# ---- bridge_dataslot_reader_flat ----
bridge_dataslot_reader_flat, placement view:
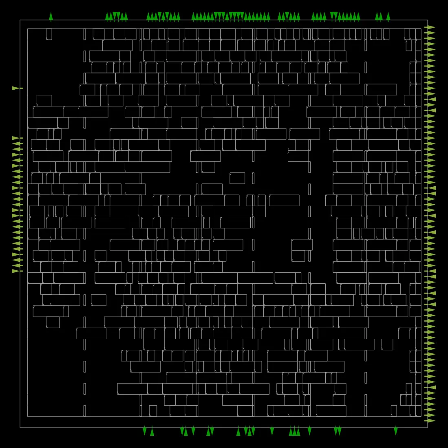
**config.mk**
```make
export PLATFORM = sky130hd
export DESIGN_NAME = bridge_dataslot_reader_flat
export DESIGN_NICKNAME = d
export VERILOG_FILES = /design/src/rtl/bridge_dataslot_reader_pkg.sv /design/src/rtl/bridge_dataslot_reader_if.sv /design/src/rtl/bridge_dataslot_reader.sv /design/src/flat_wrapper.sv
export SDC_FILE = /design/constraint.sdc
export NUM_CORES = 1
export LEC_CHECK = 0
export ABC_AREA = 0
export CORE_MARGIN = 1.5
export CORE_UTILIZATION = 43
export CTS_CLUSTER_DIAMETER = 80
export DETAILED_ROUTE_END_ITERATION = 16
export PLACE_DENSITY = 0.81
export SYNTH_ARGS = -nofsm -noshare
export SYNTH_HDL_FRONTEND = slang
export SYNTH_SLANG_ARGS = --single-unit
```
**constraint.sdc**
```tcl
create_clock -name clk -period 2.25 [get_ports clk]
set_clock_uncertainty 0.1 [all_clocks]
set_input_delay 0.3375 -clock clk [delete_from_list [all_inputs] [get_ports clk]]
set_output_delay 0.3375 -clock clk [all_outputs]
set_load 0.1 [all_outputs]
```
**src/rtl/bridge_dataslot_reader_pkg.sv**
```systemverilog
`default_nettype none
// ============================================================================
// Module      : bridge_dataslot_reader_pkg
// Description : Shared types for the dataslot reader: bridge bus word and
//               address types, the reader state enum and slot addressing.
// Revision    : 1.0 - initial release
// ============================================================================
package bridge_dataslot_reader_pkg;

    typedef logic [31:0] bridge_addr_t;
    typedef logic [31:0] bridge_data_t;

    localparam int DATASLOT_BYTES = 8;

    typedef enum logic [2:0] {
        IDLE  = 3'd0,
        RD0   = 3'd1,
        WAIT0 = 3'd2,
        RD1   = 3'd3,
        WAIT1 = 3'd4,
        RESP  = 3'd5
    } dataslot_rd_state_t;

    // Byte address of one 32-bit word of a slot; wraps modulo 2^32 by design.
    function automatic bridge_addr_t slot_word_addr(
        input bridge_addr_t base,
        input logic [4:0]   slot,
        input logic         word_sel
    );
        bridge_addr_t offset;
        offset = bridge_addr_t'(slot) * bridge_addr_t'(DATASLOT_BYTES);
        return base + offset + (word_sel ? 32'd4 : 32'd0);
    endfunction

endpackage
`default_nettype wire

```
**src/rtl/bridge_dataslot_reader_if.sv**
```systemverilog
`default_nettype none
// ============================================================================
// Module      : bus_if
// Description : Bridge bus between an initiator and a responder window.
// Revision    : 1.0 - initial release
// ============================================================================
interface bus_if
    import bridge_dataslot_reader_pkg::*;
(
    input logic clk
);

    bridge_addr_t addr;
    logic         rd;
    logic         wr;
    bridge_data_t wr_data;
    bridge_data_t rd_data;
    logic         rd_data_valid;

    modport master (
        output addr,
        output rd,
        output wr,
        output wr_data,
        input  rd_data,
        input  rd_data_valid
    );

    modport slave (
        input  clk,
        input  addr,
        input  rd,
        input  wr,
        input  wr_data,
        output rd_data,
        output rd_data_valid
    );

endinterface
`default_nettype wire

```
**src/rtl/bridge_dataslot_reader.sv**
```systemverilog
`default_nettype none
// ============================================================================
// Module      : bridge_dataslot_reader
// Description : Read-only bridge initiator fetching one 64-bit dataslot entry
//               as two word reads, with a per-read timeout.
// Revision    : 1.0 - initial release
// ============================================================================
module bridge_dataslot_reader
    import bridge_dataslot_reader_pkg::*;
#(
    parameter bridge_addr_t BASE_ADDR = 32'h0000_0000,
    parameter int           TIMEOUT   = 15
) (
    input  wire logic         clk,
    input  wire logic         reset,
    bus_if.master             bridge,
    input  wire logic         req_valid,
    output logic              req_ready,
    input  wire logic [4:0]   req_slot,
    output logic              resp_valid,
    input  wire logic         resp_ready,
    output bridge_data_t      resp_word0,
    output bridge_data_t      resp_word1,
    output logic              resp_error
);

    // Last counter value before giving up: a wait lasts exactly TIMEOUT cycles.
    localparam logic [7:0] C_CNT_LAST = 8'(TIMEOUT - 1);

    dataslot_rd_state_t r_state;
    dataslot_rd_state_t w_state_next;

    logic [4:0]   r_slot;
    bridge_addr_t r_addr;
    logic [7:0]   r_cnt;
    bridge_data_t r_word0;
    bridge_data_t r_word1;
    logic         r_error;

    logic w_rd;
    logic w_req_ready;
    logic w_resp_valid;
    logic w_timeout_hit;

    always_ff @(posedge clk) begin
        if (reset) begin
            r_state <= IDLE;
        end else begin
            r_state <= w_state_next;
        end
    end

    always_comb begin
        w_state_next  = r_state;
        w_rd          = 1'b0;
        w_req_ready   = 1'b0;
        w_resp_valid  = 1'b0;
        w_timeout_hit = (r_cnt == C_CNT_LAST);
        case (r_state)
            IDLE: begin
                w_req_ready = 1'b1;
                if (req_valid) begin
                    w_state_next = RD0;
                end
            end
            RD0: begin
                w_rd         = 1'b1;
                w_state_next = WAIT0;
            end
            WAIT0: begin
                if (bridge.rd_data_valid) begin
                    w_state_next = RD1;
                end else if (w_timeout_hit) begin
                    w_state_next = RESP;
                end
            end
            RD1: begin
                w_rd         = 1'b1;
                w_state_next = WAIT1;
            end
            WAIT1: begin
                if (bridge.rd_data_valid || w_timeout_hit) begin
                    w_state_next = RESP;
                end
            end
            RESP: begin
                w_resp_valid = 1'b1;
                if (resp_ready) begin
                    w_state_next = IDLE;
                end
            end
            default: begin
                w_state_next = IDLE;
            end
        endcase
    end

    // Address is loaded one cycle ahead of each RD state and then held.
    always_ff @(posedge clk) begin
        if (reset) begin
            r_slot  <= 5'd0;
            r_addr  <= BASE_ADDR;
            r_cnt   <= 8'd0;
            r_word0 <= '0;
            r_word1 <= '0;
            r_error <= 1'b0;
        end else begin
            case (r_state)
                IDLE: begin
                    if (req_valid) begin
                        r_slot  <= req_slot;
                        r_addr  <= slot_word_addr(BASE_ADDR, req_slot, 1'b0);
                        r_word0 <= '0;
                        r_word1 <= '0;
                        r_error <= 1'b0;
                    end
                end
                RD0, RD1: begin
                    r_cnt <= 8'd0;
                end
                WAIT0: begin
                    if (bridge.rd_data_valid) begin
                        r_word0 <= bridge.rd_data;
                        r_addr  <= slot_word_addr(BASE_ADDR, r_slot, 1'b1);
                    end else if (w_timeout_hit) begin
                        r_error <= 1'b1;
                        r_word0 <= '0;
                        r_word1 <= '0;
                    end else begin
                        r_cnt <= r_cnt + 8'd1;
                    end
                end
                WAIT1: begin
                    if (bridge.rd_data_valid) begin
                        r_word1 <= bridge.rd_data;
                    end else if (w_timeout_hit) begin
                        r_error <= 1'b1;
                        r_word0 <= '0;
                        r_word1 <= '0;
                    end else begin
                        r_cnt <= r_cnt + 8'd1;
                    end
                end
                default: begin
                end
            endcase
        end
    end

    assign bridge.addr    = r_addr;
    assign bridge.rd      = w_rd;
    assign bridge.wr      = 1'b0;
    assign bridge.wr_data = '0;

    assign req_ready  = w_req_ready;
    assign resp_valid = w_resp_valid;
    assign resp_word0 = r_word0;
    assign resp_word1 = r_word1;
    assign resp_error = r_error;

endmodule
`default_nettype wire
```
**src/flat_wrapper.sv**
```systemverilog
// flat-port wrapper written by rule: the top's interface ports become plain ports
module bridge_dataslot_reader_flat import bridge_dataslot_reader_pkg::*;
#(
    parameter bridge_addr_t BASE_ADDR = 32'h0000_0000,
    parameter int           TIMEOUT   = 15
)
  (clk, reset, req_valid, req_ready, req_slot, resp_valid, resp_ready, resp_word0, resp_word1, resp_error, bridge_addr, bridge_rd, bridge_wr, bridge_wr_data, bridge_rd_data, bridge_rd_data_valid);
  bus_if bridge_i (.clk(clk));
  input  wire logic clk;
  input  wire logic reset;
  input  wire logic req_valid;
  output logic req_ready;
  input  wire logic [4:0] req_slot;
  output logic resp_valid;
  input  wire logic resp_ready;
  output bridge_data_t resp_word0;
  output bridge_data_t resp_word1;
  output logic resp_error;
  output wire logic [$bits(bridge_i.addr)-1:0] bridge_addr;
  output wire logic [$bits(bridge_i.rd)-1:0] bridge_rd;
  output wire logic [$bits(bridge_i.wr)-1:0] bridge_wr;
  output wire logic [$bits(bridge_i.wr_data)-1:0] bridge_wr_data;
  input wire logic [$bits(bridge_i.rd_data)-1:0] bridge_rd_data;
  input wire logic [$bits(bridge_i.rd_data_valid)-1:0] bridge_rd_data_valid;
  assign bridge_addr = bridge_i.addr;
  assign bridge_rd = bridge_i.rd;
  assign bridge_wr = bridge_i.wr;
  assign bridge_wr_data = bridge_i.wr_data;
  assign bridge_i.rd_data = bridge_rd_data;
  assign bridge_i.rd_data_valid = bridge_rd_data_valid;
  bridge_dataslot_reader #(.BASE_ADDR(BASE_ADDR), .TIMEOUT(TIMEOUT)) u_core (.clk(clk), .reset(reset), .bridge(bridge_i), .req_valid(req_valid), .req_ready(req_ready), .req_slot(req_slot), .resp_valid(resp_valid), .resp_ready(resp_ready), .resp_word0(resp_word0), .resp_word1(resp_word1), .resp_error(resp_error));
endmodule
```
==> impl_metrics.tcl <==
# yosys + openroad results
set metrics [dict create \
    status "completed" \
    highest_layer "met4" \
    first_pass_iters 4 \
    rr_startpoint "u_core.r_state[0]" \
    antenna_found_initial 0 \
    diodes 0 \
    whs_path_depth 2 \
    seq_power_w 0.00165 \
    whs_ns 0.191 \
    fin_setup_tns_ns 0 \
    non_clock_buffer_count 138 \
    clockPowerShare 0.245 \
    mostFrequentLayoutCells "buf_4 (94), dfxtp_1 (87), conb_1 (59)" \
    use_met3 0.0467 \
    rsz0062_at_grt "no" \
    yosysWarnings 0 \
    routed-wl-met3_um 702 \
]
## Picture notes: 'placement view' of bridge_dataslot_reader_flat
site row count: 35
Final Non-Filler Cells: 658
Seq cells: 87
Tapcells: 111
Core ar.: 0.00920 mm²


# ---- seven_segment_4_digits_decoder ----
seven_segment_4_digits_decoder, placement view:
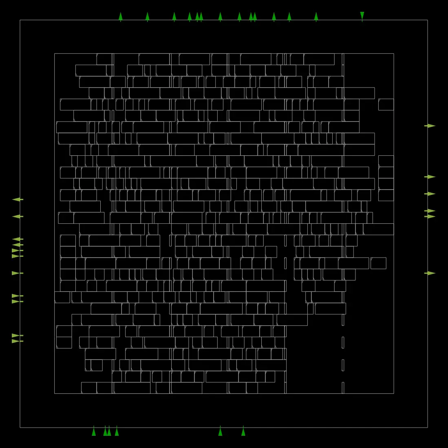
**src/rtl/seven_segment_4_digits_decoder.sv**
```systemverilog
// Receive-side monitor for a multiplexed 4-digit seven-segment bus: debounces segment/strobe
// samples, decodes each accepted pattern to a nibble and reassembles the displayed 16-bit value.
module seven_segment_4_digits_decoder #(
  parameter int STABLE_CYCLES = 4
) (
  input  logic        clock,
  input  logic        reset,
  input  logic [7:0]  abcdefgh,
  input  logic [3:0]  digit,
  output logic [15:0] number,
  output logic        number_valid,
  output logic [3:0]  digit_seen,
  output logic        pattern_error,
  output logic        strobe_error
);

  localparam logic [7:0] STAB_MAX = 8'(STABLE_CYCLES);

  logic [7:0]  s_seg, p_seg;
  logic [3:0]  s_dig, p_dig;
  logic [7:0]  stab;
  logic [15:0] shadow;

  logic        changed;
  logic        accept;
  logic [3:0]  strobes;
  logic        blank;
  logic        one_hot;
  logic        pat_ok;
  logic [3:0]  nibble;
  logic [15:0] next_shadow;
  logic [3:0]  next_seen;

  assign changed = ({s_seg, s_dig} != {p_seg, p_dig});
  // Fires only on the STABLE_CYCLES-1 -> STABLE_CYCLES step, so once per dwell.
  assign accept  = !changed && (stab == STAB_MAX - 8'd1);
  assign strobes = ~s_dig;
  assign blank   = (strobes == 4'b0000);
  assign one_hot = !blank && ((strobes & (strobes - 4'd1)) == 4'b0000);

  always_comb begin
    pat_ok = 1'b1;
    nibble = 4'h0;
    case (s_seg)
      8'hC0: nibble = 4'h0;
      8'hF9: nibble = 4'h1;
      8'hA4: nibble = 4'h2;
      8'hB0: nibble = 4'h3;
      8'h99: nibble = 4'h4;
      8'h92: nibble = 4'h5;
      8'h82: nibble = 4'h6;
      8'hF8: nibble = 4'h7;
      8'h80: nibble = 4'h8;
      8'h90: nibble = 4'h9;
      8'h88: nibble = 4'hA;
      8'h83: nibble = 4'hB;
      8'hC6: nibble = 4'hC;
      8'hA1: nibble = 4'hD;
      8'h86: nibble = 4'hE;
      8'h8E: nibble = 4'hF;
      default: pat_ok = 1'b0;
    endcase
  end

  always_comb begin
    next_shadow = shadow;
    next_seen   = digit_seen;
    for (int i = 0; i < 4; i++) begin
      if (strobes[i]) begin
        next_shadow[4*i +: 4] = nibble;
        next_seen[i]          = 1'b1;
      end
    end
  end

  always_ff @(posedge clock) begin
    if (reset) begin
      s_seg         <= 8'hFF;
      p_seg         <= 8'hFF;
      s_dig         <= 4'hF;
      p_dig         <= 4'hF;
      stab          <= 8'd0;
      shadow        <= 16'h0000;
      number        <= 16'h0000;
      number_valid  <= 1'b0;
      digit_seen    <= 4'b0000;
      pattern_error <= 1'b0;
      strobe_error  <= 1'b0;
    end else begin
      s_seg         <= abcdefgh;
      s_dig         <= digit;
      p_seg         <= s_seg;
      p_dig         <= s_dig;
      number_valid  <= 1'b0;
      pattern_error <= 1'b0;
      strobe_error  <= 1'b0;

      if (changed)
        stab <= 8'd0;
      else if (stab != STAB_MAX)
        stab <= stab + 8'd1;

      if (accept && !blank) begin
        if (!one_hot) begin
          strobe_error <= 1'b1;
        end else if (!pat_ok) begin
          pattern_error <= 1'b1;
        end else begin
          shadow <= next_shadow;
          if (next_seen == 4'b1111) begin
            number       <= next_shadow;
            number_valid <= 1'b1;
            digit_seen   <= 4'b0000;
          end else begin
            digit_seen <= next_seen;
          end
        end
      end
    end
  end

endmodule

```
**config.mk**
```make
export PLATFORM = sky130hd
export DESIGN_NAME = seven_segment_4_digits_decoder
export DESIGN_NICKNAME = d
export VERILOG_FILES = /design/src/rtl/seven_segment_4_digits_decoder.sv
export SDC_FILE = /design/constraint.sdc
export NUM_CORES = 1
export LEC_CHECK = 0
export CAP_MARGIN = 20
export CORE_MARGIN = 8
export CORE_UTILIZATION = 50
export DETAILED_ROUTE_END_ITERATION = 12
export HOLD_SLACK_MARGIN = 0.1
export PLACE_DENSITY = 0.75
export REMOVE_ABC_BUFFERS = 1
export SLEW_MARGIN = 10
export SYNTH_ARGS = -nofsm -noshare
export SYNTH_HDL_FRONTEND = slang
export SYNTH_SLANG_ARGS = --single-unit
```
**constraint.sdc**
```tcl
create_clock -name clock -period 2.1 [get_ports clock]
set_input_delay 0.42 -clock clock [delete_from_list [all_inputs] [get_ports clock]]
set_output_delay 0.42 -clock clock [all_outputs]
set_load 0.01 [all_outputs]
```
==> impl_metrics.tcl <==
# yosys + openroad results
set metrics [dict create \
    p_int_w 0.00219 \
    drt-initial-drc-count 100 \
    clockBufferCount 11 \
    cts_resized 21 \
    die_y_um 97.8 \
    reg2reg_depth 10 \
    seq_share 0.321 \
    largest_class "logic gates" \
    worst_ir_drop_vdd_uv 422 \
    cts_tree "built" \
    violations "negative setup slack" \
    finalWorstSetupSlack_ns -0.0395 \
    ys_dominant_reg_cell "dfxtp_1" \
    setup_violations 27 \
    status "complete, but fails checks" \
]
About 'placement view' of seven_segment_4_digits_decoder:
Seq cells: 71
Layout fillers: 522
Core ar.: 0.00664 mm²
site row count: 30


# ---- shift_pipe ----
shift_pipe, the metal 2 layer:
Bar = 20 µm.
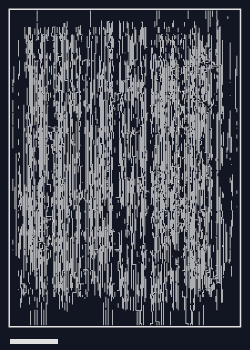
shift_pipe, placement view:
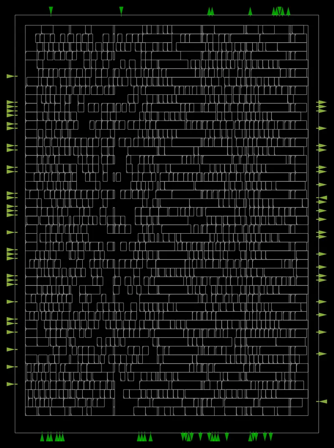
$ cat src/rtl/shift_pipe.sv
// Pipelined barrel shifter/rotator with an in-order tag sideband and valid/ready flow control.
// Shift levels run largest-first and are spread evenly over PIPE_STAGES register stages.
module shift_pipe #(
  parameter int unsigned XLEN        = 32,
  parameter int unsigned PIPE_STAGES = 2,
  parameter int unsigned TAG_W       = 5
) (
  input  logic                      clk,
  input  logic                      rst_n,
  input  logic                      flush,
  input  logic                      in_valid,
  output logic                      in_ready,
  input  logic [XLEN-1:0]           in_data,
  input  logic [$clog2(XLEN)-1:0]   in_amt,
  input  logic [2:0]                in_fn,
  input  logic [TAG_W-1:0]          in_tag,
  output logic                      out_valid,
  input  logic                      out_ready,
  output logic [XLEN-1:0]           out_data,
  output logic [TAG_W-1:0]          out_tag
);

  localparam int unsigned LEVELS = $clog2(XLEN);
  localparam int unsigned AMT_W  = LEVELS;
  localparam int unsigned LAST   = PIPE_STAGES - 1;

  localparam logic [2:0] FN_SLL = 3'b000;
  localparam logic [2:0] FN_SRL = 3'b001;
  localparam logic [2:0] FN_SRA = 3'b011;
  localparam logic [2:0] FN_ROL = 3'b100;
  localparam logic [2:0] FN_ROR = 3'b101;

  function automatic logic fn_supported(input logic [2:0] fn);
    logic ok;
    ok = 1'b0;
    case (fn)
      FN_SLL, FN_SRL, FN_SRA, FN_ROL, FN_ROR: ok = 1'b1;
      default:                                ok = 1'b0;
    endcase
    return ok;
  endfunction

  // One shift level by a fixed distance k; SRA fills from the sign captured at accept.
  function automatic logic [XLEN-1:0] level_op(input logic [XLEN-1:0] d,
                                               input logic [2:0]      fn,
                                               input logic            sign,
                                               input int unsigned     k);
    logic [XLEN-1:0] r;
    r = '0;
    case (fn)
      FN_SLL:  r = d << k;
      FN_SRL:  r = d >> k;
      FN_SRA:  r = (d >> k) | (sign ? ~({XLEN{1'b1}} >> k) : '0);
      FN_ROL:  r = (d << k) | (d >> (XLEN - k));
      FN_ROR:  r = (d >> k) | (d << (XLEN - k));
      default: r = '0;
    endcase
    return r;
  endfunction

  for (genvar s = 0; s < int'(PIPE_STAGES); s++) begin : g_stage
    // Amount bits still needed by the stages after this one (the low-order bits).
    localparam int unsigned FIRST_NEXT = ((s + 1) * LEVELS + PIPE_STAGES - 1) / PIPE_STAGES;
    localparam int unsigned REM        = LEVELS - FIRST_NEXT;

    logic              src_valid;
    logic [XLEN-1:0]   src_data;
    logic [AMT_W-1:0]  src_amt;
    logic [2:0]        src_fn;
    logic              src_sign;
    logic [TAG_W-1:0]  src_tag;
    logic [XLEN-1:0]   nxt_data;
    logic              room;

    logic              valid_q;
    logic [XLEN-1:0]   data_q;
    logic [TAG_W-1:0]  tag_q;

    if (s == 0) begin : g_src
      // Unsupported modes start from zero so every level leaves the result at zero.
      always_comb begin
        src_valid = in_valid && in_ready;
        src_data  = fn_supported(in_fn) ? in_data : '0;
        src_amt   = in_amt;
        src_fn    = in_fn;
        src_sign  = in_data[XLEN-1];
        src_tag   = in_tag;
      end
    end else begin : g_src
      always_comb begin
        src_valid = g_stage[s-1].valid_q;
        src_data  = g_stage[s-1].data_q;
        src_amt   = AMT_W'(g_stage[s-1].g_ctl.amt_q);
        src_fn    = g_stage[s-1].g_ctl.fn_q;
        src_sign  = g_stage[s-1].g_ctl.sign_q;
        src_tag   = g_stage[s-1].tag_q;
      end
    end

    // A stage may load when it is empty or everything downstream is moving.
    if (s == int'(LAST)) begin : g_room
      assign room = out_ready || !valid_q;
    end else begin : g_room
      assign room = g_stage[s+1].room || !valid_q;
    end

    always_comb begin : p_shift
      nxt_data = src_data;
      for (int j = 0; j < int'(LEVELS); j++) begin
        if (((j * int'(PIPE_STAGES)) / int'(LEVELS) == s) &&
            (((src_amt >> (int'(LEVELS) - 1 - j)) & AMT_W'(1)) != '0)) begin
          nxt_data = level_op(nxt_data, src_fn, src_sign, XLEN >> (j + 1));
        end
      end
    end

    always_ff @(posedge clk or negedge rst_n) begin
      if (!rst_n) begin
        valid_q <= 1'b0;
        data_q  <= '0;
        tag_q   <= '0;
      end else begin
        if (flush) begin
          valid_q <= 1'b0;
        end else if (room) begin
          valid_q <= src_valid;
        end
        if (room && src_valid) begin
          data_q <= nxt_data;
          tag_q  <= src_tag;
        end
      end
    end

    if (s < int'(LAST)) begin : g_ctl
      logic [REM-1:0] amt_q;
      logic [2:0]     fn_q;
      logic           sign_q;

      always_ff @(posedge clk or negedge rst_n) begin
        if (!rst_n) begin
          amt_q  <= '0;
          fn_q   <= '0;
          sign_q <= 1'b0;
        end else if (room && src_valid) begin
          amt_q  <= src_amt[REM-1:0];
          fn_q   <= src_fn;
          sign_q <= src_sign;
        end
      end
    end
  end

  assign in_ready  = !flush && g_stage[0].room;
  assign out_valid = g_stage[LAST].valid_q;
  assign out_data  = g_stage[LAST].data_q;
  assign out_tag   = g_stage[LAST].tag_q;

endmodule

$ cat config.mk
export PLATFORM = sky130hd
export DESIGN_NAME = shift_pipe
export DESIGN_NICKNAME = d
export VERILOG_FILES = /design/src/rtl/shift_pipe.sv
export SDC_FILE = /design/constraint.sdc
export NUM_CORES = 1
export LEC_CHECK = 0
export ABC_AREA = 1
export CORE_ASPECT_RATIO = 1.4
export CORE_MARGIN = 3
export CORE_UTILIZATION = 61
export DETAILED_ROUTE_END_ITERATION = 16
export GPL_TIMING_DRIVEN = 0
export HOLD_SLACK_MARGIN = 0.08
export PLACE_DENSITY = 0.87
export SYNTH_ARGS = -nofsm -noshare
export SYNTH_HDL_FRONTEND = slang
export SYNTH_SLANG_ARGS = --single-unit
$ cat constraint.sdc
create_clock -name clk -period 3.15 [get_ports clk]
set_clock_uncertainty 0.1 [all_clocks]
set_input_delay 0.945 -clock clk [delete_from_list [all_inputs] [get_ports clk]]
set_output_delay 0.945 -clock clk [all_outputs]
set_load 0.02 [all_outputs]
==> impl_metrics.tcl <==
# yosys + openroad results
set metrics [dict create \
    first_pass_iters 9 \
    mux_area_frac 0 \
    dp_hpwl_um 18600 \
    seq_power_w 0.00135 \
    crit_slowest_cell "clkdlybuf4s50_1" \
    netlist_instances 1171 \
    pre_cts_slack_ns -0.302 \
    drive_above_1_share 0.0463 \
    netSwitchingFraction 0.402 \
    power_density_mw_per_mm2 521 \
    async_flop_share 1.00 \
    switchingPower_w 0.00171 \
    die_w_um 95.3 \
    warning_count 26 \
    yosys.area_share.simple 0.434 \
    worst_ir_drop_vdd_uv 313 \
    cts_tree "built" \
    inverters 112 \
    buffer_area_frac 0.149 \
    ys_cells 1171 \
    relSlewSlack 0.495 \
    power_leader "combinational cells" \
    area_growth_pct 20.0 \
    htreeDepth 3 \
    hold_violations 0 \
    cts_buffers 9 \
    cp_top_family "buffers and inverters" \
    r2r_end "out_data[28]" \
    syn_area_per_cell_um2 5.82 \
    setup_violations 0 \
    status "completed" \
    dpl.cell_count 1398 \
    edf_count 0 \
    flop_area_mm2 0.00205 \
    postCtsSetupBuffers 0 \
    clkCellAreaFrac 0.0364 \
    logic_gate_count 898 \
    cpMostUsedCell "inv_1" \
    syn_area_mm2 0.00681 \
    worstSetupPathDepth 8 \
]
Notes on 'the metal 2 layer' of shift_pipe above:
The layer holds 49% of the routed length. The wires run mostly vertical. The longest straight run is 71.7 µm.
met2 global-route usage: 0.682
total wire length: 24600 µm
Vias: 8529

Notes on 'placement view' of shift_pipe above:
Core ar.: 0.0109 mm²
proportion of cell area occupied by registers: 0.251


# ---- seg_scan_decoder ----
seg_scan_decoder, placement view:
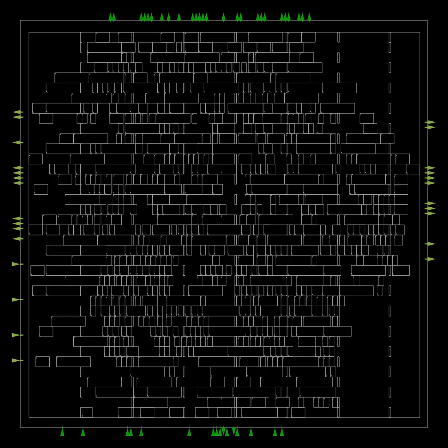
seg_scan_decoder, PDN straps and rails:
Pins as bars on the die edge. Tap cells in grey.
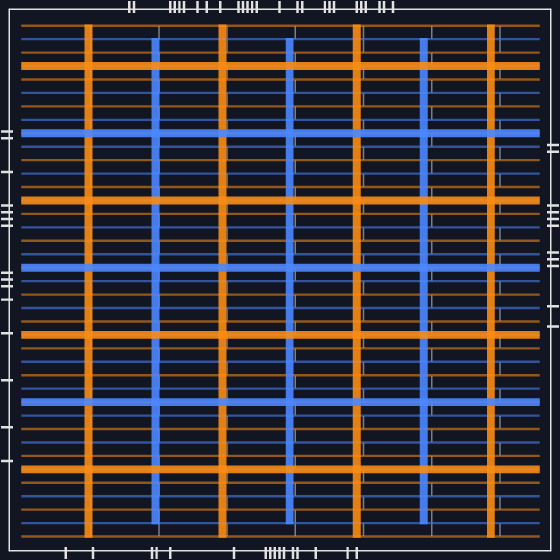
===== config.mk =====
export PLATFORM = sky130hd
export DESIGN_NAME = seg_scan_decoder
export DESIGN_NICKNAME = d
export VERILOG_FILES = /design/src/rtl/seg_scan_decoder.sv
export SDC_FILE = /design/constraint.sdc
export NUM_CORES = 1
export LEC_CHECK = 0
export ABC_AREA = 1
export CORE_MARGIN = 2
export CORE_UTILIZATION = 45
export CTS_CLUSTER_DIAMETER = 60
export CTS_CLUSTER_SIZE = 28
export DETAILED_ROUTE_END_ITERATION = 8
export GPL_ROUTABILITY_DRIVEN = 0
export GPL_TIMING_DRIVEN = 0
export PLACE_DENSITY = 0.75
export SYNTH_ARGS = -nofsm -noshare
export SYNTH_HDL_FRONTEND = slang
export SYNTH_SLANG_ARGS = --single-unit

===== constraint.sdc =====
create_clock -name clk -period 8.6 [get_ports clk]
set_input_delay 1.29 -clock clk [delete_from_list [all_inputs] [get_ports clk]]
set_output_delay 1.29 -clock clk [all_outputs]
set_load 0.005 [all_outputs]

===== src/rtl/seg_scan_decoder.sv =====
// Seven-segment scan decoder: samples a multiplexed display bus, captures each digit once its
// select/segment pair has been stable, and reports whole frames. Define SEG_ERR_CNT_EN to add errCnt.
module seg_scan_decoder #(
   parameter int unsigned STABLE_CYCLES = 4
) (
   input  logic        clk,
   input  logic        nRst,
   input  logic [7:0]  segIn,
   input  logic [7:0]  digIn,
   output logic [31:0] hexOut,
   output logic [7:0]  dpOut,
   output logic [7:0]  digValid,
   output logic        frameValid,
   output logic        errPulse
`ifdef SEG_ERR_CNT_EN
   ,
   output logic [7:0]  errCnt
`endif
);

   typedef enum logic [1:0] {IDLE, SETTLE, HOLD} state_t;

   localparam logic [7:0] STABLE = 8'(STABLE_CYCLES);

   state_t      r_state, w_nextState;
   logic [7:0]  r_cnt, w_nextCnt;
   logic [7:0]  r_seg, r_dig, r_segPrev, r_digPrev;
   logic        w_same, w_noSel, w_multiSel, w_eval;
   logic        w_capture, w_selErr, w_legal, w_err;
   logic [2:0]  w_digIdx;
   logic [4:0]  w_decode;
   logic [7:0]  w_newValid;

   // Returns {legal, value}; anything outside the hex glyph set is illegal.
   function automatic logic [4:0] decodeSeg(input logic [6:0] seg);
      case (seg)
         7'h3F:   decodeSeg = {1'b1, 4'h0};
         7'h06:   decodeSeg = {1'b1, 4'h1};
         7'h5B:   decodeSeg = {1'b1, 4'h2};
         7'h4F:   decodeSeg = {1'b1, 4'h3};
         7'h66:   decodeSeg = {1'b1, 4'h4};
         7'h6D:   decodeSeg = {1'b1, 4'h5};
         7'h7D:   decodeSeg = {1'b1, 4'h6};
         7'h07:   decodeSeg = {1'b1, 4'h7};
         7'h7F:   decodeSeg = {1'b1, 4'h8};
         7'h6F:   decodeSeg = {1'b1, 4'h9};
         7'h77:   decodeSeg = {1'b1, 4'hA};
         7'h7C:   decodeSeg = {1'b1, 4'hB};
         7'h39:   decodeSeg = {1'b1, 4'hC};
         7'h5E:   decodeSeg = {1'b1, 4'hD};
         7'h79:   decodeSeg = {1'b1, 4'hE};
         7'h71:   decodeSeg = {1'b1, 4'hF};
         default: decodeSeg = {1'b0, 4'h0};
      endcase
   endfunction

   always_comb begin
      w_digIdx = 3'd0;
      for (int i = 0; i < 8; i++) begin
         if (!r_dig[i]) w_digIdx = 3'(i);
      end
   end

   assign w_same     = (r_seg == r_segPrev) && (r_dig == r_digPrev);
   assign w_noSel    = (r_dig == 8'hFF);
   assign w_multiSel = ($countones(~r_dig) > 1);
   assign w_decode   = decodeSeg(r_seg[6:0]);
   assign w_legal    = w_decode[4];
   assign w_err      = w_selErr || (w_capture && !w_legal);
   assign w_newValid = digValid | (8'h01 << w_digIdx);

   // Next state: count while the pair holds, otherwise re-evaluate the select as from IDLE.
   always_comb begin
      w_nextState = r_state;
      w_nextCnt   = r_cnt;
      w_capture   = 1'b0;
      w_selErr    = 1'b0;
      w_eval      = 1'b0;
      case (r_state)
         SETTLE: begin
            if (w_same) begin
               if (r_cnt < STABLE) w_nextCnt = r_cnt + 8'd1;
               if (w_nextCnt == STABLE) begin
                  w_capture   = 1'b1;
                  w_nextState = HOLD;
               end
            end else begin
               w_eval = 1'b1;
            end
         end
         HOLD:    w_eval = !w_same;
         default: w_eval = 1'b1;
      endcase
      if (w_eval) begin
         if (w_noSel) begin
            w_nextState = IDLE;
            w_nextCnt   = 8'd0;
         end else if (w_multiSel) begin
            // A held multi-select flags once on entry, not every cycle it persists.
            w_nextState = IDLE;
            w_nextCnt   = 8'd0;
            w_selErr    = (r_state != IDLE) || !w_same;
         end else begin
            w_nextCnt = 8'd1;
            if (STABLE == 8'd1) begin
               w_capture   = 1'b1;
               w_nextState = HOLD;
            end else begin
               w_nextState = SETTLE;
            end
         end
      end
   end

   always_ff @(posedge clk or negedge nRst) begin
      if (!nRst) begin
         r_state    <= IDLE;
         r_cnt      <= 8'd0;
         r_seg      <= 8'h00;
         r_dig      <= 8'hFF;
         r_segPrev  <= 8'h00;
         r_digPrev  <= 8'hFF;
         hexOut     <= 32'd0;
         dpOut      <= 8'd0;
         digValid   <= 8'd0;
         frameValid <= 1'b0;
         errPulse   <= 1'b0;
      end else begin
         r_seg      <= segIn;
         r_dig      <= digIn;
         r_segPrev  <= r_seg;
         r_digPrev  <= r_dig;
         r_state    <= w_nextState;
         r_cnt      <= w_nextCnt;
         errPulse   <= w_err;
         frameValid <= 1'b0;
         if (w_capture && w_legal) begin
            hexOut[{w_digIdx, 2'b00} +: 4] <= w_decode[3:0];
            dpOut[w_digIdx]                <= r_seg[7];
            // The capture completing a frame announces it and starts the next frame empty.
            if (w_newValid == 8'hFF) begin
               digValid   <= 8'd0;
               frameValid <= 1'b1;
            end else begin
               digValid   <= w_newValid;
            end
         end
      end
   end

`ifdef SEG_ERR_CNT_EN
   always_ff @(posedge clk or negedge nRst) begin
      if (!nRst) begin
         errCnt <= 8'd0;
      end else if (w_err && (errCnt != 8'hFF)) begin
         errCnt <= errCnt + 8'd1;
      end
   end
`endif

endmodule


==> impl_metrics.tcl <==
# yosys + openroad results
set metrics [dict create \
    status "completed" \
    routed-wl-met3_um 411 \
    postCtsSetupBuffers 0 \
    cts_resized 0 \
    non_clock_buffer_count 73 \
    groute.usage.overall 0.207 \
    adder_share 0.0512 \
    drc 0 \
    ys_cells 651 \
    mux_area_frac 0 \
    num_vias 4247 \
    cts_num_sinks 92 \
    slew_viol_final 0 \
    grt.met2_usage 0.354 \
    diodes 0 \
    synth_cell_types 32 \
    cts_tree "built" \
    whs_path_depth 0 \
    rr_startpoint "r_dig[0]" \
    cp_max_fo 5 \
    wl_met2_um 5590 \
    first_pass_iters 5 \
    largest_reg_flops 32 \
    logic_gate_count 426 \
    startpoint_type "flop" \
    netlist_instances 651 \
    sh_comb_area 0.356 \
    warning_count 34 \
]
Notes on 'placement view' of seg_scan_decoder above:
proportion of cell area occupied by registers: 0.385
Finished Core Util: 0.556
Tapcells: 140
Layout fillers: 1000

Notes on 'PDN straps and rails' of seg_scan_decoder above:
Key: blue = VDD; orange = VSS
The core has 38 rows. 68 signal pins sit on the boundary. 39 met1 rails follow the rows. 7 straps on met5. 140 tap cells.
Die H: 109 µm
peak supply drop: 78.6 µV
die width: 109 µm
Core ar.: 0.0108 mm²


# ---- i2s_rx_frame_ctrl ----
i2s_rx_frame_ctrl, PDN straps and rails:
Pins as bars on the die edge. Tap cells in grey.
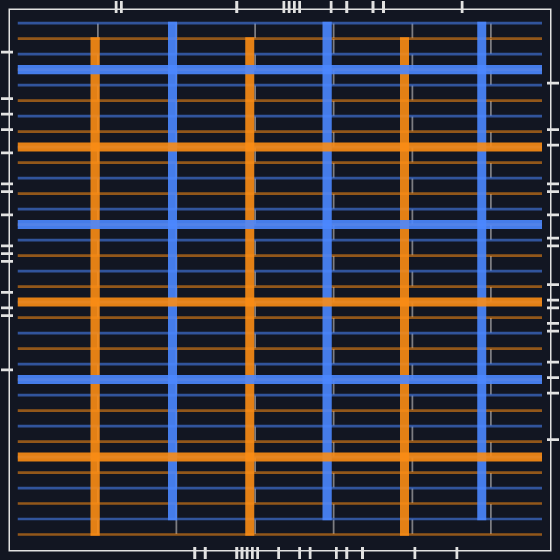
i2s_rx_frame_ctrl, the metal 2 layer:
Bar = 20 µm.
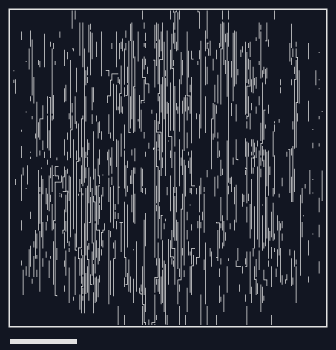
**src/rtl/i2s_rx_frame_ctrl.sv**
```systemverilog
// Master-mode I2S receiver: derives bck/lrck from mck, captures left/right samples
// with the one-bit I2S delay and hands complete stereo frames out over valid/ready.
module i2s_rx_frame_ctrl #(
    parameter int unsigned MCK_PER_BCK = 16,
    parameter int unsigned SAMPLE_W    = 24,
    parameter int unsigned SLOT_BITS   = 32
) (
    input  logic                mck,
    input  logic                reset,
    input  logic                en,
    input  logic                data_in,
    output logic                bck,
    output logic                lrck,
    output logic [SAMPLE_W-1:0] sample_left,
    output logic [SAMPLE_W-1:0] sample_right,
    output logic                out_valid,
    input  logic                out_ready,
    output logic                overrun,
    input  logic                overrun_clr,
    output logic                busy
);

    localparam int unsigned FRAME_BITS = 2 * SLOT_BITS;
    localparam int unsigned HALF_BCK   = MCK_PER_BCK / 2;
    localparam int unsigned DCNT_W     = $clog2(MCK_PER_BCK);
    localparam int unsigned BCNT_W     = $clog2(FRAME_BITS);

    typedef enum logic [1:0] {
        IDLE  = 2'd0,
        RUN   = 2'd1,
        DRAIN = 2'd2
    } state_t;

    state_t              state;
    logic [DCNT_W-1:0]   dcnt;
    logic [DCNT_W-1:0]   dcnt_nxt;
    logic [BCNT_W-1:0]   bcnt;
    logic [BCNT_W-1:0]   bcnt_nxt;
    logic [BCNT_W-1:0]   slot_bit;
    logic [SAMPLE_W-1:0] shift_q;
    logic [SAMPLE_W-1:0] hold_q;
    logic [SAMPLE_W-1:0] shift_in;
    logic                frame_done;
    logic                active;
    logic                dcnt_wrap;
    logic                frame_last;
    logic                strobe;
    logic                in_right;
    logic                cap_bit;
    logic                last_bit;

    // Counter successors, slot decode and the mid-bit sample strobe.
    always_comb begin
        active     = (state != IDLE);
        dcnt_wrap  = (dcnt == DCNT_W'(MCK_PER_BCK - 1));
        frame_last = dcnt_wrap && (bcnt == BCNT_W'(FRAME_BITS - 1));
        dcnt_nxt   = dcnt_wrap ? '0 : dcnt + DCNT_W'(1);
        bcnt_nxt   = bcnt;
        if (dcnt_wrap) begin
            bcnt_nxt = (bcnt == BCNT_W'(FRAME_BITS - 1)) ? '0 : bcnt + BCNT_W'(1);
        end
        in_right = (bcnt >= BCNT_W'(SLOT_BITS));
        slot_bit = in_right ? bcnt - BCNT_W'(SLOT_BITS) : bcnt;
        strobe   = active && (dcnt == DCNT_W'(HALF_BCK - 1));
        cap_bit  = (slot_bit != '0) && (slot_bit <= BCNT_W'(SAMPLE_W));
        last_bit = (slot_bit == BCNT_W'(SAMPLE_W));
        shift_in = {shift_q[SAMPLE_W-2:0], data_in};
    end

    always_ff @(posedge mck) begin
        if (reset) begin
            state        <= IDLE;
            dcnt         <= '0;
            bcnt         <= '0;
            bck          <= 1'b0;
            lrck         <= 1'b0;
            shift_q      <= '0;
            hold_q       <= '0;
            frame_done   <= 1'b0;
            sample_left  <= '0;
            sample_right <= '0;
            out_valid    <= 1'b0;
            overrun      <= 1'b0;
            busy         <= 1'b0;
        end else begin
            frame_done <= 1'b0;

            // Start is immediate; stop waits for the frame boundary so no frame is cut short.
            case (state)
                IDLE: begin
                    if (en) begin
                        state <= RUN;
                        busy  <= 1'b1;
                    end
                end
                RUN: begin
                    if (!en) begin
                        state <= DRAIN;
                    end
                end
                DRAIN: begin
                    if (en) begin
                        state <= RUN;
                    end else if (frame_last) begin
                        state <= IDLE;
                        busy  <= 1'b0;
                    end
                end
                default: begin
                    state <= IDLE;
                    busy  <= 1'b0;
                end
            endcase

            // Clock outputs follow the counter values that hold after this edge.
            if (active) begin
                dcnt <= dcnt_nxt;
                bcnt <= bcnt_nxt;
                bck  <= (dcnt_nxt >= DCNT_W'(HALF_BCK));
                lrck <= (bcnt_nxt >= BCNT_W'(SLOT_BITS));
            end else begin
                dcnt <= '0;
                bcnt <= '0;
                bck  <= 1'b0;
                lrck <= 1'b0;
            end

            if (strobe && cap_bit) begin
                shift_q <= shift_in;
            end
            if (strobe && last_bit) begin
                if (!in_right) begin
                    hold_q <= shift_in;
                end else begin
                    frame_done <= 1'b1;
                end
            end

            // A new frame always wins over a pending one; losing an untaken frame is overrun.
            if (frame_done) begin
                sample_left  <= hold_q;
                sample_right <= shift_q;
                out_valid    <= 1'b1;
            end else if (out_valid && out_ready) begin
                out_valid <= 1'b0;
            end

            if (frame_done && out_valid && !out_ready) begin
                overrun <= 1'b1;
            end else if (overrun_clr) begin
                overrun <= 1'b0;
            end
        end
    end

endmodule

```
**config.mk**
```make
export PLATFORM = sky130hd
export DESIGN_NAME = i2s_rx_frame_ctrl
export DESIGN_NICKNAME = d
export VERILOG_FILES = /design/src/rtl/i2s_rx_frame_ctrl.sv
export SDC_FILE = /design/constraint.sdc
export NUM_CORES = 1
export LEC_CHECK = 0
export CORE_UTILIZATION = 49
export CTS_CLUSTER_DIAMETER = 80
export DETAILED_ROUTE_END_ITERATION = 6
export GPL_TIMING_DRIVEN = 0
export PLACE_DENSITY_LB_ADDON = 0.05
export SLEW_MARGIN = 20
export SYNTH_ARGS = -nofsm -noshare
export SYNTH_HDL_FRONTEND = slang
export SYNTH_SLANG_ARGS = --single-unit
```
**constraint.sdc**
```tcl
create_clock -name mck -period 1.6 [get_ports mck]
set_input_delay 0.32 -clock mck [delete_from_list [all_inputs] [get_ports mck]]
set_output_delay 0.32 -clock mck [all_outputs]
set_load 0.05 [all_outputs]
```
==> impl_metrics.tcl <==
# yosys + openroad results
set metrics [dict create \
    cp_top_family "simple AND/OR/NAND/NOR gates" \
    p_leak_nw 2.07 \
    crit_buf_inv 2 \
    dp_hpwl_um 5810 \
    crit_arrival_ns 2.07 \
    period_used_share 1.07 \
    grt-ovfl-total 0 \
    yosysWarnings 0 \
    numPortBuffers 58 \
    non_clock_buffer_count 102 \
    gp_congestion 0.752 \
    worstSetupStartpoint "bcnt[0]" \
    edf_count 0 \
    finalWorstSetupSlack_ns -0.114 \
    syn_nets 433 \
    pg_comb_w 0.000118 \
    combGateArea_mm2 0.00190 \
    logic_gate_count 277 \
    first_pass_iters 4 \
    status "complete, but fails checks" \
    cts_resized 197 \
    grt_pass1_wl_um 14900 \
    initCoreUtil 0.511 \
    setup_violations 38 \
    hp-start "en" \
    clkCellAreaFrac 0.0983 \
    hold_violations 0 \
    clkLatencyLatePin_ns 0.50 \
    lay_top_count "dfxtp_1" \
    pg_clk_w 0.00371 \
    violations "negative setup slack" \
]
Notes on 'PDN straps and rails' of i2s_rx_frame_ctrl above:
Key: blue = VDD; orange = VSS
6 straps on met5. 6 straps on met4. 105 tap cells. 34 met1 rails follow the rows. The core has 33 rows.
Core ar.: 0.00826 mm²
peak supply drop: 906 µV
Die H: 94.8 µm

Notes on 'the metal 2 layer' of i2s_rx_frame_ctrl above:
463 nets have wire on it. The layer holds 48% of the routed length. The layer carries 4500 µm of wire. The wires run mostly vertical. The longest straight run is 41.1 µm.
met2 global-route usage: 0.356
total wire length: 9460 µm
Vias: 3240


# ---- uart_ctrl ----
uart_ctrl, clock network drawn from the DEF:
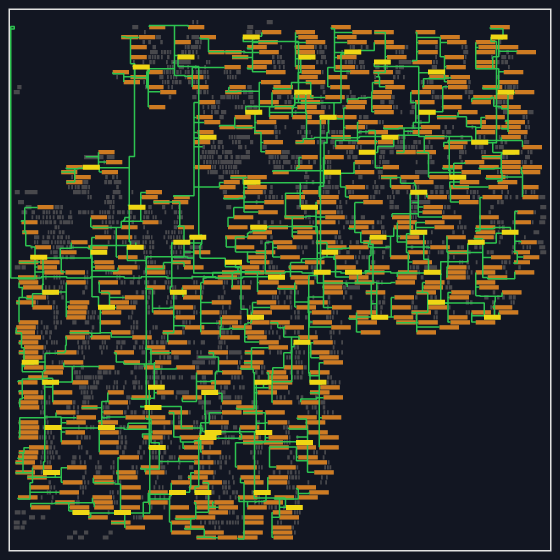
uart_ctrl, PDN straps and rails:
Pins as bars on the die edge. Tap cells in grey.
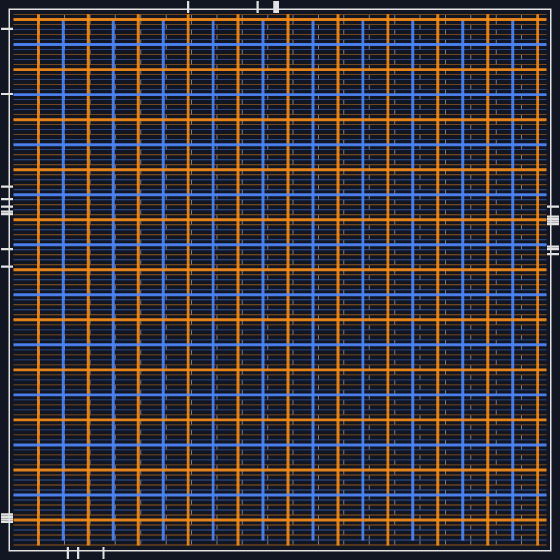
--- src/rtl/uart_ctrl.sv ---
// UART controller: TX and RX FIFOs in front of a framed serial transmitter
// and an oversampling receiver. Frame = start, data MSB first, optional
// parity, one or two stop bits; every line bit lasts CLKS_PER_BIT clocks.
module uart_ctrl #(
  parameter int PKT_SIZE     = 8,
  parameter int CLKS_PER_BIT = 16,
  parameter int FIFO_DEPTH   = 32,
  parameter int PARITY       = 0,
  parameter int STOP_BITS    = 1
) (
  input  logic                clock,
  input  logic                reset,
  input  logic                io_rx,
  output logic                io_tx,
  output logic [PKT_SIZE-1:0] io_rxReq_pkt,
  input  logic                io_rxReq_req,
  output logic                io_rxReq_ready,
  output logic                io_rxReq_done,
  input  logic [PKT_SIZE-1:0] io_txReq_pkt,
  input  logic                io_txReq_req,
  output logic                io_txReq_ready,
  output logic                io_txReq_done,
  output logic                io_parityErr,
  output logic                io_frameErr,
  output logic                io_overflow
);
  localparam int AW = $clog2(FIFO_DEPTH);
  localparam int CW = $clog2(CLKS_PER_BIT);
  localparam int BW = $clog2(PKT_SIZE);
  localparam logic [AW:0]   L_DEPTH    = (AW+1)'(FIFO_DEPTH);
  localparam logic [CW-1:0] L_BIT_END  = CW'(CLKS_PER_BIT-1);
  localparam logic [CW-1:0] L_HALF     = CW'(CLKS_PER_BIT/2-1);
  localparam logic [BW-1:0] L_LAST_BIT = BW'(PKT_SIZE-1);
  localparam logic          L_ODD      = (PARITY == 2);

  localparam logic [2:0] S_IDLE   = 3'd0;
  localparam logic [2:0] S_START  = 3'd1;
  localparam logic [2:0] S_DATA   = 3'd2;
  localparam logic [2:0] S_PARITY = 3'd3;
  localparam logic [2:0] S_STOP   = 3'd4;

  // ---------------- TX FIFO ----------------
  logic [PKT_SIZE-1:0] r_txm [FIFO_DEPTH];
  logic [AW-1:0]       r_tx_wp, r_tx_rp;
  logic [AW:0]         r_tx_cnt;
  logic [2:0]          r_tx_st;
  logic [CW-1:0]       r_tx_baud;
  logic [BW-1:0]       r_tx_bit;
  logic                r_tx_stop;
  logic [PKT_SIZE-1:0] r_tx_sh;
  logic                r_tx_par;

  logic                w_tx_push, w_tx_pop, w_tx_bit_end, w_tx_last;
  logic [PKT_SIZE-1:0] w_tx_head;

  assign io_txReq_ready = (r_tx_cnt != L_DEPTH);
  assign w_tx_push      = io_txReq_req && io_txReq_ready;
  assign w_tx_head      = r_txm[r_tx_rp];
  assign w_tx_bit_end   = (r_tx_baud == L_BIT_END);
  assign w_tx_last      = (r_tx_st == S_STOP) && w_tx_bit_end &&
                          ((STOP_BITS == 1) ? 1'b1 : r_tx_stop);
  // Head is popped when the FSM leaves IDLE or chains straight out of STOP.
  assign w_tx_pop       = ((r_tx_st == S_IDLE) || w_tx_last) && (r_tx_cnt != '0);
  assign io_txReq_done  = w_tx_last;

  // TX FIFO storage (contents need no reset; occupancy governs validity)
  always_ff @(posedge clock) begin
    if (w_tx_push) r_txm[r_tx_wp] <= io_txReq_pkt;
  end

  // TX FIFO pointers and occupancy
  always_ff @(posedge clock or negedge reset) begin
    if (!reset) begin
      r_tx_wp  <= '0;
      r_tx_rp  <= '0;
      r_tx_cnt <= '0;
    end else begin
      if (w_tx_push) r_tx_wp <= r_tx_wp + AW'(1);
      if (w_tx_pop)  r_tx_rp <= r_tx_rp + AW'(1);
      case ({w_tx_push, w_tx_pop})
        2'b10:   r_tx_cnt <= r_tx_cnt + (AW+1)'(1);
        2'b01:   r_tx_cnt <= r_tx_cnt - (AW+1)'(1);
        default: ;
      endcase
    end
  end

  // TX frame sequencer; STOP chains into START when more data is queued
  always_ff @(posedge clock or negedge reset) begin
    if (!reset) begin
      r_tx_st   <= S_IDLE;
      r_tx_baud <= '0;
      r_tx_bit  <= '0;
      r_tx_stop <= 1'b0;
      r_tx_sh   <= '0;
      r_tx_par  <= 1'b0;
    end else begin
      r_tx_baud <= ((r_tx_st == S_IDLE) || w_tx_bit_end) ? '0 : r_tx_baud + CW'(1);
      case (r_tx_st)
        S_IDLE: if (w_tx_pop) begin
          r_tx_st  <= S_START;
          r_tx_sh  <= w_tx_head;
          r_tx_par <= (^w_tx_head) ^ L_ODD;
        end
        S_START: if (w_tx_bit_end) begin
          r_tx_st  <= S_DATA;
          r_tx_bit <= '0;
        end
        S_DATA: if (w_tx_bit_end) begin
          r_tx_sh <= r_tx_sh << 1;
          if (r_tx_bit == L_LAST_BIT) begin
            r_tx_st   <= (PARITY != 0) ? S_PARITY : S_STOP;
            r_tx_stop <= 1'b0;
          end else begin
            r_tx_bit <= r_tx_bit + BW'(1);
          end
        end
        S_PARITY: if (w_tx_bit_end) begin
          r_tx_st   <= S_STOP;
          r_tx_stop <= 1'b0;
        end
        S_STOP: if (w_tx_bit_end) begin
          if (!w_tx_last) begin
            r_tx_stop <= 1'b1;
          end else if (w_tx_pop) begin
            r_tx_st  <= S_START;
            r_tx_sh  <= w_tx_head;
            r_tx_par <= (^w_tx_head) ^ L_ODD;
          end else begin
            r_tx_st <= S_IDLE;
          end
        end
        default: r_tx_st <= S_IDLE;
      endcase
    end
  end

  // Line level is decoded from state so reset drives it high immediately
  always_comb begin
    io_tx = 1'b1;
    case (r_tx_st)
      S_START:  io_tx = 1'b0;
      S_DATA:   io_tx = r_tx_sh[PKT_SIZE-1];
      S_PARITY: io_tx = r_tx_par;
      default:  io_tx = 1'b1;
    endcase
  end

  // ---------------- RX front end ----------------
  logic [1:0] r_sync;
  logic [1:0] r_sv;
  logic       r_prev;
  logic       w_rx, w_fall;

  assign w_rx   = r_sync[1];
  // r_prev only goes high once a real line sample of 1 has left the
  // synchroniser, so a line held low through reset never looks like a start.
  assign w_fall = r_prev && !w_rx;

  // Synchroniser, sample-valid tracker and previous-level register
  always_ff @(posedge clock or negedge reset) begin
    if (!reset) begin
      r_sync <= 2'b11;
      r_sv   <= 2'b00;
      r_prev <= 1'b0;
    end else begin
      r_sync <= {r_sync[0], io_rx};
      r_sv   <= {r_sv[0], 1'b1};
      r_prev <= w_rx && r_sv[1];
    end
  end

  logic [2:0]          r_rx_st;
  logic [CW-1:0]       r_rx_baud;
  logic [BW-1:0]       r_rx_bit;
  logic                r_rx_stop, r_rx_perr, r_rx_ferr, r_rx_brk, r_rx_wr;
  logic [PKT_SIZE-1:0] r_rx_sh;
  logic                r_perr_p, r_ferr_p;
  logic                w_rx_tick, w_rx_last_stop, w_ferr_any;

  assign w_rx_tick      = (r_rx_baud == L_BIT_END);
  assign w_rx_last_stop = (STOP_BITS == 1) ? 1'b1 : r_rx_stop;
  assign w_ferr_any     = r_rx_ferr || !w_rx;
  assign io_parityErr   = r_perr_p;
  assign io_frameErr    = r_ferr_p;

  // RX frame sampler: mid-bit sampling, error pulses, write request on good frame
  always_ff @(posedge clock or negedge reset) begin
    if (!reset) begin
      r_rx_st   <= S_IDLE;
      r_rx_baud <= '0;
      r_rx_bit  <= '0;
      r_rx_stop <= 1'b0;
      r_rx_perr <= 1'b0;
      r_rx_ferr <= 1'b0;
      r_rx_brk  <= 1'b0;
      r_rx_wr   <= 1'b0;
      r_rx_sh   <= '0;
      r_perr_p  <= 1'b0;
      r_ferr_p  <= 1'b0;
    end else begin
      r_rx_wr  <= 1'b0;
      r_perr_p <= 1'b0;
      r_ferr_p <= 1'b0;
      case (r_rx_st)
        S_IDLE: begin
          r_rx_baud <= '0;
          r_rx_perr <= 1'b0;
          r_rx_ferr <= 1'b0;
          if (w_fall) r_rx_st <= S_START;
        end
        S_START: if (r_rx_baud == L_HALF) begin
          r_rx_baud <= '0;
          r_rx_bit  <= '0;
          r_rx_st   <= w_rx ? S_IDLE : S_DATA;
        end else r_rx_baud <= r_rx_baud + CW'(1);
        S_DATA: if (w_rx_tick) begin
          r_rx_baud <= '0;
          r_rx_sh   <= {r_rx_sh[PKT_SIZE-2:0], w_rx};
          if (r_rx_bit == L_LAST_BIT) begin
            r_rx_st   <= (PARITY != 0) ? S_PARITY : S_STOP;
            r_rx_stop <= 1'b0;
          end else r_rx_bit <= r_rx_bit + BW'(1);
        end else r_rx_baud <= r_rx_baud + CW'(1);
        S_PARITY: if (w_rx_tick) begin
          r_rx_baud <= '0;
          r_rx_perr <= (w_rx != ((^r_rx_sh) ^ L_ODD));
          r_rx_st   <= S_STOP;
          r_rx_stop <= 1'b0;
        end else r_rx_baud <= r_rx_baud + CW'(1);
        S_STOP: if (r_rx_brk) begin
          // Broken frame: wait for the line to recover before hunting again
          if (w_rx) begin
            r_rx_brk <= 1'b0;
            r_rx_st  <= S_IDLE;
          end
        end else if (w_rx_tick) begin
          r_rx_baud <= '0;
          if (w_rx_last_stop) begin
            r_ferr_p <= w_ferr_any;
            r_perr_p <= r_rx_perr;
            r_rx_wr  <= !w_ferr_any && !r_rx_perr;
            if (w_ferr_any) r_rx_brk <= 1'b1;
            else            r_rx_st  <= S_IDLE;
          end else begin
            r_rx_ferr <= w_ferr_any;
            r_rx_stop <= 1'b1;
          end
        end else r_rx_baud <= r_rx_baud + CW'(1);
        default: r_rx_st <= S_IDLE;
      endcase
    end
  end

  // ---------------- RX FIFO ----------------
  logic [PKT_SIZE-1:0] r_rxm [FIFO_DEPTH];
  logic [AW-1:0]       r_rx_wp, r_rx_rp;
  logic [AW:0]         r_rx_cnt;
  logic [PKT_SIZE-1:0] r_pkt;
  logic                r_done, r_ovf;
  logic                w_rx_full, w_rx_push, w_rx_pop;

  assign w_rx_full      = (r_rx_cnt == L_DEPTH);
  assign w_rx_push      = r_rx_wr && !w_rx_full;
  assign w_rx_pop       = io_rxReq_req && (r_rx_cnt != '0);
  assign io_rxReq_ready = (r_rx_cnt != '0);
  assign io_rxReq_pkt   = r_pkt;
  assign io_rxReq_done  = r_done;
  assign io_overflow    = r_ovf;

  // RX FIFO storage
  always_ff @(posedge clock) begin
    if (w_rx_push) r_rxm[r_rx_wp] <= r_rx_sh;
  end

  // RX FIFO pointers, occupancy, pop data register and overflow pulse
  always_ff @(posedge clock or negedge reset) begin
    if (!reset) begin
      r_rx_wp  <= '0;
      r_rx_rp  <= '0;
      r_rx_cnt <= '0;
      r_pkt    <= '0;
      r_done   <= 1'b0;
      r_ovf    <= 1'b0;
    end else begin
      r_done <= w_rx_pop;
      r_ovf  <= r_rx_wr && w_rx_full;
      if (w_rx_push) r_rx_wp <= r_rx_wp + AW'(1);
      if (w_rx_pop) begin
        r_rx_rp <= r_rx_rp + AW'(1);
        r_pkt   <= r_rxm[r_rx_rp];
      end
      case ({w_rx_push, w_rx_pop})
        2'b10:   r_rx_cnt <= r_rx_cnt + (AW+1)'(1);
        2'b01:   r_rx_cnt <= r_rx_cnt - (AW+1)'(1);
        default: ;
      endcase
    end
  end

endmodule
--- config.mk ---
export PLATFORM = sky130hd
export DESIGN_NAME = uart_ctrl
export DESIGN_NICKNAME = d
export VERILOG_FILES = /design/src/rtl/uart_ctrl.sv
export SDC_FILE = /design/constraint.sdc
export NUM_CORES = 1
export LEC_CHECK = 0
export ABC_AREA = 1
export CORE_MARGIN = 1.5
export CORE_UTILIZATION = 30
export DETAILED_ROUTE_END_ITERATION = 16
export HOLD_SLACK_MARGIN = 0.06
export MAX_ROUTING_LAYER = met4
export PLACE_DENSITY = 0.46
export SLEW_MARGIN = 20
export SYNTH_ARGS = -nofsm -noshare
export SYNTH_HDL_FRONTEND = slang
export SYNTH_SLANG_ARGS = --single-unit
export TNS_END_PERCENT = 20
--- constraint.sdc ---
create_clock -name clock -period 2.97 [get_ports clock]
set_clock_uncertainty 0.05 [all_clocks]
set_input_delay 0.7425 -clock clock [delete_from_list [all_inputs] [get_ports clock]]
set_output_delay 0.7425 -clock clock [all_outputs]
set_load 0.01 [all_outputs]
==> impl_metrics.tcl <==
# yosys + openroad results
set metrics [dict create \
    logic_family "simple AND/OR/NAND/NOR gates" \
    rsz0062_at_grt "no" \
    gr-usage-met1 0.207 \
    diodes 1 \
    slew_viol_final 0 \
    drt-initial-drc-count 1141 \
    endpoint_kind "output port" \
    inverters 156 \
    endpoint "io_rxReq_ready" \
    status "completed" \
    crit_chain "nor4_4, nand3_1, buf_4, dlygate4sd2_1" \
    netSwitchingFraction 0.301 \
    ant_nets 0 \
    cts_buffers 70 \
    fin_nets 2414 \
    whs_path_depth 0 \
    reg2reg_depth 15 \
    ys_cells 2264 \
    cp_max_fo 4 \
    fin_util 0.355 \
    wl_met2_um 30200 \
    common_cells "nand2_1 (527), edfxtp_1 (512), nor2_1 (294)" \
]
About 'clock network drawn from the DEF' of uart_ctrl:
Key: orange = flip-flops [count 601]; yellow = cells driving clock nets [count 70]; green = clock wires [length 7990 µm]
There are 71 routed clock nets.
P_clk: 0.00844 W
clock network power share: 0.370
clock latency on the worst-skew pair: 0.61 ns

About 'PDN straps and rails' of uart_ctrl:
Key: orange = VSS; blue = VDD
21 straps on met5. 1080 tap cells. The core has 106 rows. 21 straps on met4.
die width: 294 µm
peak supply drop: 436 µV


# ---- byte_bus_responder ----
byte_bus_responder, cells coloured by class:
Bar = 100 µm. Fill, decap, tap and diode cells in grey.
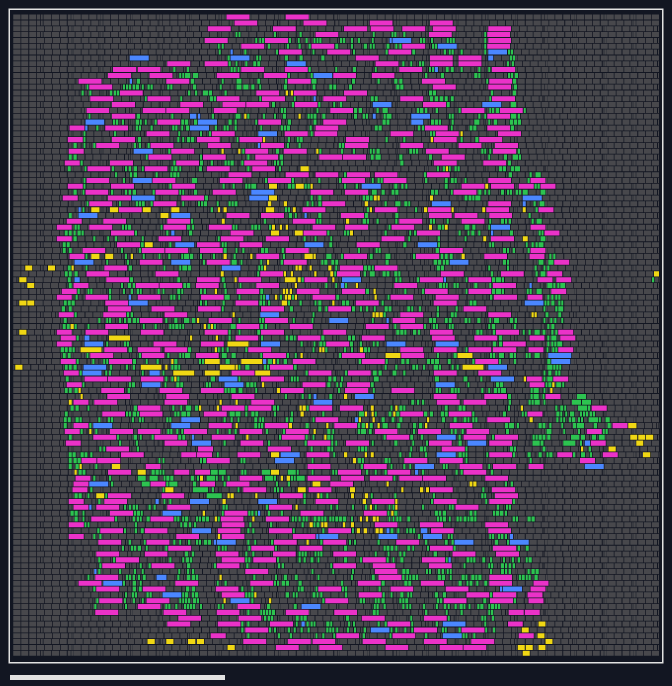
byte_bus_responder, PDN straps and rails:
Pins as bars on the die edge. Tap cells in grey.
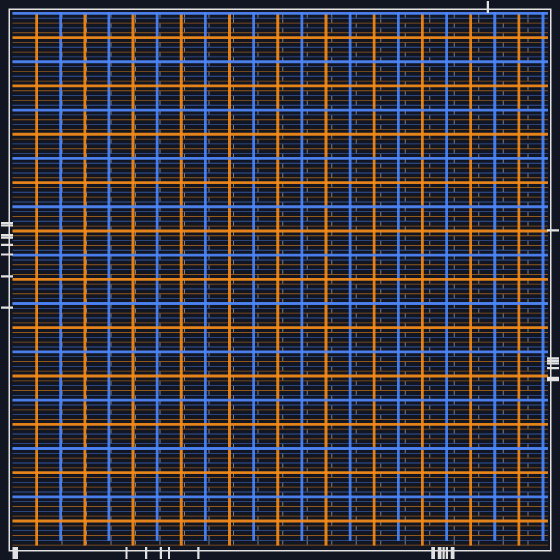
--- config.mk ---
export PLATFORM = sky130hd
export DESIGN_NAME = byte_bus_responder
export DESIGN_NICKNAME = d
export VERILOG_FILES = /design/src/rtl/byte_bus_responder.sv
export SDC_FILE = /design/constraint.sdc
export NUM_CORES = 1
export LEC_CHECK = 0
export ABC_AREA = 1
export CAP_MARGIN = 20
export CORE_UTILIZATION = 29
export CTS_CLUSTER_DIAMETER = 150
export DETAILED_ROUTE_END_ITERATION = 12
export GPL_TIMING_DRIVEN = 0
export PLACE_DENSITY = 0.44
export SYNTH_ARGS = -nofsm -noshare
export SYNTH_HDL_FRONTEND = slang
export SYNTH_SLANG_ARGS = --single-unit
--- constraint.sdc ---
create_clock -name clk -period 5.4 [get_ports clk]
set_input_delay 1.08 -clock clk [delete_from_list [all_inputs] [get_ports clk]]
set_output_delay 1.08 -clock clk [all_outputs]
set_load 0.03 [all_outputs]
--- src/rtl/byte_bus_responder.sv ---
// Bus-target responder: collects a 10-slot byte-lane frame and reads/writes an internal DEPTH x 32 memory.
// Optional ADDR_RANGE_CHK_EN flags and suppresses accesses whose upper address bits are non-zero.
module byte_bus_responder #(
  parameter int DEPTH = 16,
  localparam int AW = $clog2(DEPTH)
) (
  input  logic       clk,
  input  logic       rst,
  input  logic       frame_sync,
  input  logic [7:0] bus_a,
  input  logic [7:0] bus_d_in,
  output logic [7:0] bus_d_out,
  output logic       bus_d_oe,
  output logic       wr_commit,
  output logic       frame_done,
  output logic       frame_abort,
  output logic       addr_err
);

  logic [3:0]    slot;
  logic [3:0]    slot_next;
  logic [31:0]   addr_q;
  logic [31:0]   wdat_q;
  logic [31:0]   rsh;
  logic          wr_q;
  logic [31:0]   mem [DEPTH];
  logic [AW-1:0] idx;
  logic          in_range;
  logic [31:0]   rd_word;
  logic          capture;
  logic          decide;
  logic          do_write;
  logic          do_read;
  logic          mid_frame;
  logic          unused_bits;

  assign idx = addr_q[AW+1:2];

`ifdef ADDR_RANGE_CHK_EN
  assign in_range    = (addr_q[31:AW+2] == '0);
  assign unused_bits = ^addr_q[1:0];
`else
  assign in_range    = 1'b1;
  assign unused_bits = ^{addr_q[31:AW+2], addr_q[1:0]};
`endif

  assign rd_word = in_range ? mem[idx] : 32'h0000_0000;

  // slot counter state register
  always_ff @(posedge clk) begin
    if (rst) slot <= 4'd0;
    else     slot <= slot_next;
  end

  always_comb begin
    slot_next = 4'd0;
    if (frame_sync)                         slot_next = 4'd1;
    else if (slot >= 4'd1 && slot <= 4'd8) slot_next = slot + 4'd1;
  end

  // A sync sampled at the slot-5 edge restarts the frame before the access is decided.
  always_comb begin
    capture   = (slot >= 4'd1) && (slot <= 4'd4);
    decide    = (slot == 4'd5) && !frame_sync;
    do_write  = decide && bus_a[0] && in_range;
    do_read   = decide && !bus_a[0];
    mid_frame = frame_sync && (slot >= 4'd1) && (slot <= 4'd8);
  end

  always_ff @(posedge clk) begin
    if (rst) begin
      addr_q <= '0;
      wdat_q <= '0;
      rsh    <= '0;
      wr_q   <= 1'b0;
    end else begin
      if (capture) begin
        case (slot)
          4'd1:    begin addr_q[7:0]   <= bus_a; wdat_q[7:0]   <= bus_d_in; end
          4'd2:    begin addr_q[15:8]  <= bus_a; wdat_q[15:8]  <= bus_d_in; end
          4'd3:    begin addr_q[23:16] <= bus_a; wdat_q[23:16] <= bus_d_in; end
          default: begin addr_q[31:24] <= bus_a; wdat_q[31:24] <= bus_d_in; end
        endcase
      end
      if (decide)  wr_q <= bus_a[0];
      if (do_read) rsh  <= rd_word;
    end
  end

  always_ff @(posedge clk) begin
    if (rst) begin
      for (int i = 0; i < DEPTH; i++) mem[i] <= '0;
    end else if (do_write) begin
      mem[idx] <= wdat_q;
    end
  end

  // Registered outputs; read drive is rebuilt each cycle so an abort drops it at once.
  always_ff @(posedge clk) begin
    if (rst) begin
      bus_d_out   <= 8'h00;
      bus_d_oe    <= 1'b0;
      wr_commit   <= 1'b0;
      frame_done  <= 1'b0;
      frame_abort <= 1'b0;
    end else begin
      wr_commit   <= do_write;
      frame_done  <= (slot == 4'd9);
      frame_abort <= mid_frame;
      bus_d_out   <= 8'h00;
      bus_d_oe    <= 1'b0;
      if (do_read) begin
        bus_d_out <= rd_word[7:0];
        bus_d_oe  <= 1'b1;
      end else if (bus_d_oe && !frame_sync && !wr_q) begin
        case (slot)
          4'd6: begin bus_d_out <= rsh[15:8];  bus_d_oe <= 1'b1; end
          4'd7: begin bus_d_out <= rsh[23:16]; bus_d_oe <= 1'b1; end
          4'd8: begin bus_d_out <= rsh[31:24]; bus_d_oe <= 1'b1; end
          default: ;
        endcase
      end
    end
  end

`ifdef ADDR_RANGE_CHK_EN
  always_ff @(posedge clk) begin
    if (rst) addr_err <= 1'b0;
    else     addr_err <= decide && !in_range;
  end
`else
  assign addr_err = 1'b0;
`endif

endmodule
==> impl_metrics.tcl <==
# yosys + openroad results
set metrics [dict create \
    lay_top_count "nor2_1" \
    cts_num_sinks 593 \
    pre_cts_slack_ns 0.807 \
    drt_wl_total_um 99600 \
    ant_nets 0 \
    gp_congestion 0.906 \
    power_density_mw_per_mm2 377 \
    clockPowerShare 0.420 \
    setup_violations 0 \
    numPortBuffers 27 \
    ys_cells 2732 \
    required_ns 5.76 \
    clkLatencyLatePin_ns 0.62 \
    fin_setup_tns_ns 0 \
    drc 0 \
    final_cells 4077 \
    period_needed_ns 4.01 \
    ys_dominant_reg_cell "edfxtp_1" \
    largest_reg_flops 512 \
    cpMostUsedCell "clkbuf_1" \
    syn_area_mm2 0.0264 \
    fin_skew_ns 0.0311 \
    drt-initial-drc-count 2030 \
    flops 593 \
    hp-start "slot[0]" \
    slew_viol_final 0 \
    pg_comb_w 0.00157 \
    power_frac_seq 0.445 \
    ys_sh_xor 0.000331 \
    yosysChipArea_mm2 0.0264 \
    logic_gate_count 1732 \
    rrSetupSlack_ns 1.93 \
    dpl.cell_count 3949 \
    aoi_share 0.0689 \
    worstSetupStartpoint "rst" \
    use_met3 0.0625 \
    switchingPower_w 0.00324 \
    status "completed" \
    yosysWarnings 0 \
    period_used_share 0.743 \
    area_growth_pct 16.9 \
    grt_pass1_wl_um 139000 \
    path_class "input pin to flop" \
    grt_start_max_net_pins 33 \
    drv_cap 0 \
    syn_nets 2756 \
    worstSetupPathDepth 6 \
    initCoreUtil 0.293 \
    clk_pin_slew_ns 0.06 \
    htreeDepth 3 \
    p_leak_nw 11.3 \
    cp_max_fo 19 \
    place_area_mm2 0.0285 \
    fin_nets 2869 \
    clock_path_buffers 3 \
    largest_class "flip-flops and latches" \
    fill_cells 9090 \
    warning_count 33 \
    fmax_mhz 249 \
    common_cells "nor2_1 (842), edfxtp_1 (512), nand2_1 (277)" \
    adder_share 0.00237 \
    finalWorstSetupSlack_ns 1.39 \
    relSlewSlack 0.168 \
    buffer_area_frac 0.0535 \
    cpPeakStageDelay_ns 0.74 \
    endpoint "mem[12][20]" \
    cts-root-buf "clkbuf_16" \
    postCtsSetupBuffers 0 \
    p_int_w 0.00839 \
]
## Picture notes: 'cells coloured by class' of byte_bus_responder
Key: green = all other logic [cells 1932, share of their area 29%]; yellow = other buffers and delay cells [cells 248, share of their area 5.6%]; magenta = flip-flops [cells 593, share of their area 58%]; blue = clock drivers and dummy loads [cells 128, share of their area 8.0%]
post-route cell area: 0.0309 mm²
proportion of cell area occupied by registers: 0.550
site row count: 110
Finished Core Util: 0.343
Core ar.: 0.0901 mm²

## Picture notes: 'PDN straps and rails' of byte_bus_responder
Key: blue = VDD; orange = VSS
The core has 110 rows. 22 straps on met4. 1176 tap cells. 111 met1 rails follow the rows. 22 straps on met5.
peak supply drop: 211 µV
die width: 304 µm
Die H: 304 µm


# ---- dcache_flat ----
## src/rtl/dcache_if.sv

```systemverilog
// Bus bundles around the data cache: CPU-side byte port and memory-side block port.
// On the CPU bus the cache is the slave; on the memory bus it is the master.
interface dcache_cpu_if;
    logic       READ;
    logic       WRITE;
    logic [7:0] ADDRESS;
    logic [7:0] WRITEDATA;
    logic [7:0] READDATA;
    logic       BUSYWAIT;

    modport master (output READ, WRITE, ADDRESS, WRITEDATA, input READDATA, BUSYWAIT);
    modport slave  (input READ, WRITE, ADDRESS, WRITEDATA, output READDATA, BUSYWAIT);
endinterface

interface dcache_mem_if;
    logic        MEM_READ;
    logic        MEM_WRITE;
    logic [5:0]  MEM_ADDRESS;
    logic [31:0] MEM_WRITEDATA;
    logic [31:0] MEM_READDATA;
    logic        MEM_BUSYWAIT;

    modport master (output MEM_READ, MEM_WRITE, MEM_ADDRESS, MEM_WRITEDATA,
                    input MEM_READDATA, MEM_BUSYWAIT);
    modport slave  (input MEM_READ, MEM_WRITE, MEM_ADDRESS, MEM_WRITEDATA,
                    output MEM_READDATA, MEM_BUSYWAIT);
endinterface

```

## src/rtl/dcache.sv

```systemverilog
// Direct-mapped write-back data cache, 8 blocks of 4 bytes, byte CPU port, 32-bit block memory port.
//   state     | meaning
//   IDLE      | serve hits; on a miss pick WRITEBACK (dirty victim) or FETCH
//   WRITEBACK | push victim block to memory until MEM_BUSYWAIT samples low
//   FETCH     | request new block until MEM_BUSYWAIT samples low, capture its data
//   UPDATE    | install captured block, tag, valid=1, dirty=0
module dcache (
    input  logic         CLK,
    input  logic         RESET,
    dcache_cpu_if.slave  cpu,
    dcache_mem_if.master mem
);

    typedef enum logic [1:0] {IDLE, WRITEBACK, FETCH, UPDATE} state_t;

    state_t      state_q, state_d;
    logic [31:0] data_q [8];
    logic [2:0]  tag_q  [8];
    logic [7:0]  valid_q;
    logic [7:0]  dirty_q;
    logic [31:0] fill_q, fill_d;

    logic [2:0]  tag;
    logic [2:0]  idx;
    logic [1:0]  off;
    logic        req;
    logic        hit;
    logic        wr_hit;

    assign tag    = cpu.ADDRESS[7:5];
    assign idx    = cpu.ADDRESS[4:2];
    assign off    = cpu.ADDRESS[1:0];
    assign req    = cpu.READ | cpu.WRITE;
    assign hit    = valid_q[idx] && (tag_q[idx] == tag);
    assign wr_hit = (state_q == IDLE) && cpu.WRITE && hit;

    assign cpu.BUSYWAIT = RESET && req && !((state_q == IDLE) && hit);
    assign cpu.READDATA = (RESET && req) ? data_q[idx][{off, 3'b000} +: 8] : 8'h00;

    always_comb begin
        state_d           = state_q;
        fill_d            = fill_q;
        mem.MEM_READ      = 1'b0;
        mem.MEM_WRITE     = 1'b0;
        mem.MEM_ADDRESS   = 6'h00;
        mem.MEM_WRITEDATA = 32'h0;
        case (state_q)
            IDLE: begin
                if (req && !hit) begin
                    state_d = dirty_q[idx] ? WRITEBACK : FETCH;
                end
            end
            WRITEBACK: begin
                mem.MEM_WRITE     = 1'b1;
                mem.MEM_ADDRESS   = {tag_q[idx], idx};
                mem.MEM_WRITEDATA = data_q[idx];
                if (!mem.MEM_BUSYWAIT) begin
                    state_d = FETCH;
                end
            end
            FETCH: begin
                mem.MEM_READ    = 1'b1;
                mem.MEM_ADDRESS = {tag, idx};
                // memory may stop driving its data after this edge, so hold it locally
                if (!mem.MEM_BUSYWAIT) begin
                    state_d = UPDATE;
                    fill_d  = mem.MEM_READDATA;
                end
            end
            UPDATE: begin
                state_d = IDLE;
            end
            default: begin
                state_d = IDLE;
            end
        endcase
    end

    always_ff @(posedge CLK) begin
        if (!RESET) begin
            state_q <= IDLE;
            valid_q <= 8'h00;
            dirty_q <= 8'h00;
        end else begin
            state_q <= state_d;
            fill_q  <= fill_d;
            if (wr_hit) begin
                data_q[idx][{off, 3'b000} +: 8] <= cpu.WRITEDATA;
                dirty_q[idx]                    <= 1'b1;
            end
            if (state_q == UPDATE) begin
                data_q[idx]  <= fill_q;
                tag_q[idx]   <= tag;
                valid_q[idx] <= 1'b1;
                dirty_q[idx] <= 1'b0;
            end
        end
    end

endmodule

```

## src/flat_wrapper.sv

```systemverilog
// flat-port wrapper written by rule: the top's interface ports become plain ports
module dcache_flat 
  (CLK, RESET, cpu_READ, cpu_WRITE, cpu_ADDRESS, cpu_WRITEDATA, cpu_READDATA, cpu_BUSYWAIT, mem_MEM_READ, mem_MEM_WRITE, mem_MEM_ADDRESS, mem_MEM_WRITEDATA, mem_MEM_READDATA, mem_MEM_BUSYWAIT);
  dcache_cpu_if cpu_i ();
  dcache_mem_if mem_i ();
  input  logic CLK;
  input  logic RESET;
  input wire logic [$bits(cpu_i.READ)-1:0] cpu_READ;
  input wire logic [$bits(cpu_i.WRITE)-1:0] cpu_WRITE;
  input wire logic [$bits(cpu_i.ADDRESS)-1:0] cpu_ADDRESS;
  input wire logic [$bits(cpu_i.WRITEDATA)-1:0] cpu_WRITEDATA;
  output wire logic [$bits(cpu_i.READDATA)-1:0] cpu_READDATA;
  output wire logic [$bits(cpu_i.BUSYWAIT)-1:0] cpu_BUSYWAIT;
  output wire logic [$bits(mem_i.MEM_READ)-1:0] mem_MEM_READ;
  output wire logic [$bits(mem_i.MEM_WRITE)-1:0] mem_MEM_WRITE;
  output wire logic [$bits(mem_i.MEM_ADDRESS)-1:0] mem_MEM_ADDRESS;
  output wire logic [$bits(mem_i.MEM_WRITEDATA)-1:0] mem_MEM_WRITEDATA;
  input wire logic [$bits(mem_i.MEM_READDATA)-1:0] mem_MEM_READDATA;
  input wire logic [$bits(mem_i.MEM_BUSYWAIT)-1:0] mem_MEM_BUSYWAIT;
  assign cpu_i.READ = cpu_READ;
  assign cpu_i.WRITE = cpu_WRITE;
  assign cpu_i.ADDRESS = cpu_ADDRESS;
  assign cpu_i.WRITEDATA = cpu_WRITEDATA;
  assign cpu_READDATA = cpu_i.READDATA;
  assign cpu_BUSYWAIT = cpu_i.BUSYWAIT;
  assign mem_MEM_READ = mem_i.MEM_READ;
  assign mem_MEM_WRITE = mem_i.MEM_WRITE;
  assign mem_MEM_ADDRESS = mem_i.MEM_ADDRESS;
  assign mem_MEM_WRITEDATA = mem_i.MEM_WRITEDATA;
  assign mem_i.MEM_READDATA = mem_MEM_READDATA;
  assign mem_i.MEM_BUSYWAIT = mem_MEM_BUSYWAIT;
  dcache u_core (.CLK(CLK), .RESET(RESET), .cpu(cpu_i), .mem(mem_i));
endmodule
```

## config.mk

```make
export PLATFORM = sky130hd
export DESIGN_NAME = dcache_flat
export DESIGN_NICKNAME = d
export VERILOG_FILES = /design/src/rtl/dcache_if.sv /design/src/rtl/dcache.sv /design/src/flat_wrapper.sv
export SDC_FILE = /design/constraint.sdc
export NUM_CORES = 1
export LEC_CHECK = 0
export CAP_MARGIN = 20
export CORE_ASPECT_RATIO = 1.2
export CORE_MARGIN = 2
export CORE_UTILIZATION = 40
export DETAILED_ROUTE_END_ITERATION = 6
export HOLD_SLACK_MARGIN = 0.1
export SLEW_MARGIN = 20
export SYNTH_ARGS = -nofsm -noshare
export SYNTH_HDL_FRONTEND = slang
export SYNTH_SLANG_ARGS = --single-unit
```

## constraint.sdc

```tcl
create_clock -name CLK -period 7 [get_ports CLK]
set_clock_uncertainty 0.15 [all_clocks]
set_input_delay 1.4 -clock CLK [delete_from_list [all_inputs] [get_ports CLK]]
set_output_delay 1.4 -clock CLK [all_outputs]
set_load 0.01 [all_outputs]
```

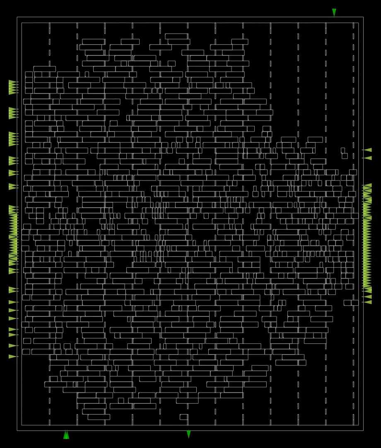
dcache_flat: placement view
site row count: 74
Finished Core Util: 0.480
Core ar.: 0.0339 mm²

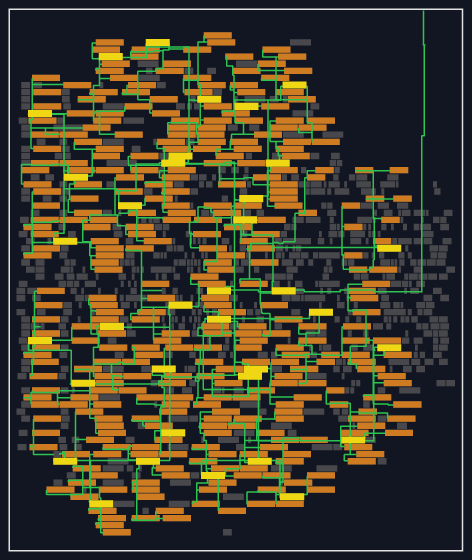
dcache_flat: clock network drawn from the DEF
Key: green = clock wires [length 3880 µm]; yellow = cells driving clock nets [count 35]; orange = flip-flops [count 330]
There are 36 routed clock nets.
clock network power share: 0.373
clock latency on the worst-skew pair: 0.52 ns
P_clk: 0.00173 W

==> impl_metrics.tcl <==
# yosys + openroad results
set metrics [dict create \
    largest_class "flip-flops and latches" \
    wirelength_met1_um 15000 \
    grt_pass1_vias 7993 \
    first_pass_iters 5 \
    p_comb_frac 0.147 \
    common_cells "edfxtp_1 (312), nor2_1 (85), mux2i_1 (44)" \
    dp_hpwl_um 24800 \
    status "completed" \
    num_vias 8084 \
    fmax_mhz 159 \
    clkCellAreaFrac 0.0641 \
    worstSetupPathDepth 8 \
    mux_area_frac 0.110 \
    top_register "u_core.data_q" \
    use_met3 0.0524 \
    cpPeakStageDelay_ns 1.04 \
    nWellTaps 456 \
    ys_dominant_reg_cell "edfxtp_1" \
    setup_violations 0 \
    routed-wl-met3_um 3770 \
    grt-ovfl-total 0 \
    fin_setup_tns_ns 0 \
    largest_area_cell "edfxtp_1" \
]

# ---- exc_sequencer ----
exc_sequencer, placement view:
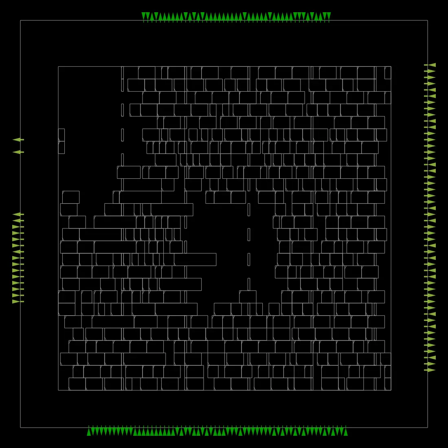
exc_sequencer, cells coloured by class:
Bar = 20 µm. Fill, decap, tap and diode cells in grey.
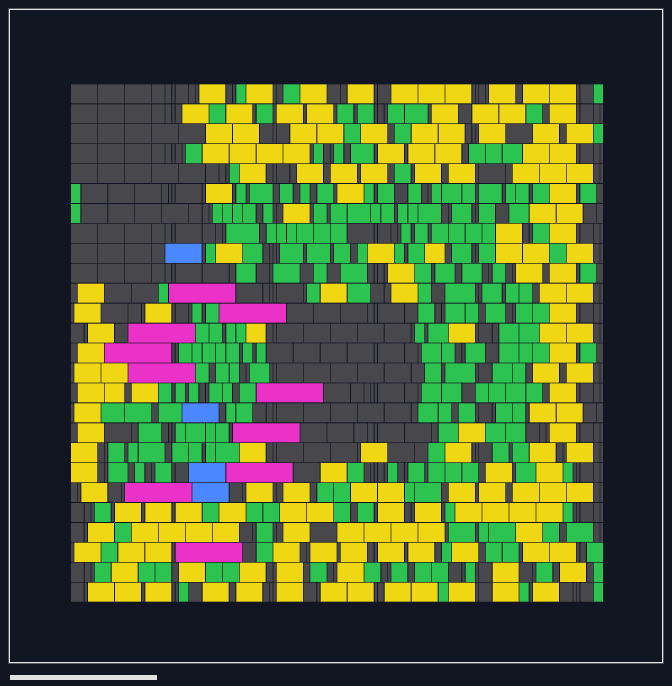
exc_sequencer, PDN straps and rails:
Pins as bars on the die edge. Tap cells in grey.
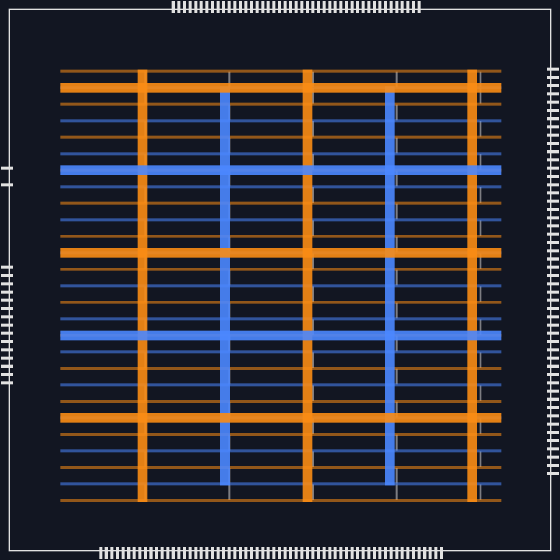
## src/rtl/exc_sequencer_pkg.sv

```systemverilog
// Shared cause codes and FSM state encoding for the precise exception sequencer.
package exc_sequencer_pkg;

  localparam logic [2:0] CAUSE_NONE    = 3'd0;
  localparam logic [2:0] CAUSE_INTR    = 3'd1;
  localparam logic [2:0] CAUSE_DECERR  = 3'd2;
  localparam logic [2:0] CAUSE_SYSCALL = 3'd3;
  localparam logic [2:0] CAUSE_BREAK   = 3'd4;
  localparam logic [2:0] CAUSE_OVF     = 3'd5;
  localparam logic [2:0] CAUSE_BUSERR  = 3'd6;

  // ENTER is not a register state: it is the combinational trigger cycle in IDLE.
  typedef enum logic {
    ST_IDLE  = 1'b0,
    ST_REDIR = 1'b1
  } exc_state_e;

  function automatic logic [31:0] ivt_page(input logic [21:0] ivtbase);
    return {ivtbase, 10'b0};
  endfunction

endpackage

```

## src/rtl/exc_sequencer_prio.sv

```systemverilog
// Priority encoder: an already-known older cause passes through, otherwise the
// highest of three request lines selects its code.
module exc_prio_enc
  import exc_sequencer_pkg::*;
#(
  parameter logic [2:0] CODE_HI  = CAUSE_NONE,
  parameter logic [2:0] CODE_MID = CAUSE_NONE,
  parameter logic [2:0] CODE_LO  = CAUSE_NONE
) (
  input  logic [2:0] i_pass,
  input  logic       i_req_hi,
  input  logic       i_req_mid,
  input  logic       i_req_lo,
  output logic [2:0] o_cause
);

  always_comb begin
    o_cause = CAUSE_NONE;
    if (i_pass != CAUSE_NONE) begin
      o_cause = i_pass;
    end else if (i_req_hi) begin
      o_cause = CODE_HI;
    end else if (i_req_mid) begin
      o_cause = CODE_MID;
    end else if (i_req_lo) begin
      o_cause = CODE_LO;
    end
  end

endmodule

```

## src/rtl/exc_sequencer.sv

```systemverilog
// Precise exception/interrupt sequencer: carries causes down the pipe, enters COP0
// at the memory stage, then redirects fetch. Define CPU_EXC_VECTORED_EN for per-cause vectors.
module exc_sequencer
  import exc_sequencer_pkg::*;
#(
  parameter int VEC_SHIFT = 7
) (
  input  logic        clk,
  input  logic        nrst,
  input  logic        i_exec_stall,
  input  logic        i_mem_stall,
  input  logic        i_fetch_stall,
  input  logic [21:0] i_cop0_ivtbase,
  input  logic        i_cop0_ie,
  input  logic        i_intr,
  input  logic        i_dec_err_p1,
  input  logic        i_syscall_p1,
  input  logic        i_break_p1,
  input  logic        i_ovf_p2,
  input  logic        i_bus_err_p3,
  input  logic        i_valid_p3,
  input  logic        i_bdslot_p3,
  input  logic [31:0] i_pc_p3,
  output logic        o_except_start,
  output logic        o_except_dly_slt,
  output logic [31:0] o_except_raddr,
  output logic [31:0] o_except_raddr_dly,
  output logic        o_nullify_decode,
  output logic        o_nullify_execute,
  output logic        o_nullify_mem,
  output logic        o_nullify_wb,
  output logic        o_fetch_redirect,
  output logic [31:0] o_fetch_addr,
  output logic [2:0]  o_except_cause
);

  exc_state_e state_q, state_d;
  logic [2:0] cause_p2_q, cause_p2_d;
  logic [2:0] cause_p3_q, cause_p3_d;
  logic [2:0] last_cause_q, last_cause_d;
  logic [2:0] p1_cause, p2_cause, eff_cause;
  logic [31:0] vec_off;
  logic core_stall, intr_ok, trigger;

  assign core_stall = i_exec_stall | i_mem_stall | i_fetch_stall;
  assign intr_ok    = i_intr & i_cop0_ie & i_valid_p3;

  exc_prio_enc #(
    .CODE_HI (CAUSE_DECERR),
    .CODE_MID(CAUSE_SYSCALL),
    .CODE_LO (CAUSE_BREAK)
  ) u_prio_p1 (
    .i_pass   (CAUSE_NONE),
    .i_req_hi (i_dec_err_p1),
    .i_req_mid(i_syscall_p1),
    .i_req_lo (i_break_p1),
    .o_cause  (p1_cause)
  );

  exc_prio_enc #(
    .CODE_HI(CAUSE_OVF)
  ) u_prio_p2 (
    .i_pass   (cause_p2_q),
    .i_req_hi (i_ovf_p2),
    .i_req_mid(1'b0),
    .i_req_lo (1'b0),
    .o_cause  (p2_cause)
  );

  exc_prio_enc #(
    .CODE_HI (CAUSE_BUSERR),
    .CODE_MID(CAUSE_INTR)
  ) u_prio_p3 (
    .i_pass   (cause_p3_q),
    .i_req_hi (i_bus_err_p3),
    .i_req_mid(intr_ok),
    .i_req_lo (1'b0),
    .o_cause  (eff_cause)
  );

  assign trigger = (state_q == ST_IDLE) && (eff_cause != CAUSE_NONE) && !core_stall;

`ifdef CPU_EXC_VECTORED_EN
  assign vec_off = 32'(last_cause_q) << VEC_SHIFT;
`else
  assign vec_off = 32'(CAUSE_NONE) << VEC_SHIFT;
`endif

  always_ff @(posedge clk or negedge nrst) begin
    if (!nrst) begin
      state_q      <= ST_IDLE;
      cause_p2_q   <= CAUSE_NONE;
      cause_p3_q   <= CAUSE_NONE;
      last_cause_q <= CAUSE_NONE;
    end else begin
      state_q      <= state_d;
      cause_p2_q   <= cause_p2_d;
      cause_p3_q   <= cause_p3_d;
      last_cause_q <= last_cause_d;
    end
  end

  // Younger stages are being flushed in REDIR, so their sources never enter the pipe.
  always_comb begin
    state_d      = state_q;
    cause_p2_d   = cause_p2_q;
    cause_p3_d   = cause_p3_q;
    last_cause_d = last_cause_q;
    case (state_q)
      ST_IDLE: begin
        if (trigger) begin
          state_d      = ST_REDIR;
          cause_p2_d   = CAUSE_NONE;
          cause_p3_d   = CAUSE_NONE;
          last_cause_d = eff_cause;
        end else if (!core_stall) begin
          cause_p2_d = p1_cause;
          cause_p3_d = p2_cause;
        end
      end
      ST_REDIR: begin
        cause_p2_d = CAUSE_NONE;
        cause_p3_d = CAUSE_NONE;
        if (!core_stall) begin
          state_d = ST_IDLE;
        end
      end
      default: state_d = ST_IDLE;
    endcase
  end

  // Gated by nrst so a combinational trigger cannot leak out while in reset.
  always_comb begin
    o_except_start     = 1'b0;
    o_except_dly_slt   = 1'b0;
    o_except_raddr     = 32'd0;
    o_except_raddr_dly = 32'd0;
    o_nullify_decode   = 1'b0;
    o_nullify_execute  = 1'b0;
    o_nullify_mem      = 1'b0;
    o_nullify_wb       = 1'b0;
    o_fetch_redirect   = 1'b0;
    o_fetch_addr       = 32'd0;
    o_except_cause     = last_cause_q;
    if (nrst) begin
      case (state_q)
        ST_IDLE: begin
          if (trigger) begin
            o_except_start     = 1'b1;
            o_except_dly_slt   = i_bdslot_p3;
            o_except_raddr     = i_pc_p3;
            o_except_raddr_dly = i_pc_p3 - 32'd4;
            o_nullify_decode   = 1'b1;
            o_nullify_execute  = 1'b1;
            o_nullify_mem      = 1'b1;
            o_nullify_wb       = 1'b1;
            o_except_cause     = eff_cause;
          end
        end
        ST_REDIR: begin
          o_fetch_redirect = 1'b1;
          o_nullify_decode = 1'b1;
          o_fetch_addr     = ivt_page(i_cop0_ivtbase) + vec_off;
        end
        default: ;
      endcase
    end
  end

endmodule

```

## config.mk

```make
export PLATFORM = sky130hd
export DESIGN_NAME = exc_sequencer
export DESIGN_NICKNAME = d
export VERILOG_FILES = /design/src/rtl/exc_sequencer_pkg.sv /design/src/rtl/exc_sequencer_prio.sv /design/src/rtl/exc_sequencer.sv
export SDC_FILE = /design/constraint.sdc
export NUM_CORES = 1
export LEC_CHECK = 0
export CAP_MARGIN = 40
export CORE_MARGIN = 8
export CORE_UTILIZATION = 33
export CTS_CLUSTER_SIZE = 8
export DETAILED_ROUTE_END_ITERATION = 8
export PLACE_DENSITY = 0.95
export SYNTH_ARGS = -nofsm -noshare
export SYNTH_HDL_FRONTEND = slang
export SYNTH_SLANG_ARGS = --single-unit
```

## constraint.sdc

```tcl
create_clock -name clk -period 6.9 [get_ports clk]
set_input_delay 1.38 -clock clk [delete_from_list [all_inputs] [get_ports clk]]
set_output_delay 1.38 -clock clk [all_outputs]
set_load 0.01 [all_outputs]
```

==> impl_metrics.tcl <==
# yosys + openroad results
set metrics [dict create \
    status "completed" \
    whs_ns 0.530 \
    fmax_mhz 173 \
    synth_cell_types 39 \
    cts_tree "built" \
    initCoreUtil 0.342 \
    logic_family "simple AND/OR/NAND/NOR gates" \
    cts_resized 0 \
    drc 0 \
    fin_nets 479 \
    busiest_layer "met2" \
    combGateArea_mm2 0.00133 \
    wl_per_cell_um 16.5 \
    endpoint "o_except_raddr_dly[20]" \
    dp_hpwl_um 6540 \
    wirelength_met1_um 2690 \
    yosysWarnings 0 \
    p_int_w 0.000217 \
    p_comb_frac 0.523 \
    use_met3 0.0414 \
    num_vias 2507 \
    syn_area_per_cell_um2 6.73 \
    netSwitchingFraction 0.335 \
    postCtsSetupBuffers 0 \
    clkLatencyLatePin_ns 0.24 \
    worstSetupStartpoint "i_mem_stall" \
    gr-usage-met1 0.193 \
    grt_pass1_vias 2416 \
    diodes 0 \
    power_frac_seq 0.252 \
    required_ns 5.52 \
    period_used_share 0.837 \
    reg2reg_depth 4 \
    crit_buf_inv 4 \
    worst_ir_drop_vdd_uv 99.2 \
    async_flop_share 1.00 \
]
Notes on 'placement view' of exc_sequencer above:
Tapcells: 70
proportion of cell area occupied by registers: 0.0735
Final Non-Filler Cells: 479
Core ar.: 0.00514 mm²

Notes on 'cells coloured by class' of exc_sequencer above:
Key: magenta = flip-flops [cells 10, share of their area 7.5%]; green = all other logic [cells 229, share of their area 41%]; yellow = other buffers and delay cells [cells 166, share of their area 50%]; blue = clock drivers and dummy loads [cells 4, share of their area 1.7%]
site row count: 26
post-route cell area: 0.00341 mm²
Finished Core Util: 0.663

Notes on 'PDN straps and rails' of exc_sequencer above:
Key: orange = VSS; blue = VDD
5 straps on met5. 5 straps on met4.
Die H: 89.0 µm
die width: 89.0 µm


# ---- match_scanner_flat ----
**config.mk**
```make
export PLATFORM = sky130hd
export DESIGN_NAME = match_scanner_flat
export DESIGN_NICKNAME = d
export VERILOG_FILES = /design/src/rtl/match_scanner_if.sv /design/src/rtl/match_scanner.sv /design/src/flat_wrapper.sv
export SDC_FILE = /design/constraint.sdc
export NUM_CORES = 1
export LEC_CHECK = 0
export ABC_AREA = 1
export CORE_MARGIN = 8
export CORE_UTILIZATION = 36
export DETAILED_ROUTE_END_ITERATION = 7
export GPL_TIMING_DRIVEN = 1
export PLACE_DENSITY = 0.52
export SETUP_SLACK_MARGIN = 0.4
export SYNTH_ARGS = -nofsm -noshare
export SYNTH_HDL_FRONTEND = slang
export SYNTH_SLANG_ARGS = --single-unit
```
**constraint.sdc**
```tcl
create_clock -name clk -period 4.59 [get_ports clk]
set_clock_uncertainty 0.2 [all_clocks]
set_input_delay 0.6885 -clock clk [delete_from_list [all_inputs] [get_ports clk]]
set_output_delay 0.6885 -clock clk [all_outputs]
set_load 0.005 [all_outputs]
```
**src/rtl/match_scanner_if.sv**
```systemverilog
// match_scanner_if: table write, scan handshake and result bus for match_scanner
interface match_scanner_if #(
  parameter int WIDTH = 32,
  parameter int DEPTH = 8,
  parameter int IDXW  = $clog2(DEPTH)
);
  logic             wr_en;
  logic [IDXW-1:0]  wr_addr;
  logic [WIDTH-1:0] wr_data;
  logic             start;
  logic [WIDTH-1:0] key;
  logic             busy;
  logic             done;
  logic             found;
  logic [IDXW-1:0]  match_idx;
  logic [IDXW:0]    match_cnt;
  modport master(output wr_en, wr_addr, wr_data, start, key,
                 input busy, done, found, match_idx, match_cnt);
  modport slave(input wr_en, wr_addr, wr_data, start, key,
                output busy, done, found, match_idx, match_cnt);
endinterface

```
**src/rtl/match_scanner.sv**
```systemverilog
// match_scanner: one-entry-per-clock key search; MATCH_SCANNER_COUNT_EN adds a full-table match counter
module match_scanner #(
  parameter int WIDTH = 32,
  parameter int DEPTH = 8,
  parameter int IDXW  = $clog2(DEPTH)
) (
  input logic clk,
  input logic rst,
  match_scanner_if.slave bus
);
  typedef enum logic [1:0] {IDLE, SCAN, DONE} state_t;
  state_t           state_q, state_d;
  logic [WIDTH-1:0] mem_q [DEPTH];
  logic [WIDTH-1:0] key_q, diff;
  logic [IDXW-1:0]  ptr_q, idx_q;
  logic             found_q, hit, last, stop;
  always_comb begin
    diff = mem_q[ptr_q] - key_q;
    hit  = (state_q == SCAN) && (diff == '0);
    last = ptr_q == IDXW'(DEPTH - 1);
`ifdef MATCH_SCANNER_COUNT_EN
    stop = last;
`else
    stop = last || hit;
`endif
    state_d = state_q == IDLE ? (bus.start ? SCAN : IDLE)
            : state_q == SCAN ? (stop ? DONE : SCAN)
            : IDLE;
  end
  always_ff @(posedge clk) begin
    if (rst) begin
      state_q <= IDLE;
      key_q   <= '0;
      ptr_q   <= '0;
      idx_q   <= '0;
      found_q <= 1'b0;
      for (int i = 0; i < DEPTH; i++) mem_q[i] <= '0;
    end else begin
      state_q <= state_d;
      if (state_q == IDLE && bus.wr_en) mem_q[bus.wr_addr] <= bus.wr_data;
      if (state_q == IDLE && bus.start) begin
        key_q   <= bus.key;
        ptr_q   <= '0;
        idx_q   <= '0;
        found_q <= 1'b0;
      end else if (state_q == SCAN) begin
        if (!last) ptr_q <= ptr_q + 1'b1;
        // only the first hit sets the index, so it stays the lowest one
        if (hit && !found_q) begin
          found_q <= 1'b1;
          idx_q   <= ptr_q;
        end
      end
    end
  end
`ifdef MATCH_SCANNER_COUNT_EN
  logic [IDXW:0] cnt_q;
  always_ff @(posedge clk) begin
    if (rst) cnt_q <= '0;
    else if (state_q == IDLE && bus.start) cnt_q <= '0;
    else if (hit) cnt_q <= cnt_q + 1'b1;
  end
  assign bus.match_cnt = cnt_q;
`else
  assign bus.match_cnt = '0;
`endif
  assign bus.busy      = state_q != IDLE;
  assign bus.done      = state_q == DONE;
  assign bus.found     = found_q;
  assign bus.match_idx = idx_q;
endmodule

```
**src/flat_wrapper.sv**
```systemverilog
// flat-port wrapper written by rule: the top's interface ports become plain ports
module match_scanner_flat 
#(
  parameter int WIDTH = 32,
  parameter int DEPTH = 8,
  parameter int IDXW  = $clog2(DEPTH)
)
  (clk, rst, bus_wr_en, bus_wr_addr, bus_wr_data, bus_start, bus_key, bus_busy, bus_done, bus_found, bus_match_idx, bus_match_cnt);
  match_scanner_if #(.WIDTH(WIDTH), .DEPTH(DEPTH), .IDXW(IDXW)) bus_i ();
  input logic clk;
  input logic rst;
  input wire logic [$bits(bus_i.wr_en)-1:0] bus_wr_en;
  input wire logic [$bits(bus_i.wr_addr)-1:0] bus_wr_addr;
  input wire logic [$bits(bus_i.wr_data)-1:0] bus_wr_data;
  input wire logic [$bits(bus_i.start)-1:0] bus_start;
  input wire logic [$bits(bus_i.key)-1:0] bus_key;
  output wire logic [$bits(bus_i.busy)-1:0] bus_busy;
  output wire logic [$bits(bus_i.done)-1:0] bus_done;
  output wire logic [$bits(bus_i.found)-1:0] bus_found;
  output wire logic [$bits(bus_i.match_idx)-1:0] bus_match_idx;
  output wire logic [$bits(bus_i.match_cnt)-1:0] bus_match_cnt;
  assign bus_i.wr_en = bus_wr_en;
  assign bus_i.wr_addr = bus_wr_addr;
  assign bus_i.wr_data = bus_wr_data;
  assign bus_i.start = bus_start;
  assign bus_i.key = bus_key;
  assign bus_busy = bus_i.busy;
  assign bus_done = bus_i.done;
  assign bus_found = bus_i.found;
  assign bus_match_idx = bus_i.match_idx;
  assign bus_match_cnt = bus_i.match_cnt;
  match_scanner #(.WIDTH(WIDTH), .DEPTH(DEPTH), .IDXW(IDXW)) u_core (.clk(clk), .rst(rst), .bus(bus_i));
endmodule
```
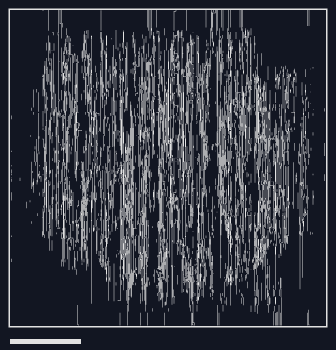
match_scanner_flat: the metal 2 layer
Bar = 50 µm.
1572 nets have wire on it. The longest straight run is 81.1 µm.
total wire length: 48200 µm
met2 global-route usage: 0.320
Vias: 12.7k

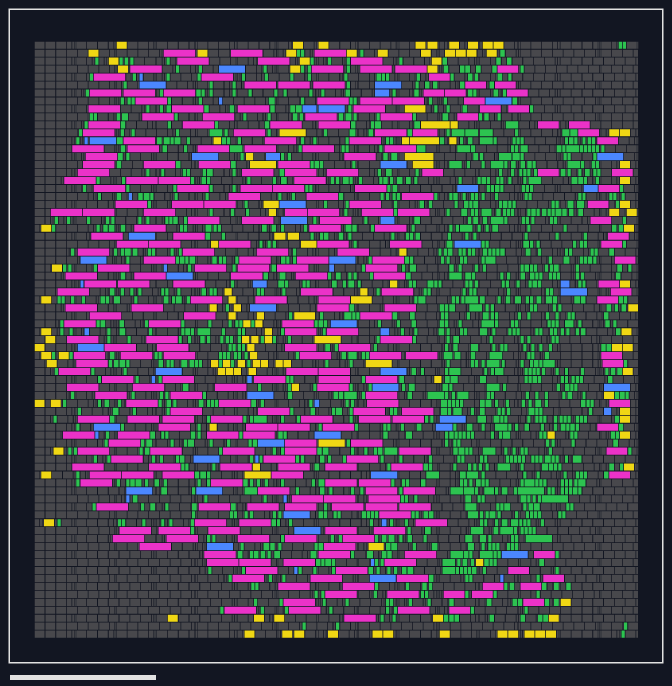
match_scanner_flat: cells coloured by class
Bar = 50 µm. Fill, decap, tap and diode cells in grey.
Key: green = all other logic [cells 1463, share of their area 37%]; magenta = flip-flops [cells 300, share of their area 48%]; blue = clock drivers and dummy loads [cells 68, share of their area 6.6%]; yellow = other buffers and delay cells [cells 135, share of their area 8.1%]
proportion of cell area occupied by registers: 0.463
Finished Core Util: 0.439
site row count: 75
post-route cell area: 0.0185 mm²
Core ar.: 0.0421 mm²

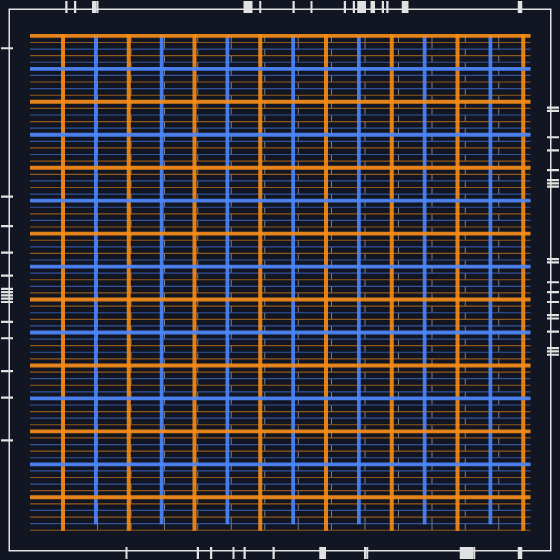
match_scanner_flat: PDN straps and rails
Pins as bars on the die edge. Tap cells in grey.
Key: orange = VSS; blue = VDD
The core has 75 rows. 81 signal pins sit on the boundary. 76 met1 rails follow the rows. 539 tap cells.
peak supply drop: 205 µV
Die H: 223 µm
die width: 223 µm

==> impl_metrics.tcl <==
# yosys + openroad results
set metrics [dict create \
    crit_chain "inv_6, buf_16, o21ai_0, o22ai_1, nor2_1, a31oi_1, buf_4, ha_1, nand2_1, nor2_1, nor3b_2, nand3_1, nand3_1, nand2_1, a21oi_1, nand3_1, nor2_2, nand3_1, nor2_1, nor2_1" \
    mostFrequentLayoutCells "nor2_1 (557), nand2_1 (276), edfxtp_1 (256)" \
    ys_sh_xor 0.000569 \
    mux_area_frac 0 \
    cts_hold_buf 0 \
    max_slew.worst_pin.slew_ns 0.604 \
    clock_path_buffers 3 \
    lay_top_count "nor2_1" \
    pg_comb_w 0.00139 \
    grt_start_max_net_pins 75 \
    clkCellAreaFrac 0.0633 \
    crit_arrival_ns 4.16 \
    cts_resized 0 \
    status "completed" \
    dpl.cell_count 2429 \
    largestRegisters "u_core.mem_q (256), u_core.key_q (32)" \
    gp_congestion 0.873 \
    initCoreUtil 0.366 \
    drive_above_1_share 0.0905 \
    largest_area_cell "edfxtp_1" \
    groute.usage.overall 0.185 \
    top_cell "nor2_1" \
    final_cells 2505 \
    power_leader "registers" \
    p_int_w 0.00518 \
    sh_comb_area 0.319 \
    combGateArea_mm2 0.00590 \
    gr-usage-met1 0.232 \
    ys_cells 1845 \
    area_growth_pct 20.2 \
    drv_cap 0 \
    seq_power_w 0.00312 \
    setup_violations 0 \
    non_clock_buffer_count 135 \
    yosysChipArea_mm2 0.0154 \
]

# ---- output_port_arbiter_flat ----
## config.mk

```make
export PLATFORM = sky130hd
export DESIGN_NAME = output_port_arbiter_flat
export DESIGN_NICKNAME = d
export VERILOG_FILES = /design/src/rtl/output_port_arbiter_if.sv /design/src/rtl/output_port_arbiter.sv /design/src/flat_wrapper.sv
export SDC_FILE = /design/constraint.sdc
export NUM_CORES = 1
export LEC_CHECK = 0
export ABC_AREA = 0
export CAP_MARGIN = 0
export CORE_ASPECT_RATIO = 1.75
export CORE_MARGIN = 4
export CORE_UTILIZATION = 45
export CTS_CLUSTER_SIZE = 12
export DETAILED_ROUTE_END_ITERATION = 16
export HOLD_SLACK_MARGIN = 0.1
export PLACE_DENSITY_LB_ADDON = 0.3
export SLEW_MARGIN = 20
export SYNTH_ARGS = -nofsm -noshare
export SYNTH_HDL_FRONTEND = slang
export SYNTH_SLANG_ARGS = --single-unit
```

## constraint.sdc

```tcl
create_clock -name clk -period 11.6 [get_ports clk]
set_input_delay 2.32 -clock clk [delete_from_list [all_inputs] [get_ports clk]]
set_output_delay 2.32 -clock clk [all_outputs]
set_load 0.02 [all_outputs]
```

## src/rtl/output_port_arbiter_if.sv

```systemverilog
// Switch-traversal handshake between the input stage, the output port arbiter and the crossbar.
interface output_port_arbiter_if #(
  parameter int PORT_NUM  = 5,
  parameter int PORT_SIZE = $clog2(PORT_NUM)
);
  logic [PORT_NUM-1:0][PORT_NUM-1:0]  request_i;   // [in][out]
  logic [PORT_NUM-1:0]                head_i;
  logic [PORT_NUM-1:0]                tail_i;
  logic [PORT_NUM-1:0]                ready_i;
  logic [PORT_NUM-1:0][PORT_NUM-1:0]  grant_o;     // [out][in]
  logic [PORT_NUM-1:0][PORT_SIZE-1:0] input_sel_o;
  logic [PORT_NUM-1:0]                valid_o;
  logic [PORT_NUM-1:0]                locked_o;

  modport master (
    output request_i, head_i, tail_i, ready_i,
    input  grant_o, input_sel_o, valid_o, locked_o
  );

  modport slave (
    input  request_i, head_i, tail_i, ready_i,
    output grant_o, input_sel_o, valid_o, locked_o
  );
endinterface

```

## src/rtl/output_port_arbiter.sv

```systemverilog
// Per-output round-robin arbiter; wormhole packet locking is enabled by defining
// OUTPUT_ARBITER_WORMHOLE_LOCK_EN (default build arbitrates every flit independently).
module output_port_arbiter #(
  parameter int PORT_NUM  = 5,
  parameter int PORT_SIZE = $clog2(PORT_NUM)
) (
  input  logic                 clk,
  input  logic                 rst,
  output_port_arbiter_if.slave bus
);

`ifdef OUTPUT_ARBITER_WORMHOLE_LOCK_EN
  typedef enum logic {IDLE = 1'b0, LOCKED = 1'b1} state_e;
  state_e               state_r [PORT_NUM];
  logic [PORT_SIZE-1:0] owner_r [PORT_NUM];
`else
  logic unused_s;
  assign unused_s = ^{bus.head_i, bus.tail_i};
`endif

  logic [PORT_SIZE-1:0]               ptr_r [PORT_NUM];
  logic [PORT_NUM-1:0][PORT_SIZE-1:0] sel_r;
  logic [PORT_NUM-1:0]                valid_r;
  logic [PORT_NUM-1:0][PORT_NUM-1:0]  filt_s;    // [in][out], lowest request bit only
  logic [PORT_NUM-1:0][PORT_NUM-1:0]  grant_s;   // [out][in]
  logic [PORT_NUM-1:0]                win_vld_s;
  logic [PORT_NUM-1:0][PORT_SIZE-1:0] win_idx_s;
  logic [PORT_NUM-1:0][PORT_SIZE-1:0] ptr_nxt_s;
  logic [PORT_SIZE-1:0]               idx_s;
  logic                               head_ok_s;

  // Keep only the lowest-index requested output of each input row.
  always_comb begin
    filt_s = '0;
    for (int i = 0; i < PORT_NUM; i++) begin
      filt_s[i] = bus.request_i[i] & (~bus.request_i[i] + PORT_NUM'(1));
    end
  end

  // Pick the winner of every output: owner when locked, round-robin from ptr otherwise.
  always_comb begin
    win_vld_s = '0;
    win_idx_s = '0;
    ptr_nxt_s = '0;
    grant_s   = '0;
    idx_s     = '0;
    head_ok_s = 1'b0;
    for (int o = 0; o < PORT_NUM; o++) begin
      if (rst || !bus.ready_i[o]) begin
        win_vld_s[o] = 1'b0;
`ifdef OUTPUT_ARBITER_WORMHOLE_LOCK_EN
      end else if (state_r[o] == LOCKED) begin
        win_vld_s[o] = filt_s[owner_r[o]][o];
        win_idx_s[o] = owner_r[o];
`endif
      end else begin
        // Scan from the far end back toward ptr so the candidate nearest ptr is kept last.
        for (int k = PORT_NUM - 1; k >= 0; k--) begin
          if ((int'(ptr_r[o]) + k) >= PORT_NUM) begin
            idx_s = PORT_SIZE'(int'(ptr_r[o]) + k - PORT_NUM);
          end else begin
            idx_s = PORT_SIZE'(int'(ptr_r[o]) + k);
          end
`ifdef OUTPUT_ARBITER_WORMHOLE_LOCK_EN
          head_ok_s = bus.head_i[idx_s];
`else
          head_ok_s = 1'b1;
`endif
          if (filt_s[idx_s][o] && head_ok_s) begin
            win_vld_s[o] = 1'b1;
            win_idx_s[o] = idx_s;
          end else begin
            win_vld_s[o] = win_vld_s[o];
          end
        end
      end
      if (win_idx_s[o] == PORT_SIZE'(PORT_NUM - 1)) begin
        ptr_nxt_s[o] = '0;
      end else begin
        ptr_nxt_s[o] = win_idx_s[o] + PORT_SIZE'(1);
      end
      if (win_vld_s[o]) begin
        grant_s[o][win_idx_s[o]] = 1'b1;
      end else begin
        grant_s[o] = '0;
      end
    end
  end

  // Per-output lock FSM, round-robin pointer and registered crossbar controls.
  always_ff @(posedge clk or posedge rst) begin
    if (rst) begin
      for (int o = 0; o < PORT_NUM; o++) begin
        ptr_r[o] <= '0;
`ifdef OUTPUT_ARBITER_WORMHOLE_LOCK_EN
        state_r[o] <= IDLE;
        owner_r[o] <= '0;
`endif
      end
      sel_r   <= '0;
      valid_r <= '0;
    end else begin
      for (int o = 0; o < PORT_NUM; o++) begin
        valid_r[o] <= win_vld_s[o];
        if (win_vld_s[o]) begin
          sel_r[o] <= win_idx_s[o];
`ifdef OUTPUT_ARBITER_WORMHOLE_LOCK_EN
          case (state_r[o])
            IDLE: begin
              ptr_r[o] <= ptr_nxt_s[o];
              if (!bus.tail_i[win_idx_s[o]]) begin
                state_r[o] <= LOCKED;
                owner_r[o] <= win_idx_s[o];
              end
            end
            LOCKED: begin
              if (bus.tail_i[owner_r[o]]) begin
                state_r[o] <= IDLE;
              end
            end
            default: state_r[o] <= IDLE;
          endcase
`else
          ptr_r[o] <= ptr_nxt_s[o];
`endif
        end
      end
    end
  end

  assign bus.grant_o     = grant_s;
  assign bus.input_sel_o = sel_r;
  assign bus.valid_o     = valid_r;

`ifdef OUTPUT_ARBITER_WORMHOLE_LOCK_EN
  for (genvar o = 0; o < PORT_NUM; o++) begin : g_locked
    assign bus.locked_o[o] = (state_r[o] == LOCKED);
  end
`else
  assign bus.locked_o = '0;
`endif

endmodule

```

## src/flat_wrapper.sv

```systemverilog
// flat-port wrapper written by rule: the top's interface ports become plain ports
module output_port_arbiter_flat 
#(
  parameter int PORT_NUM  = 5,
  parameter int PORT_SIZE = $clog2(PORT_NUM)
)
  (clk, rst, bus_request_i, bus_head_i, bus_tail_i, bus_ready_i, bus_grant_o, bus_input_sel_o, bus_valid_o, bus_locked_o);
  output_port_arbiter_if #(.PORT_NUM(PORT_NUM), .PORT_SIZE(PORT_SIZE)) bus_i ();
  input  logic clk;
  input  logic rst;
  input wire logic [$bits(bus_i.request_i)-1:0] bus_request_i;
  input wire logic [$bits(bus_i.head_i)-1:0] bus_head_i;
  input wire logic [$bits(bus_i.tail_i)-1:0] bus_tail_i;
  input wire logic [$bits(bus_i.ready_i)-1:0] bus_ready_i;
  output wire logic [$bits(bus_i.grant_o)-1:0] bus_grant_o;
  output wire logic [$bits(bus_i.input_sel_o)-1:0] bus_input_sel_o;
  output wire logic [$bits(bus_i.valid_o)-1:0] bus_valid_o;
  output wire logic [$bits(bus_i.locked_o)-1:0] bus_locked_o;
  assign bus_i.request_i = bus_request_i;
  assign bus_i.head_i = bus_head_i;
  assign bus_i.tail_i = bus_tail_i;
  assign bus_i.ready_i = bus_ready_i;
  assign bus_grant_o = bus_i.grant_o;
  assign bus_input_sel_o = bus_i.input_sel_o;
  assign bus_valid_o = bus_i.valid_o;
  assign bus_locked_o = bus_i.locked_o;
  output_port_arbiter #(.PORT_NUM(PORT_NUM), .PORT_SIZE(PORT_SIZE)) u_core (.clk(clk), .rst(rst), .bus(bus_i));
endmodule
```

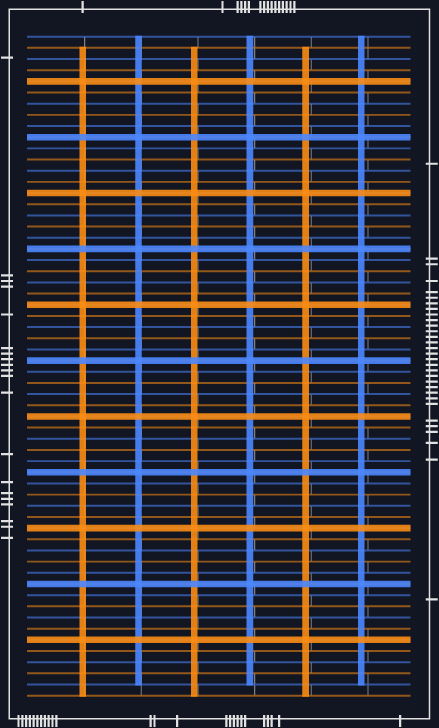
output_port_arbiter_flat: PDN straps and rails
Pins as bars on the die edge. Tap cells in grey.
Key: orange = VSS; blue = VDD
6 straps on met4. 183 tap cells. 11 straps on met5.
Die H: 172 µm
peak supply drop: 112 µV
die width: 102 µm
Core ar.: 0.0150 mm²

==> impl_metrics.tcl <==
# yosys + openroad results
set metrics [dict create \
    sh_comb_area 0.704 \
    max_slew.worst_pin.slew_ns 1.20 \
    pg_comb_w 0.00177 \
    power_leader "combinational cells" \
    power_density_mw_per_mm2 277 \
    drv_cap 0 \
    flop_area_um2 876 \
    ys_sh_xor 0.0302 \
    synth_top_area_share 0.126 \
    worstSetupStartpoint "bus_request_i[20]" \
    p_comb_frac 0.804 \
    fin_setup_tns_ns 0 \
    clkCellAreaFrac 0.0219 \
    async_flop_share 1.00 \
    wirelength_met1_um 7740 \
    grt_pass1_wl_um 32900 \
    antenna_found_initial 0 \
    logic_family "AND-OR/OR-AND gates" \
    top_cell "inv_1" \
    syn_area_per_cell_um2 7.87 \
    status "completed" \
    power_frac_seq 0.119 \
    required_ns 9.28 \
    postCtsSetupBuffers 0 \
    fin_util 0.529 \
    dieArea_mm2 0.0176 \
]
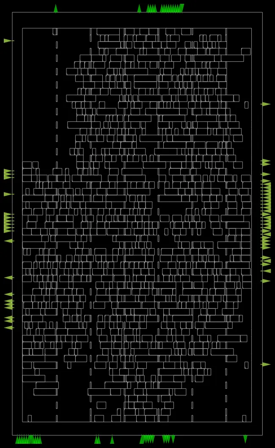
output_port_arbiter_flat: placement view
Layout fillers: 1466
Seq cells: 35


# ---- ltcpix_stream ----
`src/rtl/ltc_pkg.sv`:
```
// Shared types and widths for the lattice-to-colour pixel path.
package ltc_pkg;

  localparam int unsigned ARGB_W = 32;
  localparam int unsigned WORD_W = 64;

  typedef logic [ARGB_W-1:0] argb_t;
  typedef logic [WORD_W-1:0] lattice_word_t;

  // Which half of the FIFO head word is currently presented on the output.
  typedef enum logic {
    HALF_LO = 1'b0,
    HALF_HI = 1'b1
  } half_e;

  function automatic argb_t pick_half(input lattice_word_t word, input half_e half);
    return (half == HALF_HI) ? word[WORD_W-1:ARGB_W] : word[ARGB_W-1:0];
  endfunction

endpackage

```
`src/rtl/ltcpix_fifo.sv`:
```
// DEPTH x 64-bit word FIFO with registered occupancy count and full/empty flags.
module ltcpix_fifo
  import ltc_pkg::*;
#(
  parameter int unsigned DEPTH = 4
) (
  input  logic          clk,
  input  logic          rst,
  input  lattice_word_t wr_data,
  input  logic          wr_en,
  input  logic          rd_en,
  output lattice_word_t rd_data,
  output logic          full,
  output logic          empty
);

  localparam int unsigned AW = (DEPTH > 1) ? $clog2(DEPTH) : 1;
  localparam int unsigned CW = $clog2(DEPTH + 1);
  localparam logic [CW-1:0] DEPTH_C = CW'(DEPTH);

  lattice_word_t mem [DEPTH];
  logic [AW-1:0] wr_ptr;
  logic [AW-1:0] rd_ptr;
  logic [CW-1:0] count;
  logic          push;
  logic          pop;

  assign full    = (count == DEPTH_C);
  assign empty   = (count == '0);
  assign push    = wr_en && !full;
  assign pop     = rd_en && !empty;
  assign rd_data = mem[rd_ptr];

  // Storage carries no reset; stale words are unreachable once pointers clear.
  always_ff @(posedge clk) begin
    if (push) begin
      mem[wr_ptr] <= wr_data;
    end
  end

  always_ff @(posedge clk) begin
    if (rst) begin
      wr_ptr <= '0;
      rd_ptr <= '0;
      count  <= '0;
    end else begin
      if (push) begin
        wr_ptr <= wr_ptr + AW'(1);
      end
      if (pop) begin
        rd_ptr <= rd_ptr + AW'(1);
      end
      if (push && !pop) begin
        count <= count + CW'(1);
      end else if (pop && !push) begin
        count <= count - CW'(1);
      end
    end
  end

endmodule

```
`src/rtl/ltcpix_stream.sv`:
```
// Serialises 64-bit lattice words into a raster ARGB pixel stream with sof/eol/frame_done.
// Optional macro LTCPIX_UNDERRUN_CNT_EN adds the 16-bit underrun_cnt output.
module ltcpix_stream
  import ltc_pkg::*;
#(
  parameter int unsigned DEPTH    = 4,
  parameter int unsigned H_PIXELS = 256,
  parameter int unsigned V_LINES  = 256
) (
  input  logic              clk,
  input  logic              rst,
  input  logic [WORD_W-1:0] in_data,
  input  logic              in_valid,
  output logic              in_ready,
  output logic [ARGB_W-1:0] out_pixel,
  output logic              out_valid,
  input  logic              out_ready,
  output logic              out_sof,
  output logic              out_eol,
  output logic              frame_done
`ifdef LTCPIX_UNDERRUN_CNT_EN
  ,
  output logic [15:0]       underrun_cnt
`endif
);

  localparam int unsigned XW = (H_PIXELS > 1) ? $clog2(H_PIXELS) : 1;
  localparam int unsigned YW = (V_LINES > 1) ? $clog2(V_LINES) : 1;
  localparam logic [XW-1:0] X_LAST = XW'(H_PIXELS - 1);
  localparam logic [YW-1:0] Y_LAST = YW'(V_LINES - 1);

  lattice_word_t head;
  logic          full;
  logic          empty;
  logic          push;
  logic          pop;
  logic          xfer;
  half_e         half;
  logic [XW-1:0] x;
  logic [YW-1:0] y;
  logic          at_line_end;
  logic          at_frame_end;
  logic          at_origin;

  ltcpix_fifo #(
    .DEPTH(DEPTH)
  ) u_fifo (
    .clk    (clk),
    .rst    (rst),
    .wr_data(in_data),
    .wr_en  (push),
    .rd_en  (pop),
    .rd_data(head),
    .full   (full),
    .empty  (empty)
  );

  // Handshakes are forced low during reset so nothing transfers on the reset edge.
  assign in_ready  = !full && !rst;
  assign out_valid = !empty && !rst;
  assign push      = in_valid && in_ready;
  assign xfer      = out_valid && out_ready;
  assign pop       = xfer && (half == HALF_HI);

  assign at_line_end  = (x == X_LAST);
  assign at_frame_end = at_line_end && (y == Y_LAST);
  assign at_origin    = (x == '0) && (y == '0);

  assign out_pixel = pick_half(head, half);
  assign out_sof   = at_origin;
  assign out_eol   = at_line_end;

  always_ff @(posedge clk) begin
    if (rst) begin
      half       <= HALF_LO;
      x          <= '0;
      y          <= '0;
      frame_done <= 1'b0;
    end else begin
      frame_done <= xfer && at_frame_end;
      if (xfer) begin
        half <= (half == HALF_LO) ? HALF_HI : HALF_LO;
        if (at_line_end) begin
          x <= '0;
          y <= (y == Y_LAST) ? '0 : y + YW'(1);
        end else begin
          x <= x + XW'(1);
        end
      end
    end
  end

`ifdef LTCPIX_UNDERRUN_CNT_EN
  always_ff @(posedge clk) begin
    if (rst) begin
      underrun_cnt <= '0;
    end else if (out_ready && !out_valid && !at_origin && (underrun_cnt != '1)) begin
      underrun_cnt <= underrun_cnt + 16'd1;
    end
  end
`endif

endmodule

```
`config.mk`:
```
export PLATFORM = sky130hd
export DESIGN_NAME = ltcpix_stream
export DESIGN_NICKNAME = d
export VERILOG_FILES = /design/src/rtl/ltc_pkg.sv /design/src/rtl/ltcpix_fifo.sv /design/src/rtl/ltcpix_stream.sv
export SDC_FILE = /design/constraint.sdc
export NUM_CORES = 1
export LEC_CHECK = 0
export CAP_MARGIN = 20
export CORE_UTILIZATION = 24
export CTS_CLUSTER_DIAMETER = 60
export DETAILED_ROUTE_END_ITERATION = 7
export HOLD_SLACK_MARGIN = 0.02
export MAX_ROUTING_LAYER = met4
export PLACE_DENSITY_LB_ADDON = 0.12
export SYNTH_ARGS = -nofsm -noshare
export SYNTH_HDL_FRONTEND = slang
export SYNTH_HIERARCHICAL = 1
export SYNTH_SLANG_ARGS = --single-unit
export TNS_END_PERCENT = 100
```
`constraint.sdc`:
```
create_clock -name clk -period 6 [get_ports clk]
set_input_delay 0.6 -clock clk [delete_from_list [all_inputs] [get_ports clk]]
set_output_delay 0.6 -clock clk [all_outputs]
set_load 0.02 [all_outputs]
```
==> impl_metrics.tcl <==
# yosys + openroad results
set metrics [dict create \
    power_frac_seq 0.489 \
    largestRegisters "u_fifo/mem (256), x (8), y (8)" \
    adder_share 0.0120 \
    yosysChipArea_mm2 0.0111 \
    flops 283 \
    num_vias 5313 \
    period_needed_ns 3.79 \
    netlist_instances 524 \
    cp_max_fo 26 \
    endpoint "out_pixel[29]" \
    drt-initial-drc-count 281 \
    report.power.total_w 0.00456 \
    cts_resized 0 \
    pg_comb_w 0.000323 \
    use_met3 0.0240 \
    dpl.cell_count 1213 \
    mostFrequentLayoutCells "edfxtp_1 (256), clkdlybuf4s50_1 (104), mux4_2 (60)" \
    die_w_um 217 \
    top_register "u_fifo/mem" \
    edf_count 256 \
    status "completed" \
    mux_area_frac 0.167 \
    ant_nets 0 \
    fin_nets 728 \
    ys_cells 524 \
    p_int_w 0.00359 \
    dieArea_mm2 0.0471 \
    fin_setup_tns_ns 0 \
    cts_hold_buf 0 \
    grt.met2_usage 0.189 \
    rr_startpoint "u_fifo/count[0]" \
    clock_path_buffers 3 \
    die_y_um 217 \
    crit_slowest_cell "dfxtp_4" \
    cts-root-buf "clkbuf_16" \
    wl_per_cell_um 19.2 \
    first_pass_iters 4 \
    drt_wl_total_um 24500 \
    largest_area_cell "edfxtp_1" \
    cts_tree "built" \
    clk_pin_slew_ns 0.06 \
    netSwitchingFraction 0.212 \
    ys_sh_xor 0.0103 \
    async_flop_share 0 \
    htreeDepth 2 \
    grt_pass1_wl_um 37200 \
    nWellTaps 600 \
    wirelength_met1_um 10300 \
    fin_util 0.305 \
    required_ns 5.40 \
    drc 0 \
    common_cells "edfxtp_1 (256), mux4_2 (60), mux2_2 (33)" \
    area_growth_pct 25.1 \
    highest_layer "met4" \
    cp_top_family "buffers and inverters" \
    cpPeakStageDelay_ns 0.71 \
    diodes 2 \
    lay_top_count "edfxtp_1" \
    finalWorstSetupSlack_ns 2.21 \
    ys_seq_share 0.741 \
    drv_cap 0 \
    hp-start "y[7]" \
]
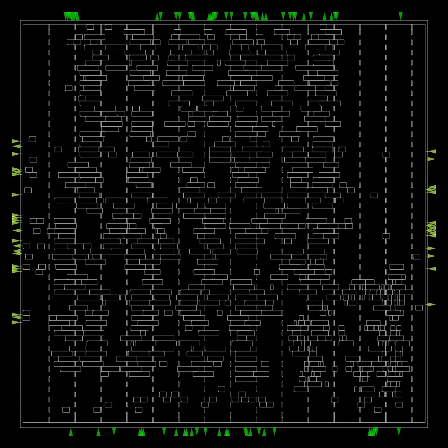
ltcpix_stream: placement view
Core ar.: 0.0455 mm²
Final Non-Filler Cells: 1277

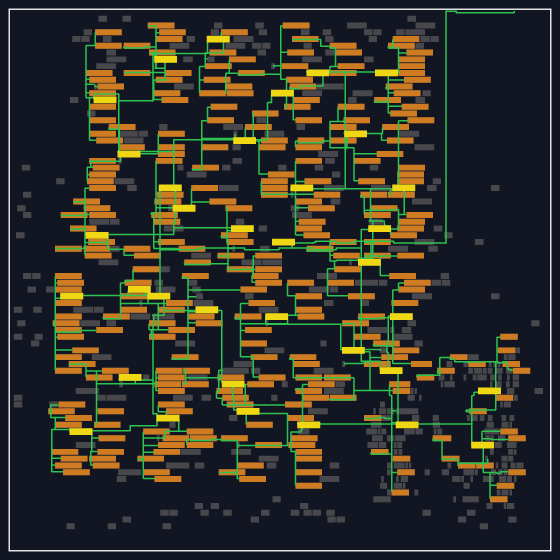
ltcpix_stream: clock network drawn from the DEF
Key: orange = flip-flops [count 283]; green = clock wires [length 3680 µm]; yellow = cells driving clock nets [count 35]
There are 36 routed clock nets.
clock latency on the worst-skew pair: 0.52 ns
P_clk: 0.00201 W
clock network power share: 0.440
Setup Skew: 0.0213 ns


# ---- minero_hash_iterativo_flat ----
minero_hash_iterativo_flat, placement view:
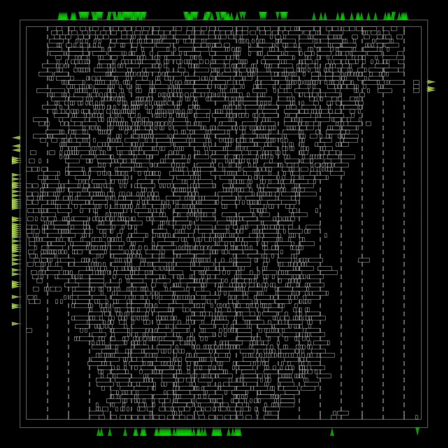
minero_hash_iterativo_flat, the metal 2 layer:
Bar = 100 µm.
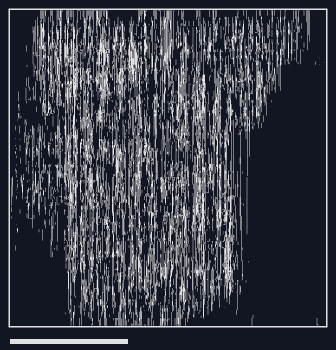
### src/rtl/minero_hash_iterativo_if.sv
// Host-side bundle for the iterative nonce-search engine: start/abort
// controls, latched search inputs, and held search results.
interface minero_hash_iterativo_if #(
   parameter int NONCE_W = 32,
   parameter int DATA_W  = 128 - NONCE_W
);
   logic               inicio;
   logic               detener;
   logic [DATA_W-1:0]  bloque_datos;
   logic [NONCE_W-1:0] nonce_inicio;
   logic [7:0]         target;
   logic               modo;
   logic               ocupado;
   logic               terminado;
   logic               encontrado;
   logic [23:0]        bounty;
   logic [NONCE_W-1:0] nonce_final;

   modport master (
      output inicio, detener, bloque_datos, nonce_inicio, target, modo,
      input  ocupado, terminado, encontrado, bounty, nonce_final
   );

   modport slave (
      input  inicio, detener, bloque_datos, nonce_inicio, target, modo,
      output ocupado, terminado, encontrado, bounty, nonce_final
   );
endinterface

### src/rtl/minero_hash_iterativo.sv
// Iterative micro-UCR nonce search: one W expansion per nonce, one hash
// round per clock, then a threshold compare. Stops on the first hit, when
// the last nonce has been tried, or on abort.
module minero_hash_iterativo #(
   parameter int                 NONCE_W   = 32,
   parameter int                 DATA_W    = 128 - NONCE_W,
   parameter logic [NONCE_W-1:0] NONCE_MAX = {NONCE_W{1'b1}},
   parameter int                 ROUNDS    = 32
) (
   input logic                    clk,
   input logic                    reset,
   minero_hash_iterativo_if.slave bus
);

   localparam int RW = $clog2(ROUNDS);
   localparam logic [RW-1:0] LAST_ROUND = RW'(ROUNDS - 1);
   localparam logic [RW-1:0] SWITCH_RND = RW'(ROUNDS / 2);

   typedef logic [ROUNDS-1:0][7:0] w_t;
   typedef enum logic [1:0] {IDLE, LOAD, HASH, CHECK} state_t;

   state_t             state;
   logic [DATA_W-1:0]  datos_q;
   logic [NONCE_W-1:0] nonce_q;
   logic [7:0]         target_q;
   logic               modo_q;
   w_t                 w_q;
   logic [7:0]         a_q, b_q, c_q;
   logic [RW-1:0]      round_q;

   logic [127:0]       bloque;
   logic [23:0]        h;
   logic               hit;
   logic [7:0]         x_val;
   logic [7:0]         k_val;

   // Byte schedule: the first 16 words are the block bytes, the rest mix
   // earlier words so later rounds depend on the whole block.
   function automatic w_t expand(input logic [127:0] blk);
      w_t w;
      w = '0;
      for (int i = 0; i < 16; i++) begin
         w[i] = blk[8*i +: 8];
      end
      for (int i = 16; i < ROUNDS; i++) begin
         w[i] = w[i-3] | (w[i-9] ^ w[i-14]);
      end
      return w;
   endfunction

   assign bloque = {datos_q, nonce_q};
   assign h      = {8'hFE + c_q, 8'h89 + b_q, 8'h01 + a_q};
   assign hit    = (h[15:8] < target_q) && (h[23:16] < target_q) &&
                   (!modo_q || (h[7:0] < target_q));
   assign x_val  = (round_q <= SWITCH_RND) ? (a_q ^ b_q) : (a_q | b_q);
   assign k_val  = (round_q <= SWITCH_RND) ? 8'h99 : 8'hA1;

   // Search sequencer; abort outranks every transition and leaves the held
   // results untouched, and terminado only pulses on a real completion.
   always_ff @(posedge clk or posedge reset) begin
      if (reset) begin
         state           <= IDLE;
         datos_q         <= '0;
         nonce_q         <= '0;
         target_q        <= '0;
         modo_q          <= 1'b0;
         w_q             <= '0;
         a_q             <= '0;
         b_q             <= '0;
         c_q             <= '0;
         round_q         <= '0;
         bus.ocupado     <= 1'b0;
         bus.terminado   <= 1'b0;
         bus.encontrado  <= 1'b0;
         bus.bounty      <= '0;
         bus.nonce_final <= '0;
      end else begin
         bus.terminado <= 1'b0;
         if ((state != IDLE) && bus.detener) begin
            state       <= IDLE;
            bus.ocupado <= 1'b0;
         end else begin
            case (state)
               IDLE: begin
                  if (bus.inicio && !bus.detener) begin
                     datos_q        <= bus.bloque_datos;
                     nonce_q        <= bus.nonce_inicio;
                     target_q       <= bus.target;
                     modo_q         <= bus.modo;
                     bus.encontrado <= 1'b0;
                     bus.bounty     <= '0;
                     bus.ocupado    <= 1'b1;
                     state          <= LOAD;
                  end
               end
               LOAD: begin
                  w_q     <= expand(bloque);
                  a_q     <= 8'h01;
                  b_q     <= 8'h89;
                  c_q     <= 8'hFE;
                  round_q <= '0;
                  state   <= HASH;
               end
               HASH: begin
                  a_q     <= b_q ^ c_q;
                  b_q     <= {c_q[3:0], 4'h0};
                  c_q     <= x_val + k_val + w_q[round_q];
                  round_q <= round_q + RW'(1);
                  if (round_q == LAST_ROUND) begin
                     state <= CHECK;
                  end
               end
               CHECK: begin
                  if (hit) begin
                     bus.encontrado  <= 1'b1;
                     bus.bounty      <= h;
                     bus.nonce_final <= nonce_q;
                     bus.terminado   <= 1'b1;
                     bus.ocupado     <= 1'b0;
                     state           <= IDLE;
                  end else if (nonce_q == NONCE_MAX) begin
                     bus.encontrado  <= 1'b0;
                     bus.bounty      <= '0;
                     bus.nonce_final <= nonce_q;
                     bus.terminado   <= 1'b1;
                     bus.ocupado     <= 1'b0;
                     state           <= IDLE;
                  end else begin
                     nonce_q <= nonce_q + NONCE_W'(1);
                     state   <= LOAD;
                  end
               end
               default: begin
                  state       <= IDLE;
                  bus.ocupado <= 1'b0;
               end
            endcase
         end
      end
   end

endmodule

### src/flat_wrapper.sv
// flat-port wrapper written by rule: the top's interface ports become plain ports
module minero_hash_iterativo_flat 
#(
   parameter int                 NONCE_W   = 32,
   parameter int                 DATA_W    = 128 - NONCE_W,
   parameter logic [NONCE_W-1:0] NONCE_MAX = {NONCE_W{1'b1}},
   parameter int                 ROUNDS    = 32
)
  (clk, reset, bus_inicio, bus_detener, bus_bloque_datos, bus_nonce_inicio, bus_target, bus_modo, bus_ocupado, bus_terminado, bus_encontrado, bus_bounty, bus_nonce_final);
  minero_hash_iterativo_if #(.NONCE_W(NONCE_W), .DATA_W(DATA_W)) bus_i ();
  input logic clk;
  input logic reset;
  input wire logic [$bits(bus_i.inicio)-1:0] bus_inicio;
  input wire logic [$bits(bus_i.detener)-1:0] bus_detener;
  input wire logic [$bits(bus_i.bloque_datos)-1:0] bus_bloque_datos;
  input wire logic [$bits(bus_i.nonce_inicio)-1:0] bus_nonce_inicio;
  input wire logic [$bits(bus_i.target)-1:0] bus_target;
  input wire logic [$bits(bus_i.modo)-1:0] bus_modo;
  output wire logic [$bits(bus_i.ocupado)-1:0] bus_ocupado;
  output wire logic [$bits(bus_i.terminado)-1:0] bus_terminado;
  output wire logic [$bits(bus_i.encontrado)-1:0] bus_encontrado;
  output wire logic [$bits(bus_i.bounty)-1:0] bus_bounty;
  output wire logic [$bits(bus_i.nonce_final)-1:0] bus_nonce_final;
  assign bus_i.inicio = bus_inicio;
  assign bus_i.detener = bus_detener;
  assign bus_i.bloque_datos = bus_bloque_datos;
  assign bus_i.nonce_inicio = bus_nonce_inicio;
  assign bus_i.target = bus_target;
  assign bus_i.modo = bus_modo;
  assign bus_ocupado = bus_i.ocupado;
  assign bus_terminado = bus_i.terminado;
  assign bus_encontrado = bus_i.encontrado;
  assign bus_bounty = bus_i.bounty;
  assign bus_nonce_final = bus_i.nonce_final;
  minero_hash_iterativo #(.NONCE_W(NONCE_W), .DATA_W(DATA_W), .NONCE_MAX(NONCE_MAX), .ROUNDS(ROUNDS)) u_core (.clk(clk), .reset(reset), .bus(bus_i));
endmodule
### config.mk
export PLATFORM = sky130hd
export DESIGN_NAME = minero_hash_iterativo_flat
export DESIGN_NICKNAME = d
export VERILOG_FILES = /design/src/rtl/minero_hash_iterativo_if.sv /design/src/rtl/minero_hash_iterativo.sv /design/src/flat_wrapper.sv
export SDC_FILE = /design/constraint.sdc
export NUM_CORES = 1
export LEC_CHECK = 0
export ABC_AREA = 1
export ABC_CLOCK_PERIOD_IN_PS = 17940
export CAP_MARGIN = 30
export CORE_MARGIN = 4
export CORE_UTILIZATION = 35
export DETAILED_ROUTE_END_ITERATION = 10
export GPL_ROUTABILITY_DRIVEN = 1
export PLACE_DENSITY = 0.58
export RECOVER_POWER = 50
export SYNTH_ARGS = -nofsm -noshare
export SYNTH_HDL_FRONTEND = slang
export SYNTH_SLANG_ARGS = --single-unit
### constraint.sdc
create_clock -name clk -period 17.94 [get_ports clk]
set_input_delay 5.382 -clock clk [delete_from_list [all_inputs] [get_ports clk]]
set_output_delay 5.382 -clock clk [all_outputs]
set_load 0.01 [all_outputs]
==> impl_metrics.tcl <==
# yosys + openroad results
set metrics [dict create \
    status "complete, but fails checks" \
    violations "max-capacitance violations, max-slew violations" \
    largestRegisters "u_core.w_q (256), u_core.datos_q (96)" \
    inverters 234 \
    period_needed_ns 10.71 \
    power_frac_seq 0.378 \
    yosys.area_share.simple 0.249 \
    slew_viol_final 382 \
    drv_cap 5 \
    clk_pin_slew_ns 0.06 \
    relSlewSlack -1.61 \
    drt-initial-drc-count 1835 \
    netSwitchingFraction 0.437 \
    rr_startpoint "u_core.state[0]" \
    grt_pass1_wl_um 116000 \
    common_cells "nand2_1 (1020), dfrtp_1 (476), o21ai_0 (408)" \
    clkCellAreaFrac 0.0603 \
    max_slew.worst_pin.slew_ns 3.91 \
]
## Picture notes: 'placement view' of minero_hash_iterativo_flat
Tapcells: 873
Seq cells: 476
site row count: 95
Core ar.: 0.0672 mm²

## Picture notes: 'the metal 2 layer' of minero_hash_iterativo_flat
The layer carries 33.9 mm of wire. The layer holds 45% of the routed length. 2490 nets have wire on it. The longest straight run is 132 µm. The wires run mostly vertical.
total wire length: 74600 µm
met2 global-route usage: 0.322
Vias: 20.4k



==> notes/layouts.md <==
Pictures saved along the way, in no particular order.

The metal 2 layer.
picture 1
Bar = 20 µm.
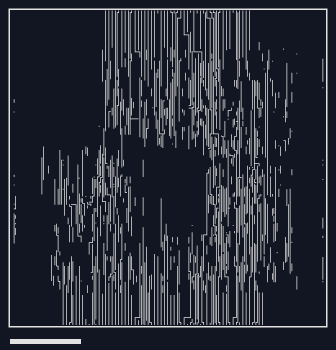
picture 2
Bar = 20 µm.
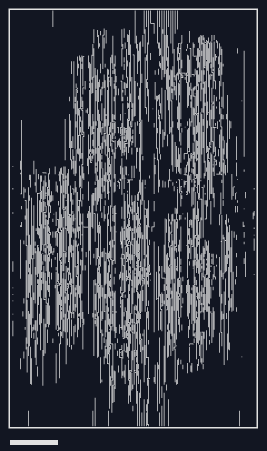
picture 3
Bar = 100 µm.
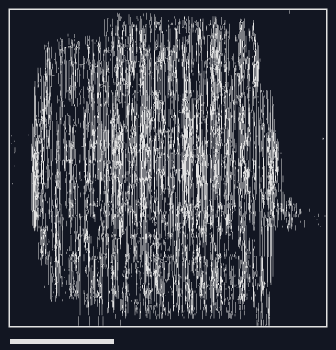
picture 4
Bar = 100 µm.
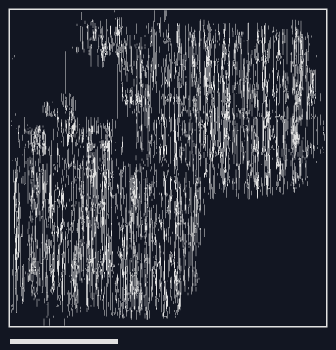
picture 5
Bar = 50 µm.
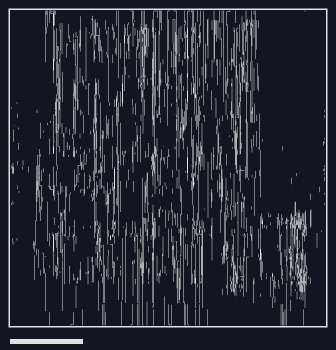
picture 6
Bar = 20 µm.
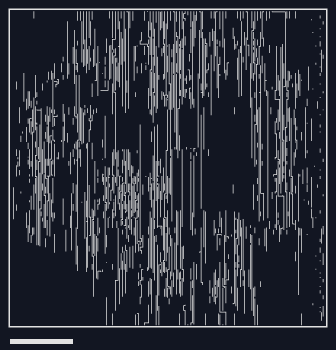
| from | picture |
|---|---|
| byte_bus_responder | picture 3 |
| bridge_dataslot_reader_flat | picture 6 |
| exc_sequencer | picture 1 |
| ltcpix_stream | picture 5 |
| output_port_arbiter_flat | picture 2 |
| uart_ctrl | picture 4 |
The one with the smallest die is picture 1.

Key to picture 5:
The layer carries 12700 µm of wire. The layer holds 52% of the routed length. The longest straight run is 101 µm. The wires run mostly vertical.


==> screenshots <==
Placement view.
(a)
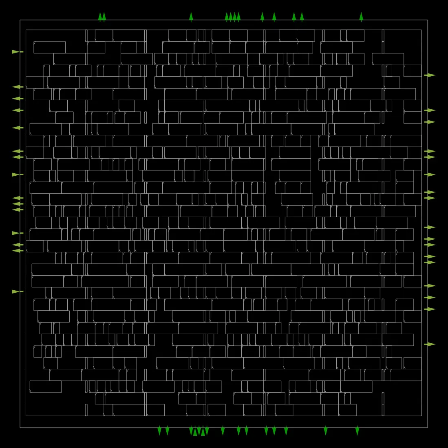
(b)
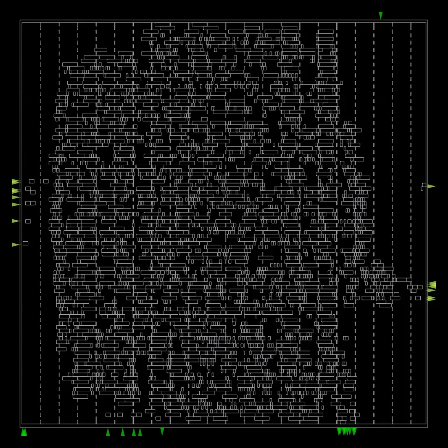
(c)
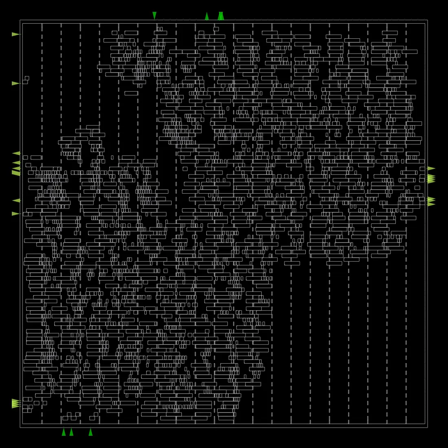
(d)
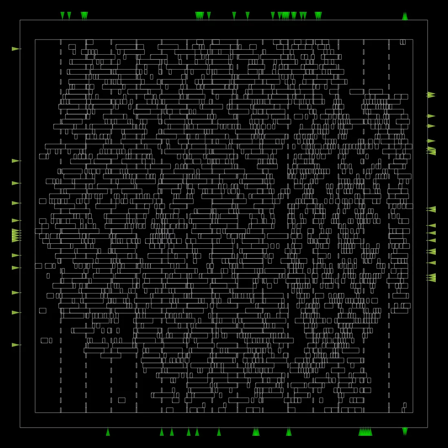
(b) -> byte_bus_responder
(c) -> uart_ctrl
(d) -> match_scanner_flat
(a) -> i2s_rx_frame_ctrl
- highest utilization: (a)
- fewest cells: (a)

Power and IR drop assume default switching activity.
